=== block 1 ===
Figure 1. Cells by drive strength (block 1).
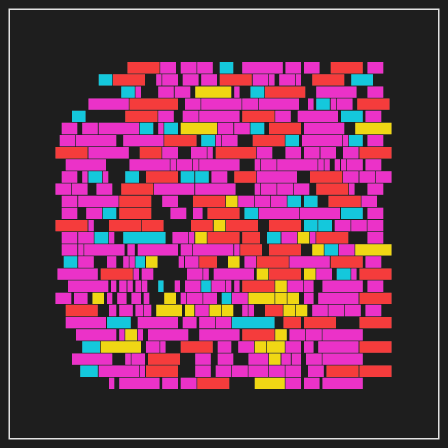

==> src/rtl/rf_write_arbiter.sv <==
// Register file write-port arbiter with a clear sequencer for r1..r31.
// Define RF_ARB_FIXED_PRIO_EN for fixed priority instead of round-robin.
module rf_write_arbiter #(
    parameter int NREQ   = 2,
    parameter int DATA_W = 32,
    parameter int ADDR_W = 5
) (
    input  logic                     clock,
    input  logic                     ctrl_reset,
    input  logic [NREQ-1:0]          req_valid,
    input  logic [NREQ*ADDR_W-1:0]   req_addr,
    input  logic [NREQ*DATA_W-1:0]   req_data,
    output logic [NREQ-1:0]          req_ready,
    input  logic                     clear_start,
    output logic                     clear_busy,
    output logic                     ctrl_writeEnable,
    output logic [ADDR_W-1:0]        ctrl_writeReg,
    output logic [DATA_W-1:0]        data_writeReg
);

    localparam int IW = (NREQ > 1) ? $clog2(NREQ) : 1;

    typedef enum logic {
        S_IDLE,
        S_CLEAR
    } state_t;

    state_t            state;
    logic [ADDR_W-1:0] cnt;
    logic [IW-1:0]     gidx;
    logic              found;
    logic [ADDR_W-1:0] addr_a [NREQ];
    logic [DATA_W-1:0] data_a [NREQ];

`ifndef RF_ARB_FIXED_PRIO_EN
    logic [IW-1:0]     ptr;
`endif

    for (genvar i = 0; i < NREQ; i++) begin : g_unpack
        assign addr_a[i] = req_addr[i*ADDR_W +: ADDR_W];
        assign data_a[i] = req_data[i*DATA_W +: DATA_W];
    end

    // Search order: fixed from 0, or rotating from the slot after the last winner
    always_comb begin
        int idx;
        logic [IW-1:0] cand;
        idx   = 0;
        cand  = '0;
        gidx  = '0;
        found = 1'b0;
        if (!ctrl_reset && state == S_IDLE && !clear_start) begin
            for (int k = 0; k < NREQ; k++) begin
`ifdef RF_ARB_FIXED_PRIO_EN
                idx = k;
`else
                idx = int'(ptr) + 1 + k;
                if (idx >= NREQ)
                    idx = idx - NREQ;
`endif
                cand = IW'(idx);
                if (!found && req_valid[cand]) begin
                    found = 1'b1;
                    gidx  = cand;
                end
            end
        end
    end

    always_comb begin
        req_ready = '0;
        if (found)
            req_ready[gidx] = 1'b1;
    end

    always_ff @(posedge clock or posedge ctrl_reset) begin
        if (ctrl_reset) begin
            state            <= S_IDLE;
            cnt              <= ADDR_W'(1);
            clear_busy       <= 1'b0;
            ctrl_writeEnable <= 1'b0;
            ctrl_writeReg    <= '0;
            data_writeReg    <= '0;
`ifndef RF_ARB_FIXED_PRIO_EN
            ptr              <= IW'(NREQ - 1);
`endif
        end else begin
            case (state)
                S_IDLE: begin
                    if (clear_start) begin
                        state            <= S_CLEAR;
                        clear_busy       <= 1'b1;
                        ctrl_writeEnable <= 1'b0;
                    end else if (found) begin
                        // r0 is hardwired zero: consume the request, suppress the strobe
                        ctrl_writeEnable <= (addr_a[gidx] != '0);
                        ctrl_writeReg    <= addr_a[gidx];
                        data_writeReg    <= data_a[gidx];
`ifndef RF_ARB_FIXED_PRIO_EN
                        ptr              <= gidx;
`endif
                    end else begin
                        ctrl_writeEnable <= 1'b0;
                    end
                end
                S_CLEAR: begin
                    ctrl_writeEnable <= 1'b1;
                    ctrl_writeReg    <= cnt;
                    data_writeReg    <= '0;
                    if (cnt == {ADDR_W{1'b1}}) begin
                        state      <= S_IDLE;
                        clear_busy <= 1'b0;
                        cnt        <= ADDR_W'(1);
                    end else begin
                        cnt <= cnt + ADDR_W'(1);
                    end
                end
                default: state <= S_IDLE;
            endcase
        end
    end

endmodule

==> config.mk <==
export PLATFORM = sky130hd
export DESIGN_NAME = rf_write_arbiter
export DESIGN_NICKNAME = d
export VERILOG_FILES = /design/src/rtl/rf_write_arbiter.sv
export SDC_FILE = /design/constraint.sdc
export NUM_CORES = 1
export LEC_CHECK = 0
export CAP_MARGIN = 5
export CORE_MARGIN = 10
export CORE_UTILIZATION = 40
export CTS_CLUSTER_DIAMETER = 120
export DETAILED_ROUTE_END_ITERATION = 12
export GPL_ROUTABILITY_DRIVEN = 1
export MAX_ROUTING_LAYER = met4
export PLACE_DENSITY = 0.81
export REMOVE_ABC_BUFFERS = 1
export SLEW_MARGIN = 25
export SYNTH_ARGS = -nofsm -noshare
export SYNTH_HDL_FRONTEND = slang
export SYNTH_SLANG_ARGS = --single-unit
==> constraint.sdc <==
create_clock -name clock -period 1.8 [get_ports clock]
set_clock_uncertainty 0.15 [all_clocks]
set_input_delay 0.27 -clock clock [delete_from_list [all_inputs] [get_ports clock]]
set_output_delay 0.27 -clock clock [all_outputs]
set_load 0.1 [all_outputs]
=== block 2 ===
[src/rtl/mem_arbiter_ctrl.sv]
// Single-port RAM arbiter between the fetch (IF) and memory (MEM) stages.
// MEM has priority, but after MAX_MEM_STREAK back-to-back MEM grants while
// IF was waiting, IF gets the next slot. A BUSY access aborts with err=1
// once TIMEOUT cycles pass without ram_ready.
module mem_arbiter_ctrl #(
  parameter int unsigned MAX_MEM_STREAK = 4,
  parameter int unsigned TIMEOUT        = 16
) (
  input  logic        clk,
  input  logic        reset,
  input  logic        if_req,
  input  logic [31:0] if_addr,
  input  logic        mem_req,
  input  logic        mem_we,
  input  logic [31:0] mem_addr,
  input  logic [31:0] mem_wdata,
  output logic        ram_en,
  output logic        ram_we,
  output logic [31:0] ram_addr,
  output logic [31:0] ram_wdata,
  input  logic [31:0] ram_rdata,
  input  logic        ram_ready,
  output logic        if_done,
  output logic        mem_done,
  output logic [31:0] rdata,
  output logic        err,
  output logic        stall_if,
  output logic        stall_mem
);

  localparam int unsigned SW = (MAX_MEM_STREAK > 0) ? $clog2(MAX_MEM_STREAK + 1) : 1;
  localparam int unsigned CW = (TIMEOUT > 1) ? $clog2(TIMEOUT) : 1;

  typedef enum logic [1:0] {
    S_IDLE,
    S_BUSY,
    S_DONE
  } state_t;

  state_t        r_state;
  state_t        w_next;
  logic          r_grant_mem;
  logic          r_ram_we;
  logic [31:0]   r_ram_addr;
  logic [31:0]   r_ram_wdata;
  logic [31:0]   r_rdata;
  logic          r_err;
  logic [SW-1:0] r_streak;
  logic [CW-1:0] r_cnt;

  logic          w_req_any;
  logic          w_mem_win;
  logic          w_streak_full;
  logic          w_timeout;

  assign w_req_any     = if_req | mem_req;
  assign w_streak_full = (r_streak == SW'(MAX_MEM_STREAK));
  assign w_mem_win     = mem_req & ~(if_req & w_streak_full);
  assign w_timeout     = (r_cnt == CW'(TIMEOUT - 1));

  // State register
  always_ff @(posedge clk) begin
    if (reset) r_state <= S_IDLE;
    else       r_state <= w_next;
  end

  // Next-state: arbitrate in IDLE, leave BUSY on ready or timeout, DONE lasts one cycle
  always_comb begin
    w_next = r_state;
    case (r_state)
      S_IDLE:  if (w_req_any) w_next = S_BUSY;
      S_BUSY:  if (ram_ready || w_timeout) w_next = S_DONE;
      S_DONE:  w_next = S_IDLE;
      default: w_next = S_IDLE;
    endcase
  end

  // Grant latch, streak tracking, BUSY counter and result capture
  always_ff @(posedge clk) begin
    if (reset) begin
      r_grant_mem <= 1'b0;
      r_ram_we    <= 1'b0;
      r_ram_addr  <= '0;
      r_ram_wdata <= '0;
      r_rdata     <= '0;
      r_err       <= 1'b0;
      r_streak    <= '0;
      r_cnt       <= '0;
    end else begin
      case (r_state)
        S_IDLE: begin
          if (w_req_any) begin
            r_cnt       <= '0;
            r_grant_mem <= w_mem_win;
            if (w_mem_win) begin
              r_ram_addr  <= mem_addr;
              r_ram_we    <= mem_we;
              r_ram_wdata <= mem_wdata;
              if (!if_req)            r_streak <= '0;
              else if (!w_streak_full) r_streak <= r_streak + SW'(1);
            end else begin
              r_ram_addr  <= if_addr;
              r_ram_we    <= 1'b0;
              r_ram_wdata <= '0;
              r_streak    <= '0;
            end
          end
        end
        S_BUSY: begin
          if (ram_ready) begin
            r_rdata <= r_ram_we ? '0 : ram_rdata;
            r_err   <= 1'b0;
          end else if (w_timeout) begin
            r_rdata <= '0;
            r_err   <= 1'b1;
          end else begin
            r_cnt <= r_cnt + CW'(1);
          end
        end
        default: ;
      endcase
    end
  end

  assign ram_en    = (r_state == S_BUSY);
  assign ram_we    = r_ram_we;
  assign ram_addr  = r_ram_addr;
  assign ram_wdata = r_ram_wdata;
  assign if_done   = (r_state == S_DONE) & ~r_grant_mem;
  assign mem_done  = (r_state == S_DONE) &  r_grant_mem;
  assign rdata     = r_rdata;
  assign err       = r_err;
  assign stall_if  = if_req  & ~if_done;
  assign stall_mem = mem_req & ~mem_done;

endmodule

[config.mk]
export PLATFORM = sky130hd
export DESIGN_NAME = mem_arbiter_ctrl
export DESIGN_NICKNAME = d
export VERILOG_FILES = /design/src/rtl/mem_arbiter_ctrl.sv
export SDC_FILE = /design/constraint.sdc
export NUM_CORES = 1
export LEC_CHECK = 0
export CORE_UTILIZATION = 42
export CTS_CLUSTER_SIZE = 25
export DETAILED_ROUTE_END_ITERATION = 10
export PLACE_DENSITY = 0.89
export RECOVER_POWER = 100
export SLEW_MARGIN = 20
export SYNTH_ARGS = -nofsm -noshare
export SYNTH_HDL_FRONTEND = slang
export SYNTH_SLANG_ARGS = --single-unit
[constraint.sdc]
create_clock -name clk -period 4.15 [get_ports clk]
set_clock_uncertainty 0.1 [all_clocks]
set_input_delay 0.415 -clock clk [delete_from_list [all_inputs] [get_ports clk]]
set_output_delay 0.415 -clock clk [all_outputs]
set_load 0.01 [all_outputs]
=== block 3 ===
$ cat config.mk
export PLATFORM = sky130hd
export DESIGN_NAME = ball_motion_ctrl_flat
export DESIGN_NICKNAME = d
export VERILOG_FILES = /design/src/rtl/ball_motion_ctrl_if.sv /design/src/rtl/ball_motion_ctrl.sv /design/src/flat_wrapper.sv
export SDC_FILE = /design/constraint.sdc
export NUM_CORES = 1
export LEC_CHECK = 0
export CAP_MARGIN = 20
export CORE_ASPECT_RATIO = 1.25
export CORE_UTILIZATION = 40
export CTS_CLUSTER_DIAMETER = 100
export DETAILED_ROUTE_END_ITERATION = 10
export PLACE_DENSITY = 0.77
export SYNTH_ARGS = -nofsm -noshare
export SYNTH_HDL_FRONTEND = slang
export SYNTH_SLANG_ARGS = --single-unit
$ cat constraint.sdc
create_clock -name clk -period 1.6 [get_ports clk]
set_input_delay 0.16 -clock clk [delete_from_list [all_inputs] [get_ports clk]]
set_output_delay 0.16 -clock clk [all_outputs]
set_load 0.02 [all_outputs]
$ cat src/rtl/ball_motion_ctrl_if.sv
// Draw handshake between the ball motion sequencer and the VGA plotting stage.
// The sequencer is the master: it raises draw_req and the plotter answers with draw_ack.
interface ball_motion_ctrl_if;
  logic draw_req;
  logic draw_erase;
  logic draw_ack;

  modport master (output draw_req, output draw_erase, input draw_ack);
  modport slave  (input draw_req, input draw_erase, output draw_ack);
endinterface

$ cat src/rtl/ball_motion_ctrl.sv
// Per-frame ball motion sequencer: erase, sample collision, reflect, step, redraw.
// Optional build macro BALL_SPEEDUP_EN adds step speed-up on every SPEEDUP_EVERY Y reflections.
//
// state  | meaning
// IDLE   | waiting for frame_tick or a pending tick
// ERASE  | background-colour plot request at the current position
// SAMPLE | position stable, down-counting to the collision latch
// TURN   | reflect dir from the latched collision code
// MOVE   | step position with clamping at the field edges
// DRAW   | ball-colour plot request at the new position
module ball_motion_ctrl #(
  parameter logic [9:0] X_INIT        = 10'd320,
  parameter logic [9:0] Y_INIT        = 10'd240,
  parameter logic [1:0] DIR_INIT      = 2'b00,
  parameter logic [6:0] STEP_INIT     = 7'd1,
  parameter logic [9:0] X_MAX         = 10'd639,
  parameter logic [9:0] Y_MAX         = 10'd479,
  parameter int         SAMPLE_WAIT   = 2,
  parameter int         SPEEDUP_EVERY = 4,
  parameter logic [6:0] STEP_MAX      = 7'd8
) (
  input  logic                clk,
  input  logic                resetn,
  input  logic                frame_tick,
  input  logic [1:0]          collision,
  ball_motion_ctrl_if.master  draw,
  output logic [9:0]          ball_x,
  output logic [9:0]          ball_y,
  output logic [6:0]          xstep,
  output logic [6:0]          ystep,
  output logic [1:0]          dir,
  output logic                busy,
  output logic                overrun
);

  localparam logic [2:0] S_IDLE   = 3'd0;
  localparam logic [2:0] S_ERASE  = 3'd1;
  localparam logic [2:0] S_SAMPLE = 3'd2;
  localparam logic [2:0] S_TURN   = 3'd3;
  localparam logic [2:0] S_MOVE   = 3'd4;
  localparam logic [2:0] S_DRAW   = 3'd5;

  localparam int CW = $clog2(SAMPLE_WAIT + 1);

  if (SAMPLE_WAIT < 1 || SPEEDUP_EVERY < 1 || STEP_MAX < STEP_INIT) begin : g_bad_cfg
    $error("ball_motion_ctrl: invalid parameter set");
  end

  logic [2:0]    state;
  logic          pending;
  logic [1:0]    coll_q;
  logic [CW-1:0] wait_cnt;
  logic [10:0]   x_sum, y_sum;
  logic [9:0]    x_next, y_next;

`ifdef BALL_SPEEDUP_EN
  localparam int RW = $clog2(SPEEDUP_EVERY + 1);
  logic [RW-1:0] refl_cnt;
`endif

  // 11-bit sums so the upper clamp never sees a wrapped value
  always_comb begin
    x_sum = {1'b0, ball_x} + {4'b0, xstep};
    y_sum = {1'b0, ball_y} + {4'b0, ystep};
    if (dir[0]) x_next = (ball_x < {3'b0, xstep}) ? 10'd0 : ball_x - {3'b0, xstep};
    else        x_next = (x_sum > {1'b0, X_MAX}) ? X_MAX : x_sum[9:0];
    if (dir[1]) y_next = (ball_y < {3'b0, ystep}) ? 10'd0 : ball_y - {3'b0, ystep};
    else        y_next = (y_sum > {1'b0, Y_MAX}) ? Y_MAX : y_sum[9:0];
  end

  always_ff @(posedge clk or negedge resetn) begin
    if (!resetn) begin
      state           <= S_IDLE;
      pending         <= 1'b0;
      overrun         <= 1'b0;
      busy            <= 1'b0;
      coll_q          <= 2'b00;
      wait_cnt        <= '0;
      ball_x          <= X_INIT;
      ball_y          <= Y_INIT;
      dir             <= DIR_INIT;
      xstep           <= STEP_INIT;
      ystep           <= STEP_INIT;
      draw.draw_req   <= 1'b0;
      draw.draw_erase <= 1'b0;
`ifdef BALL_SPEEDUP_EN
      refl_cnt        <= '0;
`endif
    end else begin
      // one-deep tick queue; a tick on the DRAW->IDLE edge lands here too
      if (busy && frame_tick) begin
        if (pending) overrun <= 1'b1;
        else         pending <= 1'b1;
      end

      case (state)
        S_IDLE: begin
          if (frame_tick || pending) begin
            state           <= S_ERASE;
            pending         <= 1'b0;
            busy            <= 1'b1;
            draw.draw_req   <= 1'b1;
            draw.draw_erase <= 1'b1;
          end
        end
        S_ERASE: begin
          if (draw.draw_ack) begin
            state           <= S_SAMPLE;
            wait_cnt        <= CW'(SAMPLE_WAIT);
            draw.draw_req   <= 1'b0;
            draw.draw_erase <= 1'b0;
          end
        end
        S_SAMPLE: begin
          if (wait_cnt == '0) begin
            coll_q <= collision;
            state  <= S_TURN;
          end else begin
            wait_cnt <= wait_cnt - 1'b1;
          end
        end
        S_TURN: begin
          if (coll_q == 2'b10) dir[0] <= ~dir[0];
          if (coll_q == 2'b11) dir[1] <= ~dir[1];
`ifdef BALL_SPEEDUP_EN
          if (coll_q == 2'b11) begin
            if (refl_cnt == RW'(SPEEDUP_EVERY - 1)) begin
              refl_cnt <= '0;
              if (xstep < STEP_MAX) xstep <= xstep + 7'd1;
              if (ystep < STEP_MAX) ystep <= ystep + 7'd1;
            end else begin
              refl_cnt <= refl_cnt + 1'b1;
            end
          end
`endif
          state <= S_MOVE;
        end
        S_MOVE: begin
          ball_x          <= x_next;
          ball_y          <= y_next;
          state           <= S_DRAW;
          draw.draw_req   <= 1'b1;
          draw.draw_erase <= 1'b0;
        end
        S_DRAW: begin
          if (draw.draw_ack) begin
            state         <= S_IDLE;
            busy          <= 1'b0;
            draw.draw_req <= 1'b0;
          end
        end
        default: begin
          state           <= S_IDLE;
          busy            <= 1'b0;
          draw.draw_req   <= 1'b0;
          draw.draw_erase <= 1'b0;
        end
      endcase
    end
  end

endmodule

$ cat src/flat_wrapper.sv
// flat-port wrapper written by rule: the top's interface ports become plain ports
module ball_motion_ctrl_flat 
#(
  parameter logic [9:0] X_INIT        = 10'd320,
  parameter logic [9:0] Y_INIT        = 10'd240,
  parameter logic [1:0] DIR_INIT      = 2'b00,
  parameter logic [6:0] STEP_INIT     = 7'd1,
  parameter logic [9:0] X_MAX         = 10'd639,
  parameter logic [9:0] Y_MAX         = 10'd479,
  parameter int         SAMPLE_WAIT   = 2,
  parameter int         SPEEDUP_EVERY = 4,
  parameter logic [6:0] STEP_MAX      = 7'd8
)
  (clk, resetn, frame_tick, collision, ball_x, ball_y, xstep, ystep, dir, busy, overrun, draw_draw_req, draw_draw_erase, draw_draw_ack);
  ball_motion_ctrl_if draw_i ();
  input  logic clk;
  input  logic resetn;
  input  logic frame_tick;
  input  logic [1:0] collision;
  output logic [9:0] ball_x;
  output logic [9:0] ball_y;
  output logic [6:0] xstep;
  output logic [6:0] ystep;
  output logic [1:0] dir;
  output logic busy;
  output logic overrun;
  output wire logic [$bits(draw_i.draw_req)-1:0] draw_draw_req;
  output wire logic [$bits(draw_i.draw_erase)-1:0] draw_draw_erase;
  input wire logic [$bits(draw_i.draw_ack)-1:0] draw_draw_ack;
  assign draw_draw_req = draw_i.draw_req;
  assign draw_draw_erase = draw_i.draw_erase;
  assign draw_i.draw_ack = draw_draw_ack;
  ball_motion_ctrl #(.X_INIT(X_INIT), .Y_INIT(Y_INIT), .DIR_INIT(DIR_INIT), .STEP_INIT(STEP_INIT), .X_MAX(X_MAX), .Y_MAX(Y_MAX), .SAMPLE_WAIT(SAMPLE_WAIT), .SPEEDUP_EVERY(SPEEDUP_EVERY), .STEP_MAX(STEP_MAX)) u_core (.clk(clk), .resetn(resetn), .frame_tick(frame_tick), .collision(collision), .draw(draw_i), .ball_x(ball_x), .ball_y(ball_y), .xstep(xstep), .ystep(ystep), .dir(dir), .busy(busy), .overrun(overrun));
endmodule

## Gallery

Cell classes on the final placement.
Plate I
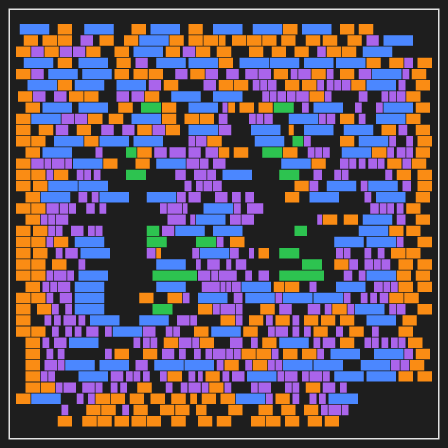
Plate II
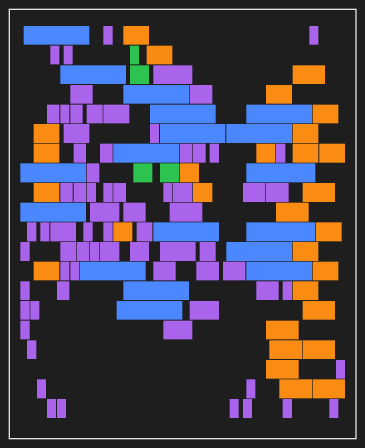
Plate III
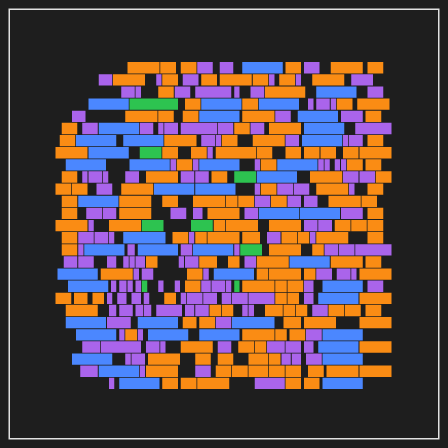
| from | picture |
|---|---|
| block 2 | Plate I |
| block 1 | Plate III |
| block 3 | Plate II |
The one with the most cells is Plate I.

Figure 2. Congestion heat map (block 2).
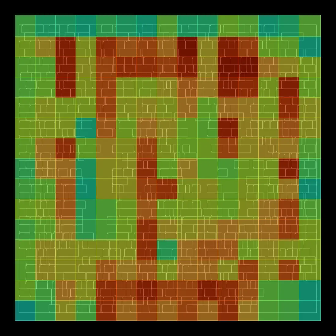
busiest grt layer: met2
M2 GR Usage: 45.8%
post-layout util: 69.8%
gr usage total: 26.1%
grt met1 use: 31.9%

==> Changelog: implementation, block 2 <==
### Implementation results

* First-pass GRT wire length at 23.1 mm
* Flop share of the area at 31.3%
* Post-route DRC at 0
* N_diodes at 0
* Status: finished with violations
* Final clock-cell share at 3.33%
* Top Layout Cells: clkdlybuf4s50_1, dfxtp_1, dlygate4sd3_1
* Failing checks: capacitance limit, slew limit
* Synth mux share at 0.229%
* Combinational share of power at 21.7%
* Row Count at 36
* Nets at 814
* Slew Limit Fails at 111
* Critical path startpoint: mem_req
* Hold Buf Count CTS at 0
* Clock power share at 30.2%
* Pint at 1.75 mW
* Dominant cell area share at 49.5%
* Total power at 2.39 mW
* DRT antenna net count at 0
* Switching portion of total power at 26.8%
* PnR worst setup slack at 1.07 ns
* Worst ir drop on vdd at 0.208 mV
* Die Wd at 104 µm
* Max-Cap Viols at 2
* Post-Synthesis Cells at 484
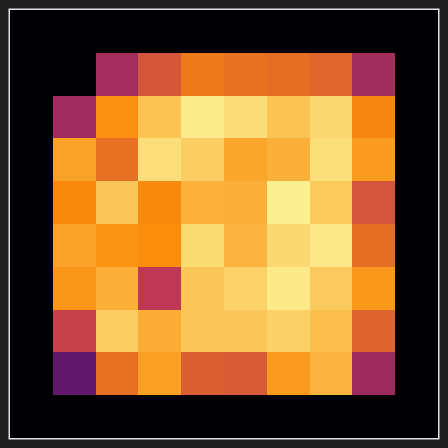
Figure 3: block 1, placement density heat map.
The die is cut into 10 by 10 equal tiles; black is low, pale yellow is high, 0 to 100% covered.
nearly empty tiles: 37%
fullest tile: 96%
densest ninth of the die: centre
post-layout util: 81.5%
FP Util: 41.6%

Notes on Figure 1 above:
legend:
  magenta:
    size: _0 and _1 cells
    cells: 229
  yellow:
    size: _3 and _4 cells
    cells: 32
  red:
    size: _6 and larger
    cells: 59
  cyan:
    size: _2 cells
    cells: 39
final instance area: 4520 µm²
Non-clk bufs: 154

==> Changelog: implementation, block 1 <==
### Implementation results

* Final weighted congestion in routability-driven placement at 0.771
* Comb/total area at 25.6%
* Post-DP HPWL at 6.55 mm
* PnR worst setup slack at -0.0290 ns
* Post-synth EDFFs at 0
* Status: finished with violations
* Iteration-0 DRC Markers at 136
* Wirelength per Cell at 20.5 µm
* I/O pin total at 120
* Wire length on met1 at 3.21 mm
* Critical Path Source Type: flip-flop
* Yosys cell types at 30
* CORE AREA at 5540 µm²
* Syn_area_per_cell at 10.8 µm²
* R2r worst-path depth at 6
* Final setup vio count at 1
* Failing checks: setup timing
* Hold Crit Class: flip-flop to flip-flop
* Unrepaired setup endpoints after global routing: true
* CTS Root Cell: clkbuf_8
* P per Cell Area at 1130 nW/µm²
* Met3 global-route usage at 3.97%
Figure 4. Congestion heat map (block 3).
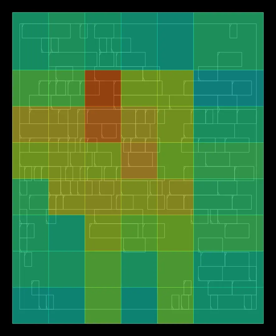
grt met1 use: 17.6%
post-layout util: 50.8%

Figure 5. Cells by drive strength (block 3).
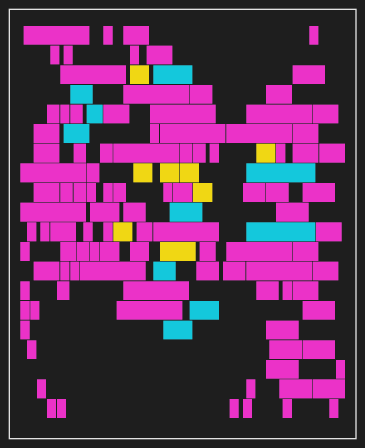
legend:
  magenta:
    size: _0 and _1 cells
    cells: 104
  cyan:
    size: _2 cells
    cells: 10
  yellow:
    size: _3 and _4 cells
    cells: 8

==> Changelog: implementation, block 3 <==
### Implementation results

* Seq pwr share at 41.6%
* Comb/total area at 31.3%
* Row Count at 20
* Synthesis Warnings at 14
* Adder-Cell Fraction of Synth Area at 1.19%
* Worst setup EP type: primary output
* Seq/Total Area, Yosys at 43.1%
* Critical Path Stages at 1
* Post-cts resize count at 1
* Setup Skew at 0.00259 ns
* Port Buf Inserts at 25
* Seq cells post-synth at 18
* Most flops, register: u_core.state
* CTS tree: built
* Non-clk bufs at 29
* Simple share at 10.7%
* H-tree levels at 1
* Pint at 1.12 mW
* Cells in synth_stat.txt at 106
* # Taps at 33
* Status: completed
* M2 GR Usage at 22.8%
* Hold Buf Count CTS at 0

=== block 4 ===
Figure 6. Cells by drive strength (block 4).
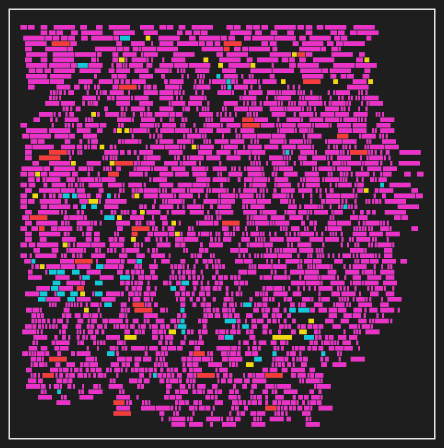

<file path="config.mk">
export PLATFORM = sky130hd
export DESIGN_NAME = iir_inverse_biquad
export DESIGN_NICKNAME = d
export VERILOG_FILES = /design/src/rtl/iir_pkg.sv /design/src/rtl/iir_inverse_biquad_mac.sv /design/src/rtl/iir_inverse_biquad.sv
export SDC_FILE = /design/constraint.sdc
export NUM_CORES = 1
export LEC_CHECK = 0
export ABC_CLOCK_PERIOD_IN_PS = 13490
export CORE_AREA = 5 5 207 209
export DETAILED_ROUTE_END_ITERATION = 10
export DIE_AREA = 0 0 212 214
export GPL_ROUTABILITY_DRIVEN = 0
export PLACE_DENSITY_LB_ADDON = 0.15
export REMOVE_ABC_BUFFERS = 1
export SLEW_MARGIN = 20
export SYNTH_ARGS = -nofsm -noshare
export SYNTH_HDL_FRONTEND = slang
export SYNTH_SLANG_ARGS = --single-unit
</file>
<file path="constraint.sdc">
create_clock -name clk -period 13.49 [get_ports clk]
set_input_delay 3.3725 -clock clk [delete_from_list [all_inputs] [get_ports clk]]
set_output_delay 3.3725 -clock clk [all_outputs]
set_load 0.05 [all_outputs]
</file>
<file path="src/rtl/iir_pkg.sv">
// Shared types, widths and the round/saturate helper for the inverse biquad.
package iir_pkg;

  localparam int DATA_BIT_NUM  = 16;
  localparam int COEFF_BIT_NUM = 16;
  localparam int COEFF_FRAC    = 14;
  localparam int PROD_W        = DATA_BIT_NUM + COEFF_BIT_NUM;
  localparam int ACC_W         = DATA_BIT_NUM + COEFF_BIT_NUM + 3;

  localparam logic signed [COEFF_BIT_NUM-1:0] COEFF_ONE = COEFF_BIT_NUM'(2**COEFF_FRAC);

  localparam logic signed [ACC_W-1:0] ROUND_HALF = ACC_W'(2**(COEFF_FRAC-1));
  localparam logic signed [ACC_W-1:0] SAT_MAX    = ACC_W'(2**(DATA_BIT_NUM-1) - 1);
  localparam logic signed [ACC_W-1:0] SAT_MIN    = -SAT_MAX - ACC_W'(1);

  localparam logic [2:0] TAP_LAST = 3'd4;
  localparam logic [2:0] TAP_DONE = 3'd5;

  typedef enum logic [1:0] {
    IDLE = 2'd0,
    MAC  = 2'd1,
    OUT  = 2'd2
  } state_t;

  // Round half up, then clamp to the sample range.
  function automatic logic [DATA_BIT_NUM-1:0] sat_round(input logic signed [ACC_W-1:0] acc);
    logic signed [ACC_W-1:0] r;
    r = (acc + ROUND_HALF) >>> COEFF_FRAC;
    if (r > SAT_MAX)
      return SAT_MAX[DATA_BIT_NUM-1:0];
    else if (r < SAT_MIN)
      return SAT_MIN[DATA_BIT_NUM-1:0];
    else
      return r[DATA_BIT_NUM-1:0];
  endfunction

endpackage

</file>
<file path="src/rtl/iir_inverse_biquad_mac.sv">
// Shared signed multiply-accumulator; subtract mode avoids negating a coefficient.
module iir_mac_unit
  import iir_pkg::*;
(
  input  logic                     clk,
  input  logic                     rst,
  input  logic                     i_clr,
  input  logic                     i_en,
  input  logic                     i_sub,
  input  logic [DATA_BIT_NUM-1:0]  i_data,
  input  logic [COEFF_BIT_NUM-1:0] i_coeff,
  output logic [ACC_W-1:0]         o_acc
);

  logic signed [PROD_W-1:0] w_prod;
  logic signed [ACC_W-1:0]  w_prod_ext;
  logic signed [ACC_W-1:0]  r_acc;

  assign w_prod     = $signed(i_data) * $signed(i_coeff);
  assign w_prod_ext = {{(ACC_W-PROD_W){w_prod[PROD_W-1]}}, w_prod};

  always_ff @(posedge clk) begin
    if (rst || i_clr)
      r_acc <= '0;
    else if (i_en)
      r_acc <= i_sub ? (r_acc - w_prod_ext) : (r_acc + w_prod_ext);
  end

  assign o_acc = r_acc;

endmodule

</file>
<file path="src/rtl/iir_inverse_biquad.sv">
// Inverse biquad: recovers x[n] from y[n] with one time-multiplexed MAC over 5 taps.
// state | meaning
// IDLE  | waiting for an input sample, in_ready high
// MAC   | taps 0..4 accumulate, tap 5 commits result and history
// OUT   | result presented until out_ready
module iir_inverse_biquad
  import iir_pkg::*;
(
  input  logic                     clk,
  input  logic                     rst,
  input  logic                     clear,
  input  logic [COEFF_BIT_NUM-1:0] coeff_in_2,
  input  logic [COEFF_BIT_NUM-1:0] coeff_in_3,
  input  logic [COEFF_BIT_NUM-1:0] coeff_out_1,
  input  logic [COEFF_BIT_NUM-1:0] coeff_out_2,
  input  logic                     in_valid,
  output logic                     in_ready,
  input  logic [DATA_BIT_NUM-1:0]  in_data,
  output logic                     out_valid,
  input  logic                     out_ready,
  output logic [DATA_BIT_NUM-1:0]  out_data
);

  state_t r_state;
  state_t w_next;
  logic [2:0] r_tap;

  logic [DATA_BIT_NUM-1:0]  r_in, r_in1, r_in2, r_out1, r_out2, r_out_data;
  logic [COEFF_BIT_NUM-1:0] r_b1, r_b2, r_a1, r_a2;

  logic                     w_flush;
  logic                     w_accept;
  logic                     w_commit;
  logic                     w_mac_en;
  logic                     w_sub;
  logic [DATA_BIT_NUM-1:0]  w_op_data;
  logic [COEFF_BIT_NUM-1:0] w_op_coeff;
  logic [ACC_W-1:0]         w_acc;
  logic [DATA_BIT_NUM-1:0]  w_result;

  assign w_flush  = rst || clear;
  assign w_accept = (r_state == IDLE) && in_valid;
  assign w_commit = (r_state == MAC) && (r_tap == TAP_DONE);
  assign w_mac_en = (r_state == MAC) && (r_tap <= TAP_LAST);
  assign w_result = sat_round($signed(w_acc));

  always_ff @(posedge clk) begin
    if (w_flush)
      r_state <= IDLE;
    else
      r_state <= w_next;
  end

  always_comb begin
    w_next = r_state;
    case (r_state)
      IDLE:    if (in_valid) w_next = MAC;
      MAC:     if (r_tap == TAP_DONE) w_next = OUT;
      OUT:     if (out_ready) w_next = IDLE;
      default: w_next = IDLE;
    endcase
  end

  always_ff @(posedge clk) begin
    if (w_flush || w_accept)
      r_tap <= '0;
    else if (r_state == MAC)
      r_tap <= r_tap + 3'd1;
  end

  // Coefficients are frozen for the whole MAC pass.
  always_ff @(posedge clk) begin
    if (w_accept) begin
      r_in <= in_data;
      r_b1 <= coeff_in_2;
      r_b2 <= coeff_in_3;
      r_a1 <= coeff_out_1;
      r_a2 <= coeff_out_2;
    end
  end

  always_comb begin
    w_op_data  = r_in;
    w_op_coeff = COEFF_ONE;
    w_sub      = 1'b0;
    case (r_tap)
      3'd1: begin w_op_data = r_in1;  w_op_coeff = r_a1; w_sub = 1'b1; end
      3'd2: begin w_op_data = r_in2;  w_op_coeff = r_a2; w_sub = 1'b1; end
      3'd3: begin w_op_data = r_out1; w_op_coeff = r_b1; w_sub = 1'b1; end
      3'd4: begin w_op_data = r_out2; w_op_coeff = r_b2; w_sub = 1'b1; end
      default: ;
    endcase
  end

  iir_mac_unit u_mac (
    .clk     (clk),
    .rst     (w_flush),
    .i_clr   (w_accept),
    .i_en    (w_mac_en),
    .i_sub   (w_sub),
    .i_data  (w_op_data),
    .i_coeff (w_op_coeff),
    .o_acc   (w_acc)
  );

  // History advances once per sample, on the commit cycle only.
  always_ff @(posedge clk) begin
    if (w_flush) begin
      r_in1      <= '0;
      r_in2      <= '0;
      r_out1     <= '0;
      r_out2     <= '0;
      r_out_data <= '0;
    end else if (w_commit) begin
      r_in2      <= r_in1;
      r_in1      <= r_in;
      r_out2     <= r_out1;
      r_out1     <= w_result;
      r_out_data <= w_result;
    end
  end

  assign in_ready  = (r_state == IDLE);
  assign out_valid = (r_state == OUT);
  assign out_data  = r_out_data;

endmodule
</file>
=== block 5 ===
==> config.mk <==
export PLATFORM = sky130hd
export DESIGN_NAME = node_step_sequencer_flat
export DESIGN_NICKNAME = d
export VERILOG_FILES = /design/src/rtl/node_step_sequencer_if.sv /design/src/rtl/node_step_sequencer.sv /design/src/flat_wrapper.sv
export SDC_FILE = /design/constraint.sdc
export NUM_CORES = 1
export LEC_CHECK = 0
export ABC_AREA = 1
export ABC_CLOCK_PERIOD_IN_PS = 2300
export CORE_MARGIN = 4
export CORE_UTILIZATION = 45
export CTS_CLUSTER_SIZE = 20
export DETAILED_ROUTE_END_ITERATION = 16
export PLACE_DENSITY = 0.75
export SKIP_CTS_REPAIR_TIMING = 1
export SYNTH_ARGS = -nofsm -noshare
export SYNTH_HDL_FRONTEND = slang
export SYNTH_SLANG_ARGS = --single-unit
==> constraint.sdc <==
create_clock -name clk_in -period 2.3 [get_ports clk_in]
set_input_delay 0.46 -clock clk_in [delete_from_list [all_inputs] [get_ports clk_in]]
set_output_delay 0.46 -clock clk_in [all_outputs]
set_load 0.05 [all_outputs]
==> src/rtl/node_step_sequencer_if.sv <==
// Collision-stage handshake bundle between the node step sequencer and the
// collision stage.
//   master : sequencer side. Drives coll_begin_out and the issued node state,
//            and receives the result pulse and the returned fields.
//   slave  : collision-stage side, with the directions reversed.
interface node_step_sequencer_if #(
    parameter int unsigned POSITION_SIZE     = 8,
    parameter int unsigned VELOCITY_SIZE     = 8,
    parameter int unsigned ACCELERATION_SIZE = 3
);
    logic                         coll_begin_out;
    logic [POSITION_SIZE-1:0]     coll_pos_x_out;
    logic [POSITION_SIZE-1:0]     coll_pos_y_out;
    logic [VELOCITY_SIZE-1:0]     coll_vel_x_out;
    logic [VELOCITY_SIZE-1:0]     coll_vel_y_out;

    logic                         coll_result_in;
    logic [POSITION_SIZE-1:0]     coll_new_pos_x_in;
    logic [POSITION_SIZE-1:0]     coll_new_pos_y_in;
    logic [VELOCITY_SIZE-1:0]     coll_new_vel_x_in;
    logic [VELOCITY_SIZE-1:0]     coll_new_vel_y_in;
    logic [ACCELERATION_SIZE-1:0] coll_acc_x_in;
    logic [ACCELERATION_SIZE-1:0] coll_acc_y_in;

    modport master (
        output coll_begin_out, coll_pos_x_out, coll_pos_y_out,
               coll_vel_x_out, coll_vel_y_out,
        input  coll_result_in, coll_new_pos_x_in, coll_new_pos_y_in,
               coll_new_vel_x_in, coll_new_vel_y_in, coll_acc_x_in, coll_acc_y_in
    );

    modport slave (
        input  coll_begin_out, coll_pos_x_out, coll_pos_y_out,
               coll_vel_x_out, coll_vel_y_out,
        output coll_result_in, coll_new_pos_x_in, coll_new_pos_y_in,
               coll_new_vel_x_in, coll_new_vel_y_in, coll_acc_x_in, coll_acc_y_in
    );
endinterface

==> src/rtl/node_step_sequencer.sv <==
// Owns the position/velocity state of every car node. It runs one physics step
// per begin_in by walking the nodes in order:
//   - gravity is applied to vel_y;
//   - the node is handed to the collision stage;
//   - the returned result is folded back into the node array.
// Ports:
//   clk_in, rst_in          : clock and synchronous active-low reset
//   begin_in                : start a step (accepted in IDLE only)
//   wr_en_in/wr_idx_in/wr_* : node write port (accepted in IDLE only)
//   coll                    : collision-stage handshake (master side)
//   pos_*_out, vel_*_out    : node state arrays
//   busy_out, done_out      : status; done_out pulses for one cycle per step
//   step_count_out          : completed steps, wraps at 16 bits
//   timeout_err_out         : sticky node-timeout flag
module node_step_sequencer #(
    parameter int unsigned NUM_NODES         = 8,
    parameter int unsigned POSITION_SIZE     = 8,
    parameter int unsigned VELOCITY_SIZE     = 8,
    parameter int unsigned ACCELERATION_SIZE = 3,
    parameter int          GRAVITY           = -1,
    parameter int unsigned TIMEOUT           = 64,
    localparam int unsigned IDX_W = (NUM_NODES > 1) ? $clog2(NUM_NODES) : 1
) (
    input  logic                                    clk_in,
    input  logic                                    rst_in,
    input  logic                                    begin_in,
    input  logic                                    wr_en_in,
    input  logic [IDX_W-1:0]                        wr_idx_in,
    input  logic [POSITION_SIZE-1:0]                wr_pos_x_in,
    input  logic [POSITION_SIZE-1:0]                wr_pos_y_in,
    input  logic [VELOCITY_SIZE-1:0]                wr_vel_x_in,
    input  logic [VELOCITY_SIZE-1:0]                wr_vel_y_in,
    node_step_sequencer_if.master                   coll,
    output logic [NUM_NODES-1:0][POSITION_SIZE-1:0] pos_x_out,
    output logic [NUM_NODES-1:0][POSITION_SIZE-1:0] pos_y_out,
    output logic [NUM_NODES-1:0][VELOCITY_SIZE-1:0] vel_x_out,
    output logic [NUM_NODES-1:0][VELOCITY_SIZE-1:0] vel_y_out,
    output logic                                    busy_out,
    output logic                                    done_out,
    output logic [15:0]                             step_count_out,
    output logic                                    timeout_err_out
);
    localparam int unsigned P     = POSITION_SIZE;
    localparam int unsigned V     = VELOCITY_SIZE;
    localparam int unsigned A     = ACCELERATION_SIZE;
    localparam int unsigned CNT_W = $clog2(TIMEOUT + 1);

    localparam logic [IDX_W-1:0] LAST_IDX  = IDX_W'(NUM_NODES - 1);
    localparam logic [IDX_W:0]   NODES     = (IDX_W + 1)'(NUM_NODES);
    localparam logic [CNT_W-1:0] CNT_LIMIT = CNT_W'(TIMEOUT - 1);
    localparam logic [V:0]       GRAV_EXT  = (V + 1)'(GRAVITY);

    typedef enum logic [2:0] {
        S_IDLE,
        S_ISSUE,
        S_WAIT,
        S_WRITEBACK,
        S_ADVANCE,
        S_DONE
    } state_t;

    state_t           state;
    state_t           state_d;
    logic [IDX_W-1:0] idx;
    logic [CNT_W-1:0] wait_cnt;

    logic             issue_load;
    logic             capture;
    logic             timeout_hit;

    logic [IDX_W-1:0] issue_idx;
    logic [P-1:0]     issue_pos_x;
    logic [P-1:0]     issue_pos_y;
    logic [V-1:0]     issue_vel_x;
    logic [V-1:0]     issue_vel_y_raw;
    logic             wr_in_range;

    logic [P-1:0]     cap_pos_x;
    logic [P-1:0]     cap_pos_y;
    logic [V-1:0]     cap_vel_x;
    logic [V-1:0]     cap_vel_y;
    logic [A-1:0]     cap_acc_x;
    logic [A-1:0]     cap_acc_y;

    // Clamp a V+1 bit sum back into the signed V-bit range.
    function automatic logic [V-1:0] sat(input logic [V:0] sum);
        if (sum[V] != sum[V-1]) begin
            sat = sum[V] ? {1'b1, {(V-1){1'b0}}} : {1'b0, {(V-1){1'b1}}};
        end else begin
            sat = sum[V-1:0];
        end
    endfunction

    function automatic logic [V:0] acc_ext(input logic [A-1:0] acc);
        acc_ext = {{(V + 1 - A){acc[A-1]}}, acc};
    endfunction

    assign wr_in_range = ({1'b0, wr_idx_in} < NODES);

    // State register.
    always_ff @(posedge clk_in) begin
        if (!rst_in) begin
            state <= S_IDLE;
        end else begin
            state <= state_d;
        end
    end

    // Next-state logic and per-cycle control strobes.
    always_comb begin
        state_d     = state;
        issue_load  = 1'b0;
        capture     = 1'b0;
        timeout_hit = 1'b0;
        case (state)
            S_IDLE: begin
                if (begin_in) begin
                    state_d    = S_ISSUE;
                    issue_load = 1'b1;
                end
            end
            S_ISSUE: state_d = S_WAIT;
            S_WAIT: begin
                // A result on the last allowed cycle still beats the timeout.
                if (coll.coll_result_in) begin
                    state_d = S_WRITEBACK;
                    capture = 1'b1;
                end else if (wait_cnt == CNT_LIMIT) begin
                    state_d     = S_ADVANCE;
                    timeout_hit = 1'b1;
                end
            end
            S_WRITEBACK: state_d = S_ADVANCE;
            S_ADVANCE: begin
                if (idx == LAST_IDX) begin
                    state_d = S_DONE;
                end else begin
                    state_d    = S_ISSUE;
                    issue_load = 1'b1;
                end
            end
            S_DONE:  state_d = S_IDLE;
            default: state_d = S_IDLE;
        endcase
    end

    // Node data for the next issue. The coll_* registers load on entry to ISSUE,
    // so a write that lands together with begin_in is forwarded here.
    always_comb begin
        issue_idx = '0;
        if (state == S_ADVANCE) begin
            issue_idx = idx + IDX_W'(1);
        end
        issue_pos_x     = pos_x_out[issue_idx];
        issue_pos_y     = pos_y_out[issue_idx];
        issue_vel_x     = vel_x_out[issue_idx];
        issue_vel_y_raw = vel_y_out[issue_idx];
        if (state == S_IDLE && wr_en_in && wr_idx_in == '0) begin
            issue_pos_x     = wr_pos_x_in;
            issue_pos_y     = wr_pos_y_in;
            issue_vel_x     = wr_vel_x_in;
            issue_vel_y_raw = wr_vel_y_in;
        end
    end

    // Datapath: node array, collision outputs, capture and status registers.
    always_ff @(posedge clk_in) begin
        if (!rst_in) begin
            pos_x_out           <= '0;
            pos_y_out           <= '0;
            vel_x_out           <= '0;
            vel_y_out           <= '0;
            coll.coll_begin_out <= 1'b0;
            coll.coll_pos_x_out <= '0;
            coll.coll_pos_y_out <= '0;
            coll.coll_vel_x_out <= '0;
            coll.coll_vel_y_out <= '0;
            idx                 <= '0;
            wait_cnt            <= '0;
            cap_pos_x           <= '0;
            cap_pos_y           <= '0;
            cap_vel_x           <= '0;
            cap_vel_y           <= '0;
            cap_acc_x           <= '0;
            cap_acc_y           <= '0;
            busy_out            <= 1'b0;
            done_out            <= 1'b0;
            step_count_out      <= '0;
            timeout_err_out     <= 1'b0;
        end else begin
            coll.coll_begin_out <= issue_load;
            busy_out            <= (state_d != S_IDLE);
            done_out            <= (state_d == S_DONE);

            if (state == S_IDLE && wr_en_in && wr_in_range) begin
                pos_x_out[wr_idx_in] <= wr_pos_x_in;
                pos_y_out[wr_idx_in] <= wr_pos_y_in;
                vel_x_out[wr_idx_in] <= wr_vel_x_in;
                vel_y_out[wr_idx_in] <= wr_vel_y_in;
            end

            if (issue_load) begin
                idx                 <= issue_idx;
                coll.coll_pos_x_out <= issue_pos_x;
                coll.coll_pos_y_out <= issue_pos_y;
                coll.coll_vel_x_out <= issue_vel_x;
                coll.coll_vel_y_out <= sat({issue_vel_y_raw[V-1], issue_vel_y_raw} + GRAV_EXT);
            end

            if (state == S_ISSUE) begin
                wait_cnt <= '0;
            end else if (state == S_WAIT) begin
                wait_cnt <= wait_cnt + CNT_W'(1);
            end

            if (capture) begin
                cap_pos_x <= coll.coll_new_pos_x_in;
                cap_pos_y <= coll.coll_new_pos_y_in;
                cap_vel_x <= coll.coll_new_vel_x_in;
                cap_vel_y <= coll.coll_new_vel_y_in;
                cap_acc_x <= coll.coll_acc_x_in;
                cap_acc_y <= coll.coll_acc_y_in;
            end

            if (timeout_hit) begin
                timeout_err_out <= 1'b1;
            end

            if (state == S_WRITEBACK) begin
                pos_x_out[idx] <= cap_pos_x;
                pos_y_out[idx] <= cap_pos_y;
                vel_x_out[idx] <= sat({cap_vel_x[V-1], cap_vel_x} + acc_ext(cap_acc_x));
                vel_y_out[idx] <= sat({cap_vel_y[V-1], cap_vel_y} + acc_ext(cap_acc_y));
            end

            if (state_d == S_DONE) begin
                step_count_out <= step_count_out + 16'd1;
            end
        end
    end
endmodule

==> src/flat_wrapper.sv <==
// flat-port wrapper written by rule: the top's interface ports become plain ports
module node_step_sequencer_flat 
#(
    parameter int unsigned NUM_NODES         = 8,
    parameter int unsigned POSITION_SIZE     = 8,
    parameter int unsigned VELOCITY_SIZE     = 8,
    parameter int unsigned ACCELERATION_SIZE = 3,
    parameter int          GRAVITY           = -1,
    parameter int unsigned TIMEOUT           = 64,
    localparam int unsigned IDX_W = (NUM_NODES > 1) ? $clog2(NUM_NODES) : 1
)
  (clk_in, rst_in, begin_in, wr_en_in, wr_idx_in, wr_pos_x_in, wr_pos_y_in, wr_vel_x_in, wr_vel_y_in, pos_x_out, pos_y_out, vel_x_out, vel_y_out, busy_out, done_out, step_count_out, timeout_err_out, coll_coll_begin_out, coll_coll_pos_x_out, coll_coll_pos_y_out, coll_coll_vel_x_out, coll_coll_vel_y_out, coll_coll_result_in, coll_coll_new_pos_x_in, coll_coll_new_pos_y_in, coll_coll_new_vel_x_in, coll_coll_new_vel_y_in, coll_coll_acc_x_in, coll_coll_acc_y_in);
  node_step_sequencer_if #(.POSITION_SIZE(POSITION_SIZE), .VELOCITY_SIZE(VELOCITY_SIZE), .ACCELERATION_SIZE(ACCELERATION_SIZE)) coll_i ();
  input  logic clk_in;
  input  logic rst_in;
  input  logic begin_in;
  input  logic wr_en_in;
  input  logic [IDX_W-1:0] wr_idx_in;
  input  logic [POSITION_SIZE-1:0] wr_pos_x_in;
  input  logic [POSITION_SIZE-1:0] wr_pos_y_in;
  input  logic [VELOCITY_SIZE-1:0] wr_vel_x_in;
  input  logic [VELOCITY_SIZE-1:0] wr_vel_y_in;
  output logic [NUM_NODES-1:0][POSITION_SIZE-1:0] pos_x_out;
  output logic [NUM_NODES-1:0][POSITION_SIZE-1:0] pos_y_out;
  output logic [NUM_NODES-1:0][VELOCITY_SIZE-1:0] vel_x_out;
  output logic [NUM_NODES-1:0][VELOCITY_SIZE-1:0] vel_y_out;
  output logic busy_out;
  output logic done_out;
  output logic [15:0] step_count_out;
  output logic timeout_err_out;
  output wire logic [$bits(coll_i.coll_begin_out)-1:0] coll_coll_begin_out;
  output wire logic [$bits(coll_i.coll_pos_x_out)-1:0] coll_coll_pos_x_out;
  output wire logic [$bits(coll_i.coll_pos_y_out)-1:0] coll_coll_pos_y_out;
  output wire logic [$bits(coll_i.coll_vel_x_out)-1:0] coll_coll_vel_x_out;
  output wire logic [$bits(coll_i.coll_vel_y_out)-1:0] coll_coll_vel_y_out;
  input wire logic [$bits(coll_i.coll_result_in)-1:0] coll_coll_result_in;
  input wire logic [$bits(coll_i.coll_new_pos_x_in)-1:0] coll_coll_new_pos_x_in;
  input wire logic [$bits(coll_i.coll_new_pos_y_in)-1:0] coll_coll_new_pos_y_in;
  input wire logic [$bits(coll_i.coll_new_vel_x_in)-1:0] coll_coll_new_vel_x_in;
  input wire logic [$bits(coll_i.coll_new_vel_y_in)-1:0] coll_coll_new_vel_y_in;
  input wire logic [$bits(coll_i.coll_acc_x_in)-1:0] coll_coll_acc_x_in;
  input wire logic [$bits(coll_i.coll_acc_y_in)-1:0] coll_coll_acc_y_in;
  assign coll_coll_begin_out = coll_i.coll_begin_out;
  assign coll_coll_pos_x_out = coll_i.coll_pos_x_out;
  assign coll_coll_pos_y_out = coll_i.coll_pos_y_out;
  assign coll_coll_vel_x_out = coll_i.coll_vel_x_out;
  assign coll_coll_vel_y_out = coll_i.coll_vel_y_out;
  assign coll_i.coll_result_in = coll_coll_result_in;
  assign coll_i.coll_new_pos_x_in = coll_coll_new_pos_x_in;
  assign coll_i.coll_new_pos_y_in = coll_coll_new_pos_y_in;
  assign coll_i.coll_new_vel_x_in = coll_coll_new_vel_x_in;
  assign coll_i.coll_new_vel_y_in = coll_coll_new_vel_y_in;
  assign coll_i.coll_acc_x_in = coll_coll_acc_x_in;
  assign coll_i.coll_acc_y_in = coll_coll_acc_y_in;
  node_step_sequencer #(.NUM_NODES(NUM_NODES), .POSITION_SIZE(POSITION_SIZE), .VELOCITY_SIZE(VELOCITY_SIZE), .ACCELERATION_SIZE(ACCELERATION_SIZE), .GRAVITY(GRAVITY), .TIMEOUT(TIMEOUT)) u_core (.clk_in(clk_in), .rst_in(rst_in), .begin_in(begin_in), .wr_en_in(wr_en_in), .wr_idx_in(wr_idx_in), .wr_pos_x_in(wr_pos_x_in), .wr_pos_y_in(wr_pos_y_in), .wr_vel_x_in(wr_vel_x_in), .wr_vel_y_in(wr_vel_y_in), .coll(coll_i), .pos_x_out(pos_x_out), .pos_y_out(pos_y_out), .vel_x_out(vel_x_out), .vel_y_out(vel_y_out), .busy_out(busy_out), .done_out(done_out), .step_count_out(step_count_out), .timeout_err_out(timeout_err_out));
endmodule
Figure 7. Cell classes on the final placement (block 5).
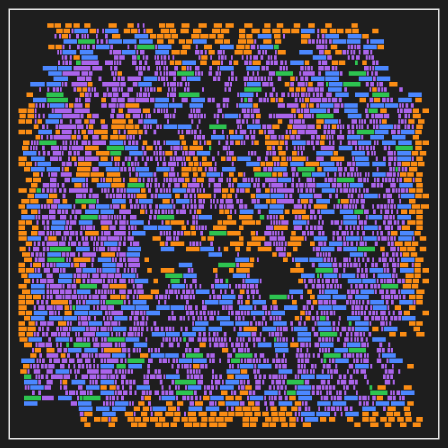
legend:
  orange:
    class: other buffers and delay cells
    cells: 615
    share_of_their_area: 23%
  purple:
    class: combinational and other logic
    cells: 2363
    share_of_their_area: 46%
  green:
    class: clock drivers and dummy loads
    cells: 81
    share_of_their_area: 5.3%
  blue:
    class: flops
    cells: 359
    share_of_their_area: 25%

Figure 8. Wires at chosen ports, followed through buffers (block 5).
Scale bar: 50 µm.
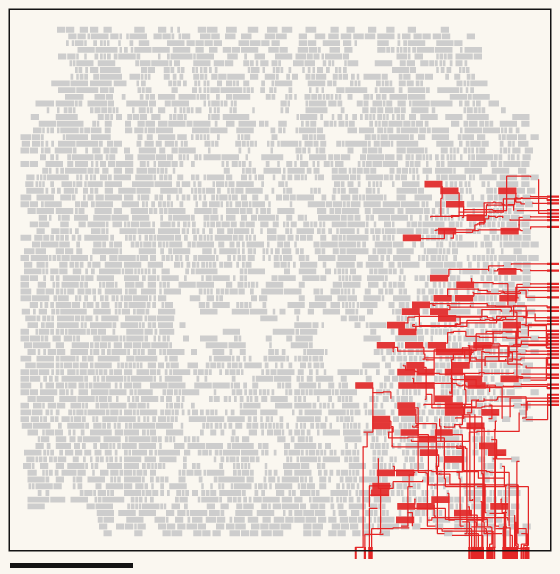
legend:
  red:
    port: pos_x_out
    bits: 64
    direction: output
    end_cells: 64
    buffers: 64
    wire: 3570 µm
I/O pin total: 386
Port Buf Inserts: 385

==> Changelog: implementation, block 5 <==
### Implementation results

* Wirelength per Cell at 22.0 µm
* Failing checks: setup timing
* Count leader, synth: o21ai_0
* Final setup vio count at 57
* Clk latency late pin at 0.59 ns
* Busiest grt layer: met2
* Mapped Nets at 3048
* N_diodes at 1
* Seq/Total Area, Yosys at 35.9%
* Layout cells sized above 1 at 18.0%
* Status: finished with violations
* Comb/total area at 38.7%
* Crit path cell chain: nor2_8 > buf_6 > nand3_4 > buf_6 > nor2_1 > nand2_1 > nand3_2 > nand3_2 > nand2_2 > inv_2 > ha_4 > nand3_4 > nor2_8 > nand3_4 > nand3_2 > nand2_2 > clkinv_4 > a21oi_2
* DR vias/cell at 5.85
* Hold depth at 3
* PnR worst setup slack at -0.140 ns
* Dominant cell area share at 35.9%
* Yosys cell types at 51
* Vias in the first global route at 21358
Figure 9. Register map, names as in the netlist (block 4).
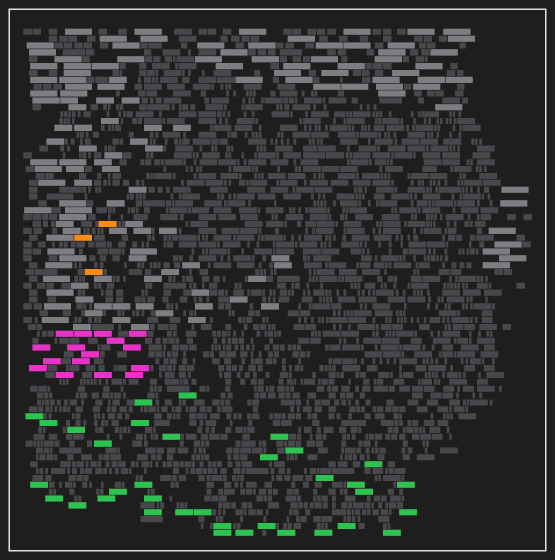
legend:
  orange:
    netlist_name: r_tap
    flops: 3
  magenta:
    netlist_name: out_data
    flops: 16
  green:
    netlist_name: u_mac.o_acc
    flops: 35

Figure 10. Congestion heat map (block 4).
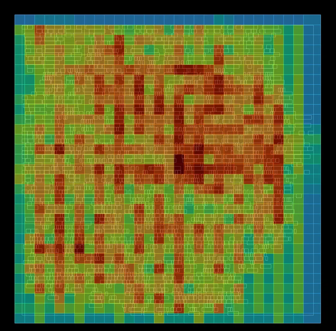
M2 GR Usage: 38.9%
post-layout util: 55.0%
met3 global-route usage: 8.30%

About Figure 6:
legend:
  red:
    size: _6 and larger
    cells: 31
  cyan:
    size: _2 cells
    cells: 51
  magenta:
    size: _0 and _1 cells
    cells: 2227
  yellow:
    size: _3 and _4 cells
    cells: 37
final instance area: 22400 µm²
Non-clk bufs: 130
Area Growth Syn to Fin: 11.1%
PnR worst setup slack: 1.51 ns

==> Changelog: implementation, block 4 <==
### Implementation results

* Commonest cells in the netlist: inv_1, nand2_1, fa_1
* R2r worst-path depth at 38
* Unrepaired setup endpoints after global routing: false
* Critical Path Stages at 38
* Initial antenna violation count at 0
* Inverters at 347
* Top cell category: multi-input combinational cells
* Main flop type: dfxtp_1
* Placed insts at 2846
* Layout cells sized above 1 at 5.07%
* Max layer used: met4
* CTS Root Cell: clkbuf_16
* Flop count at 184
* Clock power share at 25.6%
* Post-cts resize count at 0
* Switching portion of total power at 40.9%
* R2R setup slack at 1.51 ns
* Largest family of logic cells by area: adder cells
* Post-DP HPWL at 45.9 mm
* DR vias/cell at 5.73
* Adder-Cell Fraction of Synth Area at 33.8%
* Largest net degree at the start of global routing at 72
* I/O pin total at 103
* Sw power at 0.878 mW
* N_diodes at 0
* Status: completed

## Gallery

Placement density heat map.
panel A
The die is cut into 22 by 22 equal tiles; black is low, pale yellow is high, 0 to 100% covered.
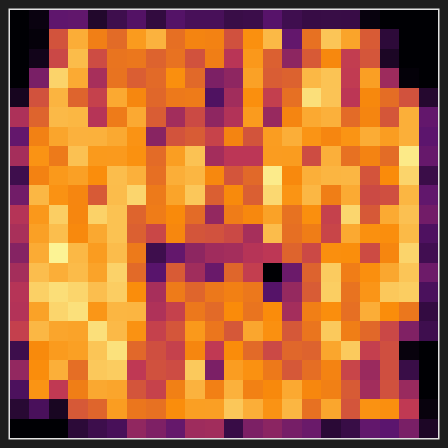
panel B
The die is cut into 21 by 21 equal tiles; black is low, pale yellow is high, 0 to 100% covered.
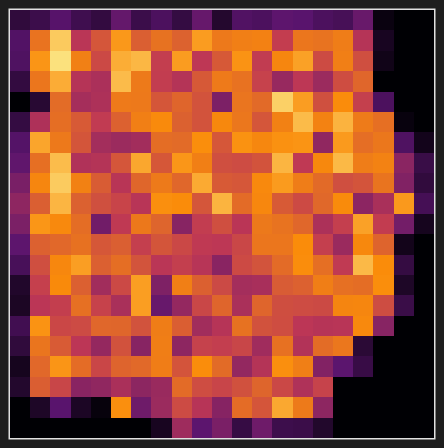
Block 4 is panel B.
Block 5 is panel A.
- highest utilization: panel A

Key to panel B:
nearly empty tiles: 11%
fullest tile: 94%
mean over tiles: 48%


=== block 6 ===
Figure 11. Placement density heat map (block 6).
The die is cut into 9 by 9 equal tiles; black is low, pale yellow is high, 0 to 100% covered.
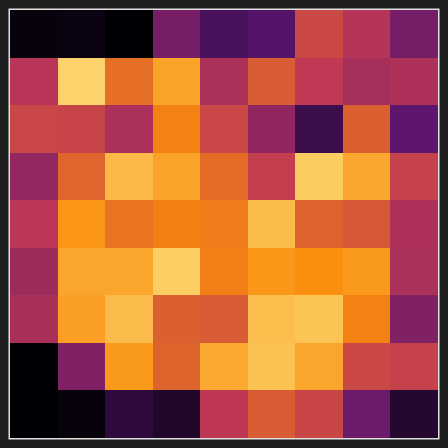

--- src/rtl/elc3_mmio_pkg.sv ---
// elc3_mmio_pkg: eLC-3 MMIO register addresses, status bit positions and register decode.
package elc3_mmio_pkg;
  localparam logic [15:0] ADDR_KBSR = 16'hFE00;
  localparam logic [15:0] ADDR_KBDR = 16'hFE02;
  localparam logic [15:0] ADDR_DSR = 16'hFE04;
  localparam logic [15:0] ADDR_DDR = 16'hFE06;
  localparam int SR_READY_BIT = 15;
  localparam int SR_IE_BIT = 14;
  typedef enum logic [2:0] {IO_NONE, IO_KBSR, IO_KBDR, IO_DSR, IO_DDR} io_reg_e;
  function automatic io_reg_e decode(input logic [15:0] a);
    return a == ADDR_KBSR ? IO_KBSR :
           a == ADDR_KBDR ? IO_KBDR :
           a == ADDR_DSR ? IO_DSR :
           a == ADDR_DDR ? IO_DDR : IO_NONE;
  endfunction
endpackage

--- src/rtl/kbd_fifo.sv ---
// kbd_fifo: synchronous byte FIFO for keyboard input; push ignored when full, pop ignored when empty.
module kbd_fifo #(
  parameter int DEPTH = 4
) (
  input  logic       clk,
  input  logic       rst,
  input  logic       push,
  input  logic       pop,
  input  logic [7:0] din,
  output logic       full,
  output logic       empty,
  output logic [7:0] head
);
  localparam int AW = $clog2(DEPTH);
  logic [7:0] mem [DEPTH];
  logic [AW-1:0] wr_ptr, rd_ptr;
  logic [AW:0] count;
  logic do_push, do_pop;
  assign full = count == (AW+1)'(DEPTH);
  assign empty = count == '0;
  assign head = mem[rd_ptr];
  assign do_push = push & ~full;
  assign do_pop = pop & ~empty;
  always_ff @(posedge clk) if (do_push) mem[wr_ptr] <= din;
  always_ff @(posedge clk or posedge rst)
    if (rst) begin
      wr_ptr <= '0;
      rd_ptr <= '0;
      count <= '0;
    end else begin
      if (do_push) wr_ptr <= wr_ptr + 1'b1;
      if (do_pop) rd_ptr <= rd_ptr + 1'b1;
      count <= count + {{AW{1'b0}}, do_push} - {{AW{1'b0}}, do_pop};
    end
endmodule

--- src/rtl/mmio_device_regs.sv ---
// mmio_device_regs: eLC-3 MMIO responder for KBSR/KBDR/DSR/DDR with keyboard FIFO and video handshake.
// Optional keyboard interrupt (IE bit and Kbd_IRQ) enabled by defining MMIO_KBD_IRQ_EN.
module mmio_device_regs
  import elc3_mmio_pkg::*;
#(
  parameter int KBD_FIFO_DEPTH = 4
) (
  input  logic        Clk,
  input  logic        Reset,
  input  logic        MIO_EN,
  input  logic        R_W,
  input  logic [15:0] Address,
  input  logic [15:0] Data_FromCPU,
  output logic [15:0] Data_ToCPU,
  output logic        IO_Hit,
  input  logic        Kbd_Valid,
  input  logic [7:0]  Kbd_Data,
  output logic        Kbd_Ready,
  output logic        Video_Valid,
  output logic [15:0] Video_Data,
  input  logic        Video_Ready,
  output logic        Kbd_IRQ
);
  io_reg_e sel;
  logic mio_q, start, full, empty, pop, wr_start, ie;
  logic [7:0] head;
  logic [15:0] rd_data;
  assign sel = MIO_EN ? decode(Address) : IO_NONE;
  assign IO_Hit = sel != IO_NONE;
  assign start = MIO_EN & ~mio_q;
  assign wr_start = start & ~R_W;
  assign pop = start & R_W & (sel == IO_KBDR) & ~empty;
  assign Kbd_Ready = ~full;
  kbd_fifo #(.DEPTH(KBD_FIFO_DEPTH)) u_fifo (
    .clk(Clk),
    .rst(Reset),
    .push(Kbd_Valid),
    .pop(pop),
    .din(Kbd_Data),
    .full(full),
    .empty(empty),
    .head(head)
  );
  // KBDR keeps its start-cycle value for the rest of the access, since head moves after the pop.
  always_comb
    rd_data = sel == IO_KBSR ? {~empty, ie, 14'b0} :
              sel == IO_KBDR ? (start ? (empty ? 16'h0000 : {8'h00, head}) : Data_ToCPU) :
              sel == IO_DSR ? {~Video_Valid, 15'b0} : 16'h0000;
  // mio_q resets high so an access already in flight when reset drops is not seen as a new start.
  always_ff @(posedge Clk or posedge Reset)
    if (Reset) begin
      mio_q <= 1'b1;
      Data_ToCPU <= '0;
      Video_Valid <= 1'b0;
      Video_Data <= '0;
    end else begin
      mio_q <= MIO_EN;
      if (IO_Hit && R_W) Data_ToCPU <= rd_data;
      if (wr_start && sel == IO_DDR && !Video_Valid) begin
        Video_Data <= Data_FromCPU;
        Video_Valid <= 1'b1;
      end else if (Video_Valid && Video_Ready) Video_Valid <= 1'b0;
    end
`ifdef MMIO_KBD_IRQ_EN
  always_ff @(posedge Clk or posedge Reset)
    if (Reset) begin
      ie <= 1'b0;
      Kbd_IRQ <= 1'b0;
    end else begin
      if (wr_start && sel == IO_KBSR) ie <= Data_FromCPU[SR_IE_BIT];
      Kbd_IRQ <= ie & ~empty;
    end
`else
  assign ie = 1'b0;
  assign Kbd_IRQ = 1'b0;
`endif
endmodule
--- config.mk ---
export PLATFORM = sky130hd
export DESIGN_NAME = mmio_device_regs
export DESIGN_NICKNAME = d
export VERILOG_FILES = /design/src/rtl/elc3_mmio_pkg.sv /design/src/rtl/kbd_fifo.sv /design/src/rtl/mmio_device_regs.sv
export SDC_FILE = /design/constraint.sdc
export NUM_CORES = 1
export LEC_CHECK = 0
export CAP_MARGIN = 25
export CORE_MARGIN = 2
export CORE_UTILIZATION = 43
export DETAILED_ROUTE_END_ITERATION = 10
export PLACE_DENSITY_LB_ADDON = 0.25
export SYNTH_ARGS = -nofsm -noshare
export SYNTH_HDL_FRONTEND = slang
export SYNTH_SLANG_ARGS = --single-unit
--- constraint.sdc ---
create_clock -name Clk -period 2.24 [get_ports Clk]
set_input_delay 0.224 -clock Clk [delete_from_list [all_inputs] [get_ports Clk]]
set_output_delay 0.224 -clock Clk [all_outputs]
set_load 0.01 [all_outputs]
=== block 7 ===
$ cat src/rtl/rca_acc_pkg.sv
// rca_acc_pkg: shared types and constants for the ripple-carry result accumulator.
//   rca_acc_state_t     : two-state FSM encoding (ACCUM, HOLD)
//   acc_width()         : lossless accumulator width for a block of COUNT results
//   COUNT_MIN/COUNT_MAX : legal range of results per block
package rca_acc_pkg;

    localparam int unsigned COUNT_MIN = 2;
    localparam int unsigned COUNT_MAX = 256;

    typedef enum logic {
        ACCUM = 1'b0,
        HOLD  = 1'b1
    } rca_acc_state_t;

    // Each result is width+1 bits; summing count of them needs $clog2(count) extra bits.
    function automatic int unsigned acc_width(input int unsigned width, input int unsigned count);
        return width + 1 + $clog2(count);
    endfunction

endpackage

$ cat src/rtl/full_adder.sv
// full_adder: single-bit full adder cell.
//   i_a, i_b : operand bits
//   i_cin    : carry in
//   o_sum    : sum bit
//   o_cout   : carry out
module full_adder (
    input  logic i_a,
    input  logic i_b,
    input  logic i_cin,
    output logic o_sum,
    output logic o_cout
);

    assign o_sum  = i_a ^ i_b ^ i_cin;
    assign o_cout = (i_a & i_b) | (i_cin & (i_a ^ i_b));

endmodule

$ cat src/rtl/rca_acc_adder.sv
// rca_acc_adder: combinational WIDTH-bit ripple adder built from full_adder cells,
// carry-in tied to 0.
//   i_a, i_b : unsigned operands
//   o_sum    : i_a + i_b, truncated to WIDTH bits
// The accumulator is sized so the sum never carries out of the MSB, so the top bit
// is a plain XOR and no carry-out is produced. WIDTH must be at least 2.
module rca_acc_adder #(
    parameter int unsigned WIDTH = 13
) (
    input  logic [WIDTH-1:0] i_a,
    input  logic [WIDTH-1:0] i_b,
    output logic [WIDTH-1:0] o_sum
);

    // Per-stage scalar carries avoid a self-referencing carry vector.
    for (genvar i = 0; i < WIDTH - 1; i++) begin : g_bit
        logic cin;
        logic cout;

        if (i == 0) begin : g_lsb
            assign cin = 1'b0;
        end else begin : g_mid
            assign cin = g_bit[i-1].cout;
        end

        full_adder u_fa (
            .i_a    (i_a[i]),
            .i_b    (i_b[i]),
            .i_cin  (cin),
            .o_sum  (o_sum[i]),
            .o_cout (cout)
        );
    end

    assign o_sum[WIDTH-1] = i_a[WIDTH-1] ^ i_b[WIDTH-1] ^ g_bit[WIDTH-2].cout;

endmodule

$ cat src/rtl/rca_result_accum.sv
// rca_result_accum: sums fixed blocks of COUNT adder results into a lossless
// accumulator and presents each block total over a valid/ready handshake.
//   i_clk, i_rst      : clock, synchronous active-high reset
//   i_valid, o_ready  : upstream result handshake
//   i_result          : WIDTH+1-bit adder result (carry-out in MSB)
//   o_acc_valid       : block total available
//   i_acc_ready       : downstream accepts the total
//   o_acc             : ACC_WIDTH-bit block total (running sum while accumulating)
//   o_peak            : largest result in the block, only with RCA_ACC_PEAK_EN defined
// Optional feature macro: RCA_ACC_PEAK_EN (adds o_peak and its register).
// All outputs are decoded from registers only; no input-to-output path.
module rca_result_accum
    import rca_acc_pkg::*;
#(
    parameter int unsigned WIDTH = 10,
    parameter int unsigned COUNT = 16,
    localparam int unsigned ACC_WIDTH = acc_width(WIDTH, COUNT)
) (
    input  logic                 i_clk,
    input  logic                 i_rst,
    input  logic                 i_valid,
    output logic                 o_ready,
    input  logic [WIDTH:0]       i_result,
    output logic                 o_acc_valid,
    input  logic                 i_acc_ready,
    output logic [ACC_WIDTH-1:0] o_acc
`ifdef RCA_ACC_PEAK_EN
    ,
    output logic [WIDTH:0]       o_peak
`endif
);

    if (COUNT < COUNT_MIN || COUNT > COUNT_MAX) begin : g_count_range_err
        $error("rca_result_accum: COUNT out of legal range");
    end

    // Counter only needs to reach COUNT-1; the last beat returns it to 0.
    localparam int unsigned   CNT_W    = $clog2(COUNT);
    localparam logic [CNT_W-1:0] CNT_LAST = CNT_W'(COUNT - 1);

    rca_acc_state_t       state_q, state_d;
    logic [ACC_WIDTH-1:0] acc_q, acc_d;
    logic [ACC_WIDTH-1:0] acc_sum;
    logic [ACC_WIDTH-1:0] addend;
    logic [CNT_W-1:0]     cnt_q, cnt_d;
    logic                 beat;
    logic                 out_hs;
    logic                 last_beat;

    assign beat      = i_valid && (state_q == ACCUM);
    assign out_hs    = i_acc_ready && (state_q == HOLD);
    assign last_beat = (cnt_q == CNT_LAST);
    assign addend    = {{(ACC_WIDTH - WIDTH - 1){1'b0}}, i_result};

    rca_acc_adder #(
        .WIDTH (ACC_WIDTH)
    ) u_adder (
        .i_a   (acc_q),
        .i_b   (addend),
        .o_sum (acc_sum)
    );

    // FSM: state register
    always_ff @(posedge i_clk) begin
        if (i_rst) begin
            state_q <= ACCUM;
        end else begin
            state_q <= state_d;
        end
    end

    // FSM: next state
    always_comb begin
        state_d = state_q;
        unique case (state_q)
            ACCUM: if (beat && last_beat) state_d = HOLD;
            HOLD:  if (i_acc_ready)       state_d = ACCUM;
            default: state_d = ACCUM;
        endcase
    end

    // FSM: outputs
    always_comb begin
        o_ready     = (state_q == ACCUM);
        o_acc_valid = (state_q == HOLD);
    end

    // Datapath next state
    always_comb begin
        acc_d = acc_q;
        cnt_d = cnt_q;
        if (out_hs) begin
            acc_d = '0;
            cnt_d = '0;
        end else if (beat) begin
            acc_d = acc_sum;
            cnt_d = last_beat ? '0 : cnt_q + 1'b1;
        end
    end

    always_ff @(posedge i_clk) begin
        if (i_rst) begin
            acc_q <= '0;
            cnt_q <= '0;
        end else begin
            acc_q <= acc_d;
            cnt_q <= cnt_d;
        end
    end

    assign o_acc = acc_q;

`ifdef RCA_ACC_PEAK_EN
    logic [WIDTH:0] peak_q, peak_d;

    always_comb begin
        peak_d = peak_q;
        if (out_hs) begin
            peak_d = '0;
        end else if (beat && (i_result > peak_q)) begin
            peak_d = i_result;
        end
    end

    always_ff @(posedge i_clk) begin
        if (i_rst) begin
            peak_q <= '0;
        end else begin
            peak_q <= peak_d;
        end
    end

    assign o_peak = peak_q;
`endif

endmodule

$ cat config.mk
export PLATFORM = sky130hd
export DESIGN_NAME = rca_result_accum
export DESIGN_NICKNAME = d
export VERILOG_FILES = /design/src/rtl/rca_acc_pkg.sv /design/src/rtl/full_adder.sv /design/src/rtl/rca_acc_adder.sv /design/src/rtl/rca_result_accum.sv
export SDC_FILE = /design/constraint.sdc
export NUM_CORES = 1
export LEC_CHECK = 0
export ABC_CLOCK_PERIOD_IN_PS = 5900
export CORE_MARGIN = 3
export CORE_UTILIZATION = 42
export DETAILED_ROUTE_END_ITERATION = 7
export PLACE_DENSITY = 0.75
export RECOVER_POWER = 25
export SLEW_MARGIN = 10
export SYNTH_ARGS = -nofsm -noshare
export SYNTH_HDL_FRONTEND = slang
export SYNTH_SLANG_ARGS = --single-unit
$ cat constraint.sdc
create_clock -name i_clk -period 5.9 [get_ports i_clk]
set_input_delay 1.18 -clock i_clk [delete_from_list [all_inputs] [get_ports i_clk]]
set_output_delay 1.18 -clock i_clk [all_outputs]
set_load 0.01 [all_outputs]
=== block 8 ===
[src/rtl/restoring_divider_param.sv]
// Multi-cycle radix-2 restoring divider, one quotient bit per clock, start/busy/valid handshake.
// Define DIV_SIGNED_EN for two's-complement operands (truncating toward zero); default is unsigned.
module restoring_divider_param #(
    parameter int WIDTH = 16
) (
    input  logic             clk,
    input  logic             rst,
    input  logic             start,
    input  logic [WIDTH-1:0] dividend,
    input  logic [WIDTH-1:0] divisor,
    output logic             busy,
    output logic             valid,
    output logic [WIDTH-1:0] quotient,
    output logic [WIDTH-1:0] remainder,
    output logic             div_by_zero
);
    localparam int CW = $clog2(WIDTH);

    typedef enum logic {IDLE = 1'b0, DIVIDE = 1'b1} state_t;

    state_t           state_q, state_d;
    logic [WIDTH:0]   a_q, a_d;
    logic [WIDTH-1:0] q_q, q_d;
    logic [WIDTH-1:0] dvs_q, dvs_d;
    logic [CW-1:0]    cnt_q, cnt_d;
    logic             busy_q, busy_d;
    logic             valid_q, valid_d;
    logic [WIDTH-1:0] quo_q, quo_d;
    logic [WIDTH-1:0] rem_q, rem_d;
    logic             dbz_q, dbz_d;

    logic [WIDTH+1:0] sh, diff;
    logic             neg;
    logic [WIDTH:0]   a_step;
    logic [WIDTH-1:0] q_step, q_res, r_res, dvd_in, dvs_in;

    // One iteration: shift {A,Q} left, trial-subtract, keep or restore.
    always_comb begin
        sh     = {a_q, q_q[WIDTH-1]};
        diff   = sh - {2'b00, dvs_q};
        neg    = diff[WIDTH+1];
        a_step = neg ? sh[WIDTH:0] : diff[WIDTH:0];
        q_step = {q_q[WIDTH-2:0], ~neg};
    end

`ifdef DIV_SIGNED_EN
    logic qneg_q, qneg_d, rneg_q, rneg_d;

    function automatic logic [WIDTH-1:0] abs_val(input logic [WIDTH-1:0] v);
        return v[WIDTH-1] ? (~v + WIDTH'(1)) : v;
    endfunction

    // Iterate on magnitudes; the quotient sign is the XOR, the remainder follows the dividend.
    always_comb begin
        dvd_in = abs_val(dividend);
        dvs_in = abs_val(divisor);
        q_res  = qneg_q ? (~q_step + WIDTH'(1)) : q_step;
        r_res  = rneg_q ? (~a_step[WIDTH-1:0] + WIDTH'(1)) : a_step[WIDTH-1:0];
    end
`else
    always_comb begin
        dvd_in = dividend;
        dvs_in = divisor;
        q_res  = q_step;
        r_res  = a_step[WIDTH-1:0];
    end
`endif

    always_comb begin
        state_d = state_q;
        a_d     = a_q;
        q_d     = q_q;
        dvs_d   = dvs_q;
        cnt_d   = cnt_q;
        busy_d  = busy_q;
        valid_d = 1'b0;
        quo_d   = quo_q;
        rem_d   = rem_q;
        dbz_d   = dbz_q;
`ifdef DIV_SIGNED_EN
        qneg_d  = qneg_q;
        rneg_d  = rneg_q;
`endif
        case (state_q)
            IDLE: begin
                if (start) begin
                    if (divisor != '0) begin
                        state_d = DIVIDE;
                        busy_d  = 1'b1;
                        a_d     = '0;
                        q_d     = dvd_in;
                        dvs_d   = dvs_in;
                        cnt_d   = '0;
`ifdef DIV_SIGNED_EN
                        qneg_d  = dividend[WIDTH-1] ^ divisor[WIDTH-1];
                        rneg_d  = dividend[WIDTH-1];
`endif
                    end else begin
                        // Divide-by-zero resolves immediately without iterating.
                        quo_d   = '1;
                        rem_d   = dividend;
                        dbz_d   = 1'b1;
                        valid_d = 1'b1;
                    end
                end
            end
            DIVIDE: begin
                a_d   = a_step;
                q_d   = q_step;
                cnt_d = cnt_q + CW'(1);
                if (cnt_q == CW'(WIDTH-1)) begin
                    state_d = IDLE;
                    busy_d  = 1'b0;
                    valid_d = 1'b1;
                    dbz_d   = 1'b0;
                    quo_d   = q_res;
                    rem_d   = r_res;
                end
            end
            default: state_d = IDLE;
        endcase
    end

    always_ff @(posedge clk or posedge rst) begin
        if (rst) begin
            state_q <= IDLE;
            a_q     <= '0;
            q_q     <= '0;
            dvs_q   <= '0;
            cnt_q   <= '0;
            busy_q  <= 1'b0;
            valid_q <= 1'b0;
            quo_q   <= '0;
            rem_q   <= '0;
            dbz_q   <= 1'b0;
        end else begin
            state_q <= state_d;
            a_q     <= a_d;
            q_q     <= q_d;
            dvs_q   <= dvs_d;
            cnt_q   <= cnt_d;
            busy_q  <= busy_d;
            valid_q <= valid_d;
            quo_q   <= quo_d;
            rem_q   <= rem_d;
            dbz_q   <= dbz_d;
        end
    end

`ifdef DIV_SIGNED_EN
    always_ff @(posedge clk or posedge rst) begin
        if (rst) begin
            qneg_q <= 1'b0;
            rneg_q <= 1'b0;
        end else begin
            qneg_q <= qneg_d;
            rneg_q <= rneg_d;
        end
    end
`endif

    assign busy        = busy_q;
    assign valid       = valid_q;
    assign quotient    = quo_q;
    assign remainder   = rem_q;
    assign div_by_zero = dbz_q;

endmodule

[config.mk]
export PLATFORM = sky130hd
export DESIGN_NAME = restoring_divider_param
export DESIGN_NICKNAME = d
export VERILOG_FILES = /design/src/rtl/restoring_divider_param.sv
export SDC_FILE = /design/constraint.sdc
export NUM_CORES = 1
export LEC_CHECK = 0
export ABC_AREA = 0
export CELL_PAD_IN_SITES_DETAIL_PLACEMENT = 0
export CELL_PAD_IN_SITES_GLOBAL_PLACEMENT = 1
export CORE_ASPECT_RATIO = 1.75
export CORE_MARGIN = 2
export CORE_UTILIZATION = 35
export CTS_CLUSTER_DIAMETER = 30
export DETAILED_ROUTE_END_ITERATION = 16
export GPL_TIMING_DRIVEN = 0
export PLACE_DENSITY = 0.74
export SKIP_LAST_GASP = 1
export SYNTH_ARGS = -nofsm -noshare
export SYNTH_HDL_FRONTEND = slang
export SYNTH_SLANG_ARGS = --single-unit
export TNS_END_PERCENT = 5
[constraint.sdc]
create_clock -name clk -period 3.46 [get_ports clk]
set_input_delay 0.346 -clock clk [delete_from_list [all_inputs] [get_ports clk]]
set_output_delay 0.346 -clock clk [all_outputs]
set_load 0.02 [all_outputs]
Figure 12. Placement density heat map (block 7).
The die is cut into 12 by 12 equal tiles; black is low, pale yellow is high, 0 to 100% covered.
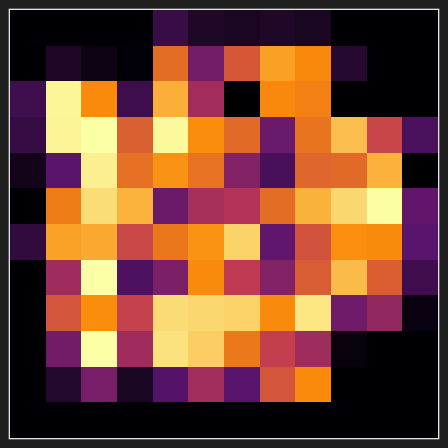
nearly empty tiles: 27%
tiles over 75% full: 22%
emptiest ninth of the die: lower right
mean over tiles: 40%
fullest tile: 100%
post-layout util: 54.9%
FP Util: 45.1%
CORE AREA: 2540 µm²

==> Changelog: implementation, block 7 <==
### Implementation results

* DR vias/cell at 4.85
* Worst ir drop on vdd at 0.156 mV
* Post-CTS Setup Bufs at 0
* Placed insts at 166
* Worst setup endpoint: o_acc[14]
* Synth area leaders: dfxtp_1, fa_1, buf_4, nand2_1, a21oi_1
* CTS Root Cell: clkbuf_4
* Wirelength per Cell at 11.1 µm
* Comb/total area at 43.3%
* Cell area after synthesis at 1150 µm²
* Grt met1 use at 15.9%
* YS chip area at 1150 µm²
* Vias in the first global route at 778
* Seq pwr share at 53.0%
* Busiest grt layer: met2
* Mapped Nets at 155
* Status: completed
* CP max FO at 1
* Hold Crit Start: o_acc[13]
* Via Count at 819
* Critical Path Source Type: primary input
* Post-Synthesis Cells at 125
* Total power at 0.296 mW
* R2R setup slack at 1.11 ns
* Hold_ws at 0.478 ns
* Combinational logic power at 0.0790 mW
* Flop count at 20
* Seq. cell area at 400 µm²
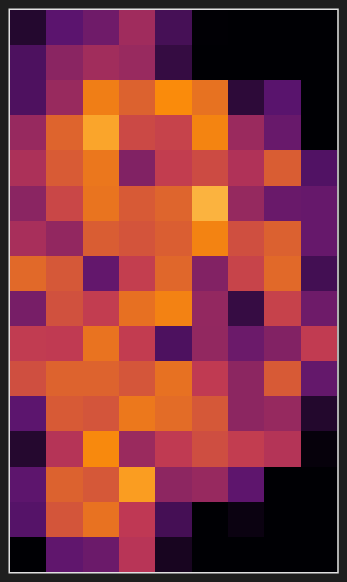
Figure 13: block 8, placement density heat map.
The die is cut into 9 by 16 equal tiles; black is low, pale yellow is high, 0 to 100% covered.
nearly empty tiles: 15%
fullest tile: 84%
tiles over 75% full: 2.1%

==> Changelog: implementation, block 8 <==
### Implementation results

* Status: completed
* Max-Cap Viols at 0
* Nets at 641
* Most flops, register: a_q
* Final clock-cell share at 4.70%
* YS chip area at 4710 µm²
* MI comb area at 2280 µm²
* Post-layout util at 44.6%
* Commonest Layout Cell: nand2_1
* Setup TNS at 0 ns
* P_leak at 2.59 nW
* Clock buffer count at 10
* Final Non-Filler Cells at 767
* Met3 WL at 497 µm
* Non-clk bufs at 98
* Gr usage total at 19.6%
* Commonest cells in the netlist: nand2_1, dfrtp_1, o21ai_0
* Slew headroom at 48.0%
* Area Growth Syn to Fin at 26.0%
* R2R setup slack at 0.13 ns
* Seq. cell area at 2230 µm²
* M2 GR Usage at 35.8%
Figure 14. Cell classes on the final placement (block 6).
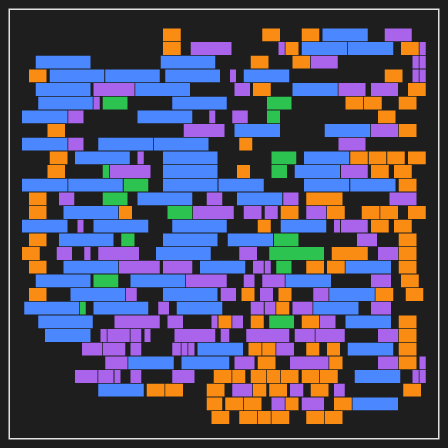
legend:
  blue:
    class: flops
    cells: 66
    share_of_their_area: 46%
  purple:
    class: combinational and other logic
    cells: 98
    share_of_their_area: 26%
  green:
    class: clock drivers and dummy loads
    cells: 16
    share_of_their_area: 4.9%
  orange:
    class: other buffers and delay cells
    cells: 95
    share_of_their_area: 23%

Notes on Figure 11 above:
nearly empty tiles: 3.7%
densest ninth of the die: centre
fullest tile: 91%
CORE AREA: 6350 µm²
post-layout util: 63.4%

==> Changelog: implementation, block 6 <==
### Implementation results

* Seq power at 1.51 mW
* Final setup vio count at 1
* Filler Cell Count at 496
* Hold Crit Class: primary input to flip-flop
* Placed insts at 336
* Signal buf overhead at 22.8%
* Status: finished with violations
* Crit-path leading delay family: simple AND/OR/NAND/NOR gates
* PnR worst setup slack at -0.0616 ns
* Clock power share at 31.8%
* Largest family of logic cells by area: multiplexers
* Top cell category: registers
* R2r startpoint: mio_q
* Post-Synthesis Cells at 169
* Max-Cap Viols at 0
* Synth mux share at 14.3%
* Failing checks: setup timing
* Hold Buf Count CTS at 0
* Yosys cell types at 38
* Seq pwr share at 50.2%
* Synth Area in Compound Gates at 3.44%
* Switching portion of total power at 25.8%
* Post-layout minimum cycle time at 2.30 ns

=== block 9 ===
Figure 15. Cells by drive strength (block 9).
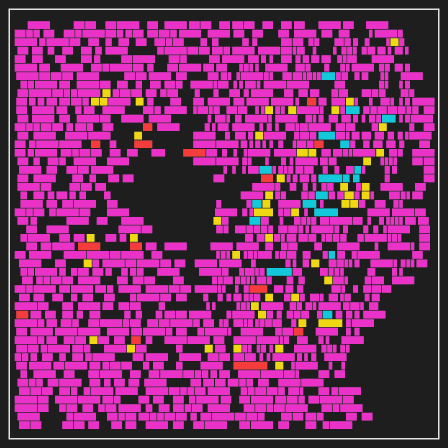

`src/rtl/samp_pkg.sv`:
```
// Shared definitions for the sample capture path: state encoding and default widths.
package samp_pkg;

  localparam int unsigned DefDataWidth = 128;
  localparam int unsigned DefLenWidth  = 16;

  typedef enum logic [2:0] {
    StIdle,
    StArmed,
    StSkip,
    StCapture,
    StDone
  } state_e;

endpackage

```
`src/rtl/edge_det_rise.sv`:
```
// Rising-edge detector: the previous level is registered, the pulse is combinational.
module edge_det_rise (
  input  logic clk,
  input  logic rst,
  input  logic d,
  output logic rise
);

  logic d_q;

  always_ff @(posedge clk) begin
    if (rst) d_q <= 1'b0;
    else     d_q <= d;
  end

  assign rise = d & ~d_q;

endmodule

```
`src/rtl/samp_capture_ctrl.sv`:
```
// Batched capture sequencer: optional trigger wait, skip, then forwards a fixed number of
// stream beats to the sample buffer with one registered cycle of latency.
module samp_capture_ctrl
  import samp_pkg::*;
#(
  parameter int unsigned DATA_WIDTH = DefDataWidth,
  parameter int unsigned LEN_WIDTH  = DefLenWidth
) (
  input  logic                  clk,
  input  logic                  rst,
  input  logic [LEN_WIDTH-1:0]  cfg_len,
  input  logic [LEN_WIDTH-1:0]  cfg_skip,
  input  logic                  cfg_trig_en,
  input  logic                  arm,
  input  logic                  abort,
  input  logic                  trig_in,
  input  logic                  s_axis_tvalid,
  input  logic                  s_axis_tready,
  input  logic [DATA_WIDTH-1:0] s_axis_tdata,
  output logic                  m_axis_tvalid,
  output logic [DATA_WIDTH-1:0] m_axis_tdata,
  output logic                  busy,
  output logic                  done,
  output logic                  gap_err,
  output logic [LEN_WIDTH-1:0]  beat_cnt
);

  state_e                 state_q, state_d;
  logic [LEN_WIDTH-1:0]   len_q, len_d;
  logic [LEN_WIDTH-1:0]   skip_q, skip_d;
  logic                   trig_en_q, trig_en_d;
  logic [LEN_WIDTH-1:0]   skip_cnt_q, skip_cnt_d;
  logic [LEN_WIDTH-1:0]   beat_cnt_q, beat_cnt_d;
  logic                   done_q, done_d;
  logic                   gap_err_q, gap_err_d;
  logic                   m_valid_q, m_valid_d;
  logic [DATA_WIDTH-1:0]  m_data_q;
  logic                   beat;
  logic                   trig_rise;

  assign beat = s_axis_tvalid & s_axis_tready;

  edge_det_rise u_trig_edge (
    .clk  (clk),
    .rst  (rst),
    .d    (trig_in),
    .rise (trig_rise)
  );

  always_comb begin
    state_d    = state_q;
    len_d      = len_q;
    skip_d     = skip_q;
    trig_en_d  = trig_en_q;
    skip_cnt_d = skip_cnt_q;
    beat_cnt_d = beat_cnt_q;
    done_d     = done_q;
    gap_err_d  = gap_err_q;
    m_valid_d  = 1'b0;

    // abort overrides everything, including a coincident arm
    if (abort) begin
      state_d = StIdle;
      done_d  = 1'b0;
    end else begin
      unique case (state_q)
        StIdle, StDone: begin
          if (arm) begin
            len_d      = cfg_len;
            skip_d     = cfg_skip;
            trig_en_d  = cfg_trig_en;
            skip_cnt_d = '0;
            beat_cnt_d = '0;
            gap_err_d  = 1'b0;
            done_d     = (cfg_len == '0);
            state_d    = (cfg_len == '0) ? StDone : StArmed;
          end
        end
        StArmed: begin
          if (!trig_en_q || trig_rise) state_d = (skip_q != '0) ? StSkip : StCapture;
        end
        StSkip: begin
          if (beat) begin
            skip_cnt_d = skip_cnt_q + LEN_WIDTH'(1);
            if (skip_cnt_d == skip_q) state_d = StCapture;
          end
        end
        StCapture: begin
          if (beat) begin
            m_valid_d  = 1'b1;
            beat_cnt_d = beat_cnt_q + LEN_WIDTH'(1);
            if (beat_cnt_d == len_q) begin
              state_d = StDone;
              done_d  = 1'b1;
            end
          end else begin
            gap_err_d = 1'b1;
          end
        end
        default: state_d = StIdle;
      endcase
    end
  end

  always_ff @(posedge clk) begin
    if (rst) begin
      state_q    <= StIdle;
      len_q      <= '0;
      skip_q     <= '0;
      trig_en_q  <= 1'b0;
      skip_cnt_q <= '0;
      beat_cnt_q <= '0;
      done_q     <= 1'b0;
      gap_err_q  <= 1'b0;
      m_valid_q  <= 1'b0;
      m_data_q   <= '0;
    end else begin
      state_q    <= state_d;
      len_q      <= len_d;
      skip_q     <= skip_d;
      trig_en_q  <= trig_en_d;
      skip_cnt_q <= skip_cnt_d;
      beat_cnt_q <= beat_cnt_d;
      done_q     <= done_d;
      gap_err_q  <= gap_err_d;
      m_valid_q  <= m_valid_d;
      m_data_q   <= s_axis_tdata;
    end
  end

  assign m_axis_tvalid = m_valid_q;
  assign m_axis_tdata  = m_data_q;
  assign busy          = (state_q == StArmed) || (state_q == StSkip) || (state_q == StCapture);
  assign done          = done_q;
  assign gap_err       = gap_err_q;
  assign beat_cnt      = beat_cnt_q;

endmodule

```
`config.mk`:
```
export PLATFORM = sky130hd
export DESIGN_NAME = samp_capture_ctrl
export DESIGN_NICKNAME = d
export VERILOG_FILES = /design/src/rtl/samp_pkg.sv /design/src/rtl/edge_det_rise.sv /design/src/rtl/samp_capture_ctrl.sv
export SDC_FILE = /design/constraint.sdc
export NUM_CORES = 1
export LEC_CHECK = 0
export CAP_MARGIN = 20
export CORE_MARGIN = 1
export CORE_UTILIZATION = 42
export CTS_BUF_LIST = sky130_fd_sc_hd__clkbuf_4
export DETAILED_ROUTE_END_ITERATION = 10
export PLACE_DENSITY = 0.79
export SYNTH_ARGS = -nofsm -noshare
export SYNTH_HDL_FRONTEND = slang
export SYNTH_SLANG_ARGS = --single-unit
```
`constraint.sdc`:
```
create_clock -name clk -period 2.8 [get_ports clk]
set_input_delay 0.7 -clock clk [delete_from_list [all_inputs] [get_ports clk]]
set_output_delay 0.7 -clock clk [all_outputs]
set_load 0.01 [all_outputs]
```
=== block 10 ===
### config.mk
export PLATFORM = sky130hd
export DESIGN_NAME = mac_binarize_flat
export DESIGN_NICKNAME = d
export VERILOG_FILES = /design/src/rtl/mac_binarize_if.sv /design/src/rtl/mac_binarize.sv /design/src/flat_wrapper.sv
export SDC_FILE = /design/constraint.sdc
export NUM_CORES = 1
export LEC_CHECK = 0
export CORE_ASPECT_RATIO = 0.75
export CORE_MARGIN = 8
export CORE_UTILIZATION = 51
export DETAILED_ROUTE_END_ITERATION = 16
export GPL_TIMING_DRIVEN = 0
export PLACE_DENSITY = 0.8
export REMOVE_ABC_BUFFERS = 1
export SLEW_MARGIN = 0
export SYNTH_ARGS = -nofsm -noshare
export SYNTH_HDL_FRONTEND = slang
export SYNTH_SLANG_ARGS = --single-unit
### constraint.sdc
create_clock -name clk -period 2.7 [get_ports clk]
set_clock_uncertainty 0.15 [all_clocks]
set_input_delay 0.81 -clock clk [delete_from_list [all_inputs] [get_ports clk]]
set_output_delay 0.81 -clock clk [all_outputs]
set_load 0.02 [all_outputs]
### src/rtl/mac_binarize_if.sv
// Handshake bundle between the two-channel MAC, the binarizer and the next-layer buffer.
// 'slave' is the binarizer's view; 'master' is the view of whatever drives it.
interface mac_binarize_if #(
    parameter int ACC_W  = 10,
    parameter int GROUPS = 8
);
    logic [ACC_W-1:0]    mac_out1;
    logic [ACC_W-1:0]    mac_out2;
    logic                mac_done;
    logic [2*GROUPS-1:0] out_data;
    logic                out_valid;
    logic                out_ready;
    logic                ovf;
    logic                ovf_clr;

    modport master (
        output mac_out1, mac_out2, mac_done, out_ready, ovf_clr,
        input  out_data, out_valid, ovf
    );

    modport slave (
        input  mac_out1, mac_out2, mac_done, out_ready, ovf_clr,
        output out_data, out_valid, ovf
    );
endinterface

### src/rtl/mac_binarize.sv
// Binarizes two signed accumulator results per mac_done against per-channel thresholds,
// packs GROUPS events into one word, and offers it downstream with one word of skid storage.
module mac_binarize #(
    parameter int ACC_W  = 10,
    parameter int GROUPS = 8,
    parameter int THR1   = 0,
    parameter int THR2   = 0,
    parameter bit FLIP1  = 1'b0,
    parameter bit FLIP2  = 1'b0
) (
    input  logic           clk,
    input  logic           rst,
    mac_binarize_if.slave  bus
);
    localparam int W     = 2 * GROUPS;
    localparam int CNT_W = (GROUPS > 1) ? $clog2(GROUPS) : 1;

    localparam logic signed [ACC_W-1:0] THR1_S = ACC_W'(THR1);
    localparam logic signed [ACC_W-1:0] THR2_S = ACC_W'(THR2);
    localparam logic [CNT_W-1:0]        LAST   = CNT_W'(GROUPS - 1);

    typedef enum logic {
        FILL,
        HOLD
    } state_e;

    state_e           state_q, state_d;
    logic [W-1:0]     pack_q, pack_d;
    logic [W-1:0]     out_data_q, out_data_d;
    logic [CNT_W-1:0] cnt_q, cnt_d;
    logic             out_valid_q, out_valid_d;
    logic             ovf_q, ovf_d;
    logic [W-1:0]     word;
    logic [1:0]       pair;
    logic             pop;

    always_comb begin
        pair[0] = ($signed(bus.mac_out1) >= THR1_S) ^ FLIP1;
        pair[1] = ($signed(bus.mac_out2) >= THR2_S) ^ FLIP2;
        pop     = out_valid_q & bus.out_ready;

        word = pack_q;
        word[{cnt_q, 1'b0} +: 2] = pair;

        state_d     = state_q;
        pack_d      = pack_q;
        cnt_d       = cnt_q;
        out_data_d  = out_data_q;
        out_valid_d = out_valid_q & ~pop;
        ovf_d       = ovf_q & ~bus.ovf_clr;

        case (state_q)
            FILL: begin
                if (bus.mac_done) begin
                    if (cnt_q == LAST) begin
                        cnt_d = '0;
                        if (!out_valid_q || pop) begin
                            out_data_d  = word;
                            out_valid_d = 1'b1;
                            pack_d      = '0;
                        end else begin
                            pack_d  = word;
                            state_d = HOLD;
                        end
                    end else begin
                        pack_d = word;
                        cnt_d  = cnt_q + CNT_W'(1);
                    end
                end
            end
            HOLD: begin
                // cnt is always 0 here, so a same-cycle event becomes event 0 of a fresh word
                if (pop) begin
                    out_data_d  = pack_q;
                    out_valid_d = 1'b1;
                    state_d     = FILL;
                    pack_d      = '0;
                    if (bus.mac_done) begin
                        pack_d[1:0] = pair;
                        cnt_d       = CNT_W'(1);
                    end
                end else if (bus.mac_done) begin
                    ovf_d = 1'b1;
                end
            end
            default: state_d = FILL;
        endcase
    end

    always_ff @(posedge clk) begin
        if (rst) begin
            state_q     <= FILL;
            pack_q      <= '0;
            cnt_q       <= '0;
            out_data_q  <= '0;
            out_valid_q <= 1'b0;
            ovf_q       <= 1'b0;
        end else begin
            state_q     <= state_d;
            pack_q      <= pack_d;
            cnt_q       <= cnt_d;
            out_data_q  <= out_data_d;
            out_valid_q <= out_valid_d;
            ovf_q       <= ovf_d;
        end
    end

    assign bus.out_data  = out_data_q;
    assign bus.out_valid = out_valid_q;
    assign bus.ovf       = ovf_q;
endmodule

### src/flat_wrapper.sv
// flat-port wrapper written by rule: the top's interface ports become plain ports
module mac_binarize_flat 
#(
    parameter int ACC_W  = 10,
    parameter int GROUPS = 8,
    parameter int THR1   = 0,
    parameter int THR2   = 0,
    parameter bit FLIP1  = 1'b0,
    parameter bit FLIP2  = 1'b0
)
  (clk, rst, bus_mac_out1, bus_mac_out2, bus_mac_done, bus_out_ready, bus_ovf_clr, bus_out_data, bus_out_valid, bus_ovf);
  mac_binarize_if #(.ACC_W(ACC_W), .GROUPS(GROUPS)) bus_i ();
  input  logic clk;
  input  logic rst;
  input wire logic [$bits(bus_i.mac_out1)-1:0] bus_mac_out1;
  input wire logic [$bits(bus_i.mac_out2)-1:0] bus_mac_out2;
  input wire logic [$bits(bus_i.mac_done)-1:0] bus_mac_done;
  input wire logic [$bits(bus_i.out_ready)-1:0] bus_out_ready;
  input wire logic [$bits(bus_i.ovf_clr)-1:0] bus_ovf_clr;
  output wire logic [$bits(bus_i.out_data)-1:0] bus_out_data;
  output wire logic [$bits(bus_i.out_valid)-1:0] bus_out_valid;
  output wire logic [$bits(bus_i.ovf)-1:0] bus_ovf;
  assign bus_i.mac_out1 = bus_mac_out1;
  assign bus_i.mac_out2 = bus_mac_out2;
  assign bus_i.mac_done = bus_mac_done;
  assign bus_i.out_ready = bus_out_ready;
  assign bus_i.ovf_clr = bus_ovf_clr;
  assign bus_out_data = bus_i.out_data;
  assign bus_out_valid = bus_i.out_valid;
  assign bus_ovf = bus_i.ovf;
  mac_binarize #(.ACC_W(ACC_W), .GROUPS(GROUPS), .THR1(THR1), .THR2(THR2), .FLIP1(FLIP1), .FLIP2(FLIP2)) u_core (.clk(clk), .rst(rst), .bus(bus_i));
endmodule
=== block 11 ===
`config.mk`:
```
export PLATFORM = sky130hd
export DESIGN_NAME = stdout_uart
export DESIGN_NICKNAME = d
export VERILOG_FILES = /design/src/rtl/stdout_uart.sv
export SDC_FILE = /design/constraint.sdc
export NUM_CORES = 1
export LEC_CHECK = 0
export CORE_UTILIZATION = 46
export DETAILED_ROUTE_END_ITERATION = 8
export HOLD_SLACK_MARGIN = 0.03
export SLEW_MARGIN = 40
export SYNTH_ARGS = -nofsm -noshare
export SYNTH_HDL_FRONTEND = slang
export SYNTH_SLANG_ARGS = --single-unit
```
`constraint.sdc`:
```
create_clock -name clk_i -period 6.68 [get_ports clk_i]
set_clock_uncertainty 0.1 [all_clocks]
set_input_delay 1.336 -clock clk_i [delete_from_list [all_inputs] [get_ports clk_i]]
set_output_delay 1.336 -clock clk_i [all_outputs]
set_load 0.005 [all_outputs]
```
`src/rtl/stdout_uart.sv`:
```
// stdout_uart: word FIFO for the system stdout stream, drained as ASCII hex
// lines ("XXXX\n") over an 8N1 UART. Draining is gated by stdout_flush_i
// unless the FIFO is full, so program output is batched.
module stdout_uart #(
    parameter int DEPTH        = 16,
    parameter int CLKS_PER_BIT = 868
) (
    input  logic                       clk_i,
    input  logic                       rst_ni,
    input  logic                       stdout_val_i,
    input  logic [15:0]                stdout_data_i,
    output logic                       stdout_rdy_o,
    input  logic                       stdout_flush_i,
    output logic                       uart_tx_o,
    output logic                       tx_busy_o,
    output logic [$clog2(DEPTH+1)-1:0] fifo_level_o
);
    localparam int LW = $clog2(DEPTH + 1);
    localparam int PW = $clog2(DEPTH);
    localparam int BW = $clog2(CLKS_PER_BIT);

    typedef enum logic [1:0] {S_IDLE, S_START, S_DATA, S_STOP} state_t;

    logic [15:0]   r_mem [DEPTH];
    logic [PW-1:0] r_wr_ptr;
    logic [PW-1:0] r_rd_ptr;
    logic [LW-1:0] r_level;
    state_t        r_state;
    logic [BW-1:0] r_baud;
    logic [2:0]    r_bit;
    logic [2:0]    r_char;
    logic [15:0]   r_word;
    logic          r_tx;
    logic          r_busy;

    logic          w_push;
    logic          w_pop;
    logic          w_baud_end;
    logic [7:0]    w_char;

    function automatic logic [7:0] hex_ascii(input logic [3:0] n);
        if (n < 4'd10) return 8'h30 + {4'h0, n};
        else           return 8'h37 + {4'h0, n};
    endfunction

    assign stdout_rdy_o = (r_level != LW'(DEPTH));
    assign w_push       = stdout_val_i && stdout_rdy_o;
    // A full FIFO drains on its own so the producer cannot stall forever.
    assign w_pop        = (r_state == S_IDLE) && (r_level != '0) &&
                          (stdout_flush_i || !stdout_rdy_o);
    assign w_baud_end   = (r_baud == BW'(CLKS_PER_BIT - 1));

    assign uart_tx_o    = r_tx;
    assign tx_busy_o    = r_busy;
    assign fifo_level_o = r_level;

    // Select the character being sent: four hex nibbles, MSB first, then LF.
    always_comb begin
        w_char = 8'h0A;
        case (r_char)
            3'd0:    w_char = hex_ascii(r_word[15:12]);
            3'd1:    w_char = hex_ascii(r_word[11:8]);
            3'd2:    w_char = hex_ascii(r_word[7:4]);
            3'd3:    w_char = hex_ascii(r_word[3:0]);
            default: w_char = 8'h0A;
        endcase
    end

    // FIFO storage and the popped-word shift source (data only, never reset).
    always_ff @(posedge clk_i) begin
        if (w_push) r_mem[r_wr_ptr] <= stdout_data_i;
        if (w_pop)  r_word          <= r_mem[r_rd_ptr];
    end

    // FIFO pointers wrap modulo DEPTH; level tracks push minus pop.
    always_ff @(posedge clk_i or negedge rst_ni) begin
        if (!rst_ni) begin
            r_wr_ptr <= '0;
            r_rd_ptr <= '0;
            r_level  <= '0;
        end else begin
            if (w_push)
                r_wr_ptr <= (r_wr_ptr == PW'(DEPTH - 1)) ? '0 : r_wr_ptr + PW'(1);
            if (w_pop)
                r_rd_ptr <= (r_rd_ptr == PW'(DEPTH - 1)) ? '0 : r_rd_ptr + PW'(1);
            if (w_push && !w_pop)
                r_level <= r_level + LW'(1);
            else if (w_pop && !w_push)
                r_level <= r_level - LW'(1);
        end
    end

    // Serializer FSM: start, 8 data bits LSB first, stop; five characters per word.
    always_ff @(posedge clk_i or negedge rst_ni) begin
        if (!rst_ni) begin
            r_state <= S_IDLE;
            r_baud  <= '0;
            r_bit   <= '0;
            r_char  <= '0;
            r_tx    <= 1'b1;
            r_busy  <= 1'b0;
        end else begin
            case (r_state)
                S_IDLE: begin
                    if (w_pop) begin
                        r_state <= S_START;
                        r_baud  <= '0;
                        r_char  <= '0;
                        r_tx    <= 1'b0;
                        r_busy  <= 1'b1;
                    end
                end
                S_START: begin
                    if (w_baud_end) begin
                        r_state <= S_DATA;
                        r_baud  <= '0;
                        r_bit   <= '0;
                        r_tx    <= w_char[0];
                    end else begin
                        r_baud <= r_baud + BW'(1);
                    end
                end
                S_DATA: begin
                    if (w_baud_end) begin
                        r_baud <= '0;
                        if (r_bit == 3'd7) begin
                            r_state <= S_STOP;
                            r_tx    <= 1'b1;
                        end else begin
                            r_bit <= r_bit + 3'd1;
                            r_tx  <= w_char[r_bit + 3'd1];
                        end
                    end else begin
                        r_baud <= r_baud + BW'(1);
                    end
                end
                S_STOP: begin
                    if (w_baud_end) begin
                        r_baud <= '0;
                        if (r_char == 3'd4) begin
                            r_state <= S_IDLE;
                            r_busy  <= 1'b0;
                        end else begin
                            r_state <= S_START;
                            r_char  <= r_char + 3'd1;
                            r_tx    <= 1'b0;
                        end
                    end else begin
                        r_baud <= r_baud + BW'(1);
                    end
                end
                default: begin
                    r_state <= S_IDLE;
                    r_tx    <= 1'b1;
                    r_busy  <= 1'b0;
                end
            endcase
        end
    end

endmodule

```
=== block 12 ===
File: src/rtl/vga_score_digits.sv
// vga_score_digits: saturating 4-digit BCD score, per-frame snapshot and
// 7-segment digit raster producing a registered 12-bit pixel.
module vga_score_digits #(
    parameter int X0    = 240,
    parameter int Y0    = 200,
    parameter int DIG_W = 32,
    parameter int DIG_H = 48,
    parameter int GAP   = 8,
    parameter int T     = 4
) (
    input  logic        clk,
    input  logic        rst,
    input  logic        inc,
    input  logic        clr,
    input  logic        valid,
    input  logic [9:0]  h_cnt,
    input  logic [9:0]  v_cnt,
    input  logic [11:0] bg_color,
    input  logic [11:0] seg0,
    input  logic [11:0] seg1,
    input  logic [11:0] seg2,
    input  logic [11:0] seg3,
    input  logic [11:0] seg4,
    input  logic [11:0] seg5,
    input  logic [11:0] seg6,
    input  logic [11:0] seg7,
    input  logic [11:0] seg8,
    output logic [3:0]  num,
    output logic [15:0] score,
    output logic        full,
    output logic [11:0] pixel
);
    localparam int PITCH = DIG_W + GAP;
    localparam int MID0  = DIG_H / 2 - T / 2;
    localparam int MID1  = DIG_H / 2 + T / 2;

    logic [15:0] nxt, shown;
    logic        c, c_in, in_cell, valid_d, blank;
    logic [1:0]  c_n, n;
    logic [9:0]  c_lx, lx, ly;
    logic [3:0]  dig;
    logic        l, r, top, bot, up, mid;
    logic [11:0] seg_col;
    int          h, v, lxi, lyi;

    assign full = score == 16'h9999;

    always_comb begin
        nxt = score;
        c = 1'b1;
        for (int i = 0; i < 4; i++) begin
            if (c) begin
                nxt[4*i +: 4] = (score[4*i +: 4] == 4'd9) ? 4'd0 : score[4*i +: 4] + 4'd1;
                c = score[4*i +: 4] == 4'd9;
            end
        end
    end

    always_ff @(posedge clk or posedge rst) begin
        if (rst) begin
            score <= 16'h0000;
            shown <= 16'h0000;
        end else begin
            score <= clr ? 16'h0000 : (inc && !full) ? nxt : score;
            if (h_cnt == 10'd0 && v_cnt == 10'd0)
                shown <= score;
        end
    end

    always_comb begin
        h = {22'd0, h_cnt};
        v = {22'd0, v_cnt};
        c_in = 1'b0;
        c_n = 2'd0;
        c_lx = 10'd0;
        for (int i = 0; i < 4; i++) begin
            if (h >= X0 + i * PITCH && h < X0 + i * PITCH + DIG_W && v >= Y0 && v < Y0 + DIG_H) begin
                c_in = 1'b1;
                c_n = 2'(i);
                c_lx = 10'(h - X0 - i * PITCH);
            end
        end
    end

    always_ff @(posedge clk or posedge rst) begin
        if (rst) begin
            in_cell <= 1'b0;
            n <= 2'd0;
            lx <= 10'd0;
            ly <= 10'd0;
            valid_d <= 1'b0;
        end else begin
            in_cell <= c_in;
            n <= c_n;
            lx <= c_lx;
            ly <= 10'(v - Y0);
            valid_d <= valid;
        end
    end

    // n=0 is the thousands digit; a digit is blank while it and all higher digits are zero
    assign dig   = n == 2'd0 ? shown[15:12] : n == 2'd1 ? shown[11:8] : n == 2'd2 ? shown[7:4] : shown[3:0];
    assign blank = n == 2'd0 ? shown[15:12] == 4'd0 : n == 2'd1 ? shown[15:8] == 8'd0 :
                   n == 2'd2 ? shown[15:4] == 12'd0 : 1'b0;
    assign num   = (in_cell && !blank) ? dig : 4'd11;

    assign lxi = {22'd0, lx};
    assign lyi = {22'd0, ly};
    assign l   = lxi < T;
    assign r   = lxi >= DIG_W - T;
    assign top = lyi < T;
    assign bot = lyi >= DIG_H - T;
    assign up  = lyi < DIG_H / 2;
    assign mid = lyi >= MID0 && lyi < MID1;

    assign seg_col = (l && mid) ? seg7 : (r && mid) ? seg8 : mid ? seg6 : top ? seg0 : bot ? seg3 :
                     (l && up) ? seg5 : l ? seg4 : (r && up) ? seg1 : r ? seg2 : bg_color;

    // blanked cells show background even if the segment stage returns colours
    always_ff @(posedge clk or posedge rst) begin
        if (rst)
            pixel <= 12'h000;
        else
            pixel <= !valid_d ? 12'h000 : (in_cell && !blank) ? seg_col : bg_color;
    end
endmodule

File: config.mk
export PLATFORM = sky130hd
export DESIGN_NAME = vga_score_digits
export DESIGN_NICKNAME = d
export VERILOG_FILES = /design/src/rtl/vga_score_digits.sv
export SDC_FILE = /design/constraint.sdc
export NUM_CORES = 1
export LEC_CHECK = 0
export CAP_MARGIN = 20
export CORE_ASPECT_RATIO = 1.4
export CORE_MARGIN = 1.5
export CORE_UTILIZATION = 42
export CTS_CLUSTER_SIZE = 12
export DETAILED_ROUTE_END_ITERATION = 12
export PLACE_DENSITY = 0.82
export RECOVER_POWER = 25
export SYNTH_ARGS = -nofsm -noshare
export SYNTH_HDL_FRONTEND = slang
export SYNTH_SLANG_ARGS = --single-unit
File: constraint.sdc
create_clock -name clk -period 2.1 [get_ports clk]
set_input_delay 0.21 -clock clk [delete_from_list [all_inputs] [get_ports clk]]
set_output_delay 0.21 -clock clk [all_outputs]
set_load 0.01 [all_outputs]
Figure 16. Cell classes on the final placement (block 12).
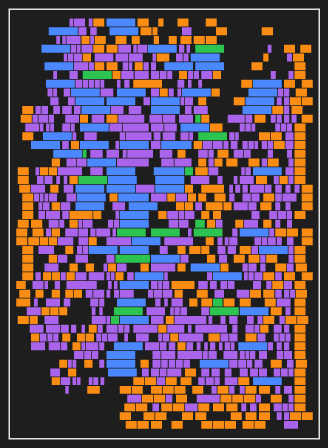
legend:
  green:
    class: clock drivers and dummy loads
    cells: 16
    share_of_their_area: 3.7%
  blue:
    class: flops
    cells: 65
    share_of_their_area: 20%
  orange:
    class: other buffers and delay cells
    cells: 273
    share_of_their_area: 32%
  purple:
    class: combinational and other logic
    cells: 472
    share_of_their_area: 44%
CORE AREA: 11800 µm²
post-layout util: 68.9%

==> Changelog: implementation, block 12 <==
### Implementation results

* Initial antenna violation count at 1
* Largest net degree at the start of global routing at 66
* Status: completed
* Cells in synth_stat.txt at 578
* FP Util at 43.0%
* Largest regs: score: 16 flops, shown: 16 flops, pixel: 12 flops
* Simple share at 24.0%
* I/O pin total at 178
* First-pass GRT wire length at 28.4 mm
* Power Clock at 1.50 mW
* CP max stage delay at 0.63 ns
* Logic Gate Count at 455
* Port Buf Inserts at 177
* Sw power at 1.11 mW
* Crit-path leading delay family: simple AND/OR/NAND/NOR gates
* MI comb area at 3420 µm²
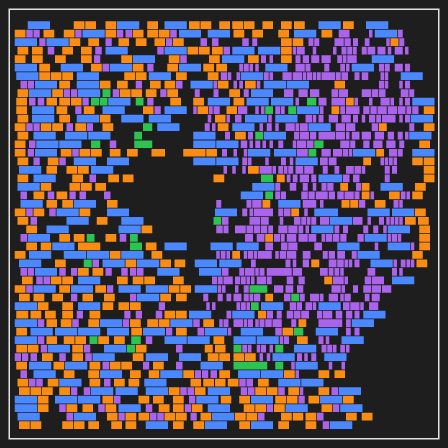
Figure 17: block 9, cell classes on the final placement.
legend:
  purple:
    class: combinational and other logic
    cells: 579
    share_of_their_area: 31%
  orange:
    class: other buffers and delay cells
    cells: 339
    share_of_their_area: 30%
  blue:
    class: flops
    cells: 200
    share_of_their_area: 36%
  green:
    class: clock drivers and dummy loads
    cells: 32
    share_of_their_area: 2.7%
CORE AREA: 17500 µm²
final instance area: 11400 µm²
Row Count: 48

## Picture notes: Figure 15
legend:
  red:
    size: _6 and larger
    cells: 14
  yellow:
    size: _3 and _4 cells
    cells: 47
  magenta:
    size: _0 and _1 cells
    cells: 1071
  cyan:
    size: _2 cells
    cells: 18

==> Changelog: implementation, block 9 <==
### Implementation results

* Comb/total area at 29.8%
* Iteration-0 DRC Markers at 502
* Critical path startpoint: skip_cnt_q[1]
* PnR worst setup slack at 0.230 ns
* Commonest cells in the netlist: dfxtp_1, nor2b_1, nand2_1
* Top Layout Cells: clkdlybuf4s50_1, dfxtp_1, nor2b_1
* Port Buf Inserts at 315
* Slew of the pin with the lowest slew margin at 0.680 ns
* Post-route DRC at 0
* First-pass GRT wire length at 36.7 mm
* Slew Limit Fails at 0
* Initial antenna violation count at 1
* Critical Path Stages at 8
* R2r startpoint: skip_cnt_q[1]
* Non-clk bufs at 339
* Seq power at 3.03 mW
* Count leader, synth: dfxtp_1
* R2R setup slack at 0.23 ns
* Placed insts at 1343
* Logic Gate Count at 573
* Hold depth at 2
* Final worst-path cycle share at 91.8%
* Combinational share of power at 14.6%
* Final weighted congestion in routability-driven placement at 0.888
* Status: completed
* Layout cells sized above 1 at 6.87%
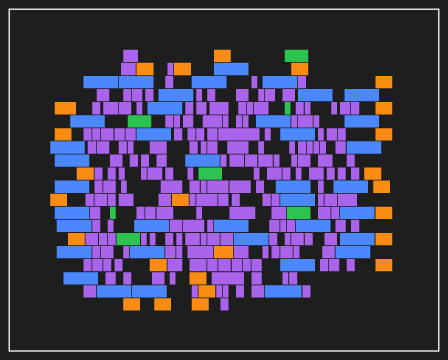
Figure 18: block 10, cell classes on the final placement.
legend:
  orange:
    class: other buffers and delay cells
    cells: 25
    share_of_their_area: 11%
  purple:
    class: combinational and other logic
    cells: 200
    share_of_their_area: 53%
  green:
    class: clock drivers and dummy loads
    cells: 7
    share_of_their_area: 3.3%
  blue:
    class: flops
    cells: 38
    share_of_their_area: 33%

==> Changelog: implementation, block 10 <==
### Implementation results

* Status: completed
* Via Count at 1959
* CP max stage delay at 0.56 ns
* Worst setup EP type: flip-flop
* R2r worst-path depth at 7
* Final setup vio count at 0
* Slew of the pin with the lowest slew margin at 0.903 ns
* Hold depth at 2
* Deepest clock path buffer count at 2
* Final Non-Filler Cells at 325
* Flop share of the area at 31.9%
* Switching portion of total power at 25.7%
* Vias in the first global route at 1770
* Clock transition at path regs at 0.07 ns
* Max layer used: met4
* Logic Gate Count at 192
* Power Clock at 0.366 mW
* Post-cts resize count at 2
* Synth mux share at 1.10%
* DRT antenna net count at 0
* Filler Cell Count at 390
* Setup TNS at 0 ns
* Worst slack, placed at -0.318 ns
Figure 19. Register map, names as in the netlist (block 11).
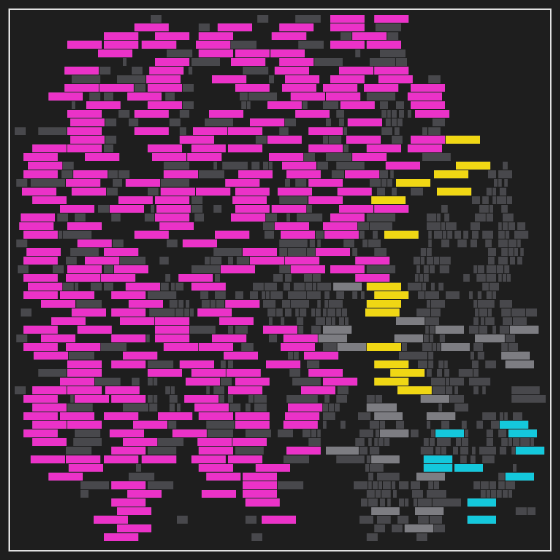
legend:
  cyan:
    netlist_name: r_baud
    flops: 10
    where: lower right
  yellow:
    netlist_name: r_word
    flops: 16
  magenta:
    netlist_name: r_mem
    flops: 256
post-layout util: 53.3%
flop share of the area: 60.8%
Seq power: 2.34 mW
Seq. cell area: 9000 µm²

Figure 20. Placement density heat map (block 11).
The die is cut into 17 by 17 equal tiles; black is low, pale yellow is high, 0 to 100% covered.
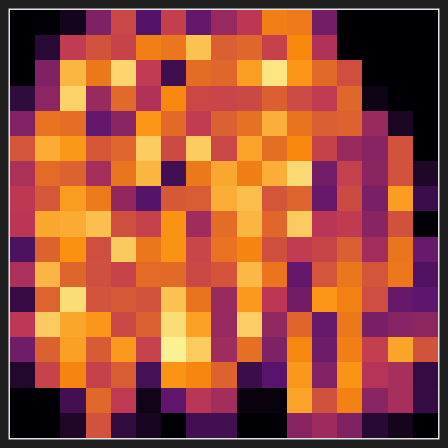
fullest tile: 97%
mean over tiles: 50%
tiles over 75% full: 18%

==> Changelog: implementation, block 11 <==
### Implementation results

* Status: completed
* Max-Cap Viols at 0
* Final instance area at 14800 µm²
* Unrepaired setup endpoints after global routing: false
* Wirelength per Cell at 22.2 µm
* Clock power share at 37.3%
* Reg2reg end: fifo_level_o[4]
* CP Data Required Time at 7.02 ns
* Non-clk bufs at 47
* Grt met1 use at 27.6%
* Flop count at 305
* Crit path cell chain: clkdlybuf4s50_1 > o41a_1 > a21oi_1 > nor2_4 > inv_1 > ha_1 > inv_1 > ha_1 > a21o_1 > a21oi_1 > xnor2_1 > nor2_1 > xor2_1
* Main flop type: edfxtp_1
* Final Non-Filler Cells at 1270
* Arr. time, crit path at 4.10 ns
* Crit-path leading delay family: buffers and inverters
* Logic Gate Count at 457
* # Taps at 378
* Synth area leaders: edfxtp_1, dfrtp_1, mux4_2, mux2i_1, ha_1
* Met3 global-route usage at 3.14%
* Slew of the pin with the lowest slew margin at 0.814 ns
* Die area at 28900 µm²
* N_diodes at 0
* Post-cts resize count at 0
* P_leak at 4.91 nW
* Iteration-0 DRC Markers at 507
* Area Growth Syn to Fin at 14.0%

=== block 13 ===
[src/rtl/input_handler_pkg.sv]
`default_nettype none
// ============================================================================
// Module   : input_handler_pkg
// Purpose  : Shared cursor encodings, button indices and FSM state encodings
//            for the push-button front end of the clock board.
// Revision : 1.0 - initial release
// ============================================================================
package input_handler_pkg;

    // One-hot field select, shared with the clock state storage block
    localparam logic [2:0] CURSOR_RUN  = 3'b000;
    localparam logic [2:0] CURSOR_SEC  = 3'b001;
    localparam logic [2:0] CURSOR_MIN  = 3'b010;
    localparam logic [2:0] CURSOR_HOUR = 3'b100;

    // Bit positions of the buttons inside the debounced vectors
    localparam int BTN_UP     = 0;
    localparam int BTN_DOWN   = 1;
    localparam int BTN_LEFT   = 2;
    localparam int BTN_RIGHT  = 3;
    localparam int BTN_CENTER = 4;
    localparam int BTN_COUNT  = 5;

    // Up/down auto-repeat FSM
    localparam logic [1:0] REP_IDLE   = 2'd0;
    localparam logic [1:0] REP_DELAY  = 2'd1;
    localparam logic [1:0] REP_REPEAT = 2'd2;

    // Centre button FSM
    localparam logic [1:0] CTR_IDLE    = 2'd0;
    localparam logic [1:0] CTR_HELD    = 2'd1;
    localparam logic [1:0] CTR_CLEARED = 2'd2;

    // Cursor moves toward hours: sec -> min -> hour -> sec
    function automatic logic [2:0] rotateLeft(input logic [2:0] cur);
        return {cur[1:0], cur[2]};
    endfunction

    // Cursor moves toward seconds: sec -> hour -> min -> sec
    function automatic logic [2:0] rotateRight(input logic [2:0] cur);
        return {cur[0], cur[2:1]};
    endfunction

endpackage
`default_nettype wire

[src/rtl/button_debouncer.sv]
`default_nettype none
// ============================================================================
// Module   : button_debouncer
// Purpose  : 2-FF synchronizer plus stable-count debouncer for one raw button.
//            Provides the debounced level and one-cycle press/release strobes
//            (strobes are combinational from the registered level).
// Revision : 1.0 - initial release
// ============================================================================
module button_debouncer #(
    parameter int DEBOUNCE_CYCLES = 1000000
) (
    input  logic clk,
    input  logic reset,
    input  logic btnRaw,
    output logic level,
    output logic pressed,
    output logic released
);

    localparam int c_CNT_W = $clog2(DEBOUNCE_CYCLES) + 1;
    localparam logic [c_CNT_W-1:0] c_CNT_LAST = c_CNT_W'(DEBOUNCE_CYCLES - 1);

    logic               r_sync1;
    logic               r_sync2;
    logic               r_level;
    logic               r_levelPrev;
    logic [c_CNT_W-1:0] r_count;

    // Synchronize, then accept a new level only after it has been stable long enough
    always_ff @(posedge clk) begin
        if (reset) begin
            r_sync1     <= 1'b0;
            r_sync2     <= 1'b0;
            r_level     <= 1'b0;
            r_levelPrev <= 1'b0;
            r_count     <= '0;
        end else begin
            r_sync1     <= btnRaw;
            r_sync2     <= r_sync1;
            r_levelPrev <= r_level;
            if (r_sync2 != r_level) begin
                if (r_count >= c_CNT_LAST) begin
                    r_level <= r_sync2;
                    r_count <= '0;
                end else begin
                    r_count <= r_count + 1'b1;
                end
            end else begin
                // Any bounce back to the accepted level restarts the count
                r_count <= '0;
            end
        end
    end

    assign level    = r_level;
    assign pressed  = r_level & ~r_levelPrev;
    assign released = ~r_level & r_levelPrev;

endmodule
`default_nettype wire

[src/rtl/input_handler.sv]
`default_nettype none
// ============================================================================
// Module   : input_handler
// Purpose  : Turns the five raw board buttons into registered up/down/clear
//            pulses and a one-hot cursor for the clock state storage block.
//            Up/down auto-repeat; centre toggles edit mode or clears on hold.
// Revision : 1.0 - initial release
// ============================================================================
module input_handler #(
    parameter int DEBOUNCE_CYCLES = 1000000,
    parameter int REPEAT_DELAY    = 50000000,
    parameter int REPEAT_RATE     = 10000000,
    parameter int CLEAR_HOLD      = 200000000
) (
    input  logic       clk,
    input  logic       reset,
    input  logic       btnUp,
    input  logic       btnDown,
    input  logic       btnLeft,
    input  logic       btnRight,
    input  logic       btnCenter,
    output logic       up,
    output logic       down,
    output logic       clearPulse,
    output logic [2:0] cursorPos
);

    import input_handler_pkg::*;

    // Up and down share one counter, so it is sized for the longer interval
    localparam int c_REP_MAX  = (REPEAT_DELAY > REPEAT_RATE) ? REPEAT_DELAY : REPEAT_RATE;
    localparam int c_REP_W    = $clog2(c_REP_MAX) + 1;
    localparam int c_HOLD_W   = $clog2(CLEAR_HOLD) + 1;
    localparam logic [c_REP_W-1:0]  c_DELAY_LAST = c_REP_W'(REPEAT_DELAY - 1);
    localparam logic [c_REP_W-1:0]  c_RATE_LAST  = c_REP_W'(REPEAT_RATE - 1);
    localparam logic [c_HOLD_W-1:0] c_HOLD_LAST  = c_HOLD_W'(CLEAR_HOLD - 1);

    logic [BTN_COUNT-1:0] w_btnRaw;
    logic [BTN_COUNT-1:0] w_level;
    logic [BTN_COUNT-1:0] w_pressed;
    logic [BTN_COUNT-1:0] w_released;
    logic                 w_unusedReleased;

    assign w_btnRaw = {btnCenter, btnRight, btnLeft, btnDown, btnUp};

    generate
        for (genvar i = 0; i < BTN_COUNT; i++) begin : g_btn
            button_debouncer #(
                .DEBOUNCE_CYCLES(DEBOUNCE_CYCLES)
            ) u_debouncer (
                .clk     (clk),
                .reset   (reset),
                .btnRaw  (w_btnRaw[i]),
                .level   (w_level[i]),
                .pressed (w_pressed[i]),
                .released(w_released[i])
            );
        end
    endgenerate

    // Release strobes are not needed: every FSM exits on the debounced level
    assign w_unusedReleased = ^w_released;

    logic                r_up, r_down, r_clearPulse;
    logic [2:0]          r_cursorPos;
    logic [1:0]          r_repState, w_repNext;
    logic                r_repUp;
    logic [c_REP_W-1:0]  r_repCount;
    logic [1:0]          r_ctrState, w_ctrNext;
    logic [c_HOLD_W-1:0] r_holdCount;

    logic w_editing, w_upOnly, w_downOnly, w_startUp, w_repHeld;
    logic w_repFire, w_repRestart, w_toggle, w_clearNow;

    assign w_editing  = (r_cursorPos != CURSOR_RUN);
    assign w_upOnly   = w_level[BTN_UP] & ~w_level[BTN_DOWN];
    assign w_downOnly = w_level[BTN_DOWN] & ~w_level[BTN_UP];
    assign w_startUp  = w_pressed[BTN_UP] & w_upOnly;
    assign w_repHeld  = r_repUp ? w_upOnly : w_downOnly;

    // Repeat FSM next state: any release, double press or run mode drops to idle
    always_comb begin
        w_repNext = r_repState;
        case (r_repState)
            REP_IDLE: begin
                if (w_editing && (w_startUp || (w_pressed[BTN_DOWN] && w_downOnly)))
                    w_repNext = REP_DELAY;
            end
            REP_DELAY: begin
                if (!w_editing || !w_repHeld)
                    w_repNext = REP_IDLE;
                else if (r_repCount >= c_DELAY_LAST)
                    w_repNext = REP_REPEAT;
            end
            REP_REPEAT: begin
                if (!w_editing || !w_repHeld)
                    w_repNext = REP_IDLE;
            end
            default: w_repNext = REP_IDLE;
        endcase
    end

    // Repeat FSM outputs: fire on entry to DELAY/REPEAT and each rate period
    always_comb begin
        w_repFire    = 1'b0;
        w_repRestart = 1'b0;
        case (r_repState)
            REP_IDLE:   w_repFire = (w_repNext == REP_DELAY);
            REP_DELAY:  w_repFire = (w_repNext == REP_REPEAT);
            REP_REPEAT: w_repFire = (w_repNext == REP_REPEAT) && (r_repCount >= c_RATE_LAST);
            default:    w_repFire = 1'b0;
        endcase
        w_repRestart = w_repFire;
    end

    // Centre FSM next state: short press toggles edit mode, long hold clears
    always_comb begin
        w_ctrNext = r_ctrState;
        case (r_ctrState)
            CTR_IDLE: begin
                if (w_pressed[BTN_CENTER])
                    w_ctrNext = CTR_HELD;
            end
            CTR_HELD: begin
                if (!w_level[BTN_CENTER])
                    w_ctrNext = CTR_IDLE;
                else if (r_holdCount >= c_HOLD_LAST)
                    w_ctrNext = CTR_CLEARED;
            end
            CTR_CLEARED: begin
                if (!w_level[BTN_CENTER])
                    w_ctrNext = CTR_IDLE;
            end
            default: w_ctrNext = CTR_IDLE;
        endcase
    end

    // Centre FSM outputs: toggle only on a release from HELD
    always_comb begin
        w_toggle   = (r_ctrState == CTR_HELD) && (w_ctrNext == CTR_IDLE);
        w_clearNow = (r_ctrState == CTR_HELD) && (w_ctrNext == CTR_CLEARED);
    end

    // State registers, saturating counters, cursor and registered outputs
    always_ff @(posedge clk) begin
        if (reset) begin
            r_repState   <= REP_IDLE;
            r_repUp      <= 1'b0;
            r_repCount   <= '0;
            r_ctrState   <= CTR_IDLE;
            r_holdCount  <= '0;
            r_cursorPos  <= CURSOR_RUN;
            r_up         <= 1'b0;
            r_down       <= 1'b0;
            r_clearPulse <= 1'b0;
        end else begin
            r_repState <= w_repNext;
            if (r_repState == REP_IDLE)
                r_repUp <= w_startUp;
            if (w_repRestart || (w_repNext == REP_IDLE))
                r_repCount <= '0;
            else if (r_repCount != '1)
                r_repCount <= r_repCount + 1'b1;

            r_ctrState <= w_ctrNext;
            if (r_ctrState != CTR_HELD)
                r_holdCount <= '0;
            else if (r_holdCount != '1)
                r_holdCount <= r_holdCount + 1'b1;

            if (w_toggle)
                r_cursorPos <= w_editing ? CURSOR_RUN : CURSOR_SEC;
            else if (w_editing && w_pressed[BTN_LEFT] && !w_level[BTN_RIGHT])
                r_cursorPos <= rotateLeft(r_cursorPos);
            else if (w_editing && w_pressed[BTN_RIGHT] && !w_level[BTN_LEFT])
                r_cursorPos <= rotateRight(r_cursorPos);

            r_up         <= w_repFire & ((r_repState == REP_IDLE) ? w_startUp : r_repUp);
            r_down       <= w_repFire & ((r_repState == REP_IDLE) ? ~w_startUp : ~r_repUp);
            r_clearPulse <= w_clearNow;
        end
    end

    assign up         = r_up;
    assign down       = r_down;
    assign clearPulse = r_clearPulse;
    assign cursorPos  = r_cursorPos;

endmodule
`default_nettype wire
[config.mk]
export PLATFORM = sky130hd
export DESIGN_NAME = input_handler
export DESIGN_NICKNAME = d
export VERILOG_FILES = /design/src/rtl/input_handler_pkg.sv /design/src/rtl/button_debouncer.sv /design/src/rtl/input_handler.sv
export SDC_FILE = /design/constraint.sdc
export NUM_CORES = 1
export LEC_CHECK = 0
export CAP_MARGIN = 20
export CORE_MARGIN = 2
export CORE_UTILIZATION = 55
export DETAILED_ROUTE_END_ITERATION = 10
export PLACE_DENSITY = 0.71
export SLEW_MARGIN = 20
export SYNTH_ARGS = -nofsm -noshare
export SYNTH_HDL_FRONTEND = slang
export SYNTH_SLANG_ARGS = --single-unit
[constraint.sdc]
create_clock -name clk -period 2.77 [get_ports clk]
set_clock_uncertainty 0.1 [all_clocks]
set_input_delay 0.554 -clock clk [delete_from_list [all_inputs] [get_ports clk]]
set_output_delay 0.554 -clock clk [all_outputs]
set_load 0.03 [all_outputs]
=== block 14 ===
### src/rtl/button_driver.sv
`default_nettype none
// ============================================================================
//  Module      : button_driver
//  Description : Presses a toggle-style button until its stateful feedback
//                matches a requested level, retrying up to MAX_ATTEMPTS
//                times, then pulses done (with error if the level was never
//                reached). All outputs are Moore-decoded from state.
//  Revision    : 1.0 - initial release
// ============================================================================
module button_driver #(
  parameter int PRESS_CYCLES   = 1,
  parameter int RELEASE_CYCLES = 1,
  parameter int MAX_ATTEMPTS   = 3
) (
  input  logic clk,
  input  logic rst_n,
  input  logic req_valid,
  input  logic req_state,
  output logic req_ready,
  input  logic stateful_button,
  output logic button,
  output logic done,
  output logic error
);

  typedef enum logic [2:0] {
    ST_IDLE    = 3'd0,
    ST_CHECK   = 3'd1,
    ST_PRESS   = 3'd2,
    ST_RELEASE = 3'd3,
    ST_VERIFY  = 3'd4,
    ST_DONE    = 3'd5,
    ST_FAIL    = 3'd6
  } state_t;

  // Phase counter counts down to zero, so it reloads with length-1.
  localparam logic [7:0] c_press_reload   = 8'(PRESS_CYCLES - 1);
  localparam logic [7:0] c_release_reload = 8'(RELEASE_CYCLES - 1);
  localparam logic [3:0] c_max_attempts   = 4'(MAX_ATTEMPTS);
  localparam logic [3:0] c_attempts_sat   = 4'hF;

  state_t     r_state;
  state_t     w_next_state;
  logic       r_target;
  logic [7:0] r_phase;
  logic [3:0] r_attempts;
  logic       w_accept;
  logic       w_enter_press;
  logic       w_enter_release;

  assign w_accept        = (r_state == ST_IDLE) && req_valid;
  assign w_enter_press   = (w_next_state == ST_PRESS) && (r_state != ST_PRESS);
  assign w_enter_release = (w_next_state == ST_RELEASE) && (r_state != ST_RELEASE);

  // Next-state decode; feedback is compared against the latched target only.
  always_comb begin
    w_next_state = r_state;
    case (r_state)
      ST_IDLE:    if (req_valid) w_next_state = ST_CHECK;
      ST_CHECK:   w_next_state = (stateful_button == r_target) ? ST_DONE : ST_PRESS;
      ST_PRESS:   if (r_phase == 8'd0) w_next_state = ST_RELEASE;
      ST_RELEASE: if (r_phase == 8'd0) w_next_state = ST_VERIFY;
      ST_VERIFY: begin
        if (stateful_button == r_target)       w_next_state = ST_DONE;
        else if (r_attempts < c_max_attempts)  w_next_state = ST_PRESS;
        else                                   w_next_state = ST_FAIL;
      end
      ST_DONE:    w_next_state = ST_IDLE;
      ST_FAIL:    w_next_state = ST_IDLE;
      default:    w_next_state = ST_IDLE;
    endcase
  end

  // State register.
  always_ff @(posedge clk or negedge rst_n) begin
    if (!rst_n) r_state <= ST_IDLE;
    else        r_state <= w_next_state;
  end

  // Target latch and attempt counter: cleared on acceptance, bumped per press, saturating.
  always_ff @(posedge clk or negedge rst_n) begin
    if (!rst_n) begin
      r_target   <= 1'b0;
      r_attempts <= 4'd0;
    end else if (w_accept) begin
      r_target   <= req_state;
      r_attempts <= 4'd0;
    end else if (w_enter_press && (r_attempts != c_attempts_sat)) begin
      r_attempts <= r_attempts + 4'd1;
    end
  end

  // Phase counter: reloads on PRESS/RELEASE entry, otherwise counts down to zero.
  always_ff @(posedge clk or negedge rst_n) begin
    if (!rst_n)                r_phase <= 8'd0;
    else if (w_enter_press)    r_phase <= c_press_reload;
    else if (w_enter_release)  r_phase <= c_release_reload;
    else if (r_phase != 8'd0)  r_phase <= r_phase - 8'd1;
  end

  assign req_ready = (r_state == ST_IDLE);
  assign button    = (r_state == ST_PRESS);
  assign done      = (r_state == ST_DONE) || (r_state == ST_FAIL);
  assign error     = (r_state == ST_FAIL);

endmodule
`default_nettype wire

### config.mk
export PLATFORM = sky130hd
export DESIGN_NAME = button_driver
export DESIGN_NICKNAME = d
export VERILOG_FILES = /design/src/rtl/button_driver.sv
export SDC_FILE = /design/constraint.sdc
export NUM_CORES = 1
export LEC_CHECK = 0
export ABC_CLOCK_PERIOD_IN_PS = 2200
export CORE_MARGIN = 5
export CORE_UTILIZATION = 45
export CTS_BUF_LIST = sky130_fd_sc_hd__clkbuf_4 sky130_fd_sc_hd__clkbuf_8
export CTS_CLUSTER_DIAMETER = 50
export CTS_CLUSTER_SIZE = 20
export DETAILED_ROUTE_END_ITERATION = 7
export GPL_TIMING_DRIVEN = 0
export PLACE_DENSITY = 0.64
export SYNTH_ARGS = -nofsm -noshare
export SYNTH_HDL_FRONTEND = slang
export SYNTH_SLANG_ARGS = --single-unit
export TNS_END_PERCENT = 20
### constraint.sdc
create_clock -name clk -period 2.2 [get_ports clk]
set_input_delay 0.33 -clock clk [delete_from_list [all_inputs] [get_ports clk]]
set_output_delay 0.33 -clock clk [all_outputs]
set_load 0.05 [all_outputs]
=== block 15 ===
--- config.mk ---
export PLATFORM = sky130hd
export DESIGN_NAME = instr_decode_queue
export DESIGN_NICKNAME = d
export VERILOG_FILES = /design/src/rtl/cpu_pkg.sv /design/src/rtl/sign_extend.sv /design/src/rtl/instr_decode_queue.sv
export SDC_FILE = /design/constraint.sdc
export NUM_CORES = 1
export LEC_CHECK = 0
export ABC_AREA = 1
export CORE_ASPECT_RATIO = 0.7
export CORE_MARGIN = 1
export CORE_UTILIZATION = 47
export CTS_BUF_LIST = sky130_fd_sc_hd__clkbuf_8
export DETAILED_ROUTE_END_ITERATION = 8
export PLACE_DENSITY_LB_ADDON = 0.3
export SKIP_CTS_REPAIR_TIMING = 1
export SYNTH_ARGS = -nofsm -noshare
export SYNTH_HDL_FRONTEND = slang
export SYNTH_SLANG_ARGS = --single-unit
export TNS_END_PERCENT = 50
--- constraint.sdc ---
create_clock -name clk -period 2.33 [get_ports clk]
set_clock_uncertainty 0.1 [all_clocks]
set_input_delay 0.5825 -clock clk [delete_from_list [all_inputs] [get_ports clk]]
set_output_delay 0.5825 -clock clk [all_outputs]
set_load 0.05 [all_outputs]
--- src/rtl/cpu_pkg.sv ---
// Shared CPU definitions: opcode encodings, one-hot register selects and
// instruction field positions used by the decode stage.
package cpu_pkg;

   localparam int INSTR_W = 16;

   localparam logic [2:0] MOV  = 3'b110;
   localparam logic [2:0] ALU  = 3'b101;
   localparam logic [2:0] LDR  = 3'b011;
   localparam logic [2:0] STR  = 3'b100;
   localparam logic [2:0] HALT = 3'b111;

   localparam logic [2:0] NSEL_RN = 3'b001;
   localparam logic [2:0] NSEL_RD = 3'b010;
   localparam logic [2:0] NSEL_RM = 3'b100;

   localparam int OPC_HI = 15;
   localparam int OPC_LO = 13;
   localparam int OP_HI  = 12;
   localparam int OP_LO  = 11;
   localparam int RN_HI  = 10;
   localparam int RN_LO  = 8;
   localparam int RD_HI  = 7;
   localparam int RD_LO  = 5;
   localparam int SH_HI  = 4;
   localparam int SH_LO  = 3;
   localparam int RM_HI  = 2;
   localparam int RM_LO  = 0;
   localparam int IMM5_W = 5;
   localparam int IMM8_W = 8;

   function automatic logic is_onehot3(input logic [2:0] v);
      return (v == NSEL_RN) || (v == NSEL_RD) || (v == NSEL_RM);
   endfunction

endpackage

--- src/rtl/sign_extend.sv ---
// Replicates the top bit of an IN_W-bit field up to OUT_W bits.
module sign_extend #(
   parameter int IN_W  = 5,
   parameter int OUT_W = 16
) (
   input  logic [IN_W-1:0]  in_i,
   output logic [OUT_W-1:0] ext_o
);

   assign ext_o = {{(OUT_W-IN_W){in_i[IN_W-1]}}, in_i};

endmodule

--- src/rtl/instr_decode_queue.sv ---
// Instruction queue feeding the control FSM: valid/ready FIFO whose head
// entry is decoded combinationally into fields, register numbers and immediates.
module instr_decode_queue
   import cpu_pkg::*;
#(
   parameter int         DEPTH        = 2,
   parameter int         IMM_W        = 16,
   parameter logic [7:0] ILLEGAL_MASK = 8'b0000_0111
) (
   input  logic                    clk,
   input  logic                    reset_n,
   input  logic                    in_valid,
   output logic                    in_ready,
   input  logic [INSTR_W-1:0]      in_instr,
   input  logic                    flush,
   input  logic [2:0]              nsel,
   output logic                    out_valid,
   input  logic                    out_ready,
   output logic [2:0]              opcode,
   output logic [1:0]              op,
   output logic [1:0]              shift,
   output logic [2:0]              readnum,
   output logic [2:0]              writenum,
   output logic [IMM_W-1:0]        sximm5,
   output logic [IMM_W-1:0]        sximm8,
   output logic                    illegal,
   output logic                    nsel_err,
   output logic [$clog2(DEPTH):0]  count
);

   localparam int AW = $clog2(DEPTH);
   localparam int CW = AW + 1;
   localparam logic [CW-1:0] FULL = CW'(DEPTH);

   logic [INSTR_W-1:0] mem_q [DEPTH];
   logic [AW-1:0]      wr_q, wr_d, rd_q, rd_d;
   logic [CW-1:0]      cnt_q, cnt_d;
   logic               push, pop;
   logic [INSTR_W-1:0] head;
   logic [2:0]         reg_sel;

   assign in_ready  = (cnt_q != FULL) && !flush;
   assign out_valid = (cnt_q != '0);
   assign push      = in_valid && in_ready;
   assign pop       = out_valid && out_ready;

   // flush wins over pop; push is already blocked through in_ready
   always_comb begin
      wr_d  = wr_q;
      rd_d  = rd_q;
      cnt_d = cnt_q;
      if (flush) begin
         wr_d  = '0;
         rd_d  = '0;
         cnt_d = '0;
      end else begin
         if (push) wr_d = wr_q + AW'(1);
         if (pop)  rd_d = rd_q + AW'(1);
         cnt_d = cnt_q + CW'(push) - CW'(pop);
      end
   end

   always_ff @(posedge clk or negedge reset_n) begin
      if (!reset_n) begin
         wr_q  <= '0;
         rd_q  <= '0;
         cnt_q <= '0;
         for (int i = 0; i < DEPTH; i++) mem_q[i] <= '0;
      end else begin
         wr_q  <= wr_d;
         rd_q  <= rd_d;
         cnt_q <= cnt_d;
         if (push) mem_q[wr_q] <= in_instr;
      end
   end

   assign head   = mem_q[rd_q];
   assign opcode = head[OPC_HI:OPC_LO];
   assign op     = head[OP_HI:OP_LO];
   assign shift  = head[SH_HI:SH_LO];
   assign count  = cnt_q;

   always_comb begin
      reg_sel = '0;
      case (nsel)
         NSEL_RN: reg_sel = head[RN_HI:RN_LO];
         NSEL_RD: reg_sel = head[RD_HI:RD_LO];
         NSEL_RM: reg_sel = head[RM_HI:RM_LO];
         default: reg_sel = '0;
      endcase
   end

   assign readnum  = reg_sel;
   assign writenum = reg_sel;

   // An empty queue shows a stale head, so the error flags are qualified here
   assign nsel_err = out_valid && !is_onehot3(nsel);
   assign illegal  = out_valid && ILLEGAL_MASK[opcode];

   sign_extend #(.IN_W(IMM5_W), .OUT_W(IMM_W)) u_sx5 (
      .in_i  (head[IMM5_W-1:0]),
      .ext_o (sximm5)
   );

   sign_extend #(.IN_W(IMM8_W), .OUT_W(IMM_W)) u_sx8 (
      .in_i  (head[IMM8_W-1:0]),
      .ext_o (sximm8)
   );

endmodule

Figure 21. Placement density heat map (block 14).
The die is cut into 11 by 11 equal tiles; black is low, pale yellow is high, 0 to 100% covered.
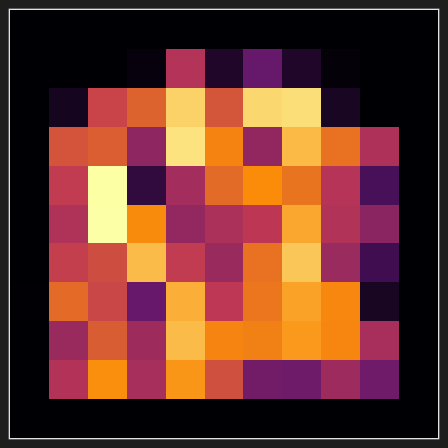
mean over tiles: 34%
nearly empty tiles: 38%
fullest tile: 100%
tiles over 75% full: 13%
densest ninth of the die: centre

Figure 22. Cell classes on the final placement (block 14).
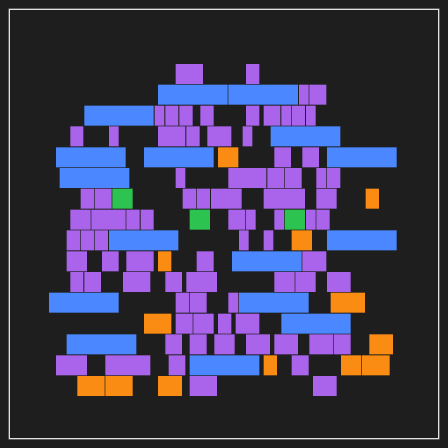
legend:
  green:
    class: clock drivers
    cells: 3
    share_of_their_area: 2.1%
  purple:
    class: combinational and other logic
    cells: 81
    share_of_their_area: 50%
  blue:
    class: flops
    cells: 16
    share_of_their_area: 37%
  orange:
    class: other buffers and delay cells
    cells: 13
    share_of_their_area: 10%
Row Count: 16
post-layout util: 55.7%
CORE AREA: 1980 µm²
flop share of the area: 36.2%

==> Changelog: implementation, block 14 <==
### Implementation results

* Slew of the pin with the lowest slew margin at 0.734 ns
* Met3 global-route usage at 4.41%
* CP Data Required Time at 2.40 ns
* Unrepaired setup endpoints after global routing: false
* Nets at 122
* Crit path cell chain: clkdlybuf4s50_1 > xor2_2 > nand3b_1 > or4_4 > or3_1 > a21oi_1
* CTS Root Cell: clkbuf_4
* Final setup vio count at 0
* Initial antenna violation count at 0
* Post-DP HPWL at 1.31 mm
* CTS tree: built
* Final clock-cell share at 2.04%
* Largest regs: r_phase: 8 flops, r_attempts: 4 flops, r_state: 3 flops
* Status: completed
* Slew Limit Fails at 0
* Hold Vio Cnt, Final at 0
* Iteration-0 DRC Markers at 3
* Largest net degree at the start of global routing at 17
* Clk latency late pin at 0.28 ns
* Max-Cap Viols at 0
* Dominant cell area share at 42.1%
* R2R setup slack at 0.11 ns
* Die H at 56.0 µm
Figure 23. Cell classes on the final placement (block 13).
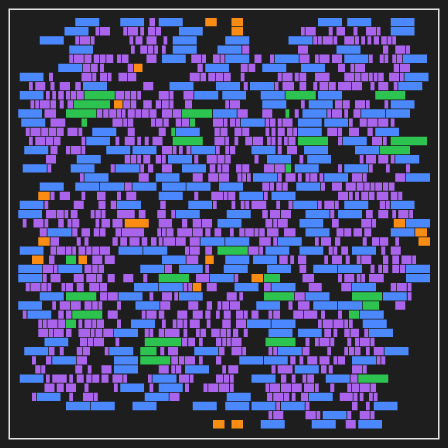
legend:
  orange:
    class: other buffers and delay cells
    cells: 18
    share_of_their_area: 2.0%
  purple:
    class: combinational and other logic
    cells: 755
    share_of_their_area: 49%
  green:
    class: clock drivers and dummy loads
    cells: 31
    share_of_their_area: 6.7%
  blue:
    class: flops
    cells: 192
    share_of_their_area: 43%

==> Changelog: implementation, block 13 <==
### Implementation results

* Status: completed
* DRT antenna net count at 0
* Seq/Total Area, Yosys at 45.9%
* MI comb area at 4340 µm²
* Critical path buffers and inverters at 0
* Synth Area in Compound Gates at 5.84%
* Flop count at 192
* Hold Buf Count CTS at 0
* I/O pin total at 13
* Clock transition at path regs at 0.07 ns
* First-pass iteration count of the detailed router at 5
* Non-clk bufs at 18
* Signal buf overhead at 1.92%
* Ys async rst share at 0%
* Dominant cell area share at 45.9%
* Final Non-Filler Cells at 1184
* Synthesis Warnings at 0
* Hold Vio Cnt, Final at 0
* R2r startpoint: g_btn[2].u_debouncer.r_count[12]
* CTS buffer count at 17
* Nets at 998
* Post-layout util at 61.7%
* Arr. time, crit path at 2.65 ns
* Met3 WL at 379 µm
* Die area at 16200 µm²
* CP max FO at 20
* Slowest cell on the critical path: or4_1
* Gr usage total at 18.8%
Figure 24. Cell classes on the final placement (block 15).
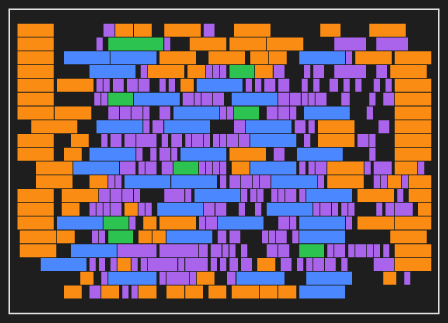
legend:
  blue:
    class: flops
    cells: 36
    share_of_their_area: 26%
  orange:
    class: other buffers and delay cells
    cells: 87
    share_of_their_area: 39%
  purple:
    class: combinational and other logic
    cells: 202
    share_of_their_area: 31%
  green:
    class: clock drivers and dummy loads
    cells: 8
    share_of_their_area: 3.6%
CORE AREA: 4450 µm²
flop share of the area: 25.5%
post-layout util: 79.4%
final instance area: 3540 µm²

==> Changelog: implementation, block 15 <==
### Implementation results

* Status: finished with violations
* Failing checks: DRC
* Total overflow reported by the global router at 0
* Met3 global-route usage at 5.80%
* Max layer used: met4
* Placed insts at 379
* H-tree levels at 2
* Synth area leaders: dfrtp_1, nand2_1, buf_4, nand4_1, nand2_2
* Grt met1 use at 30.5%
* # Taps at 55
* Hold Vio Cnt, Final at 0
* Kind of critical path: flip-flop to primary output
* Setup TNS at 0 ns
* R2R setup slack at 0.59 ns
* Worst setup EP type: primary output
* Ys async rst share at 100%
* Post-route DRC at 6
* Area Growth Syn to Fin at 57.9%
* N_diodes at 0
* Arr. time, crit path at 1.61 ns
* # clock sinks at 36
* Yosys cell types at 23

==> gallery <==
Cells by drive strength.
image #1
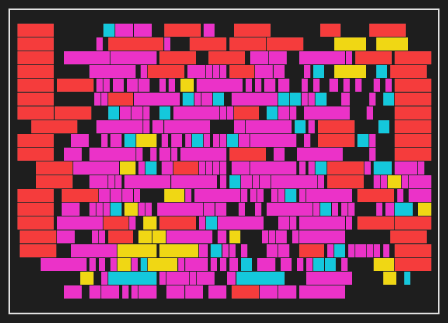
image #2
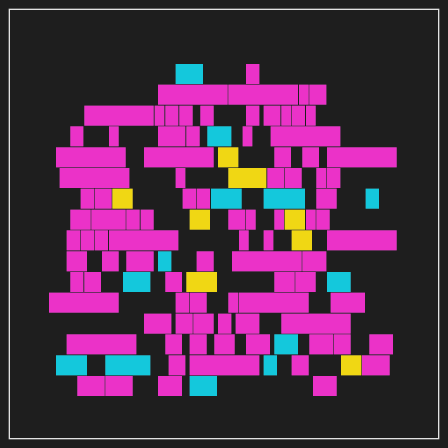
image #3
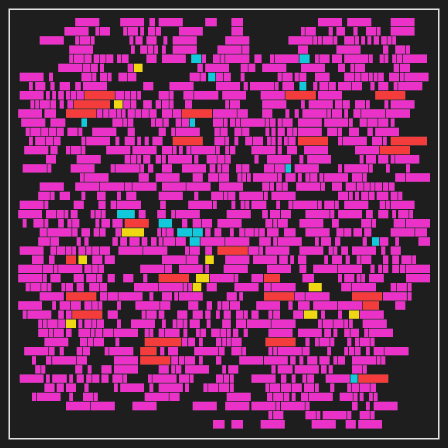
block 15: image #1
block 14: image #2
block 13: image #3
The one with the fewest cells is image #2.
The one with the most cells is image #3.

Key to image #1:
legend:
  yellow:
    size: _3 and _4 cells
    cells: 21
  magenta:
    size: _0 and _1 cells
    cells: 216
  cyan:
    size: _2 cells
    cells: 36
  red:
    size: _6 and larger
    cells: 60


=== block 16 ===
$ cat config.mk
export PLATFORM = sky130hd
export DESIGN_NAME = key_conditioner
export DESIGN_NICKNAME = d
export VERILOG_FILES = /design/src/rtl/key_conditioner.sv
export SDC_FILE = /design/constraint.sdc
export NUM_CORES = 1
export LEC_CHECK = 0
export CAP_MARGIN = 20
export CORE_UTILIZATION = 60
export DETAILED_ROUTE_END_ITERATION = 10
export PLACE_DENSITY = 0.88
export SLEW_MARGIN = 10
export SYNTH_ARGS = -nofsm -noshare
export SYNTH_HDL_FRONTEND = slang
export SYNTH_SLANG_ARGS = --single-unit
$ cat constraint.sdc
create_clock -name clk -period 2.9 [get_ports clk]
set_input_delay 0.87 -clock clk [delete_from_list [all_inputs] [get_ports clk]]
set_output_delay 0.87 -clock clk [all_outputs]
set_load 0.02 [all_outputs]
$ cat src/rtl/key_conditioner.sv
// Push-button front end: 2-flop synchronisers, per-bit debounce, priority note
// encoder with change strobe, and a saturating three-level octave register.
module key_conditioner #(
  parameter int DEBOUNCE_CYCLES = 2_000_000,
  parameter int CNT_W           = 21
) (
  input  logic       clk,
  input  logic       rst,
  input  logic [6:0] key_raw,
  input  logic [1:0] octave_raw,
  output logic [3:0] note,
  output logic       note_change,
  output logic       octave_up,
  output logic       octave_down,
  output logic [1:0] octave_state
);

  localparam int NB = 9;
  localparam logic [CNT_W-1:0] CNT_LAST = CNT_W'(DEBOUNCE_CYCLES - 1);

  typedef enum logic [1:0] {
    OCT_LOW  = 2'd0,
    OCT_MID  = 2'd1,
    OCT_HIGH = 2'd2
  } oct_t;

  logic [NB-1:0] s1, s2, stable;
  logic [1:0]    oct_stable_q;
  logic [3:0]    note_next;
  logic          up_rise, down_rise;
  logic          octave_up_next, octave_down_next;
  oct_t          state, state_next;

  // Bits 6:0 are note keys, bits 8:7 are octave up/down.
  always_ff @(posedge clk) begin
    if (rst) begin
      s1 <= '0;
      s2 <= '0;
    end else begin
      s1 <= {octave_raw, key_raw};
      s2 <= s1;
    end
  end

  for (genvar g = 0; g < NB; g++) begin : g_debounce
    logic [CNT_W-1:0] cnt;

    always_ff @(posedge clk) begin
      if (rst) begin
        cnt       <= '0;
        stable[g] <= 1'b0;
      end else if (s2[g] == stable[g]) begin
        cnt <= '0;
      end else if (cnt == CNT_LAST) begin
        stable[g] <= s2[g];
        cnt       <= '0;
      end else begin
        cnt <= cnt + 1'b1;
      end
    end
  end

  // Lowest set key wins; scanning downward lets the lowest index overwrite.
  always_comb begin
    note_next = 4'd0;
    for (int i = 6; i >= 0; i--) begin
      if (stable[i]) note_next = 4'(i + 1);
    end
  end

  always_ff @(posedge clk) begin
    if (rst) begin
      note        <= 4'd0;
      note_change <= 1'b0;
    end else begin
      note        <= note_next;
      note_change <= (note_next != note);
    end
  end

  always_ff @(posedge clk) begin
    if (rst) oct_stable_q <= 2'b00;
    else     oct_stable_q <= stable[8:7];
  end

  assign up_rise   = stable[7] & ~oct_stable_q[0];
  assign down_rise = stable[8] & ~oct_stable_q[1];

  always_ff @(posedge clk) begin
    if (rst) state <= OCT_MID;
    else     state <= state_next;
  end

  // Simultaneous up and down edges cancel out.
  always_comb begin
    state_next = state;
    if (up_rise && !down_rise) begin
      case (state)
        OCT_LOW: state_next = OCT_MID;
        OCT_MID: state_next = OCT_HIGH;
        default: state_next = state;
      endcase
    end else if (down_rise && !up_rise) begin
      case (state)
        OCT_HIGH: state_next = OCT_MID;
        OCT_MID:  state_next = OCT_LOW;
        default:  state_next = state;
      endcase
    end
  end

  always_comb begin
    octave_up_next   = (state == OCT_HIGH);
    octave_down_next = (state == OCT_LOW);
  end

  always_ff @(posedge clk) begin
    if (rst) begin
      octave_up   <= 1'b0;
      octave_down <= 1'b0;
    end else begin
      octave_up   <= octave_up_next;
      octave_down <= octave_down_next;
    end
  end

  assign octave_state = state;

endmodule

=== block 17 ===
### src/rtl/dot_result_collector.sv
// dot_result_collector
//   Collects a vector of NOE single-precision dot-product results arriving as
//   strobes, packs them NI lanes per word (first element in the most
//   significant lane), and streams the packed words to a vector memory through
//   a 2-deep registered FIFO with valid/ready handshaking. The source has no
//   backpressure: a word completed while the FIFO is full and not draining is
//   dropped and flagged through the sticky overflow output.
//
// Ports
//   clk       rising-edge clock
//   reset     synchronous, active-high reset
//   start     pulse that begins collection of one result vector (IDLE only)
//   in_valid  one finished dot product on in_data (COLLECT only)
//   in_data   32-bit IEEE-754 result, passed through unmodified
//   wr_valid  head packed word is available
//   wr_ready  vector memory accepts the head word this cycle
//   wr_addr   word address of the head word
//   wr_data   packed head word, 32*NI bits
//   busy      high while collecting or flushing
//   done      one-cycle pulse once the final word has been written
//   overflow  sticky: a packed word was dropped

module dot_result_collector #(
    parameter int unsigned NOE    = 10,
    parameter int unsigned NI     = 8,
    parameter int unsigned ADDR_W = 8
) (
    input  logic                clk,
    input  logic                reset,
    input  logic                start,
    input  logic                in_valid,
    input  logic [31:0]         in_data,
    output logic                wr_valid,
    input  logic                wr_ready,
    output logic [ADDR_W-1:0]   wr_addr,
    output logic [32*NI-1:0]    wr_data,
    output logic                busy,
    output logic                done,
    output logic                overflow
);

    localparam int unsigned CW = $clog2(NOE + 1);
    localparam int unsigned LW = $clog2(NI);

    typedef enum logic [1:0] {
        IDLE,
        COLLECT,
        FLUSH,
        DONE
    } state_t;

    state_t              state;
    logic [CW-1:0]       count;
    logic [LW-1:0]       lane;
    logic [32*NI-1:0]    pack;

    logic [32*NI-1:0]    mem [2];
    logic                rd_ptr;
    logic                wr_ptr;
    logic [1:0]          fifo_cnt;
    logic [1:0]          fifo_cnt_next;

    logic                capture;
    logic                last_elem;
    logic                last_lane;
    logic                push;
    logic                pop;
    logic                full;
    logic                push_ok;
    logic                drop;
    logic [32*NI-1:0]    merged;

    assign capture   = (state == COLLECT) && in_valid;
    assign last_elem = (count == CW'(NOE - 1));
    assign last_lane = (lane == LW'(NI - 1));
    assign push      = capture && (last_lane || last_elem);
    assign pop       = (fifo_cnt != 2'd0) && wr_ready;
    assign full      = (fifo_cnt == 2'd2);
    // A full FIFO still accepts the push when the head leaves on the same edge.
    assign push_ok   = push && (!full || pop);
    assign drop      = push && full && !pop;

    assign wr_data   = mem[rd_ptr];

    // Pack register with the incoming element merged into its lane; this is
    // both the next pack value and the word pushed when the word completes.
    always_comb begin
        merged = pack;
        for (int unsigned i = 0; i < NI; i++) begin
            if (lane == LW'(i)) begin
                merged[32*(NI-i)-1 -: 32] = in_data;
            end
        end
    end

    always_comb begin
        fifo_cnt_next = fifo_cnt;
        case ({push_ok, pop})
            2'b10:   fifo_cnt_next = fifo_cnt + 2'd1;
            2'b01:   fifo_cnt_next = fifo_cnt - 2'd1;
            default: fifo_cnt_next = fifo_cnt;
        endcase
    end

    always_ff @(posedge clk) begin
        if (reset) begin
            state    <= IDLE;
            count    <= '0;
            lane     <= '0;
            pack     <= '0;
            mem[0]   <= '0;
            mem[1]   <= '0;
            rd_ptr   <= 1'b0;
            wr_ptr   <= 1'b0;
            fifo_cnt <= '0;
            wr_valid <= 1'b0;
            wr_addr  <= '0;
            busy     <= 1'b0;
            done     <= 1'b0;
            overflow <= 1'b0;
        end else begin
            // Output FIFO runs in every state; it only holds words between a
            // push in COLLECT and the drain that ends FLUSH.
            if (pop) begin
                rd_ptr  <= ~rd_ptr;
                wr_addr <= wr_addr + ADDR_W'(1);
            end
            if (push_ok) begin
                mem[wr_ptr] <= merged;
                wr_ptr      <= ~wr_ptr;
            end
            fifo_cnt <= fifo_cnt_next;
            wr_valid <= (fifo_cnt_next != 2'd0);
            if (drop) begin
                overflow <= 1'b1;
            end

            done <= 1'b0;
            case (state)
                IDLE: begin
                    if (start) begin
                        count    <= '0;
                        lane     <= '0;
                        pack     <= '0;
                        wr_addr  <= '0;
                        overflow <= 1'b0;
                        busy     <= 1'b1;
                        state    <= COLLECT;
                    end
                end
                COLLECT: begin
                    if (in_valid) begin
                        count <= count + CW'(1);
                        lane  <= lane + LW'(1);
                        pack  <= push ? '0 : merged;
                        if (last_elem) begin
                            state <= FLUSH;
                        end
                    end
                end
                FLUSH: begin
                    if (fifo_cnt_next == 2'd0) begin
                        busy  <= 1'b0;
                        done  <= 1'b1;
                        state <= DONE;
                    end
                end
                DONE: begin
                    state <= IDLE;
                end
                default: begin
                    busy  <= 1'b0;
                    state <= IDLE;
                end
            endcase
        end
    end

endmodule

### config.mk
export PLATFORM = sky130hd
export DESIGN_NAME = dot_result_collector
export DESIGN_NICKNAME = d
export VERILOG_FILES = /design/src/rtl/dot_result_collector.sv
export SDC_FILE = /design/constraint.sdc
export NUM_CORES = 1
export LEC_CHECK = 0
export ABC_AREA = 1
export ABC_CLOCK_PERIOD_IN_PS = 9200
export CAP_MARGIN = 10
export CORE_ASPECT_RATIO = 0.8
export CORE_MARGIN = 10
export CORE_UTILIZATION = 40
export CTS_CLUSTER_DIAMETER = 200
export DETAILED_ROUTE_END_ITERATION = 10
export GPL_TIMING_DRIVEN = 1
export HOLD_SLACK_MARGIN = 0.15
export SETUP_SLACK_MARGIN = 0.05
export SLEW_MARGIN = 5
export SYNTH_ARGS = -nofsm -noshare
export SYNTH_HDL_FRONTEND = slang
export SYNTH_SLANG_ARGS = --single-unit
### constraint.sdc
create_clock -name clk -period 9.2 [get_ports clk]
set_input_delay 1.84 -clock clk [delete_from_list [all_inputs] [get_ports clk]]
set_output_delay 1.84 -clock clk [all_outputs]
set_load 0.1 [all_outputs]
=== block 18 ===
`config.mk`:
```
export PLATFORM = sky130hd
export DESIGN_NAME = dcache_line_ctrl
export DESIGN_NICKNAME = d
export VERILOG_FILES = /design/src/rtl/dcache_pkg.sv /design/src/rtl/dcache_tag_array.sv /design/src/rtl/dcache_line_ctrl.sv
export SDC_FILE = /design/constraint.sdc
export NUM_CORES = 1
export LEC_CHECK = 0
export CAP_MARGIN = 10
export CELL_PAD_IN_SITES_DETAIL_PLACEMENT = 2
export CELL_PAD_IN_SITES_GLOBAL_PLACEMENT = 2
export CORE_MARGIN = 2
export CORE_UTILIZATION = 36
export DETAILED_ROUTE_END_ITERATION = 10
export PLACE_DENSITY_LB_ADDON = 0.1
export SLEW_MARGIN = 20
export SYNTH_ARGS = -nofsm -noshare
export SYNTH_HDL_FRONTEND = slang
export SYNTH_SLANG_ARGS = --single-unit
```
`constraint.sdc`:
```
create_clock -name clk -period 5.1 [get_ports clk]
set_input_delay 1.02 -clock clk [delete_from_list [all_inputs] [get_ports clk]]
set_output_delay 1.02 -clock clk [all_outputs]
set_load 0.01 [all_outputs]
```
`src/rtl/dcache_pkg.sv`:
```
// rtl/dcache_pkg.sv - shared types, constants and helpers for the data-cache line controller
package dcache_pkg;

    typedef enum logic [3:0] {
        IDLE,
        LOOKUP,
        RDATA,
        RESP,
        WB,
        RF,
        UNC_RD,
        UNC_WR,
        ERR
    } state_t;

    localparam logic [3:0] SIZE_1B = 4'b0001;
    localparam logic [3:0] SIZE_2B = 4'b0010;
    localparam logic [3:0] SIZE_4B = 4'b0100;
    localparam logic [3:0] SIZE_8B = 4'b1000;

    localparam int LINE_BEATS = 256;

    // Lane base is aligned down to the access size, so the mask never spills past byte 7.
    function automatic logic [7:0] size_to_be(input logic [3:0] sz, input logic [2:0] lane);
        logic [7:0] be;
        case (sz)
            SIZE_1B: be = 8'h01 << lane;
            SIZE_2B: be = 8'h03 << {lane[2:1], 1'b0};
            SIZE_4B: be = 8'h0F << {lane[2], 2'b00};
            SIZE_8B: be = 8'hFF;
            default: be = 8'h00;
        endcase
        return be;
    endfunction

endpackage

```
`src/rtl/dcache_tag_array.sv`:
```
// rtl/dcache_tag_array.sv - direct-mapped valid/dirty/tag store, async read, sync write
module dcache_tag_array #(
    parameter int SETS    = 16,
    parameter int INDEX_W = $clog2(SETS),
    parameter int TAG_W   = 64 - 11 - INDEX_W
) (
    input  logic               clk,
    input  logic               rst_n,
    input  logic [INDEX_W-1:0] idx,
    output logic               rd_valid,
    output logic               rd_dirty,
    output logic [TAG_W-1:0]   rd_tag,
    input  logic               wr_en,
    input  logic               wr_valid,
    input  logic               wr_dirty,
    input  logic [TAG_W-1:0]   wr_tag
);

    logic [SETS-1:0]  valid_q;
    logic [SETS-1:0]  dirty_q;
    logic [TAG_W-1:0] tag_q [SETS];

    always_ff @(posedge clk or negedge rst_n) begin
        if (!rst_n) begin
            valid_q <= '0;
            dirty_q <= '0;
        end else if (wr_en) begin
            valid_q[idx] <= wr_valid;
            dirty_q[idx] <= wr_dirty;
        end
    end

    // Tags are only meaningful behind a valid bit, so they carry no reset.
    always_ff @(posedge clk) begin
        if (wr_en) begin
            tag_q[idx] <= wr_tag;
        end
    end

    assign rd_valid = valid_q[idx];
    assign rd_dirty = dirty_q[idx];
    assign rd_tag   = tag_q[idx];

endmodule

```
`src/rtl/dcache_line_ctrl.sv`:
```
// rtl/dcache_line_ctrl.sv - write-back direct-mapped cache controller in front of the cache bus unit
module dcache_line_ctrl
    import dcache_pkg::*;
#(
    parameter int SETS    = 16,
    parameter int SRAM_AW = 8 + $clog2(SETS)
) (
    input  logic               clk,
    input  logic               rst_n,
    input  logic               req_valid,
    output logic               req_ready,
    input  logic               req_we,
    input  logic               req_cacheable,
    input  logic [3:0]         req_size,
    input  logic [63:0]        req_addr,
    input  logic [63:0]        req_wdata,
    output logic               resp_valid,
    output logic               resp_err,
    output logic [63:0]        resp_rdata,
    output logic               write_through_req,
    output logic               read_req,
    output logic               read_line_req,
    output logic               write_line_req,
    output logic [3:0]         size,
    output logic [63:0]        pa,
    output logic [63:0]        wt_data,
    input  logic [63:0]        line_data,
    input  logic [10:0]        addr_count,
    input  logic               line_write,
    input  logic               trans_rdy,
    input  logic               bus_error,
    output logic [SRAM_AW-1:0] sram_addr,
    output logic               sram_we,
    output logic [7:0]         sram_be,
    output logic [63:0]        sram_wdata,
    input  logic [63:0]        sram_rdata
);

    localparam int INDEX_W = $clog2(SETS);
    localparam int TAG_W   = 64 - 11 - INDEX_W;
    localparam int BEAT_W  = $clog2(LINE_BEATS);

    state_t state_q, state_d;

    logic [63:0] addr_q, wdata_q, rdata_q;
    logic [3:0]  size_q;
    logic        we_q, cacheable_q;

    logic [INDEX_W-1:0] idx;
    logic [BEAT_W-1:0]  offset, beat;
    logic [TAG_W-1:0]   tag;

    logic               ent_valid, ent_dirty, hit;
    logic [TAG_W-1:0]   ent_tag;
    logic               tag_we, tag_wr_valid, tag_wr_dirty;
    logic [TAG_W-1:0]   tag_wr_tag;

    logic unused_bits;
    assign unused_bits = ^addr_count[2:0];

    assign idx    = addr_q[11+INDEX_W-1:11];
    assign offset = addr_q[10:3];
    assign tag    = addr_q[63:11+INDEX_W];
    assign beat   = addr_count[10:3];

    dcache_tag_array #(
        .SETS    (SETS),
        .INDEX_W (INDEX_W),
        .TAG_W   (TAG_W)
    ) u_tags (
        .clk      (clk),
        .rst_n    (rst_n),
        .idx      (idx),
        .rd_valid (ent_valid),
        .rd_dirty (ent_dirty),
        .rd_tag   (ent_tag),
        .wr_en    (tag_we),
        .wr_valid (tag_wr_valid),
        .wr_dirty (tag_wr_dirty),
        .wr_tag   (tag_wr_tag)
    );

    assign hit = ent_valid && (ent_tag == tag) && cacheable_q;

    always_ff @(posedge clk or negedge rst_n) begin
        if (!rst_n) begin
            state_q     <= IDLE;
            addr_q      <= '0;
            wdata_q     <= '0;
            rdata_q     <= '0;
            size_q      <= '0;
            we_q        <= 1'b0;
            cacheable_q <= 1'b0;
        end else begin
            state_q <= state_d;
            if (state_q == IDLE && req_valid) begin
                addr_q      <= req_addr;
                wdata_q     <= req_wdata;
                size_q      <= req_size;
                we_q        <= req_we;
                cacheable_q <= req_cacheable;
            end
            if (state_q == UNC_RD && trans_rdy && !bus_error) begin
                rdata_q <= line_data;
            end
        end
    end

    always_comb begin
        state_d      = state_q;
        sram_we      = 1'b0;
        sram_be      = 8'h00;
        sram_addr    = {idx, offset};
        sram_wdata   = wdata_q;
        tag_we       = 1'b0;
        tag_wr_valid = ent_valid;
        tag_wr_dirty = ent_dirty;
        tag_wr_tag   = ent_tag;
        case (state_q)
            IDLE: begin
                if (req_valid) state_d = LOOKUP;
            end
            LOOKUP: begin
                if (!cacheable_q) begin
                    state_d = we_q ? UNC_WR : UNC_RD;
                end else if (hit && we_q) begin
                    sram_we      = 1'b1;
                    sram_be      = size_to_be(size_q, addr_q[2:0]);
                    tag_we       = 1'b1;
                    tag_wr_dirty = 1'b1;
                    state_d      = RESP;
                end else if (hit) begin
                    state_d = RDATA;
                end else if (ent_valid && ent_dirty) begin
                    state_d = WB;
                end else begin
                    state_d = RF;
                end
            end
            WB: begin
                sram_addr = {idx, beat};
                // A failed write-back leaves the victim valid and dirty so nothing is lost.
                if (bus_error) begin
                    state_d = ERR;
                end else if (trans_rdy) begin
                    tag_we       = 1'b1;
                    tag_wr_dirty = 1'b0;
                    state_d      = RF;
                end
            end
            RF: begin
                if (line_write) begin
                    sram_we    = 1'b1;
                    sram_be    = 8'hFF;
                    sram_addr  = {idx, beat};
                    sram_wdata = line_data;
                end
                if (bus_error) begin
                    tag_we       = 1'b1;
                    tag_wr_valid = 1'b0;
                    tag_wr_dirty = 1'b0;
                    state_d      = ERR;
                end else if (trans_rdy) begin
                    tag_we       = 1'b1;
                    tag_wr_valid = 1'b1;
                    tag_wr_dirty = 1'b0;
                    tag_wr_tag   = tag;
                    state_d      = LOOKUP;
                end
            end
            UNC_RD, UNC_WR: begin
                if (bus_error)      state_d = ERR;
                else if (trans_rdy) state_d = RESP;
            end
            RDATA, RESP, ERR: state_d = IDLE;
            default:          state_d = IDLE;
        endcase
    end

    assign req_ready         = (state_q == IDLE);
    assign resp_valid        = (state_q == RDATA) || (state_q == RESP) || (state_q == ERR);
    assign resp_err          = (state_q == ERR);
    assign resp_rdata        = (state_q == RDATA) ? sram_rdata : rdata_q;
    assign write_line_req    = (state_q == WB);
    assign read_line_req     = (state_q == RF);
    assign read_req          = (state_q == UNC_RD);
    assign write_through_req = (state_q == UNC_WR);
    assign size              = size_q;
    assign wt_data           = (state_q == WB) ? sram_rdata : wdata_q;

    always_comb begin
        pa = addr_q;
        if (state_q == WB) begin
            pa = {ent_tag, idx, 11'b0};
        end else if (state_q == RF) begin
            pa = {tag, idx, 11'b0};
        end
    end

endmodule

```
=== block 19 ===
<file path="config.mk">
export PLATFORM = sky130hd
export DESIGN_NAME = l1_mem_arbiter
export DESIGN_NICKNAME = d
export VERILOG_FILES = /design/src/rtl/l1_mem_arbiter_pkg.sv /design/src/rtl/l1_mem_arbiter.sv
export SDC_FILE = /design/constraint.sdc
export NUM_CORES = 1
export LEC_CHECK = 0
export CAP_MARGIN = 20
export CORE_AREA = 8 8 527 529
export CTS_BUF_LIST = sky130_fd_sc_hd__clkbuf_16
export CTS_CLUSTER_DIAMETER = 200
export DETAILED_ROUTE_END_ITERATION = 16
export DIE_AREA = 0 0 535 537
export PLACE_DENSITY = 0.31
export SLEW_MARGIN = 20
export SYNTH_ARGS = -nofsm -noshare
export SYNTH_HDL_FRONTEND = slang
export SYNTH_SLANG_ARGS = --single-unit
</file>
<file path="constraint.sdc">
create_clock -name sys_clk -period 3.1 [get_ports sys_clk]
set_input_delay 0.31 -clock sys_clk [delete_from_list [all_inputs] [get_ports sys_clk]]
set_output_delay 0.31 -clock sys_clk [all_outputs]
set_load 0.01 [all_outputs]
</file>
<file path="src/rtl/l1_mem_arbiter_pkg.sv">
// Shared definitions for the L1 <-> MMU line arbiter: FSM encodings,
// default widths and grant-owner constants.
package l1_mem_arbiter_pkg;

    localparam int DEF_ADDR_W = 32;
    localparam int DEF_LINE_W = 256;

    typedef enum logic [1:0] {
        ARB_IDLE    = 2'd0,
        ARB_GRANT_I = 2'd1,
        ARB_GRANT_D = 2'd2,
        ARB_RELEASE = 2'd3
    } arb_state_t;

    localparam logic OWNER_I = 1'b0;
    localparam logic OWNER_D = 1'b1;

endpackage

</file>
<file path="src/rtl/l1_mem_arbiter.sv">
// Two-master (I-cache, D-cache) to one-slave (MMU) line arbiter with
// D priority and a saturating starvation counter that forces I through.
//
// state        | meaning
// ARB_IDLE     | no transaction; pick a master, latch its request
// ARB_GRANT_I  | I-cache transaction in flight, waiting for mmu_done
// ARB_GRANT_D  | D-cache transaction in flight, waiting for mmu_done
// ARB_RELEASE  | one-cycle gap so the finished master can drop its request
module l1_mem_arbiter
    import l1_mem_arbiter_pkg::*;
#(
    parameter int ADDR_W       = DEF_ADDR_W,
    parameter int LINE_W       = DEF_LINE_W,
    parameter int STARVE_LIMIT = 4
) (
    input  logic              sys_clk,
    input  logic              rst_n,
    input  logic              ic_req_read,
    input  logic [ADDR_W-1:0] ic_req_addr,
    output logic              ic_done,
    output logic [LINE_W-1:0] ic_read_data,
    input  logic              dc_req_read,
    input  logic              dc_req_write,
    input  logic [ADDR_W-1:0] dc_req_addr,
    input  logic [LINE_W-1:0] dc_write_data,
    output logic              dc_done,
    output logic [LINE_W-1:0] dc_read_data,
    output logic              mmu_req_read,
    output logic              mmu_req_write,
    output logic [ADDR_W-1:0] mmu_req_addr,
    output logic [LINE_W-1:0] mmu_write_data,
    input  logic              mmu_done,
    input  logic [LINE_W-1:0] mmu_read_data,
    output logic              arb_busy
);

    localparam int CNT_W = $clog2(STARVE_LIMIT + 1);
    localparam logic [CNT_W-1:0] CNT_LIMIT = CNT_W'(STARVE_LIMIT);

    arb_state_t       state_q;
    arb_state_t       state_d;
    logic [CNT_W-1:0] starve_cnt;
    logic             grant_i;
    logic             grant_d;
    logic             grant_owner;
    logic             dc_req_any;
    logic             starve_hit;
    logic             xfer_done;

    assign dc_req_any = dc_req_read | dc_req_write;
    assign starve_hit = (starve_cnt == CNT_LIMIT);
    assign xfer_done  = mmu_done &&
                        ((state_q == ARB_GRANT_I) || (state_q == ARB_GRANT_D));

    always_comb begin
        state_d     = state_q;
        grant_i     = 1'b0;
        grant_d     = 1'b0;
        grant_owner = OWNER_I;
        case (state_q)
            ARB_IDLE: begin
                if (dc_req_any && !(ic_req_read && starve_hit)) begin
                    grant_d     = 1'b1;
                    grant_owner = OWNER_D;
                    state_d     = ARB_GRANT_D;
                end else if (ic_req_read) begin
                    grant_i     = 1'b1;
                    grant_owner = OWNER_I;
                    state_d     = ARB_GRANT_I;
                end
            end
            ARB_GRANT_I, ARB_GRANT_D: begin
                if (mmu_done) state_d = ARB_RELEASE;
            end
            ARB_RELEASE: state_d = ARB_IDLE;
            default:     state_d = ARB_IDLE;
        endcase
    end

    always_ff @(posedge sys_clk) begin
        if (!rst_n) begin
            state_q        <= ARB_IDLE;
            starve_cnt     <= '0;
            mmu_req_read   <= 1'b0;
            mmu_req_write  <= 1'b0;
            mmu_req_addr   <= '0;
            mmu_write_data <= '0;
        end else begin
            state_q <= state_d;

            if (grant_i || grant_d) begin
                if (grant_owner == OWNER_D) begin
                    // a write-back wins over a fill when both are raised
                    mmu_req_write  <= dc_req_write;
                    mmu_req_read   <= ~dc_req_write;
                    mmu_req_addr   <= dc_req_addr;
                    mmu_write_data <= dc_write_data;
                end else begin
                    mmu_req_write  <= 1'b0;
                    mmu_req_read   <= 1'b1;
                    mmu_req_addr   <= ic_req_addr;
                    mmu_write_data <= '0;
                end
            end else if (xfer_done) begin
                mmu_req_read  <= 1'b0;
                mmu_req_write <= 1'b0;
            end

            if (grant_i) begin
                starve_cnt <= '0;
            end else if (grant_d && ic_req_read) begin
                if (!starve_hit) starve_cnt <= starve_cnt + CNT_W'(1);
            end else if ((state_q == ARB_IDLE) && !ic_req_read) begin
                starve_cnt <= '0;
            end
        end
    end

    // reset aborts an in-flight transaction without a completion pulse
    assign ic_done      = rst_n && mmu_done && (state_q == ARB_GRANT_I);
    assign dc_done      = rst_n && mmu_done && (state_q == ARB_GRANT_D);
    assign ic_read_data = mmu_read_data;
    assign dc_read_data = mmu_read_data;
    assign arb_busy     = (state_q != ARB_IDLE);

endmodule

</file>
=== block 20 ===
File: src/rtl/uart_rx_fifo.sv
// uart_rx_fifo: receive-side character buffer between the UART receiver and the
// register interface. First-word fall-through, with a sticky overrun flag for
// characters dropped while the buffer is full.
//
// Ports:
//   clk          system clock (rising edge)
//   arst_n       asynchronous active-low reset
//   wr_en        push strobe (receiver done tick)
//   wr_data      received character, valid with wr_en
//   rd_en        pop strobe from the register interface
//   rd_data      head entry, zero while empty
//   empty        no entries stored
//   full         DEPTH entries stored (feeds the receiver's overrun input)
//   level        number of stored entries, 0..DEPTH
//   overrun      sticky: a push was dropped
//   clr_overrun  clears overrun (a coincident drop wins)
//
// Optional feature, enabled by defining UART_RX_FIFO_THRESH_EN:
//   thresh       level threshold, 0 disables
//   thresh_irq   registered, high the cycle after level >= thresh (thresh != 0)

module uart_rx_fifo #(
  parameter int unsigned DATA_BITS = 8,
  parameter int unsigned DEPTH     = 16,
  localparam int unsigned CW       = $clog2(DEPTH) + 1
) (
  input  logic                 clk,
  input  logic                 arst_n,
  input  logic                 wr_en,
  input  logic [DATA_BITS-1:0] wr_data,
  input  logic                 rd_en,
  output logic [DATA_BITS-1:0] rd_data,
  output logic                 empty,
  output logic                 full,
  output logic [CW-1:0]        level,
  output logic                 overrun,
  input  logic                 clr_overrun
`ifdef UART_RX_FIFO_THRESH_EN
  ,
  input  logic [CW-1:0]        thresh,
  output logic                 thresh_irq
`endif
);

  // Index width; the pointer MSB above it is the wrap bit.
  localparam int unsigned AW = CW - 1;

  logic [CW-1:0]        wr_ptr_q, wr_ptr_d;
  logic [CW-1:0]        rd_ptr_q, rd_ptr_d;
  logic [AW-1:0]        wr_idx, rd_idx;
  logic                 overrun_q, overrun_d;
  logic                 do_push, do_pop;
  logic [DATA_BITS-1:0] mem_q [DEPTH];

  assign wr_idx = wr_ptr_q[AW-1:0];
  assign rd_idx = rd_ptr_q[AW-1:0];

  // Status is purely a function of the registered pointers.
  always_comb begin
    empty = (wr_ptr_q == rd_ptr_q);
    full  = (wr_idx == rd_idx) && (wr_ptr_q[CW-1] != rd_ptr_q[CW-1]);
    level = wr_ptr_q - rd_ptr_q;
  end

  // A pop in the same cycle frees a slot, so a push into a full buffer is
  // still accepted when it coincides with a pop.
  always_comb begin
    do_pop  = rd_en && !empty;
    do_push = wr_en && (!full || do_pop);
  end

  always_comb begin
    wr_ptr_d = wr_ptr_q;
    rd_ptr_d = rd_ptr_q;
    if (do_push) begin
      wr_ptr_d = wr_ptr_q + CW'(1);
    end
    if (do_pop) begin
      rd_ptr_d = rd_ptr_q + CW'(1);
    end
  end

  // Set has priority over clear so a drop is never lost to a coincident clear.
  always_comb begin
    overrun_d = overrun_q;
    if (wr_en && !do_push) begin
      overrun_d = 1'b1;
    end else if (clr_overrun) begin
      overrun_d = 1'b0;
    end
  end

  always_ff @(posedge clk or negedge arst_n) begin
    if (!arst_n) begin
      wr_ptr_q  <= '0;
      rd_ptr_q  <= '0;
      overrun_q <= 1'b0;
    end else begin
      wr_ptr_q  <= wr_ptr_d;
      rd_ptr_q  <= rd_ptr_d;
      overrun_q <= overrun_d;
    end
  end

  // Storage carries no reset; stale contents are masked by empty.
  always_ff @(posedge clk) begin
    if (do_push) begin
      mem_q[wr_idx] <= wr_data;
    end
  end

  always_comb begin
    rd_data = '0;
    if (!empty) begin
      rd_data = mem_q[rd_idx];
    end
  end

  assign overrun = overrun_q;

`ifdef UART_RX_FIFO_THRESH_EN
  logic thresh_irq_q;

  always_ff @(posedge clk or negedge arst_n) begin
    if (!arst_n) begin
      thresh_irq_q <= 1'b0;
    end else begin
      thresh_irq_q <= (thresh != '0) && (level >= thresh);
    end
  end

  assign thresh_irq = thresh_irq_q;
`endif

endmodule
File: config.mk
export PLATFORM = sky130hd
export DESIGN_NAME = uart_rx_fifo
export DESIGN_NICKNAME = d
export VERILOG_FILES = /design/src/rtl/uart_rx_fifo.sv
export SDC_FILE = /design/constraint.sdc
export NUM_CORES = 1
export LEC_CHECK = 0
export ABC_AREA = 1
export CORE_UTILIZATION = 35
export CTS_CLUSTER_DIAMETER = 80
export DETAILED_ROUTE_END_ITERATION = 10
export HOLD_SLACK_MARGIN = 0.12
export SLEW_MARGIN = 5
export SYNTH_ARGS = -nofsm -noshare
export SYNTH_HDL_FRONTEND = slang
export SYNTH_SLANG_ARGS = --single-unit
File: constraint.sdc
create_clock -name clk -period 2.5 [get_ports clk]
set_input_delay 0.5 -clock clk [delete_from_list [all_inputs] [get_ports clk]]
set_output_delay 0.5 -clock clk [all_outputs]
set_load 0.01 [all_outputs]
Figure 25. Placement density heat map (block 18).
The die is cut into 36 by 36 equal tiles; black is low, pale yellow is high, 0 to 100% covered.
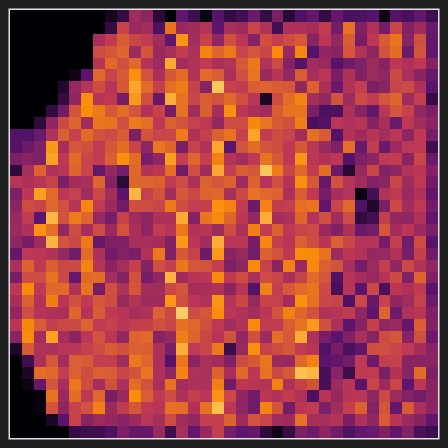
nearly empty tiles: 5.6%
mean over tiles: 46%
tiles over 75% full: 3.6%

==> Changelog: implementation, block 18 <==
### Implementation results

* Filler Cell Count at 11764
* Arr. time, crit path at 4.65 ns
* P_leak at 22.9 nW
* PnR worst setup slack at -0.566 ns
* R2R setup slack at 0.12 ns
* Failing checks: setup timing
* Max layer used: met5
* Area Growth Syn to Fin at 33.9%
* Final Non-Filler Cells at 5731
* H-tree levels at 3
* Initial antenna violation count at 20
* Dominant cell area share at 51.4%
* Final setup vio count at 9
* Final instance area at 61300 µm²
* Most flops, register: u_tags.tag_q
* Status: finished with violations
* Worst setup EP type: primary output
* XORs/XNORs by Area at 0.612%
* Kind of critical path: flip-flop to primary output
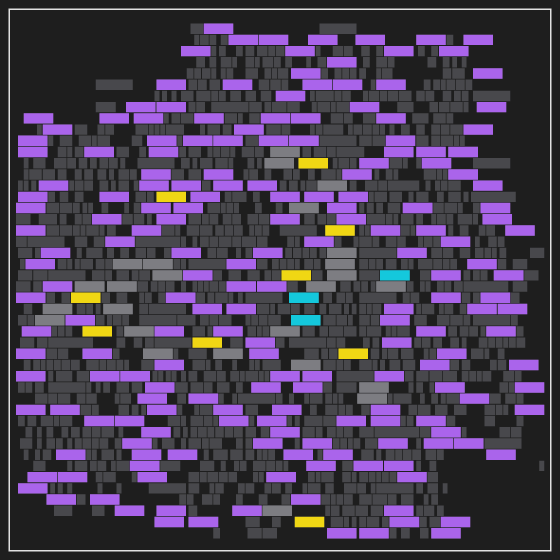
Figure 26: block 16, register map, names as in the netlist.
legend:
  purple:
    netlist_name: g_debounce.cnt
    flops: 189
    where: widely spread
  cyan:
    netlist_name: note
    flops: 3
  yellow:
    netlist_name: s2
    flops: 9
not coloured: 25
Seq. cell area: 4520 µm²
flop share of the area: 40.4%

==> Changelog: implementation, block 16 <==
### Implementation results

* DRT Wirelength at 19.7 mm
* Iteration-0 DRC Markers at 561
* Critical path startpoint: octave_state[1]
* Status: completed
* M2 GR Usage at 41.8%
* Hold Crit Start: s1[4]
* PnR worst setup slack at 0.355 ns
* Dominant cell area share at 45.3%
* Filler Cell Count at 1172
* Count leader, synth: dfxtp_1
* First-pass GRT wire length at 33.9 mm
* Hold Vio Cnt, Final at 0
* Slowest cell on the critical path: clkdlybuf4s50_1
* Switching portion of total power at 19.5%
* CP Data Required Time at 2.03 ns
* Post-cts resize count at 0
* DRT antenna net count at 0
* Arr. time, crit path at 1.67 ns
* Post-layout util at 69.8%
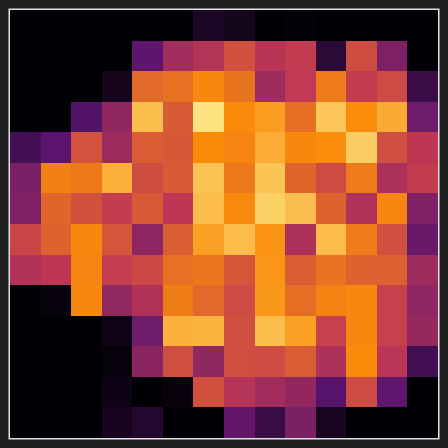
Figure 27: block 20, placement density heat map.
The die is cut into 14 by 14 equal tiles; black is low, pale yellow is high, 0 to 100% covered.
mean over tiles: 43%
emptiest ninth of the die: lower left
densest ninth of the die: centre
fullest tile: 94%
tiles over 75% full: 12%
nearly empty tiles: 22%
CORE AREA: 18000 µm²
post-layout util: 46.5%
FP Util: 35.8%

==> Changelog: implementation, block 20 <==
### Implementation results

* Status: completed
* Setup Skew at 0.00783 ns
* Cells in synth_stat.txt at 654
* Top Layout Cells: nand2_1, edfxtp_1, inv_1
* Final worst-path cycle share at 98.4%
* P per Cell Area at 1220 nW/µm²
* Seq pwr share at 28.2%
* Placed cell area at 7410 µm²
* Hold Vio Cnt, Final at 0
* Largest regs: mem_q: 128 flops, rd_ptr_q: 5 flops, wr_ptr_q: 5 flops
* Largest family of logic cells by area: simple AND/OR/NAND/NOR gates
* Post-Synthesis Cells at 654
* Deepest clock path buffer count at 2
* Setup TNS at 0 ns
* Area Growth Syn to Fin at 30.0%
* Dominant cell area share at 59.8%
* Cell taking the most area after synthesis: edfxtp_1
* Flop count at 139
* Clock buffer count at 17
* R2R setup slack at 0.16 ns
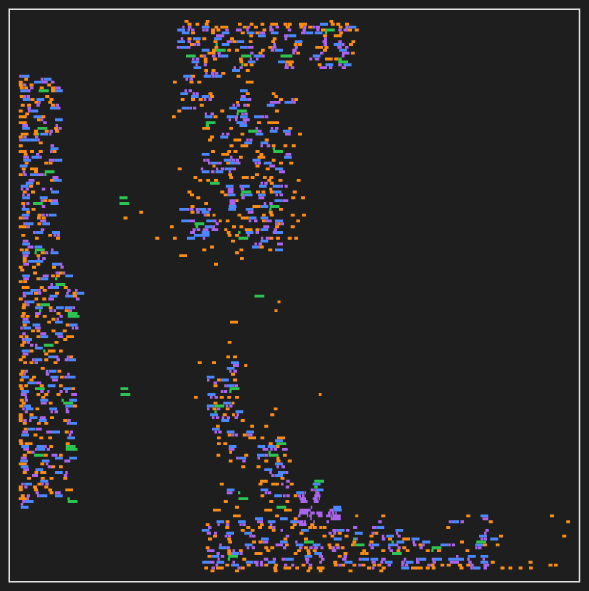
Figure 28: block 19, cell classes on the final placement.
legend:
  blue:
    class: flops
    cells: 295
    share_of_their_area: 31%
  purple:
    class: combinational and other logic
    cells: 657
    share_of_their_area: 27%
  orange:
    class: other buffers and delay cells
    cells: 651
    share_of_their_area: 35%
  green:
    class: clock drivers and dummy loads
    cells: 78
    share_of_their_area: 7.2%
flop share of the area: 25.2%
final instance area: 23400 µm²
CORE AREA: 269000 µm²
Row Count: 191
post-layout util: 8.70%

==> Changelog: implementation, block 19 <==
### Implementation results

* Unrepaired setup endpoints after global routing: false
* Cell area after synthesis at 15500 µm²
* CP max stage delay at 0.60 ns
* Non-clk bufs at 651
* DRT Wirelength at 162 mm
* Main flop type: dfxtp_1
* Filler Cell Count at 31156
* CP Data Required Time at 2.79 ns
* Critical Path Stages at 4
* Gr usage total at 10.6%
* Mapped Nets at 2191
* Worst slack, placed at 0.652 ns
* Hold Crit Start: rst_n
* Sw power at 7.57 mW
* Final setup vio count at 0
* Final Non-Filler Cells at 5257
* Synth mux share at 0.0728%
* Status: completed
* Post-DP HPWL at 140 mm
Figure 29. Placement density heat map (block 17).
The die is cut into 35 by 29 equal tiles; black is low, pale yellow is high, 0 to 100% covered.
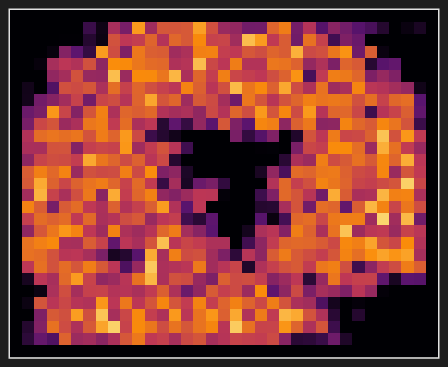
fullest tile: 91%
mean over tiles: 40%
emptiest ninth of the die: centre

Figure 30. Cell classes on the final placement (block 17).
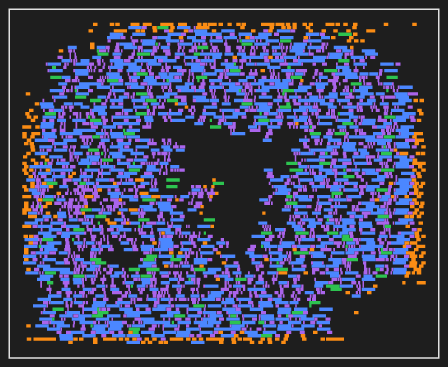
legend:
  green:
    class: clock drivers and dummy loads
    cells: 158
    share_of_their_area: 6.9%
  orange:
    class: other buffers and delay cells
    cells: 342
    share_of_their_area: 8.5%
  purple:
    class: combinational and other logic
    cells: 2684
    share_of_their_area: 32%
  blue:
    class: flops
    cells: 794
    share_of_their_area: 52%

==> Changelog: implementation, block 17 <==
### Implementation results

* Status: completed
* Post-cts resize count at 0
* Hold Vio Cnt, Final at 0
* Row Count at 97
* Cells in synth_stat.txt at 3714
* Comb/total area at 27.3%
* Max layer used: met4
* Largest net degree at the start of global routing at 193
* Cell taking the most area after synthesis: edfxtp_1
* Layout cells sized above 1 at 11.5%
* Crit path cell chain: buf_4 > mux2_2 > clkdlybuf4s50_1
* Hold depth at 1
* Logic Gate Count at 2241
* Wire length on met1 at 46.3 mm
* Largest family of logic cells by area: simple AND/OR/NAND/NOR gates
* Initial antenna violation count at 14
* Worst setup endpoint: wr_data[57]
* Area Growth Syn to Fin at 18.6%
* Die Wd at 351 µm
* Flop count at 794
* Power Clock at 3.44 mW

=== block 21 ===
File: src/rtl/arb_pkg.sv
// Shared types and helpers for the round-robin arbiter.
//   arb_state_e    : controller state (IDLE, GRANT)
//   onehot_to_idx  : one-hot vector (up to MAX_N bits) -> bit index
//   idx_inc_wrap   : index + 1, wrapping to 0 at n (any n, not just powers of two)
package arb_pkg;

   localparam int unsigned MAX_N = 32;
   localparam int unsigned IDX_W = $clog2(MAX_N);

   typedef enum logic [0:0] {
      IDLE  = 1'b0,
      GRANT = 1'b1
   } arb_state_e;

   // OR-reduce the indices of set bits; exact for a one-hot or zero input.
   function automatic logic [IDX_W-1:0] onehot_to_idx(input logic [MAX_N-1:0] oh);
      logic [IDX_W-1:0] idx;
      idx = '0;
      for (int unsigned i = 0; i < MAX_N; i++) begin
         if (oh[i]) idx = idx | IDX_W'(i);
      end
      return idx;
   endfunction

   // Explicit wrap compare so non-power-of-two n rotates correctly.
   function automatic logic [IDX_W-1:0] idx_inc_wrap(input logic [IDX_W-1:0] idx,
                                                     input int unsigned     n);
      if ((32'(idx) + 32'd1) >= n) return '0;
      return idx + IDX_W'(1);
   endfunction

endpackage : arb_pkg

File: src/rtl/pp_enc.sv
// Programmable priority encoder (purely combinational).
//   in      : index of the highest-priority requester
//   req     : request vector
//   gnt     : one-hot pick; priority in, in+1, ... wrapping mod N
//   any_gnt : high when some request is set
module pp_enc #(
   parameter  int unsigned N  = 4,
   localparam int unsigned PW = $clog2(N)
) (
   input  logic [PW-1:0] in,
   input  logic [N-1:0]  req,
   output logic [N-1:0]  gnt,
   output logic          any_gnt
);

   // Walk from the pointer around the ring; first set request wins.
   always_comb begin
      logic [PW:0]   sum;
      logic [PW-1:0] idx;
      gnt     = '0;
      any_gnt = 1'b0;
      sum     = '0;
      idx     = '0;
      for (int unsigned i = 0; i < N; i++) begin
         sum = {1'b0, in} + (PW+1)'(i);
         if (sum >= (PW+1)'(N)) sum = sum - (PW+1)'(N);
         idx = PW'(sum);
         if (!any_gnt && req[idx]) begin
            gnt[idx] = 1'b1;
            any_gnt  = 1'b1;
         end
      end
   end

endmodule : pp_enc

File: src/rtl/rr_arb_ctrl.sv
// Round-robin arbitration controller with grant lock and hold timeout.
//   clk, rst_n : clock, async active-low reset
//   req        : level requests, one per master
//   done       : release pulse; only the current owner's bit is honoured
//   gnt        : registered one-hot grant, held while locked
//   busy       : grant locked (gnt != 0)
//   owner      : index of current owner, valid when busy
//   ptr        : priority pointer fed to the encoder
//   preempt    : one-cycle pulse when a grant is revoked by timeout
module rr_arb_ctrl
   import arb_pkg::*;
#(
   parameter  int unsigned N        = 4,
   parameter  int unsigned MAX_HOLD = 8,
   localparam int unsigned PW       = $clog2(N)
) (
   input  logic          clk,
   input  logic          rst_n,
   input  logic [N-1:0]  req,
   input  logic [N-1:0]  done,
   output logic [N-1:0]  gnt,
   output logic          busy,
   output logic [PW-1:0] owner,
   output logic [PW-1:0] ptr,
   output logic          preempt
);

   localparam int unsigned CW        = (MAX_HOLD == 0) ? 1 : $clog2(MAX_HOLD + 1);
   localparam int unsigned HOLD_LAST = (MAX_HOLD == 0) ? 0 : MAX_HOLD - 1;

   arb_state_e    state_q, state_d;
   logic [N-1:0]  gnt_q, gnt_d;
   logic          busy_q, busy_d;
   logic [PW-1:0] owner_q, owner_d;
   logic [PW-1:0] ptr_q, ptr_d;
   logic          preempt_q, preempt_d;
   logic [CW-1:0] cnt_q, cnt_d;

   logic [N-1:0]  enc_gnt;
   logic          enc_any;
   logic          timeout_c;
   logic          release_c;

   // Combinational pick relative to the current pointer.
   pp_enc #(.N(N)) u_pp_enc (
      .in      (ptr_q),
      .req     (req),
      .gnt     (enc_gnt),
      .any_gnt (enc_any)
   );

   // Counter value at the edge that completes MAX_HOLD held cycles.
   assign timeout_c = (MAX_HOLD != 0) && (cnt_q == CW'(HOLD_LAST));

   // Next-state and next-output logic.
   always_comb begin
      state_d   = state_q;
      gnt_d     = gnt_q;
      busy_d    = busy_q;
      owner_d   = owner_q;
      ptr_d     = ptr_q;
      preempt_d = 1'b0;
      cnt_d     = cnt_q;
      release_c = 1'b0;

      case (state_q)
         IDLE: begin
            if (enc_any) begin
               gnt_d   = enc_gnt;
               busy_d  = 1'b1;
               owner_d = PW'(onehot_to_idx(MAX_N'(enc_gnt)));
               cnt_d   = '0;
               state_d = GRANT;
            end else begin
               gnt_d  = '0;
               busy_d = 1'b0;
            end
         end

         GRANT: begin
            // Owner release beats withdrawal beats timeout.
            if (done[owner_q]) begin
               release_c = 1'b1;
            end else if (!req[owner_q]) begin
               release_c = 1'b1;
            end else if (timeout_c) begin
               release_c = 1'b1;
               preempt_d = 1'b1;
            end else if (cnt_q != CW'(MAX_HOLD)) begin
               cnt_d = cnt_q + CW'(1);
            end

            // Release always passes through IDLE for a dead cycle.
            if (release_c) begin
               gnt_d   = '0;
               busy_d  = 1'b0;
               cnt_d   = '0;
               ptr_d   = PW'(idx_inc_wrap(IDX_W'(owner_q), N));
               state_d = IDLE;
            end
         end

         default: begin
            gnt_d   = '0;
            busy_d  = 1'b0;
            state_d = IDLE;
         end
      endcase
   end

   // State and output registers.
   always_ff @(posedge clk or negedge rst_n) begin
      if (!rst_n) begin
         state_q   <= IDLE;
         gnt_q     <= '0;
         busy_q    <= 1'b0;
         owner_q   <= '0;
         ptr_q     <= '0;
         preempt_q <= 1'b0;
         cnt_q     <= '0;
      end else begin
         state_q   <= state_d;
         gnt_q     <= gnt_d;
         busy_q    <= busy_d;
         owner_q   <= owner_d;
         ptr_q     <= ptr_d;
         preempt_q <= preempt_d;
         cnt_q     <= cnt_d;
      end
   end

   assign gnt     = gnt_q;
   assign busy    = busy_q;
   assign owner   = owner_q;
   assign ptr     = ptr_q;
   assign preempt = preempt_q;

endmodule : rr_arb_ctrl

File: config.mk
export PLATFORM = sky130hd
export DESIGN_NAME = rr_arb_ctrl
export DESIGN_NICKNAME = d
export VERILOG_FILES = /design/src/rtl/arb_pkg.sv /design/src/rtl/pp_enc.sv /design/src/rtl/rr_arb_ctrl.sv
export SDC_FILE = /design/constraint.sdc
export NUM_CORES = 1
export LEC_CHECK = 0
export ABC_AREA = 1
export CAP_MARGIN = 20
export CORE_MARGIN = 5
export CORE_UTILIZATION = 47
export DETAILED_ROUTE_END_ITERATION = 7
export PLACE_DENSITY = 0.73
export SYNTH_ARGS = -nofsm -noshare
export SYNTH_HDL_FRONTEND = slang
export SYNTH_SLANG_ARGS = --single-unit
File: constraint.sdc
create_clock -name clk -period 1.77 [get_ports clk]
set_input_delay 0.354 -clock clk [delete_from_list [all_inputs] [get_ports clk]]
set_output_delay 0.354 -clock clk [all_outputs]
set_load 0.02 [all_outputs]
=== block 22 ===
### src/rtl/sfp_pkg.sv
// Shared constants and FSM state type for the peer row-sum reader.
//   BW      : activation bit width
//   BW_PSUM : partial-sum width
//   SUM_W   : row-sum width carried between cores
//   state_e : reader FSM states (IDLE, RD, CAP)
package sfp_pkg;

  localparam int unsigned BW      = 8;
  localparam int unsigned BW_PSUM = 2 * BW + 4;
  localparam int unsigned SUM_W   = BW_PSUM + 4;
  localparam int unsigned RX_W    = 16;

  typedef enum logic [1:0] {
    IDLE = 2'd0,
    RD   = 2'd1,
    CAP  = 2'd2
  } state_e;

endpackage

### src/rtl/sum_buf.sv
// Local row-sum buffer: synchronous DEPTH x SUM_W FIFO.
// Ports:
//   clk, reset_n      : clock, async active-low reset (pointers/count only)
//   flush             : synchronous clear of pointers and count
//   push, push_data   : write tail at end of cycle
//   pop               : drop head at end of cycle (ignored when empty)
//   count             : registered occupancy, 0..DEPTH
//   head_c            : head entry when non-empty, zero when empty
module sum_buf #(
  parameter int unsigned DEPTH = 8,
  parameter int unsigned SUM_W = sfp_pkg::SUM_W
) (
  input  logic                     clk,
  input  logic                     reset_n,
  input  logic                     flush,
  input  logic                     push,
  input  logic [SUM_W-1:0]         push_data,
  input  logic                     pop,
  output logic [$clog2(DEPTH):0]   count,
  output logic [SUM_W-1:0]         head_c
);

  localparam int unsigned AW = $clog2(DEPTH);
  localparam int unsigned CW = AW + 1;

  logic [SUM_W-1:0] mem [DEPTH];
  logic [AW-1:0]    wr_ptr;
  logic [AW-1:0]    rd_ptr;
  logic [CW-1:0]    cnt;
  logic             do_push;
  logic             do_pop;
  logic             empty;
  logic             full;

  assign empty   = (cnt == '0);
  assign full    = (cnt == CW'(DEPTH));
  assign do_pop  = pop && !empty;
  // A push into a full buffer is only legal when the head leaves the same cycle.
  assign do_push = push && (!full || do_pop);

  // Pointer and occupancy state; pointers wrap naturally at DEPTH.
  always_ff @(posedge clk or negedge reset_n) begin
    if (!reset_n) begin
      wr_ptr <= '0;
      rd_ptr <= '0;
      cnt    <= '0;
    end else if (flush) begin
      wr_ptr <= '0;
      rd_ptr <= '0;
      cnt    <= '0;
    end else begin
      if (do_push) wr_ptr <= wr_ptr + AW'(1);
      if (do_pop)  rd_ptr <= rd_ptr + AW'(1);
      case ({do_push, do_pop})
        2'b10:   cnt <= cnt + CW'(1);
        2'b01:   cnt <= cnt - CW'(1);
        default: cnt <= cnt;
      endcase
    end
  end

  // Storage array; contents are don't-care until written.
  always_ff @(posedge clk) begin
    if (do_push && !flush) mem[wr_ptr] <= push_data;
  end

  assign count  = cnt;
  assign head_c = empty ? '0 : mem[rd_ptr];

endmodule

### src/rtl/peer_sum_reader.sv
// Pulls row sums from a peer core's FIFO into a local buffer that feeds the
// 2-core sum adder and divide step.
// Ports:
//   clk, reset_n   : clock, async active-low reset
//   peer_nonempty  : peer FIFO holds data
//   peer_sum       : peer FIFO head, valid the cycle after peer_rd
//   peer_rd        : single-cycle read strobe to the peer FIFO
//   div_req        : divide step consumes the buffer head
//   flush          : synchronous clear of buffer and FSM
//   sum_in         : buffer head (zero when empty)
//   ready_to_div   : buffer non-empty
//   err_underflow  : sticky, div_req seen with an empty buffer
//   rx_count       : captured-sum counter, only with PEER_SUM_STAT_EN, else 0
// Build option: define PEER_SUM_STAT_EN to enable rx_count.
module peer_sum_reader import sfp_pkg::*; #(
  parameter int unsigned BW      = sfp_pkg::BW,
  parameter int unsigned BW_PSUM = 2 * BW + 4,
  parameter int unsigned SUM_W   = BW_PSUM + 4,
  parameter int unsigned DEPTH   = 8
) (
  input  logic             clk,
  input  logic             reset_n,
  input  logic             peer_nonempty,
  input  logic [SUM_W-1:0] peer_sum,
  output logic             peer_rd,
  input  logic             div_req,
  input  logic             flush,
  output logic [SUM_W-1:0] sum_in,
  output logic             ready_to_div,
  output logic             err_underflow,
  output logic [15:0]      rx_count
);

  localparam int unsigned CW = $clog2(DEPTH) + 1;

  state_e        state;
  state_e        state_nxt;
  logic [CW-1:0] count;
  logic          push;
  logic          room_idle;
  logic          room_cap;

  // A slot is reserved on entry to RD, so the occupancy seen in CAP still
  // excludes the sum being captured; count it when deciding to read again.
  assign room_idle = (count < CW'(DEPTH));
  assign room_cap  = ((count + CW'(1)) < CW'(DEPTH));

  // Capture happens in CAP; a coincident flush discards it.
  assign push = (state == CAP) && !flush;

  // State register plus registered read strobe.
  always_ff @(posedge clk or negedge reset_n) begin
    if (!reset_n) begin
      state   <= IDLE;
      peer_rd <= 1'b0;
    end else begin
      state   <= state_nxt;
      peer_rd <= (state_nxt == RD);
    end
  end

  // Next-state logic.
  always_comb begin
    state_nxt = state;
    unique case (state)
      IDLE:    if (peer_nonempty && room_idle) state_nxt = RD;
      RD:      state_nxt = CAP;
      CAP:     state_nxt = (peer_nonempty && room_cap) ? RD : IDLE;
      default: state_nxt = IDLE;
    endcase
    if (flush) state_nxt = IDLE;
  end

  // Sticky underflow flag; flush does not clear it.
  always_ff @(posedge clk or negedge reset_n) begin
    if (!reset_n)                     err_underflow <= 1'b0;
    else if (div_req && count == '0)  err_underflow <= 1'b1;
  end

  sum_buf #(
    .DEPTH (DEPTH),
    .SUM_W (SUM_W)
  ) u_buf (
    .clk       (clk),
    .reset_n   (reset_n),
    .flush     (flush),
    .push      (push),
    .push_data (peer_sum),
    .pop       (div_req),
    .count     (count),
    .head_c    (sum_in)
  );

  assign ready_to_div = (count != '0);

`ifdef PEER_SUM_STAT_EN
  // Count of accepted captures, free-running with wrap.
  always_ff @(posedge clk or negedge reset_n) begin
    if (!reset_n)  rx_count <= '0;
    else if (push) rx_count <= rx_count + 16'd1;
  end
`else
  assign rx_count = '0;
`endif

endmodule

### config.mk
export PLATFORM = sky130hd
export DESIGN_NAME = peer_sum_reader
export DESIGN_NICKNAME = d
export VERILOG_FILES = /design/src/rtl/sfp_pkg.sv /design/src/rtl/sum_buf.sv /design/src/rtl/peer_sum_reader.sv
export SDC_FILE = /design/constraint.sdc
export NUM_CORES = 1
export LEC_CHECK = 0
export CORE_MARGIN = 5
export CORE_UTILIZATION = 40
export CTS_BUF_LIST = sky130_fd_sc_hd__clkbuf_4
export DETAILED_ROUTE_END_ITERATION = 8
export PLACE_DENSITY = 0.57
export SYNTH_ARGS = -nofsm -noshare
export SYNTH_HDL_FRONTEND = slang
export SYNTH_SLANG_ARGS = --single-unit
### constraint.sdc
create_clock -name clk -period 4.5 [get_ports clk]
set_clock_uncertainty 0.05 [all_clocks]
set_input_delay 0.45 -clock clk [delete_from_list [all_inputs] [get_ports clk]]
set_output_delay 0.45 -clock clk [all_outputs]
set_load 0.02 [all_outputs]
=== block 23 ===
`config.mk`:
```
export PLATFORM = sky130hd
export DESIGN_NAME = rle_channel_arbiter_flat
export DESIGN_NICKNAME = d
export VERILOG_FILES = /design/src/rtl/rle_channel_arbiter_if.sv /design/src/rtl/rle_channel_arbiter.sv /design/src/flat_wrapper.sv
export SDC_FILE = /design/constraint.sdc
export NUM_CORES = 1
export LEC_CHECK = 0
export ABC_AREA = 1
export CORE_MARGIN = 2
export CORE_UTILIZATION = 53
export DETAILED_ROUTE_END_ITERATION = 10
export GPL_ROUTABILITY_DRIVEN = 0
export PLACE_DENSITY = 0.81
export SETUP_SLACK_MARGIN = 0.05
export SYNTH_ARGS = -nofsm -noshare
export SYNTH_HDL_FRONTEND = slang
export SYNTH_SLANG_ARGS = --single-unit
```
`constraint.sdc`:
```
create_clock -name rdclk -period 12.5 [get_ports rdclk]
set_input_delay 2.5 -clock rdclk [delete_from_list [all_inputs] [get_ports rdclk]]
set_output_delay 2.5 -clock rdclk [all_outputs]
set_load 0.01 [all_outputs]
```
`src/rtl/rle_channel_arbiter_if.sv`:
```
// Output handshake bundle between the channel arbiter and the serial sender.
// The arbiter presents a word with its channel index; the sender acknowledges it.
interface rle_channel_arbiter_if #(
    parameter int P  = 16,
    parameter int CW = 4
);
    logic [P-1:0]  word_out;
    logic [CW-1:0] ch_out;
    logic          valid_out;
    logic          ack_in;

    modport master (
        output word_out,
        output ch_out,
        output valid_out,
        input  ack_in
    );

    modport slave (
        input  word_out,
        input  ch_out,
        input  valid_out,
        output ack_in
    );
endinterface

```
`src/rtl/rle_channel_arbiter.sv`:
```
// Captures per-channel RLE words into holding registers and grants the single
// output port round-robin, counting words lost to overrun.
//
// state | meaning
// EMPTY | output register idle, valid_out=0
// FULL  | output register holds a word awaiting ack_in
module rle_channel_arbiter #(
    parameter int N  = 16,
    parameter int P  = 16,
    parameter int CW = 4
) (
    input  logic                  rdclk,
    input  logic                  nreset,
    input  logic                  en,
    input  logic [N*P-1:0]        word_in,
    input  logic [N-1:0]          ready_in,
    input  logic                  clr_stat,
    rle_channel_arbiter_if.master sender,
    output logic [N-1:0]          overflow,
    output logic [15:0]           drop_cnt
);

    typedef enum logic {EMPTY = 1'b0, FULL = 1'b1} state_t;

    state_t        state;
    state_t        state_next;

    logic [P-1:0]  hold [N];
    logic [N-1:0]  pend;
    logic [N-1:0]  pend_next;
    logic [CW-1:0] ptr;
    logic [CW-1:0] ptr_next;
    logic [P-1:0]  word_reg;
    logic [CW-1:0] ch_reg;

    logic [CW-1:0] sel;
    logic          found;
    logic          do_grant;
    logic [N-1:0]  grant_mask;
    logic [N-1:0]  capture;
    logic [N-1:0]  overrun;
    logic [4:0]    n_over;
    logic [15:0]   drop_base;
    logic [16:0]   drop_sum;
    logic [15:0]   drop_next;
    logic [N-1:0]  ovf_next;

    // Rotating search starting at ptr; the first pending channel wins.
    always_comb begin
        logic [CW:0] idx;
        sel   = '0;
        found = 1'b0;
        idx   = '0;
        for (int k = 0; k < N; k++) begin
            idx = {1'b0, ptr} + (CW+1)'(k);
            if (idx >= (CW+1)'(N)) begin
                idx = idx - (CW+1)'(N);
            end
            if (!found && pend[idx[CW-1:0]]) begin
                found = 1'b1;
                sel   = idx[CW-1:0];
            end
        end
    end

    assign do_grant = en && found && ((state == EMPTY) || sender.ack_in);
    assign ptr_next = (sel == CW'(N-1)) ? '0 : sel + 1'b1;

    // A capture onto a pending channel is legal only if that channel is being
    // granted on the same edge, since the old word leaves as the new one lands.
    always_comb begin
        grant_mask = '0;
        capture    = '0;
        overrun    = '0;
        n_over     = '0;
        for (int i = 0; i < N; i++) begin
            grant_mask[i] = do_grant && (sel == CW'(i));
            if (en && ready_in[i]) begin
                if (pend[i] && !grant_mask[i]) begin
                    overrun[i] = 1'b1;
                end else begin
                    capture[i] = 1'b1;
                end
            end
            n_over = n_over + 5'(overrun[i]);
        end
        pend_next = (pend & ~grant_mask) | capture;
    end

    // Clear first, then this cycle's overruns, so a same-edge overrun survives.
    always_comb begin
        drop_base = clr_stat ? 16'd0 : drop_cnt;
        drop_sum  = {1'b0, drop_base} + 17'(n_over);
        drop_next = drop_sum[16] ? 16'hFFFF : drop_sum[15:0];
        ovf_next  = (clr_stat ? '0 : overflow) | overrun;
    end

    always_comb begin
        state_next = state;
        case (state)
            EMPTY: begin
                if (do_grant) begin
                    state_next = FULL;
                end
            end
            FULL: begin
                if (sender.ack_in && !do_grant) begin
                    state_next = EMPTY;
                end
            end
            default: state_next = EMPTY;
        endcase
    end

    always_ff @(posedge rdclk or negedge nreset) begin
        if (!nreset) begin
            state <= EMPTY;
        end else begin
            state <= state_next;
        end
    end

    always_ff @(posedge rdclk or negedge nreset) begin
        if (!nreset) begin
            for (int i = 0; i < N; i++) begin
                hold[i] <= '0;
            end
            pend     <= '0;
            ptr      <= '0;
            word_reg <= '0;
            ch_reg   <= '0;
            overflow <= '0;
            drop_cnt <= '0;
        end else begin
            for (int i = 0; i < N; i++) begin
                if (capture[i]) begin
                    hold[i] <= word_in[i*P +: P];
                end
            end
            pend <= pend_next;
            if (do_grant) begin
                word_reg <= hold[sel];
                ch_reg   <= sel;
                ptr      <= ptr_next;
            end
            overflow <= ovf_next;
            drop_cnt <= drop_next;
        end
    end

    assign sender.word_out  = word_reg;
    assign sender.ch_out    = ch_reg;
    assign sender.valid_out = (state == FULL);

endmodule

```
`src/flat_wrapper.sv`:
```
// flat-port wrapper written by rule: the top's interface ports become plain ports
module rle_channel_arbiter_flat 
#(
    parameter int N  = 16,
    parameter int P  = 16,
    parameter int CW = 4
)
  (rdclk, nreset, en, word_in, ready_in, clr_stat, overflow, drop_cnt, sender_word_out, sender_ch_out, sender_valid_out, sender_ack_in);
  rle_channel_arbiter_if #(.P(P), .CW(CW)) sender_i ();
  input  logic rdclk;
  input  logic nreset;
  input  logic en;
  input  logic [N*P-1:0] word_in;
  input  logic [N-1:0] ready_in;
  input  logic clr_stat;
  output logic [N-1:0] overflow;
  output logic [15:0] drop_cnt;
  output wire logic [$bits(sender_i.word_out)-1:0] sender_word_out;
  output wire logic [$bits(sender_i.ch_out)-1:0] sender_ch_out;
  output wire logic [$bits(sender_i.valid_out)-1:0] sender_valid_out;
  input wire logic [$bits(sender_i.ack_in)-1:0] sender_ack_in;
  assign sender_word_out = sender_i.word_out;
  assign sender_ch_out = sender_i.ch_out;
  assign sender_valid_out = sender_i.valid_out;
  assign sender_i.ack_in = sender_ack_in;
  rle_channel_arbiter #(.N(N), .P(P), .CW(CW)) u_core (.rdclk(rdclk), .nreset(nreset), .en(en), .word_in(word_in), .ready_in(ready_in), .clr_stat(clr_stat), .sender(sender_i), .overflow(overflow), .drop_cnt(drop_cnt));
endmodule
```
=== block 24 ===
File: src/rtl/alu_exec_pkg.sv
// rtl/alu_exec_pkg.sv - opcodes, state encoding and helper constants for alu_exec
package alu_exec_pkg;

  localparam logic [2:0] OC_ADD = 3'b000;
  localparam logic [2:0] OC_SUB = 3'b001;
  localparam logic [2:0] OC_MUL = 3'b010;
  localparam logic [2:0] OC_DIV = 3'b011;
  localparam logic [2:0] OC_NOT = 3'b100;
  localparam logic [2:0] OC_XOR = 3'b101;
  localparam logic [2:0] OC_OR  = 3'b110;
  localparam logic [2:0] OC_AND = 3'b111;

  localparam logic [2:0] OC_UNARY = OC_NOT;

  localparam logic [2:0] ENC_IDLE    = 3'd0;
  localparam logic [2:0] ENC_FETCH_A = 3'd1;
  localparam logic [2:0] ENC_FETCH_B = 3'd2;
  localparam logic [2:0] ENC_LOAD_B  = 3'd3;
  localparam logic [2:0] ENC_EXEC    = 3'd4;
  localparam logic [2:0] ENC_WB      = 3'd5;

  typedef enum logic [2:0] {
    ST_IDLE    = ENC_IDLE,
    ST_FETCH_A = ENC_FETCH_A,
    ST_FETCH_B = ENC_FETCH_B,
    ST_LOAD_B  = ENC_LOAD_B,
    ST_EXEC    = ENC_EXEC,
    ST_WB      = ENC_WB
  } state_t;

endpackage

File: src/rtl/alu_exec.sv
// rtl/alu_exec.sv - operand sequencer: fetch operands, drive external ALU, write back result
// Optional divide-by-zero guard enabled by defining ALU_EXEC_DIV_GUARD_EN.
module alu_exec
  import alu_exec_pkg::*;
#(
  parameter int DATA_WIDTH = 16,
  parameter int ADDR_WIDTH = 6
) (
  input  logic                  clk,
  input  logic                  rst,
  input  logic                  start,
  input  logic [2:0]            oc,
  input  logic [ADDR_WIDTH-1:0] dst_addr,
  input  logic [ADDR_WIDTH-1:0] src1_addr,
  input  logic [ADDR_WIDTH-1:0] src2_addr,
  output logic                  busy,
  output logic                  done,
  output logic                  err,
  output logic [ADDR_WIDTH-1:0] mem_addr,
  output logic                  mem_we,
  output logic [DATA_WIDTH-1:0] mem_data_out,
  input  logic [DATA_WIDTH-1:0] mem_data_in,
  output logic [2:0]            alu_oc,
  output logic [DATA_WIDTH-1:0] alu_a,
  output logic [DATA_WIDTH-1:0] alu_b,
  input  logic [DATA_WIDTH-1:0] alu_f
);

`ifdef ALU_EXEC_DIV_GUARD_EN
  localparam bit DIV_GUARD_EN = 1'b1;
`else
  localparam bit DIV_GUARD_EN = 1'b0;
`endif

  state_t                state_q, state_d;
  logic [2:0]            oc_q, oc_d;
  logic [ADDR_WIDTH-1:0] dst_q, dst_d;
  logic [ADDR_WIDTH-1:0] s1_q, s1_d;
  logic [ADDR_WIDTH-1:0] s2_q, s2_d;
  logic [DATA_WIDTH-1:0] a_q, a_d;
  logic [DATA_WIDTH-1:0] b_q, b_d;
  logic [DATA_WIDTH-1:0] f_q, f_d;
  logic                  div_err_q, div_err_d;

  always_ff @(posedge clk or posedge rst) begin
    if (rst) begin
      state_q   <= ST_IDLE;
      oc_q      <= '0;
      dst_q     <= '0;
      s1_q      <= '0;
      s2_q      <= '0;
      a_q       <= '0;
      b_q       <= '0;
      f_q       <= '0;
      div_err_q <= 1'b0;
    end else begin
      state_q   <= state_d;
      oc_q      <= oc_d;
      dst_q     <= dst_d;
      s1_q      <= s1_d;
      s2_q      <= s2_d;
      a_q       <= a_d;
      b_q       <= b_d;
      f_q       <= f_d;
      div_err_q <= div_err_d;
    end
  end

  always_comb begin
    state_d   = state_q;
    oc_d      = oc_q;
    dst_d     = dst_q;
    s1_d      = s1_q;
    s2_d      = s2_q;
    a_d       = a_q;
    b_d       = b_q;
    f_d       = f_q;
    div_err_d = div_err_q;
    unique case (state_q)
      ST_IDLE: begin
        if (start) begin
          oc_d    = oc;
          dst_d   = dst_addr;
          s1_d    = src1_addr;
          s2_d    = src2_addr;
          state_d = ST_FETCH_A;
        end
      end
      ST_FETCH_A: state_d = ST_FETCH_B;
      ST_FETCH_B: begin
        a_d = mem_data_in;
        if (oc_q == OC_UNARY) begin
          b_d     = '0;
          state_d = ST_EXEC;
        end else begin
          state_d = ST_LOAD_B;
        end
      end
      ST_LOAD_B: begin
        b_d     = mem_data_in;
        state_d = ST_EXEC;
      end
      ST_EXEC: begin
        f_d       = alu_f;
        div_err_d = DIV_GUARD_EN && (oc_q == OC_DIV) && (b_q == '0);
        state_d   = ST_WB;
      end
      ST_WB: begin
        div_err_d = 1'b0;
        state_d   = ST_IDLE;
      end
      default: state_d = ST_IDLE;
    endcase
  end

  // Unary ops keep s1 on the bus in FETCH_B so the unused source is never addressed.
  always_comb begin
    mem_addr = '0;
    unique case (state_q)
      ST_FETCH_A: mem_addr = s1_q;
      ST_FETCH_B: mem_addr = (oc_q == OC_UNARY) ? s1_q : s2_q;
      ST_LOAD_B:  mem_addr = s2_q;
      ST_WB:      mem_addr = dst_q;
      default:    mem_addr = '0;
    endcase
  end

  assign busy         = (state_q != ST_IDLE);
  assign done         = (state_q == ST_WB);
  assign mem_we       = (state_q == ST_WB) && !div_err_q;
  assign err          = (state_q == ST_WB) && div_err_q;
  assign mem_data_out = f_q;
  assign alu_oc       = oc_q;
  assign alu_a        = a_q;
  assign alu_b        = b_q;

endmodule

File: config.mk
export PLATFORM = sky130hd
export DESIGN_NAME = alu_exec
export DESIGN_NICKNAME = d
export VERILOG_FILES = /design/src/rtl/alu_exec_pkg.sv /design/src/rtl/alu_exec.sv
export SDC_FILE = /design/constraint.sdc
export NUM_CORES = 1
export LEC_CHECK = 0
export ABC_AREA = 1
export CELL_PAD_IN_SITES_DETAIL_PLACEMENT = 1
export CELL_PAD_IN_SITES_GLOBAL_PLACEMENT = 2
export CORE_UTILIZATION = 23
export CTS_BUF_LIST = sky130_fd_sc_hd__clkbuf_4 sky130_fd_sc_hd__clkbuf_8
export DETAILED_ROUTE_END_ITERATION = 8
export GPL_TIMING_DRIVEN = 0
export HOLD_SLACK_MARGIN = 0.02
export PLACE_DENSITY = 0.82
export SKIP_LAST_GASP = 1
export SLEW_MARGIN = 10
export SYNTH_ARGS = -nofsm -noshare
export SYNTH_HDL_FRONTEND = slang
export SYNTH_SLANG_ARGS = --single-unit
export TNS_END_PERCENT = 1
File: constraint.sdc
create_clock -name clk -period 2 [get_ports clk]
set_input_delay 0.2 -clock clk [delete_from_list [all_inputs] [get_ports clk]]
set_output_delay 0.2 -clock clk [all_outputs]
set_load 0.02 [all_outputs]
Figure 31. Congestion heat map (block 23).
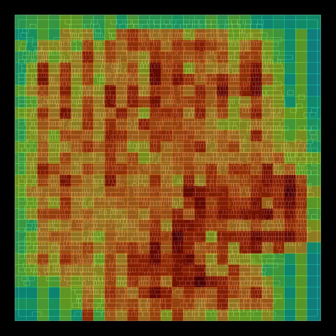
Wirelength per Cell: 19.8 µm
gr usage total: 35.6%

Figure 32. Register map, names as in the netlist (block 23).
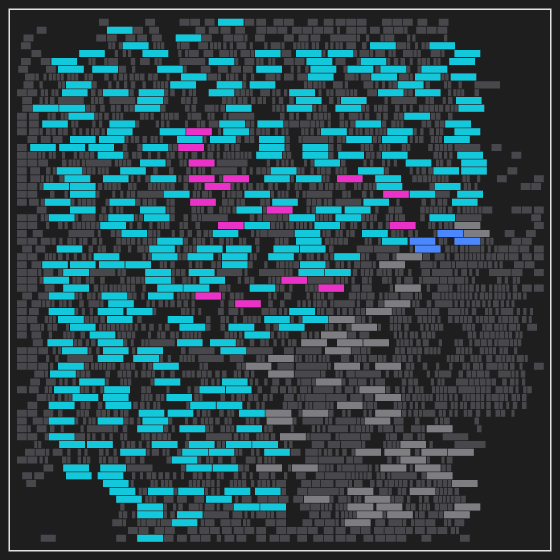
legend:
  magenta:
    netlist_name: u_core.sender.word_out
    flops: 16
  cyan:
    netlist_name: u_core.hold
    flops: 256
  blue:
    netlist_name: u_core.sender.ch_out
    flops: 4
    where: middle right
Seq. cell area: 8230 µm²
post-layout util: 67.5%

==> Changelog: implementation, block 23 <==
### Implementation results

* Post-DP HPWL at 44.6 mm
* Inverters at 159
* Busiest grt layer: met2
* DRT Wirelength at 62.8 mm
* Filler Cell Count at 2715
* CORE AREA at 33400 µm²
* Post-cts resize count at 0
* Hold Buf Count CTS at 0
* Post-synth EDFFs at 0
* Hold depth at 2
* Final Non-Filler Cells at 3178
* MI comb area at 8500 µm²
* Critical Path Stages at 45
* Hold Crit Class: flip-flop to flip-flop
* Status: completed
* CTS Root Cell: clkbuf_16
* Dominant cell area share at 45.9%
* Slew Limit Fails at 0
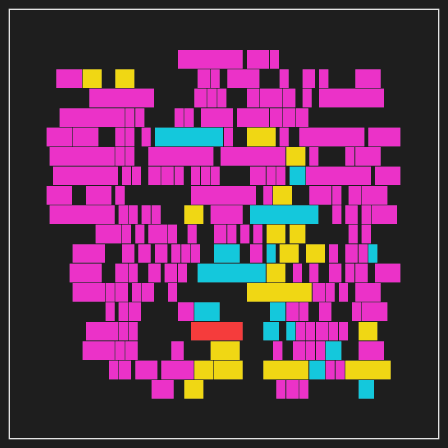
Figure 33: block 21, cells by drive strength.
legend:
  magenta:
    size: _0 and _1 cells
    cells: 161
  yellow:
    size: _3 and _4 cells
    cells: 19
  cyan:
    size: _2 cells
    cells: 14
  red:
    size: _6 and larger
    cells: 1
Area Growth Syn to Fin: 29.9%
final instance area: 1520 µm²
Non-clk bufs: 28

==> Changelog: implementation, block 21 <==
### Implementation results

* Synth mux share at 0%
* Simple share at 45.7%
* Main flop type: dfrtp_1
* Met2 WL post-DR at 1.25 mm
* Fmax at 622 MHz
* DRT Wirelength at 2.75 mm
* Seq. cell area at 379 µm²
* Arr. time, crit path at 1.25 ns
* YS chip area at 1170 µm²
* DR vias/cell at 5.14
* N_diodes at 0
* Signal buf overhead at 17.1%
* Row Count at 18
* Filler Cell Count at 237
* Gr usage total at 17.0%
* # Taps at 30
* Post-route DRC at 0
* CP Data Required Time at 1.42 ns
* Status: completed
* Met3 WL at 164 µm
* Cell area after synthesis at 1170 µm²
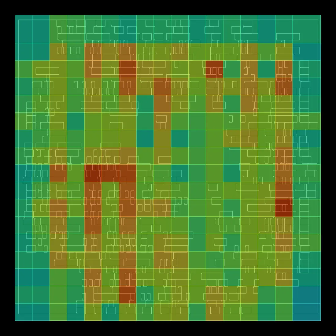
Figure 34: block 24, congestion heat map.
gr usage total: 14.1%
busiest grt layer: met2
post-layout util: 35.4%
grt met1 use: 18.1%
Wirelength per Cell: 14.0 µm

==> Changelog: implementation, block 24 <==
### Implementation results

* Post-cts resize count at 18
* Syn_area_per_cell at 8.47 µm²
* Seq cells post-synth at 72
* Synthesis Warnings at 0
* Failing checks: setup timing
* Hold Vio Cnt, Final at 0
* Post-layout minimum cycle time at 2.03 ns
* Crit-path leading delay family: buffers and inverters
* PnR worst setup slack at -0.0314 ns
* Status: finished with violations
* Max-Cap Viols at 0
* MI comb area at 1190 µm²
* Setup TNS at -0.0487 ns
* Nets at 572
* Port Buf Inserts at 115
* Synth mux share at 0%
* DR vias/cell at 4.28
* Post-DP HPWL at 7.58 mm
* Top cell category: registers
* Final Non-Filler Cells at 701
* Final setup vio count at 2
* Unrepaired setup endpoints after global routing: true
* Hold Buf Count CTS at 0
* Met3 global-route usage at 2.15%
Figure 35. Placement density heat map (block 22).
The die is cut into 15 by 15 equal tiles; black is low, pale yellow is high, 0 to 100% covered.
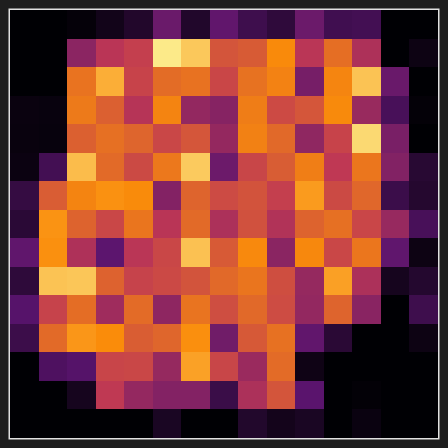
tiles over 75% full: 8.4%
mean over tiles: 40%
emptiest ninth of the die: lower right

Figure 36. Congestion heat map (block 22).
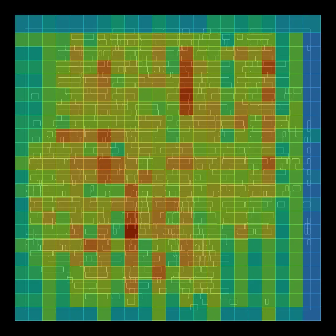
met3 global-route usage: 3.26%
busiest grt layer: met2
M2 GR Usage: 21.9%
Wirelength per Cell: 19.6 µm
grt met1 use: 19.2%

==> Changelog: implementation, block 22 <==
### Implementation results

* CP max FO at 37
* R2r worst-path depth at 7
* Hold Vio Cnt, Final at 0
* Crit path cell chain: buf_12 > mux4_2 > mux2i_1 > nor2_1 > clkdlybuf4s50_1
* Initial antenna violation count at 1
* Wire length on met1 at 7.22 mm
* # Taps at 270
* Largest net degree at the start of global routing at 38
* R2R setup slack at 1.80 ns
* Final worst-path cycle share at 81.2%
* Count leader, synth: edfxtp_1
* Post-DP HPWL at 9.38 mm
* Status: completed
* Seq. cell area at 6120 µm²
* Largest register FFs at 192
* Comb/total area at 20.4%
* Post-layout util at 48.1%
* Max-Cap Viols at 0
* Seq/Total Area, Yosys at 73.9%
* Syn_area_per_cell at 20.1 µm²
* Placed cell area at 9150 µm²
* Final weighted congestion in routability-driven placement at 0.733
* Flop count at 206

=== block 25 ===
`src/rtl/selection_aco_seq_if.sv`:
```
// Port bundle of the ACO output-selection unit: per-input selection and
// reward requests in, registered selections, drops and table view out.
interface selection_aco_seq_if #(
  parameter int N     = 5,
  parameter int M     = 4,
  parameter int XW    = 2,
  parameter int YW    = 2,
  parameter int NODES = 16,
  parameter int DW    = 4,
  parameter int PH_W  = 4
);
  logic [N-1:0][3:0]                 i_en;
  logic [N-1:0]                      i_select_neighbor;
  logic [N-1:0][M-1:0][1:0]          i_avail_directions;
  logic [N-1:0][XW-1:0]              i_x_dest;
  logic [N-1:0][YW-1:0]              i_y_dest;
  logic [N-1:0]                      i_update;
  logic [N-1:0][DW-1:0]              i_update_dest;
  logic [N-1:0][1:0]                 i_update_code;
  logic [N-1:0][N-1:0]               o_output_req;
  logic [N-1:0]                      o_req_valid;
  logic [N-1:0]                      o_update_drop;
  logic [NODES-1:0][N-2:0][PH_W-1:0] o_pheromones;

  modport master (
    output i_en, i_select_neighbor, i_avail_directions, i_x_dest, i_y_dest,
    output i_update, i_update_dest, i_update_code,
    input  o_output_req, o_req_valid, o_update_drop, o_pheromones
  );

  modport slave (
    input  i_en, i_select_neighbor, i_avail_directions, i_x_dest, i_y_dest,
    input  i_update, i_update_dest, i_update_code,
    output o_output_req, o_req_valid, o_update_drop, o_pheromones
  );
endinterface

```
`src/rtl/selection_aco_seq.sv`:
```
// Registered output-port selector for the adaptive NoC router: first / random /
// most-credit / pheromone-driven choice per input, with reward and evaporation.
module selection_aco_seq #(
  parameter int X_LOC        = 0,
  parameter int Y_LOC        = 0,
  parameter int X_NODES      = 4,
  parameter int Y_NODES      = 4,
  parameter int N            = 5,
  parameter int M            = 4,
  parameter int PH_W         = 4,
  parameter int PH_INIT      = 8,
  parameter int PH_MAX       = 15,
  parameter int PH_MIN       = 0,
  parameter int PH_DELTA     = 2,
  parameter int THRESH       = 10,
  parameter int DECAY_PERIOD = 256,
  parameter int MODE         = 3
) (
  input logic                clk,
  input logic                reset_n,
  selection_aco_seq_if.slave bus
);
  localparam int NODES = X_NODES * Y_NODES;
  localparam int DW    = (NODES > 1) ? $clog2(NODES) : 1;
  localparam int L     = M - 1;
  localparam int IW    = (M > 1) ? $clog2(M) : 1;
  localparam int PW    = (N > 1) ? $clog2(N) : 1;
  localparam int CW    = (DECAY_PERIOD > 1) ? $clog2(DECAY_PERIOD) : 1;

  generate
    if (X_LOC >= X_NODES || Y_LOC >= Y_NODES) begin : g_bad_loc
      $error("selection_aco_seq: router location lies outside the mesh");
    end
  endgenerate

  function automatic logic [7:0] lfsr_step(input logic [7:0] v);
    return {v[6:0], v[7] ^ v[5] ^ v[4] ^ v[3]};
  endfunction

  function automatic logic [PH_W-1:0] sat_inc(input logic [PH_W-1:0] v);
    return (int'(v) + PH_DELTA > PH_MAX) ? PH_W'(PH_MAX) : PH_W'(int'(v) + PH_DELTA);
  endfunction

  function automatic logic [PH_W-1:0] sat_dec(input logic [PH_W-1:0] v);
    return (int'(v) - 1 < PH_MIN) ? PH_W'(PH_MIN) : PH_W'(int'(v) - 1);
  endfunction

  function automatic logic [PH_W-1:0] evaporate(input logic [PH_W-1:0] v);
    if (int'(v) > PH_INIT) return PH_W'(int'(v) - 1);
    if (int'(v) < PH_INIT) return PH_W'(int'(v) + 1);
    return v;
  endfunction

  logic [N-1:0][7:0]                 lfsr_reg;
  logic [NODES-1:0][N-2:0][PH_W-1:0] table_reg, table_next;
  logic [CW-1:0]                     decay_reg, decay_next;
  logic                              wrap;
  logic [N-1:0][N-1:0]               req_reg, req_next;
  logic [N-1:0]                      valid_reg, drop_reg, drop_next, accept;

  always_comb begin
    wrap       = 1'b0;
    decay_next = '0;
    if (DECAY_PERIOD > 0) begin
      wrap       = (int'(decay_reg) == DECAY_PERIOD - 1);
      decay_next = wrap ? '0 : decay_reg + CW'(1);
    end
  end

  // Per-input selection; every comparison reads the table as registered before this edge.
  for (genvar gi = 0; gi < N; gi++) begin : g_sel
    logic [1:0]      cnt, cnt_div, code, first_code, rnd_code, obl_code, aco_code, pick_code;
    logic [IW-1:0]   rnd;
    logic [DW-1:0]   row;
    logic [PW-1:0]   port;
    logic [3:0]      best_en;
    logic [PH_W-1:0] ph, ph_max, ph_min;
    logic [PH_W:0]   spread;
    logic            list_ok, any_ok, pick_ok;
    logic [N-1:0]    req_l;

    always_comb begin
      cnt        = bus.i_avail_directions[gi][M-1];
      cnt_div    = (cnt == 2'd0) ? 2'd1 : cnt;
      list_ok    = (cnt != 2'd0) && (int'(cnt) <= L);
      rnd        = IW'(lfsr_reg[gi] % {6'd0, cnt_div});
      first_code = bus.i_avail_directions[gi][0];
      rnd_code   = bus.i_avail_directions[gi][rnd];
      row        = DW'(int'(bus.i_y_dest[gi]) * X_NODES + int'(bus.i_x_dest[gi]));
      any_ok     = 1'b0;
      obl_code   = '0;
      aco_code   = '0;
      best_en    = '0;
      ph_max     = '0;
      ph_min     = '0;
      code       = '0;
      port       = '0;
      ph         = '0;
      for (int k = 0; k < L; k++) begin
        code = bus.i_avail_directions[gi][IW'(k)];
        port = PW'(int'(code) + 1);
        ph   = table_reg[row][code];
        // U-turn back to the requesting port is never a comparison candidate.
        if (k < int'(cnt) && int'(port) != gi && int'(code) < N - 1) begin
          if (!any_ok || bus.i_en[port] > best_en) begin
            best_en  = bus.i_en[port];
            obl_code = code;
          end
          if (!any_ok || ph > ph_max) begin
            ph_max   = ph;
            aco_code = code;
          end
          if (!any_ok || ph < ph_min) ph_min = ph;
          any_ok = 1'b1;
        end
      end

      spread    = {1'b0, ph_max} - {1'b0, ph_min};
      pick_ok   = 1'b1;
      pick_code = first_code;
      case (MODE)
        0: pick_code = first_code;
        1: pick_code = rnd_code;
        2: begin
          pick_code = obl_code;
          pick_ok   = any_ok;
        end
        default: begin
          pick_code = (spread > (PH_W+1)'(THRESH)) ? aco_code : rnd_code;
          pick_ok   = any_ok;
        end
      endcase

      req_l = '0;
      if (bus.i_select_neighbor[gi] && list_ok && pick_ok)
        req_l = N'(1) << (int'(pick_code) + 1);
    end

    assign req_next[gi] = req_l;
  end

  // Only the lowest-indexed updater of a row wins this cycle.
  for (genvar gi = 0; gi < N; gi++) begin : g_arb
    logic beaten;

    always_comb begin
      beaten = 1'b0;
      for (int j = 0; j < gi; j++)
        if (bus.i_update[j] && bus.i_update_dest[j] == bus.i_update_dest[gi]) beaten = 1'b1;
    end

    assign accept[gi]    = bus.i_update[gi] && !beaten;
    assign drop_next[gi] = bus.i_update[gi] && beaten;
  end

  for (genvar gi = 0; gi < NODES; gi++) begin : g_row
    logic       hit;
    logic [1:0] hit_code;

    always_comb begin
      hit      = 1'b0;
      hit_code = '0;
      for (int j = 0; j < N; j++)
        if (accept[j] && int'(bus.i_update_dest[j]) == gi) begin
          hit      = 1'b1;
          hit_code = bus.i_update_code[j];
        end
    end

    // A rewarded row skips evaporation on a wrap cycle.
    for (genvar gj = 0; gj < N - 1; gj++) begin : g_col
      assign table_next[gi][gj] =
        hit  ? ((int'(hit_code) == gj) ? sat_inc(table_reg[gi][gj]) : sat_dec(table_reg[gi][gj])) :
        wrap ? evaporate(table_reg[gi][gj]) : table_reg[gi][gj];
    end
  end

  always_ff @(posedge clk) begin
    if (!reset_n) begin
      for (int i = 0; i < N; i++) lfsr_reg[i] <= 8'(i * 37 + 1);
      for (int r = 0; r < NODES; r++)
        for (int c = 0; c < N - 1; c++) table_reg[r][c] <= PH_W'(PH_INIT);
      decay_reg <= '0;
      req_reg   <= '0;
      valid_reg <= '0;
      drop_reg  <= '0;
    end else begin
      for (int i = 0; i < N; i++) lfsr_reg[i] <= lfsr_step(lfsr_reg[i]);
      table_reg <= table_next;
      decay_reg <= decay_next;
      req_reg   <= req_next;
      valid_reg <= bus.i_select_neighbor;
      drop_reg  <= drop_next;
    end
  end

  assign bus.o_output_req  = req_reg;
  assign bus.o_req_valid   = valid_reg;
  assign bus.o_update_drop = drop_reg;
  assign bus.o_pheromones  = table_reg;
endmodule
```
`src/flat_wrapper.sv`:
```
// flat-port wrapper written by rule: the top's interface ports become plain ports
module selection_aco_seq_flat 
#(
  parameter int X_LOC        = 0,
  parameter int Y_LOC        = 0,
  parameter int X_NODES      = 4,
  parameter int Y_NODES      = 4,
  parameter int N            = 5,
  parameter int M            = 4,
  parameter int PH_W         = 4,
  parameter int PH_INIT      = 8,
  parameter int PH_MAX       = 15,
  parameter int PH_MIN       = 0,
  parameter int PH_DELTA     = 2,
  parameter int THRESH       = 10,
  parameter int DECAY_PERIOD = 256,
  parameter int MODE         = 3
)
  (clk, reset_n, bus_i_en, bus_i_select_neighbor, bus_i_avail_directions, bus_i_x_dest, bus_i_y_dest, bus_i_update, bus_i_update_dest, bus_i_update_code, bus_o_output_req, bus_o_req_valid, bus_o_update_drop, bus_o_pheromones);
  selection_aco_seq_if #(.N(N), .M(M), .PH_W(PH_W)) bus_i ();
  input logic clk;
  input logic reset_n;
  input wire logic [$bits(bus_i.i_en)-1:0] bus_i_en;
  input wire logic [$bits(bus_i.i_select_neighbor)-1:0] bus_i_select_neighbor;
  input wire logic [$bits(bus_i.i_avail_directions)-1:0] bus_i_avail_directions;
  input wire logic [$bits(bus_i.i_x_dest)-1:0] bus_i_x_dest;
  input wire logic [$bits(bus_i.i_y_dest)-1:0] bus_i_y_dest;
  input wire logic [$bits(bus_i.i_update)-1:0] bus_i_update;
  input wire logic [$bits(bus_i.i_update_dest)-1:0] bus_i_update_dest;
  input wire logic [$bits(bus_i.i_update_code)-1:0] bus_i_update_code;
  output wire logic [$bits(bus_i.o_output_req)-1:0] bus_o_output_req;
  output wire logic [$bits(bus_i.o_req_valid)-1:0] bus_o_req_valid;
  output wire logic [$bits(bus_i.o_update_drop)-1:0] bus_o_update_drop;
  output wire logic [$bits(bus_i.o_pheromones)-1:0] bus_o_pheromones;
  assign bus_i.i_en = bus_i_en;
  assign bus_i.i_select_neighbor = bus_i_select_neighbor;
  assign bus_i.i_avail_directions = bus_i_avail_directions;
  assign bus_i.i_x_dest = bus_i_x_dest;
  assign bus_i.i_y_dest = bus_i_y_dest;
  assign bus_i.i_update = bus_i_update;
  assign bus_i.i_update_dest = bus_i_update_dest;
  assign bus_i.i_update_code = bus_i_update_code;
  assign bus_o_output_req = bus_i.o_output_req;
  assign bus_o_req_valid = bus_i.o_req_valid;
  assign bus_o_update_drop = bus_i.o_update_drop;
  assign bus_o_pheromones = bus_i.o_pheromones;
  selection_aco_seq #(.X_LOC(X_LOC), .Y_LOC(Y_LOC), .X_NODES(X_NODES), .Y_NODES(Y_NODES), .N(N), .M(M), .PH_W(PH_W), .PH_INIT(PH_INIT), .PH_MAX(PH_MAX), .PH_MIN(PH_MIN), .PH_DELTA(PH_DELTA), .THRESH(THRESH), .DECAY_PERIOD(DECAY_PERIOD), .MODE(MODE)) u_core (.clk(clk), .reset_n(reset_n), .bus(bus_i));
endmodule
```
`config.mk`:
```
export PLATFORM = sky130hd
export DESIGN_NAME = selection_aco_seq_flat
export DESIGN_NICKNAME = d
export VERILOG_FILES = /design/src/rtl/selection_aco_seq_if.sv /design/src/rtl/selection_aco_seq.sv /design/src/flat_wrapper.sv
export SDC_FILE = /design/constraint.sdc
export NUM_CORES = 2
export LEC_CHECK = 0
export ABC_CLOCK_PERIOD_IN_PS = 12800
export CAP_MARGIN = 20
export CORE_UTILIZATION = 30
export CTS_CLUSTER_DIAMETER = 40
export DETAILED_ROUTE_END_ITERATION = 10
export SLEW_MARGIN = 20
export SYNTH_ARGS = -nofsm -noshare
export SYNTH_HDL_FRONTEND = slang
export SYNTH_SLANG_ARGS = --single-unit
```
`constraint.sdc`:
```
create_clock -name clk -period 12.8 [get_ports clk]
set_input_delay 3.2 -clock clk [delete_from_list [all_inputs] [get_ports clk]]
set_output_delay 3.2 -clock clk [all_outputs]
set_load 0.005 [all_outputs]
```
=== block 26 ===
$ cat src/rtl/blowfish_decrypt_iter_if.sv
`default_nettype none
// ============================================================================
// Module   : blowfish_decrypt_iter_if
// Purpose  : Block-in / block-out handshake bundle for the iterative Blowfish core.
// Revision : 1.0
// ============================================================================
interface blowfish_decrypt_iter_if;
  logic        in_valid;
  logic        in_ready;
  logic [63:0] ct_in;
  logic        out_valid;
  logic        out_ready;
  logic [63:0] pt_out;

  modport master (
    output in_valid, ct_in, out_ready,
    input  in_ready, out_valid, pt_out
  );

  modport slave (
    input  in_valid, ct_in, out_ready,
    output in_ready, out_valid, pt_out
  );
endinterface
`default_nettype wire

$ cat src/rtl/blowfish_decrypt_iter.sv
`default_nettype none
// ============================================================================
// Module   : blowfish_decrypt_iter
// Purpose  : Iterative Blowfish decryption core, one Feistel round per two clocks
//            using external 1-cycle S-box RAMs. BLOWFISH_DEC_ENC_MODE_EN adds an
//            enc port selecting encryption at accept time.
// Revision : 1.0
// ============================================================================
module blowfish_decrypt_iter #(
  parameter int ROUNDS  = 16,
  parameter int SBOX_AW = 8
) (
  input  logic                     clk,
  input  logic                     rst_n,
  input  logic [32*(ROUNDS+2)-1:0] p_array,
`ifdef BLOWFISH_DEC_ENC_MODE_EN
  input  logic                     enc,
`endif
  blowfish_decrypt_iter_if.slave   blk,
  output logic [SBOX_AW-1:0]       s_addr0,
  output logic [SBOX_AW-1:0]       s_addr1,
  output logic [SBOX_AW-1:0]       s_addr2,
  output logic [SBOX_AW-1:0]       s_addr3,
  input  logic [31:0]              s_data0,
  input  logic [31:0]              s_data1,
  input  logic [31:0]              s_data2,
  input  logic [31:0]              s_data3
);

  localparam int         IW      = $clog2(ROUNDS + 2);
  localparam logic [2:0] C_IDLE  = 3'd0;
  localparam logic [2:0] C_ADDR  = 3'd1;
  localparam logic [2:0] C_MIX   = 3'd2;
  localparam logic [2:0] C_FINAL = 3'd3;
  localparam logic [2:0] C_DONE  = 3'd4;

  logic [2:0]    r_state;
  logic [2:0]    w_state_nxt;
  logic [31:0]   r_xl;
  logic [31:0]   r_xr;
  logic [31:0]   r_addr;
  logic [IW-1:0] r_idx;
  logic [63:0]   r_pt;
  logic [31:0]   w_p [ROUNDS+2];
  logic [31:0]   w_t;
  logic [31:0]   w_f;
  logic [31:0]   w_addr;
  logic [31:0]   w_fin_l;
  logic [31:0]   w_fin_r;
  logic [IW-1:0] w_start;
  logic [IW-1:0] w_idx_nxt;
  logic          w_last;

  for (genvar k = 0; k < ROUNDS + 2; k++) begin : g_parr
    assign w_p[k] = p_array[32*k +: 32];
  end

  assign w_t = r_xl ^ w_p[r_idx];
  assign w_f = ((s_data0 + s_data1) ^ s_data2) + s_data3;

`ifdef BLOWFISH_DEC_ENC_MODE_EN
  logic r_enc;

  always_ff @(posedge clk or negedge rst_n) begin
    if (!rst_n) begin
      r_enc <= 1'b0;
    end else if (r_state == C_IDLE && blk.in_valid) begin
      r_enc <= enc;
    end
  end

  // Encryption walks P[0..ROUNDS-1] upward and whitens with the top two words.
  assign w_start   = enc ? '0 : IW'(ROUNDS + 1);
  assign w_last    = r_enc ? (r_idx == IW'(ROUNDS - 1)) : (r_idx == IW'(2));
  assign w_idx_nxt = r_enc ? r_idx + 1'b1 : r_idx - 1'b1;
  assign w_fin_l   = r_enc ? w_p[ROUNDS+1] : w_p[0];
  assign w_fin_r   = r_enc ? w_p[ROUNDS]   : w_p[1];
`else
  assign w_start   = IW'(ROUNDS + 1);
  assign w_last    = (r_idx == IW'(2));
  assign w_idx_nxt = r_idx - 1'b1;
  assign w_fin_l   = w_p[0];
  assign w_fin_r   = w_p[1];
`endif

  always_ff @(posedge clk or negedge rst_n) begin
    if (!rst_n) begin
      r_state <= C_IDLE;
    end else begin
      r_state <= w_state_nxt;
    end
  end

  always_comb begin
    w_state_nxt = r_state;
    case (r_state)
      C_IDLE:  if (blk.in_valid) w_state_nxt = C_ADDR;
      C_ADDR:  w_state_nxt = C_MIX;
      C_MIX:   w_state_nxt = w_last ? C_FINAL : C_ADDR;
      C_FINAL: w_state_nxt = C_DONE;
      C_DONE:  if (blk.out_ready) w_state_nxt = C_IDLE;
      default: w_state_nxt = C_IDLE;
    endcase
  end

  // Addresses go straight to the RAMs during ADDR so data is back for MIX.
  always_comb begin
    blk.in_ready  = (r_state == C_IDLE);
    blk.out_valid = (r_state == C_DONE);
    w_addr        = (r_state == C_ADDR) ? w_t : r_addr;
  end

  assign s_addr0    = w_addr[31:24];
  assign s_addr1    = w_addr[23:16];
  assign s_addr2    = w_addr[15:8];
  assign s_addr3    = w_addr[7:0];
  assign blk.pt_out = r_pt;

  always_ff @(posedge clk or negedge rst_n) begin
    if (!rst_n) begin
      r_xl   <= '0;
      r_xr   <= '0;
      r_addr <= '0;
      r_idx  <= IW'(ROUNDS + 1);
      r_pt   <= '0;
    end else begin
      case (r_state)
        C_IDLE: begin
          if (blk.in_valid) begin
            r_xl  <= blk.ct_in[63:32];
            r_xr  <= blk.ct_in[31:0];
            r_idx <= w_start;
          end
        end
        C_ADDR: begin
          r_xl   <= w_t;
          r_addr <= w_t;
        end
        C_MIX: begin
          r_xl  <= r_xr ^ w_f;
          r_xr  <= r_xl;
          r_idx <= w_idx_nxt;
        end
        // The last MIX swapped L/R; pick them back apart while whitening.
        C_FINAL: r_pt <= {r_xr ^ w_fin_l, r_xl ^ w_fin_r};
        default: ;
      endcase
    end
  end

endmodule
`default_nettype wire

$ cat src/flat_wrapper.sv
// flat-port wrapper written by rule: the top's interface ports become plain ports
module blowfish_decrypt_iter_flat 
#(
  parameter int ROUNDS  = 16,
  parameter int SBOX_AW = 8
)
  (clk, rst_n, p_array, s_addr0, s_addr1, s_addr2, s_addr3, s_data0, s_data1, s_data2, s_data3, blk_in_valid, blk_ct_in, blk_out_ready, blk_in_ready, blk_out_valid, blk_pt_out);
  blowfish_decrypt_iter_if blk_i ();
  input  logic clk;
  input  logic rst_n;
  input  logic [32*(ROUNDS+2)-1:0] p_array;
  output logic [SBOX_AW-1:0] s_addr0;
  output logic [SBOX_AW-1:0] s_addr1;
  output logic [SBOX_AW-1:0] s_addr2;
  output logic [SBOX_AW-1:0] s_addr3;
  input  logic [31:0] s_data0;
  input  logic [31:0] s_data1;
  input  logic [31:0] s_data2;
  input  logic [31:0] s_data3;
  input wire logic [$bits(blk_i.in_valid)-1:0] blk_in_valid;
  input wire logic [$bits(blk_i.ct_in)-1:0] blk_ct_in;
  input wire logic [$bits(blk_i.out_ready)-1:0] blk_out_ready;
  output wire logic [$bits(blk_i.in_ready)-1:0] blk_in_ready;
  output wire logic [$bits(blk_i.out_valid)-1:0] blk_out_valid;
  output wire logic [$bits(blk_i.pt_out)-1:0] blk_pt_out;
  assign blk_i.in_valid = blk_in_valid;
  assign blk_i.ct_in = blk_ct_in;
  assign blk_i.out_ready = blk_out_ready;
  assign blk_in_ready = blk_i.in_ready;
  assign blk_out_valid = blk_i.out_valid;
  assign blk_pt_out = blk_i.pt_out;
  blowfish_decrypt_iter #(.ROUNDS(ROUNDS), .SBOX_AW(SBOX_AW)) u_core (.clk(clk), .rst_n(rst_n), .p_array(p_array), .blk(blk_i), .s_addr0(s_addr0), .s_addr1(s_addr1), .s_addr2(s_addr2), .s_addr3(s_addr3), .s_data0(s_data0), .s_data1(s_data1), .s_data2(s_data2), .s_data3(s_data3));
endmodule
$ cat config.mk
export PLATFORM = sky130hd
export DESIGN_NAME = blowfish_decrypt_iter_flat
export DESIGN_NICKNAME = d
export VERILOG_FILES = /design/src/rtl/blowfish_decrypt_iter_if.sv /design/src/rtl/blowfish_decrypt_iter.sv /design/src/flat_wrapper.sv
export SDC_FILE = /design/constraint.sdc
export NUM_CORES = 1
export LEC_CHECK = 0
export ABC_AREA = 1
export ABC_CLOCK_PERIOD_IN_PS = 2700
export CAP_MARGIN = 20
export CORE_AREA = 5 5 340 342
export CTS_BUF_LIST = sky130_fd_sc_hd__clkbuf_16
export DETAILED_ROUTE_END_ITERATION = 10
export DIE_AREA = 0 0 345 347
export PLACE_DENSITY_LB_ADDON = 0.3
export RECOVER_POWER = 25
export SYNTH_ARGS = -nofsm -noshare
export SYNTH_HDL_FRONTEND = slang
export SYNTH_SLANG_ARGS = --single-unit
export TNS_END_PERCENT = 50
$ cat constraint.sdc
create_clock -name clk -period 2.7 [get_ports clk]
set_input_delay 0.405 -clock clk [delete_from_list [all_inputs] [get_ports clk]]
set_output_delay 0.405 -clock clk [all_outputs]
set_load 0.05 [all_outputs]
=== block 27 ===
## config.mk

```make
export PLATFORM = sky130hd
export DESIGN_NAME = wide_add_sequencer
export DESIGN_NICKNAME = d
export VERILOG_FILES = /design/src/rtl/wide_add_sequencer.sv
export SDC_FILE = /design/constraint.sdc
export NUM_CORES = 1
export LEC_CHECK = 0
export ABC_AREA = 0
export CAP_MARGIN = 20
export CORE_MARGIN = 5
export CORE_UTILIZATION = 48
export DETAILED_ROUTE_END_ITERATION = 7
export HOLD_SLACK_MARGIN = 0.02
export PLACE_DENSITY = 0.86
export SLEW_MARGIN = 20
export SYNTH_ARGS = -nofsm -noshare
export SYNTH_HDL_FRONTEND = slang
export SYNTH_SLANG_ARGS = --single-unit
```

## constraint.sdc

```tcl
create_clock -name clk -period 2.55 [get_ports clk]
set_input_delay 0.765 -clock clk [delete_from_list [all_inputs] [get_ports clk]]
set_output_delay 0.765 -clock clk [all_outputs]
set_load 0.005 [all_outputs]
```

## src/rtl/wide_add_sequencer.sv

```systemverilog
// wide_add_sequencer: gathers two MAX-bit operands from a W-bit valid/ready
// stream and holds them on add_a/add_b for an external registered adder.
// After the adder latency it captures sum/carry and returns the sum as W-bit
// beats, least-significant beat first.
//
// Ports:
//   clk, rst_n              clock, asynchronous active-low reset
//   in_valid/in_ready/in_data   operand beat stream (A beats, then B beats)
//   out_valid/out_ready/out_data/out_last/out_cout   sum beat stream
//   add_a, add_b            operands driven into the adder (registered)
//   add_sum, add_cout       registered adder result
module wide_add_sequencer #(
    parameter int unsigned MAX     = 128,
    parameter int unsigned W       = 32,
    parameter int unsigned ADD_LAT = 2
) (
    input  logic           clk,
    input  logic           rst_n,
    input  logic           in_valid,
    output logic           in_ready,
    input  logic [W-1:0]   in_data,
    output logic           out_valid,
    input  logic           out_ready,
    output logic [W-1:0]   out_data,
    output logic           out_last,
    output logic           out_cout,
    output logic [MAX-1:0] add_a,
    output logic [MAX-1:0] add_b,
    input  logic [MAX-1:0] add_sum,
    input  logic           add_cout
);

    localparam int unsigned N  = MAX / W;
    localparam int unsigned BW = (N > 1) ? $clog2(N) : 1;
    localparam int unsigned LW = (ADD_LAT > 0) ? $clog2(ADD_LAT + 1) : 1;

    localparam logic [BW-1:0] LAST_BEAT = BW'(N - 1);
    localparam logic [LW-1:0] LAT_INIT  = LW'(ADD_LAT);

    typedef enum logic [1:0] {
        LOAD_A,
        LOAD_B,
        WAIT,
        SEND
    } state_t;

    state_t         state, state_n;
    logic [BW-1:0]  beat, beat_n;
    logic [LW-1:0]  lat_cnt, lat_n;
    logic [MAX-1:0] a_n, b_n;
    logic [MAX-1:0] result, result_n;
    logic           cout_r, cout_n;

    logic           in_ready_n;
    logic           out_valid_n;
    logic [W-1:0]   out_data_n;
    logic           out_last_n;
    logic           out_cout_n;

    logic           in_fire;
    logic           out_fire;

    // in_ready/out_valid are registered copies of the state decode
    assign in_fire  = in_valid && in_ready;
    assign out_fire = out_valid && out_ready;

    // State, datapath and registered outputs
    always_ff @(posedge clk or negedge rst_n) begin
        if (!rst_n) begin
            state     <= LOAD_A;
            beat      <= '0;
            lat_cnt   <= '0;
            add_a     <= '0;
            add_b     <= '0;
            result    <= '0;
            cout_r    <= 1'b0;
            in_ready  <= 1'b1;
            out_valid <= 1'b0;
            out_data  <= '0;
            out_last  <= 1'b0;
            out_cout  <= 1'b0;
        end else begin
            state     <= state_n;
            beat      <= beat_n;
            lat_cnt   <= lat_n;
            add_a     <= a_n;
            add_b     <= b_n;
            result    <= result_n;
            cout_r    <= cout_n;
            in_ready  <= in_ready_n;
            out_valid <= out_valid_n;
            out_data  <= out_data_n;
            out_last  <= out_last_n;
            out_cout  <= out_cout_n;
        end
    end

    // Next-state, datapath updates and next output values
    always_comb begin
        state_n  = state;
        beat_n   = beat;
        lat_n    = lat_cnt;
        a_n      = add_a;
        b_n      = add_b;
        result_n = result;
        cout_n   = cout_r;

        case (state)
            LOAD_A: begin
                if (in_fire) begin
                    a_n[beat*W +: W] = in_data;
                    if (beat == LAST_BEAT) begin
                        beat_n  = '0;
                        state_n = LOAD_B;
                    end else begin
                        beat_n = beat + BW'(1);
                    end
                end
            end
            LOAD_B: begin
                if (in_fire) begin
                    b_n[beat*W +: W] = in_data;
                    if (beat == LAST_BEAT) begin
                        beat_n  = '0;
                        lat_n   = LAT_INIT;
                        state_n = WAIT;
                    end else begin
                        beat_n = beat + BW'(1);
                    end
                end
            end
            WAIT: begin
                // Capture one edge after the counter reaches zero so the
                // adder has seen stable operands for ADD_LAT edges.
                if (lat_cnt == '0) begin
                    result_n = add_sum;
                    cout_n   = add_cout;
                    beat_n   = '0;
                    state_n  = SEND;
                end else begin
                    lat_n = lat_cnt - LW'(1);
                end
            end
            SEND: begin
                if (out_fire) begin
                    if (beat == LAST_BEAT) begin
                        beat_n  = '0;
                        state_n = LOAD_A;
                    end else begin
                        beat_n = beat + BW'(1);
                    end
                end
            end
            default: begin
                state_n = LOAD_A;
                beat_n  = '0;
            end
        endcase

        // Outputs follow the next state so they are valid in the same cycle
        in_ready_n  = (state_n == LOAD_A) || (state_n == LOAD_B);
        out_valid_n = (state_n == SEND);
        out_data_n  = '0;
        out_last_n  = 1'b0;
        out_cout_n  = 1'b0;
        if (state_n == SEND) begin
            out_data_n = result_n[beat_n*W +: W];
            out_last_n = (beat_n == LAST_BEAT);
            out_cout_n = cout_n;
        end
    end

endmodule

```

Figure 37. Placement density heat map (block 27).
The die is cut into 20 by 20 equal tiles; black is low, pale yellow is high, 0 to 100% covered.
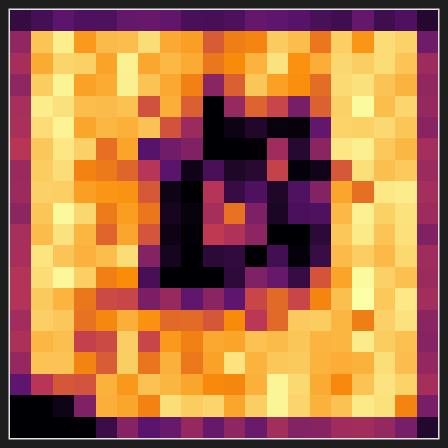
emptiest ninth of the die: centre
mean over tiles: 60%
tiles over 75% full: 46%
nearly empty tiles: 6.0%
CORE AREA: 34600 µm²
post-layout util: 69.2%
FP Util: 48.6%

==> Changelog: implementation, block 27 <==
### Implementation results

* Hold Vio Cnt, Final at 0
* Grt met1 use at 37.3%
* XORs/XNORs by Area at 0.0520%
* Hold Buf Count CTS at 0
* Status: completed
* Final Non-Filler Cells at 2481
* Vias in the first global route at 14910
* R2R setup slack at 0.12 ns
* Cell taking the most area after synthesis: dfrtp_1
* Filler Cell Count at 2280
* Synth area leaders: dfrtp_1, nand2_1, mux2_2, o21ai_0, nor2_1
* R2r startpoint: beat[0]
* I/O pin total at 457
* Flop count at 427
* Simple share at 11.7%
* R2r worst-path depth at 8
* N_diodes at 3
* Slew headroom at 66.2%
* Iteration-0 DRC Markers at 1243
* Layout cells sized above 1 at 14.3%
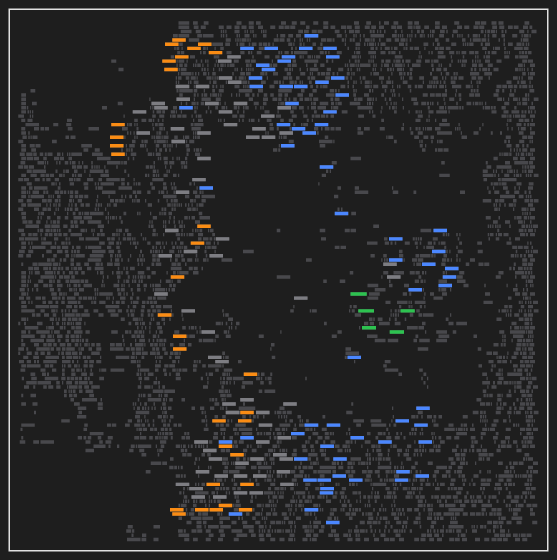
Figure 38: block 26, register map, names as in the netlist.
legend:
  blue:
    netlist_name: u_core.blk.pt_out
    flops: 64
  green:
    netlist_name: u_core.r_idx
    flops: 5
  orange:
    netlist_name: u_core.r_addr
    flops: 32
not coloured: 67

==> Changelog: implementation, block 26 <==
### Implementation results

* Yosys cell types at 44
* YS chip area at 18300 µm²
* Vias in the first global route at 25450
* Total power at 41.7 mW
* Slowest cell on the critical path: dfstp_4
* Status: finished with violations
* Failing checks: setup timing
* Final setup vio count at 52
* Slew of the pin with the lowest slew margin at 1.42 ns
* Total overflow reported by the global router at 0
* Clk latency late pin at 0.50 ns
* PnR worst setup slack at -0.654 ns
* Signal buf overhead at 37.0%
* P_leak at 16.6 nW
* Post-layout minimum cycle time at 3.35 ns
* Critical path buffers and inverters at 5
Figure 39. Register map, names as in the netlist (block 25).
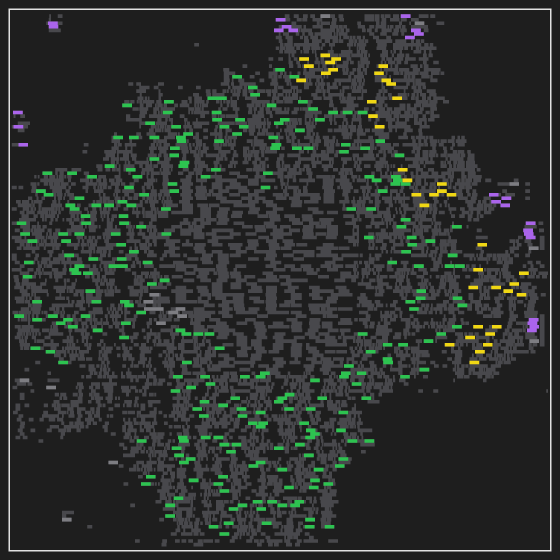
legend:
  purple:
    netlist_name: u_core.bus.o_output_req
    flops: 25
  yellow:
    netlist_name: u_core.lfsr_reg
    flops: 40
  green:
    netlist_name: u_core.bus.o_pheromones
    flops: 256
not coloured: 17
Seq power: 1.46 mW
flop share of the area: 11.1%
Seq. cell area: 6770 µm²
post-layout util: 36.8%

==> Changelog: implementation, block 25 <==
### Implementation results

* Post-synth EDFFs at 0
* Max-Cap Viols at 0
* Total overflow reported by the global router at 0
* Clock transition at path regs at 0.04 ns
* Inverters at 351
* Sw power at 2.91 mW
* Status: completed
* Reg2reg end: u_core.bus.o_output_req[2]
* Post-CTS Setup Bufs at 0
* Slew Limit Fails at 0
* Synth Area in Compound Gates at 24.4%
* Setup TNS at 0 ns
* Total power at 7.34 mW
* Hold depth at 2
* Met3 WL at 27.6 mm
* First-pass iteration count of the detailed router at 9

## Gallery

Cell classes on the final placement.
(a)
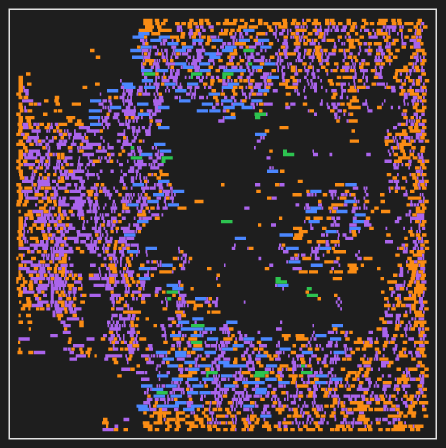
(b)
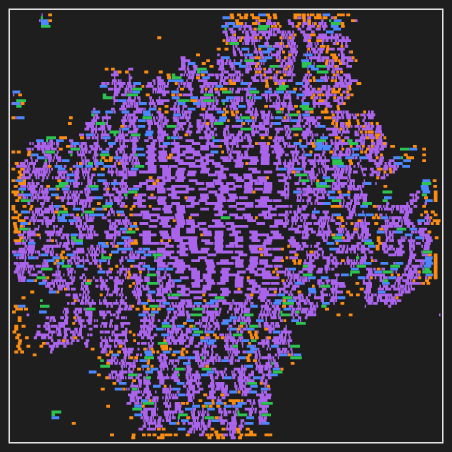
(c)
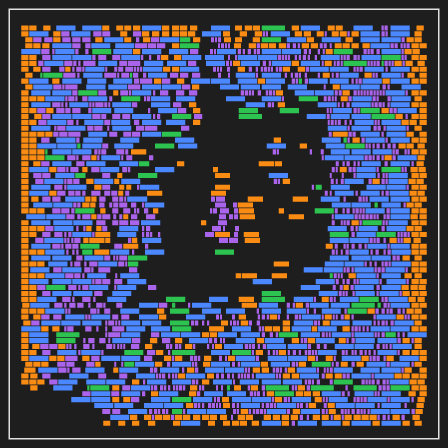
block 27: (c)
block 25: (b)
block 26: (a)
The one with the most sequential cells is (c).



==> layout pictures side by side <==
Congestion heat map.
picture 1
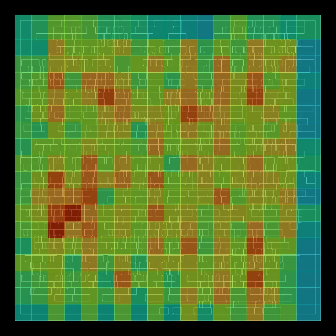
picture 2
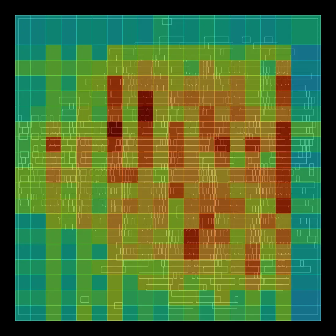
picture 3
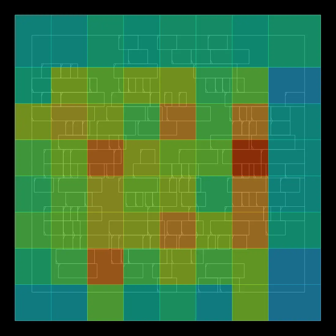
picture 4
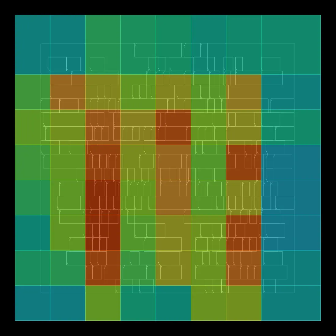
picture 5
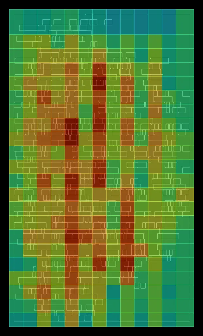
picture 6
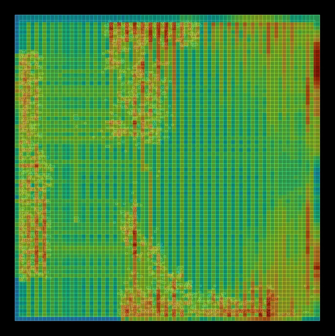
Block 19 is picture 6.
Block 20 is picture 2.
Block 8 is picture 5.
Block 21 is picture 4.
Block 13 is picture 1.
Block 7 is picture 3.
- most wire per cell: picture 6
- lowest utilization: picture 6


==> screenshots <==
Congestion heat map.
shot_01.png
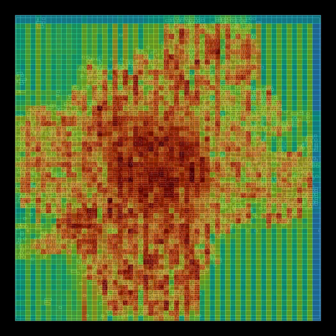
shot_02.png
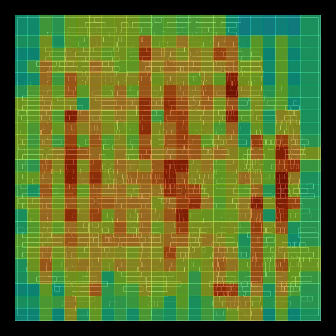
shot_03.png
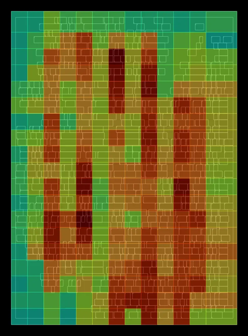
shot_04.png
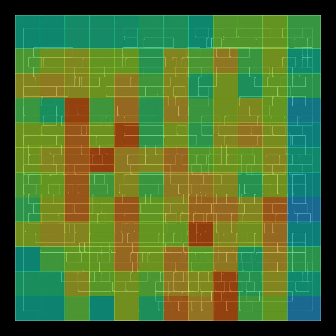
shot_05.png
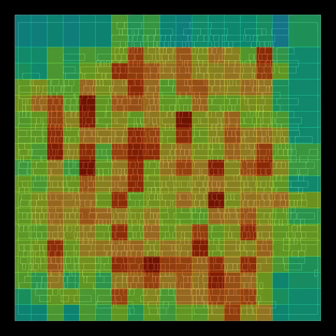
shot_06.png
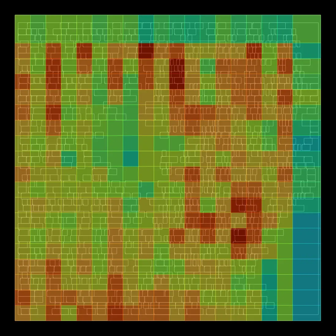
| picture | from |
|---|---|
| shot_03.png | block 12 |
| shot_04.png | block 6 |
| shot_01.png | block 25 |
| shot_02.png | block 11 |
| shot_06.png | block 9 |
| shot_05.png | block 16 |
- most wire per cell: shot_01.png
- lowest utilization: shot_01.png

Power and IR drop assume default switching activity.
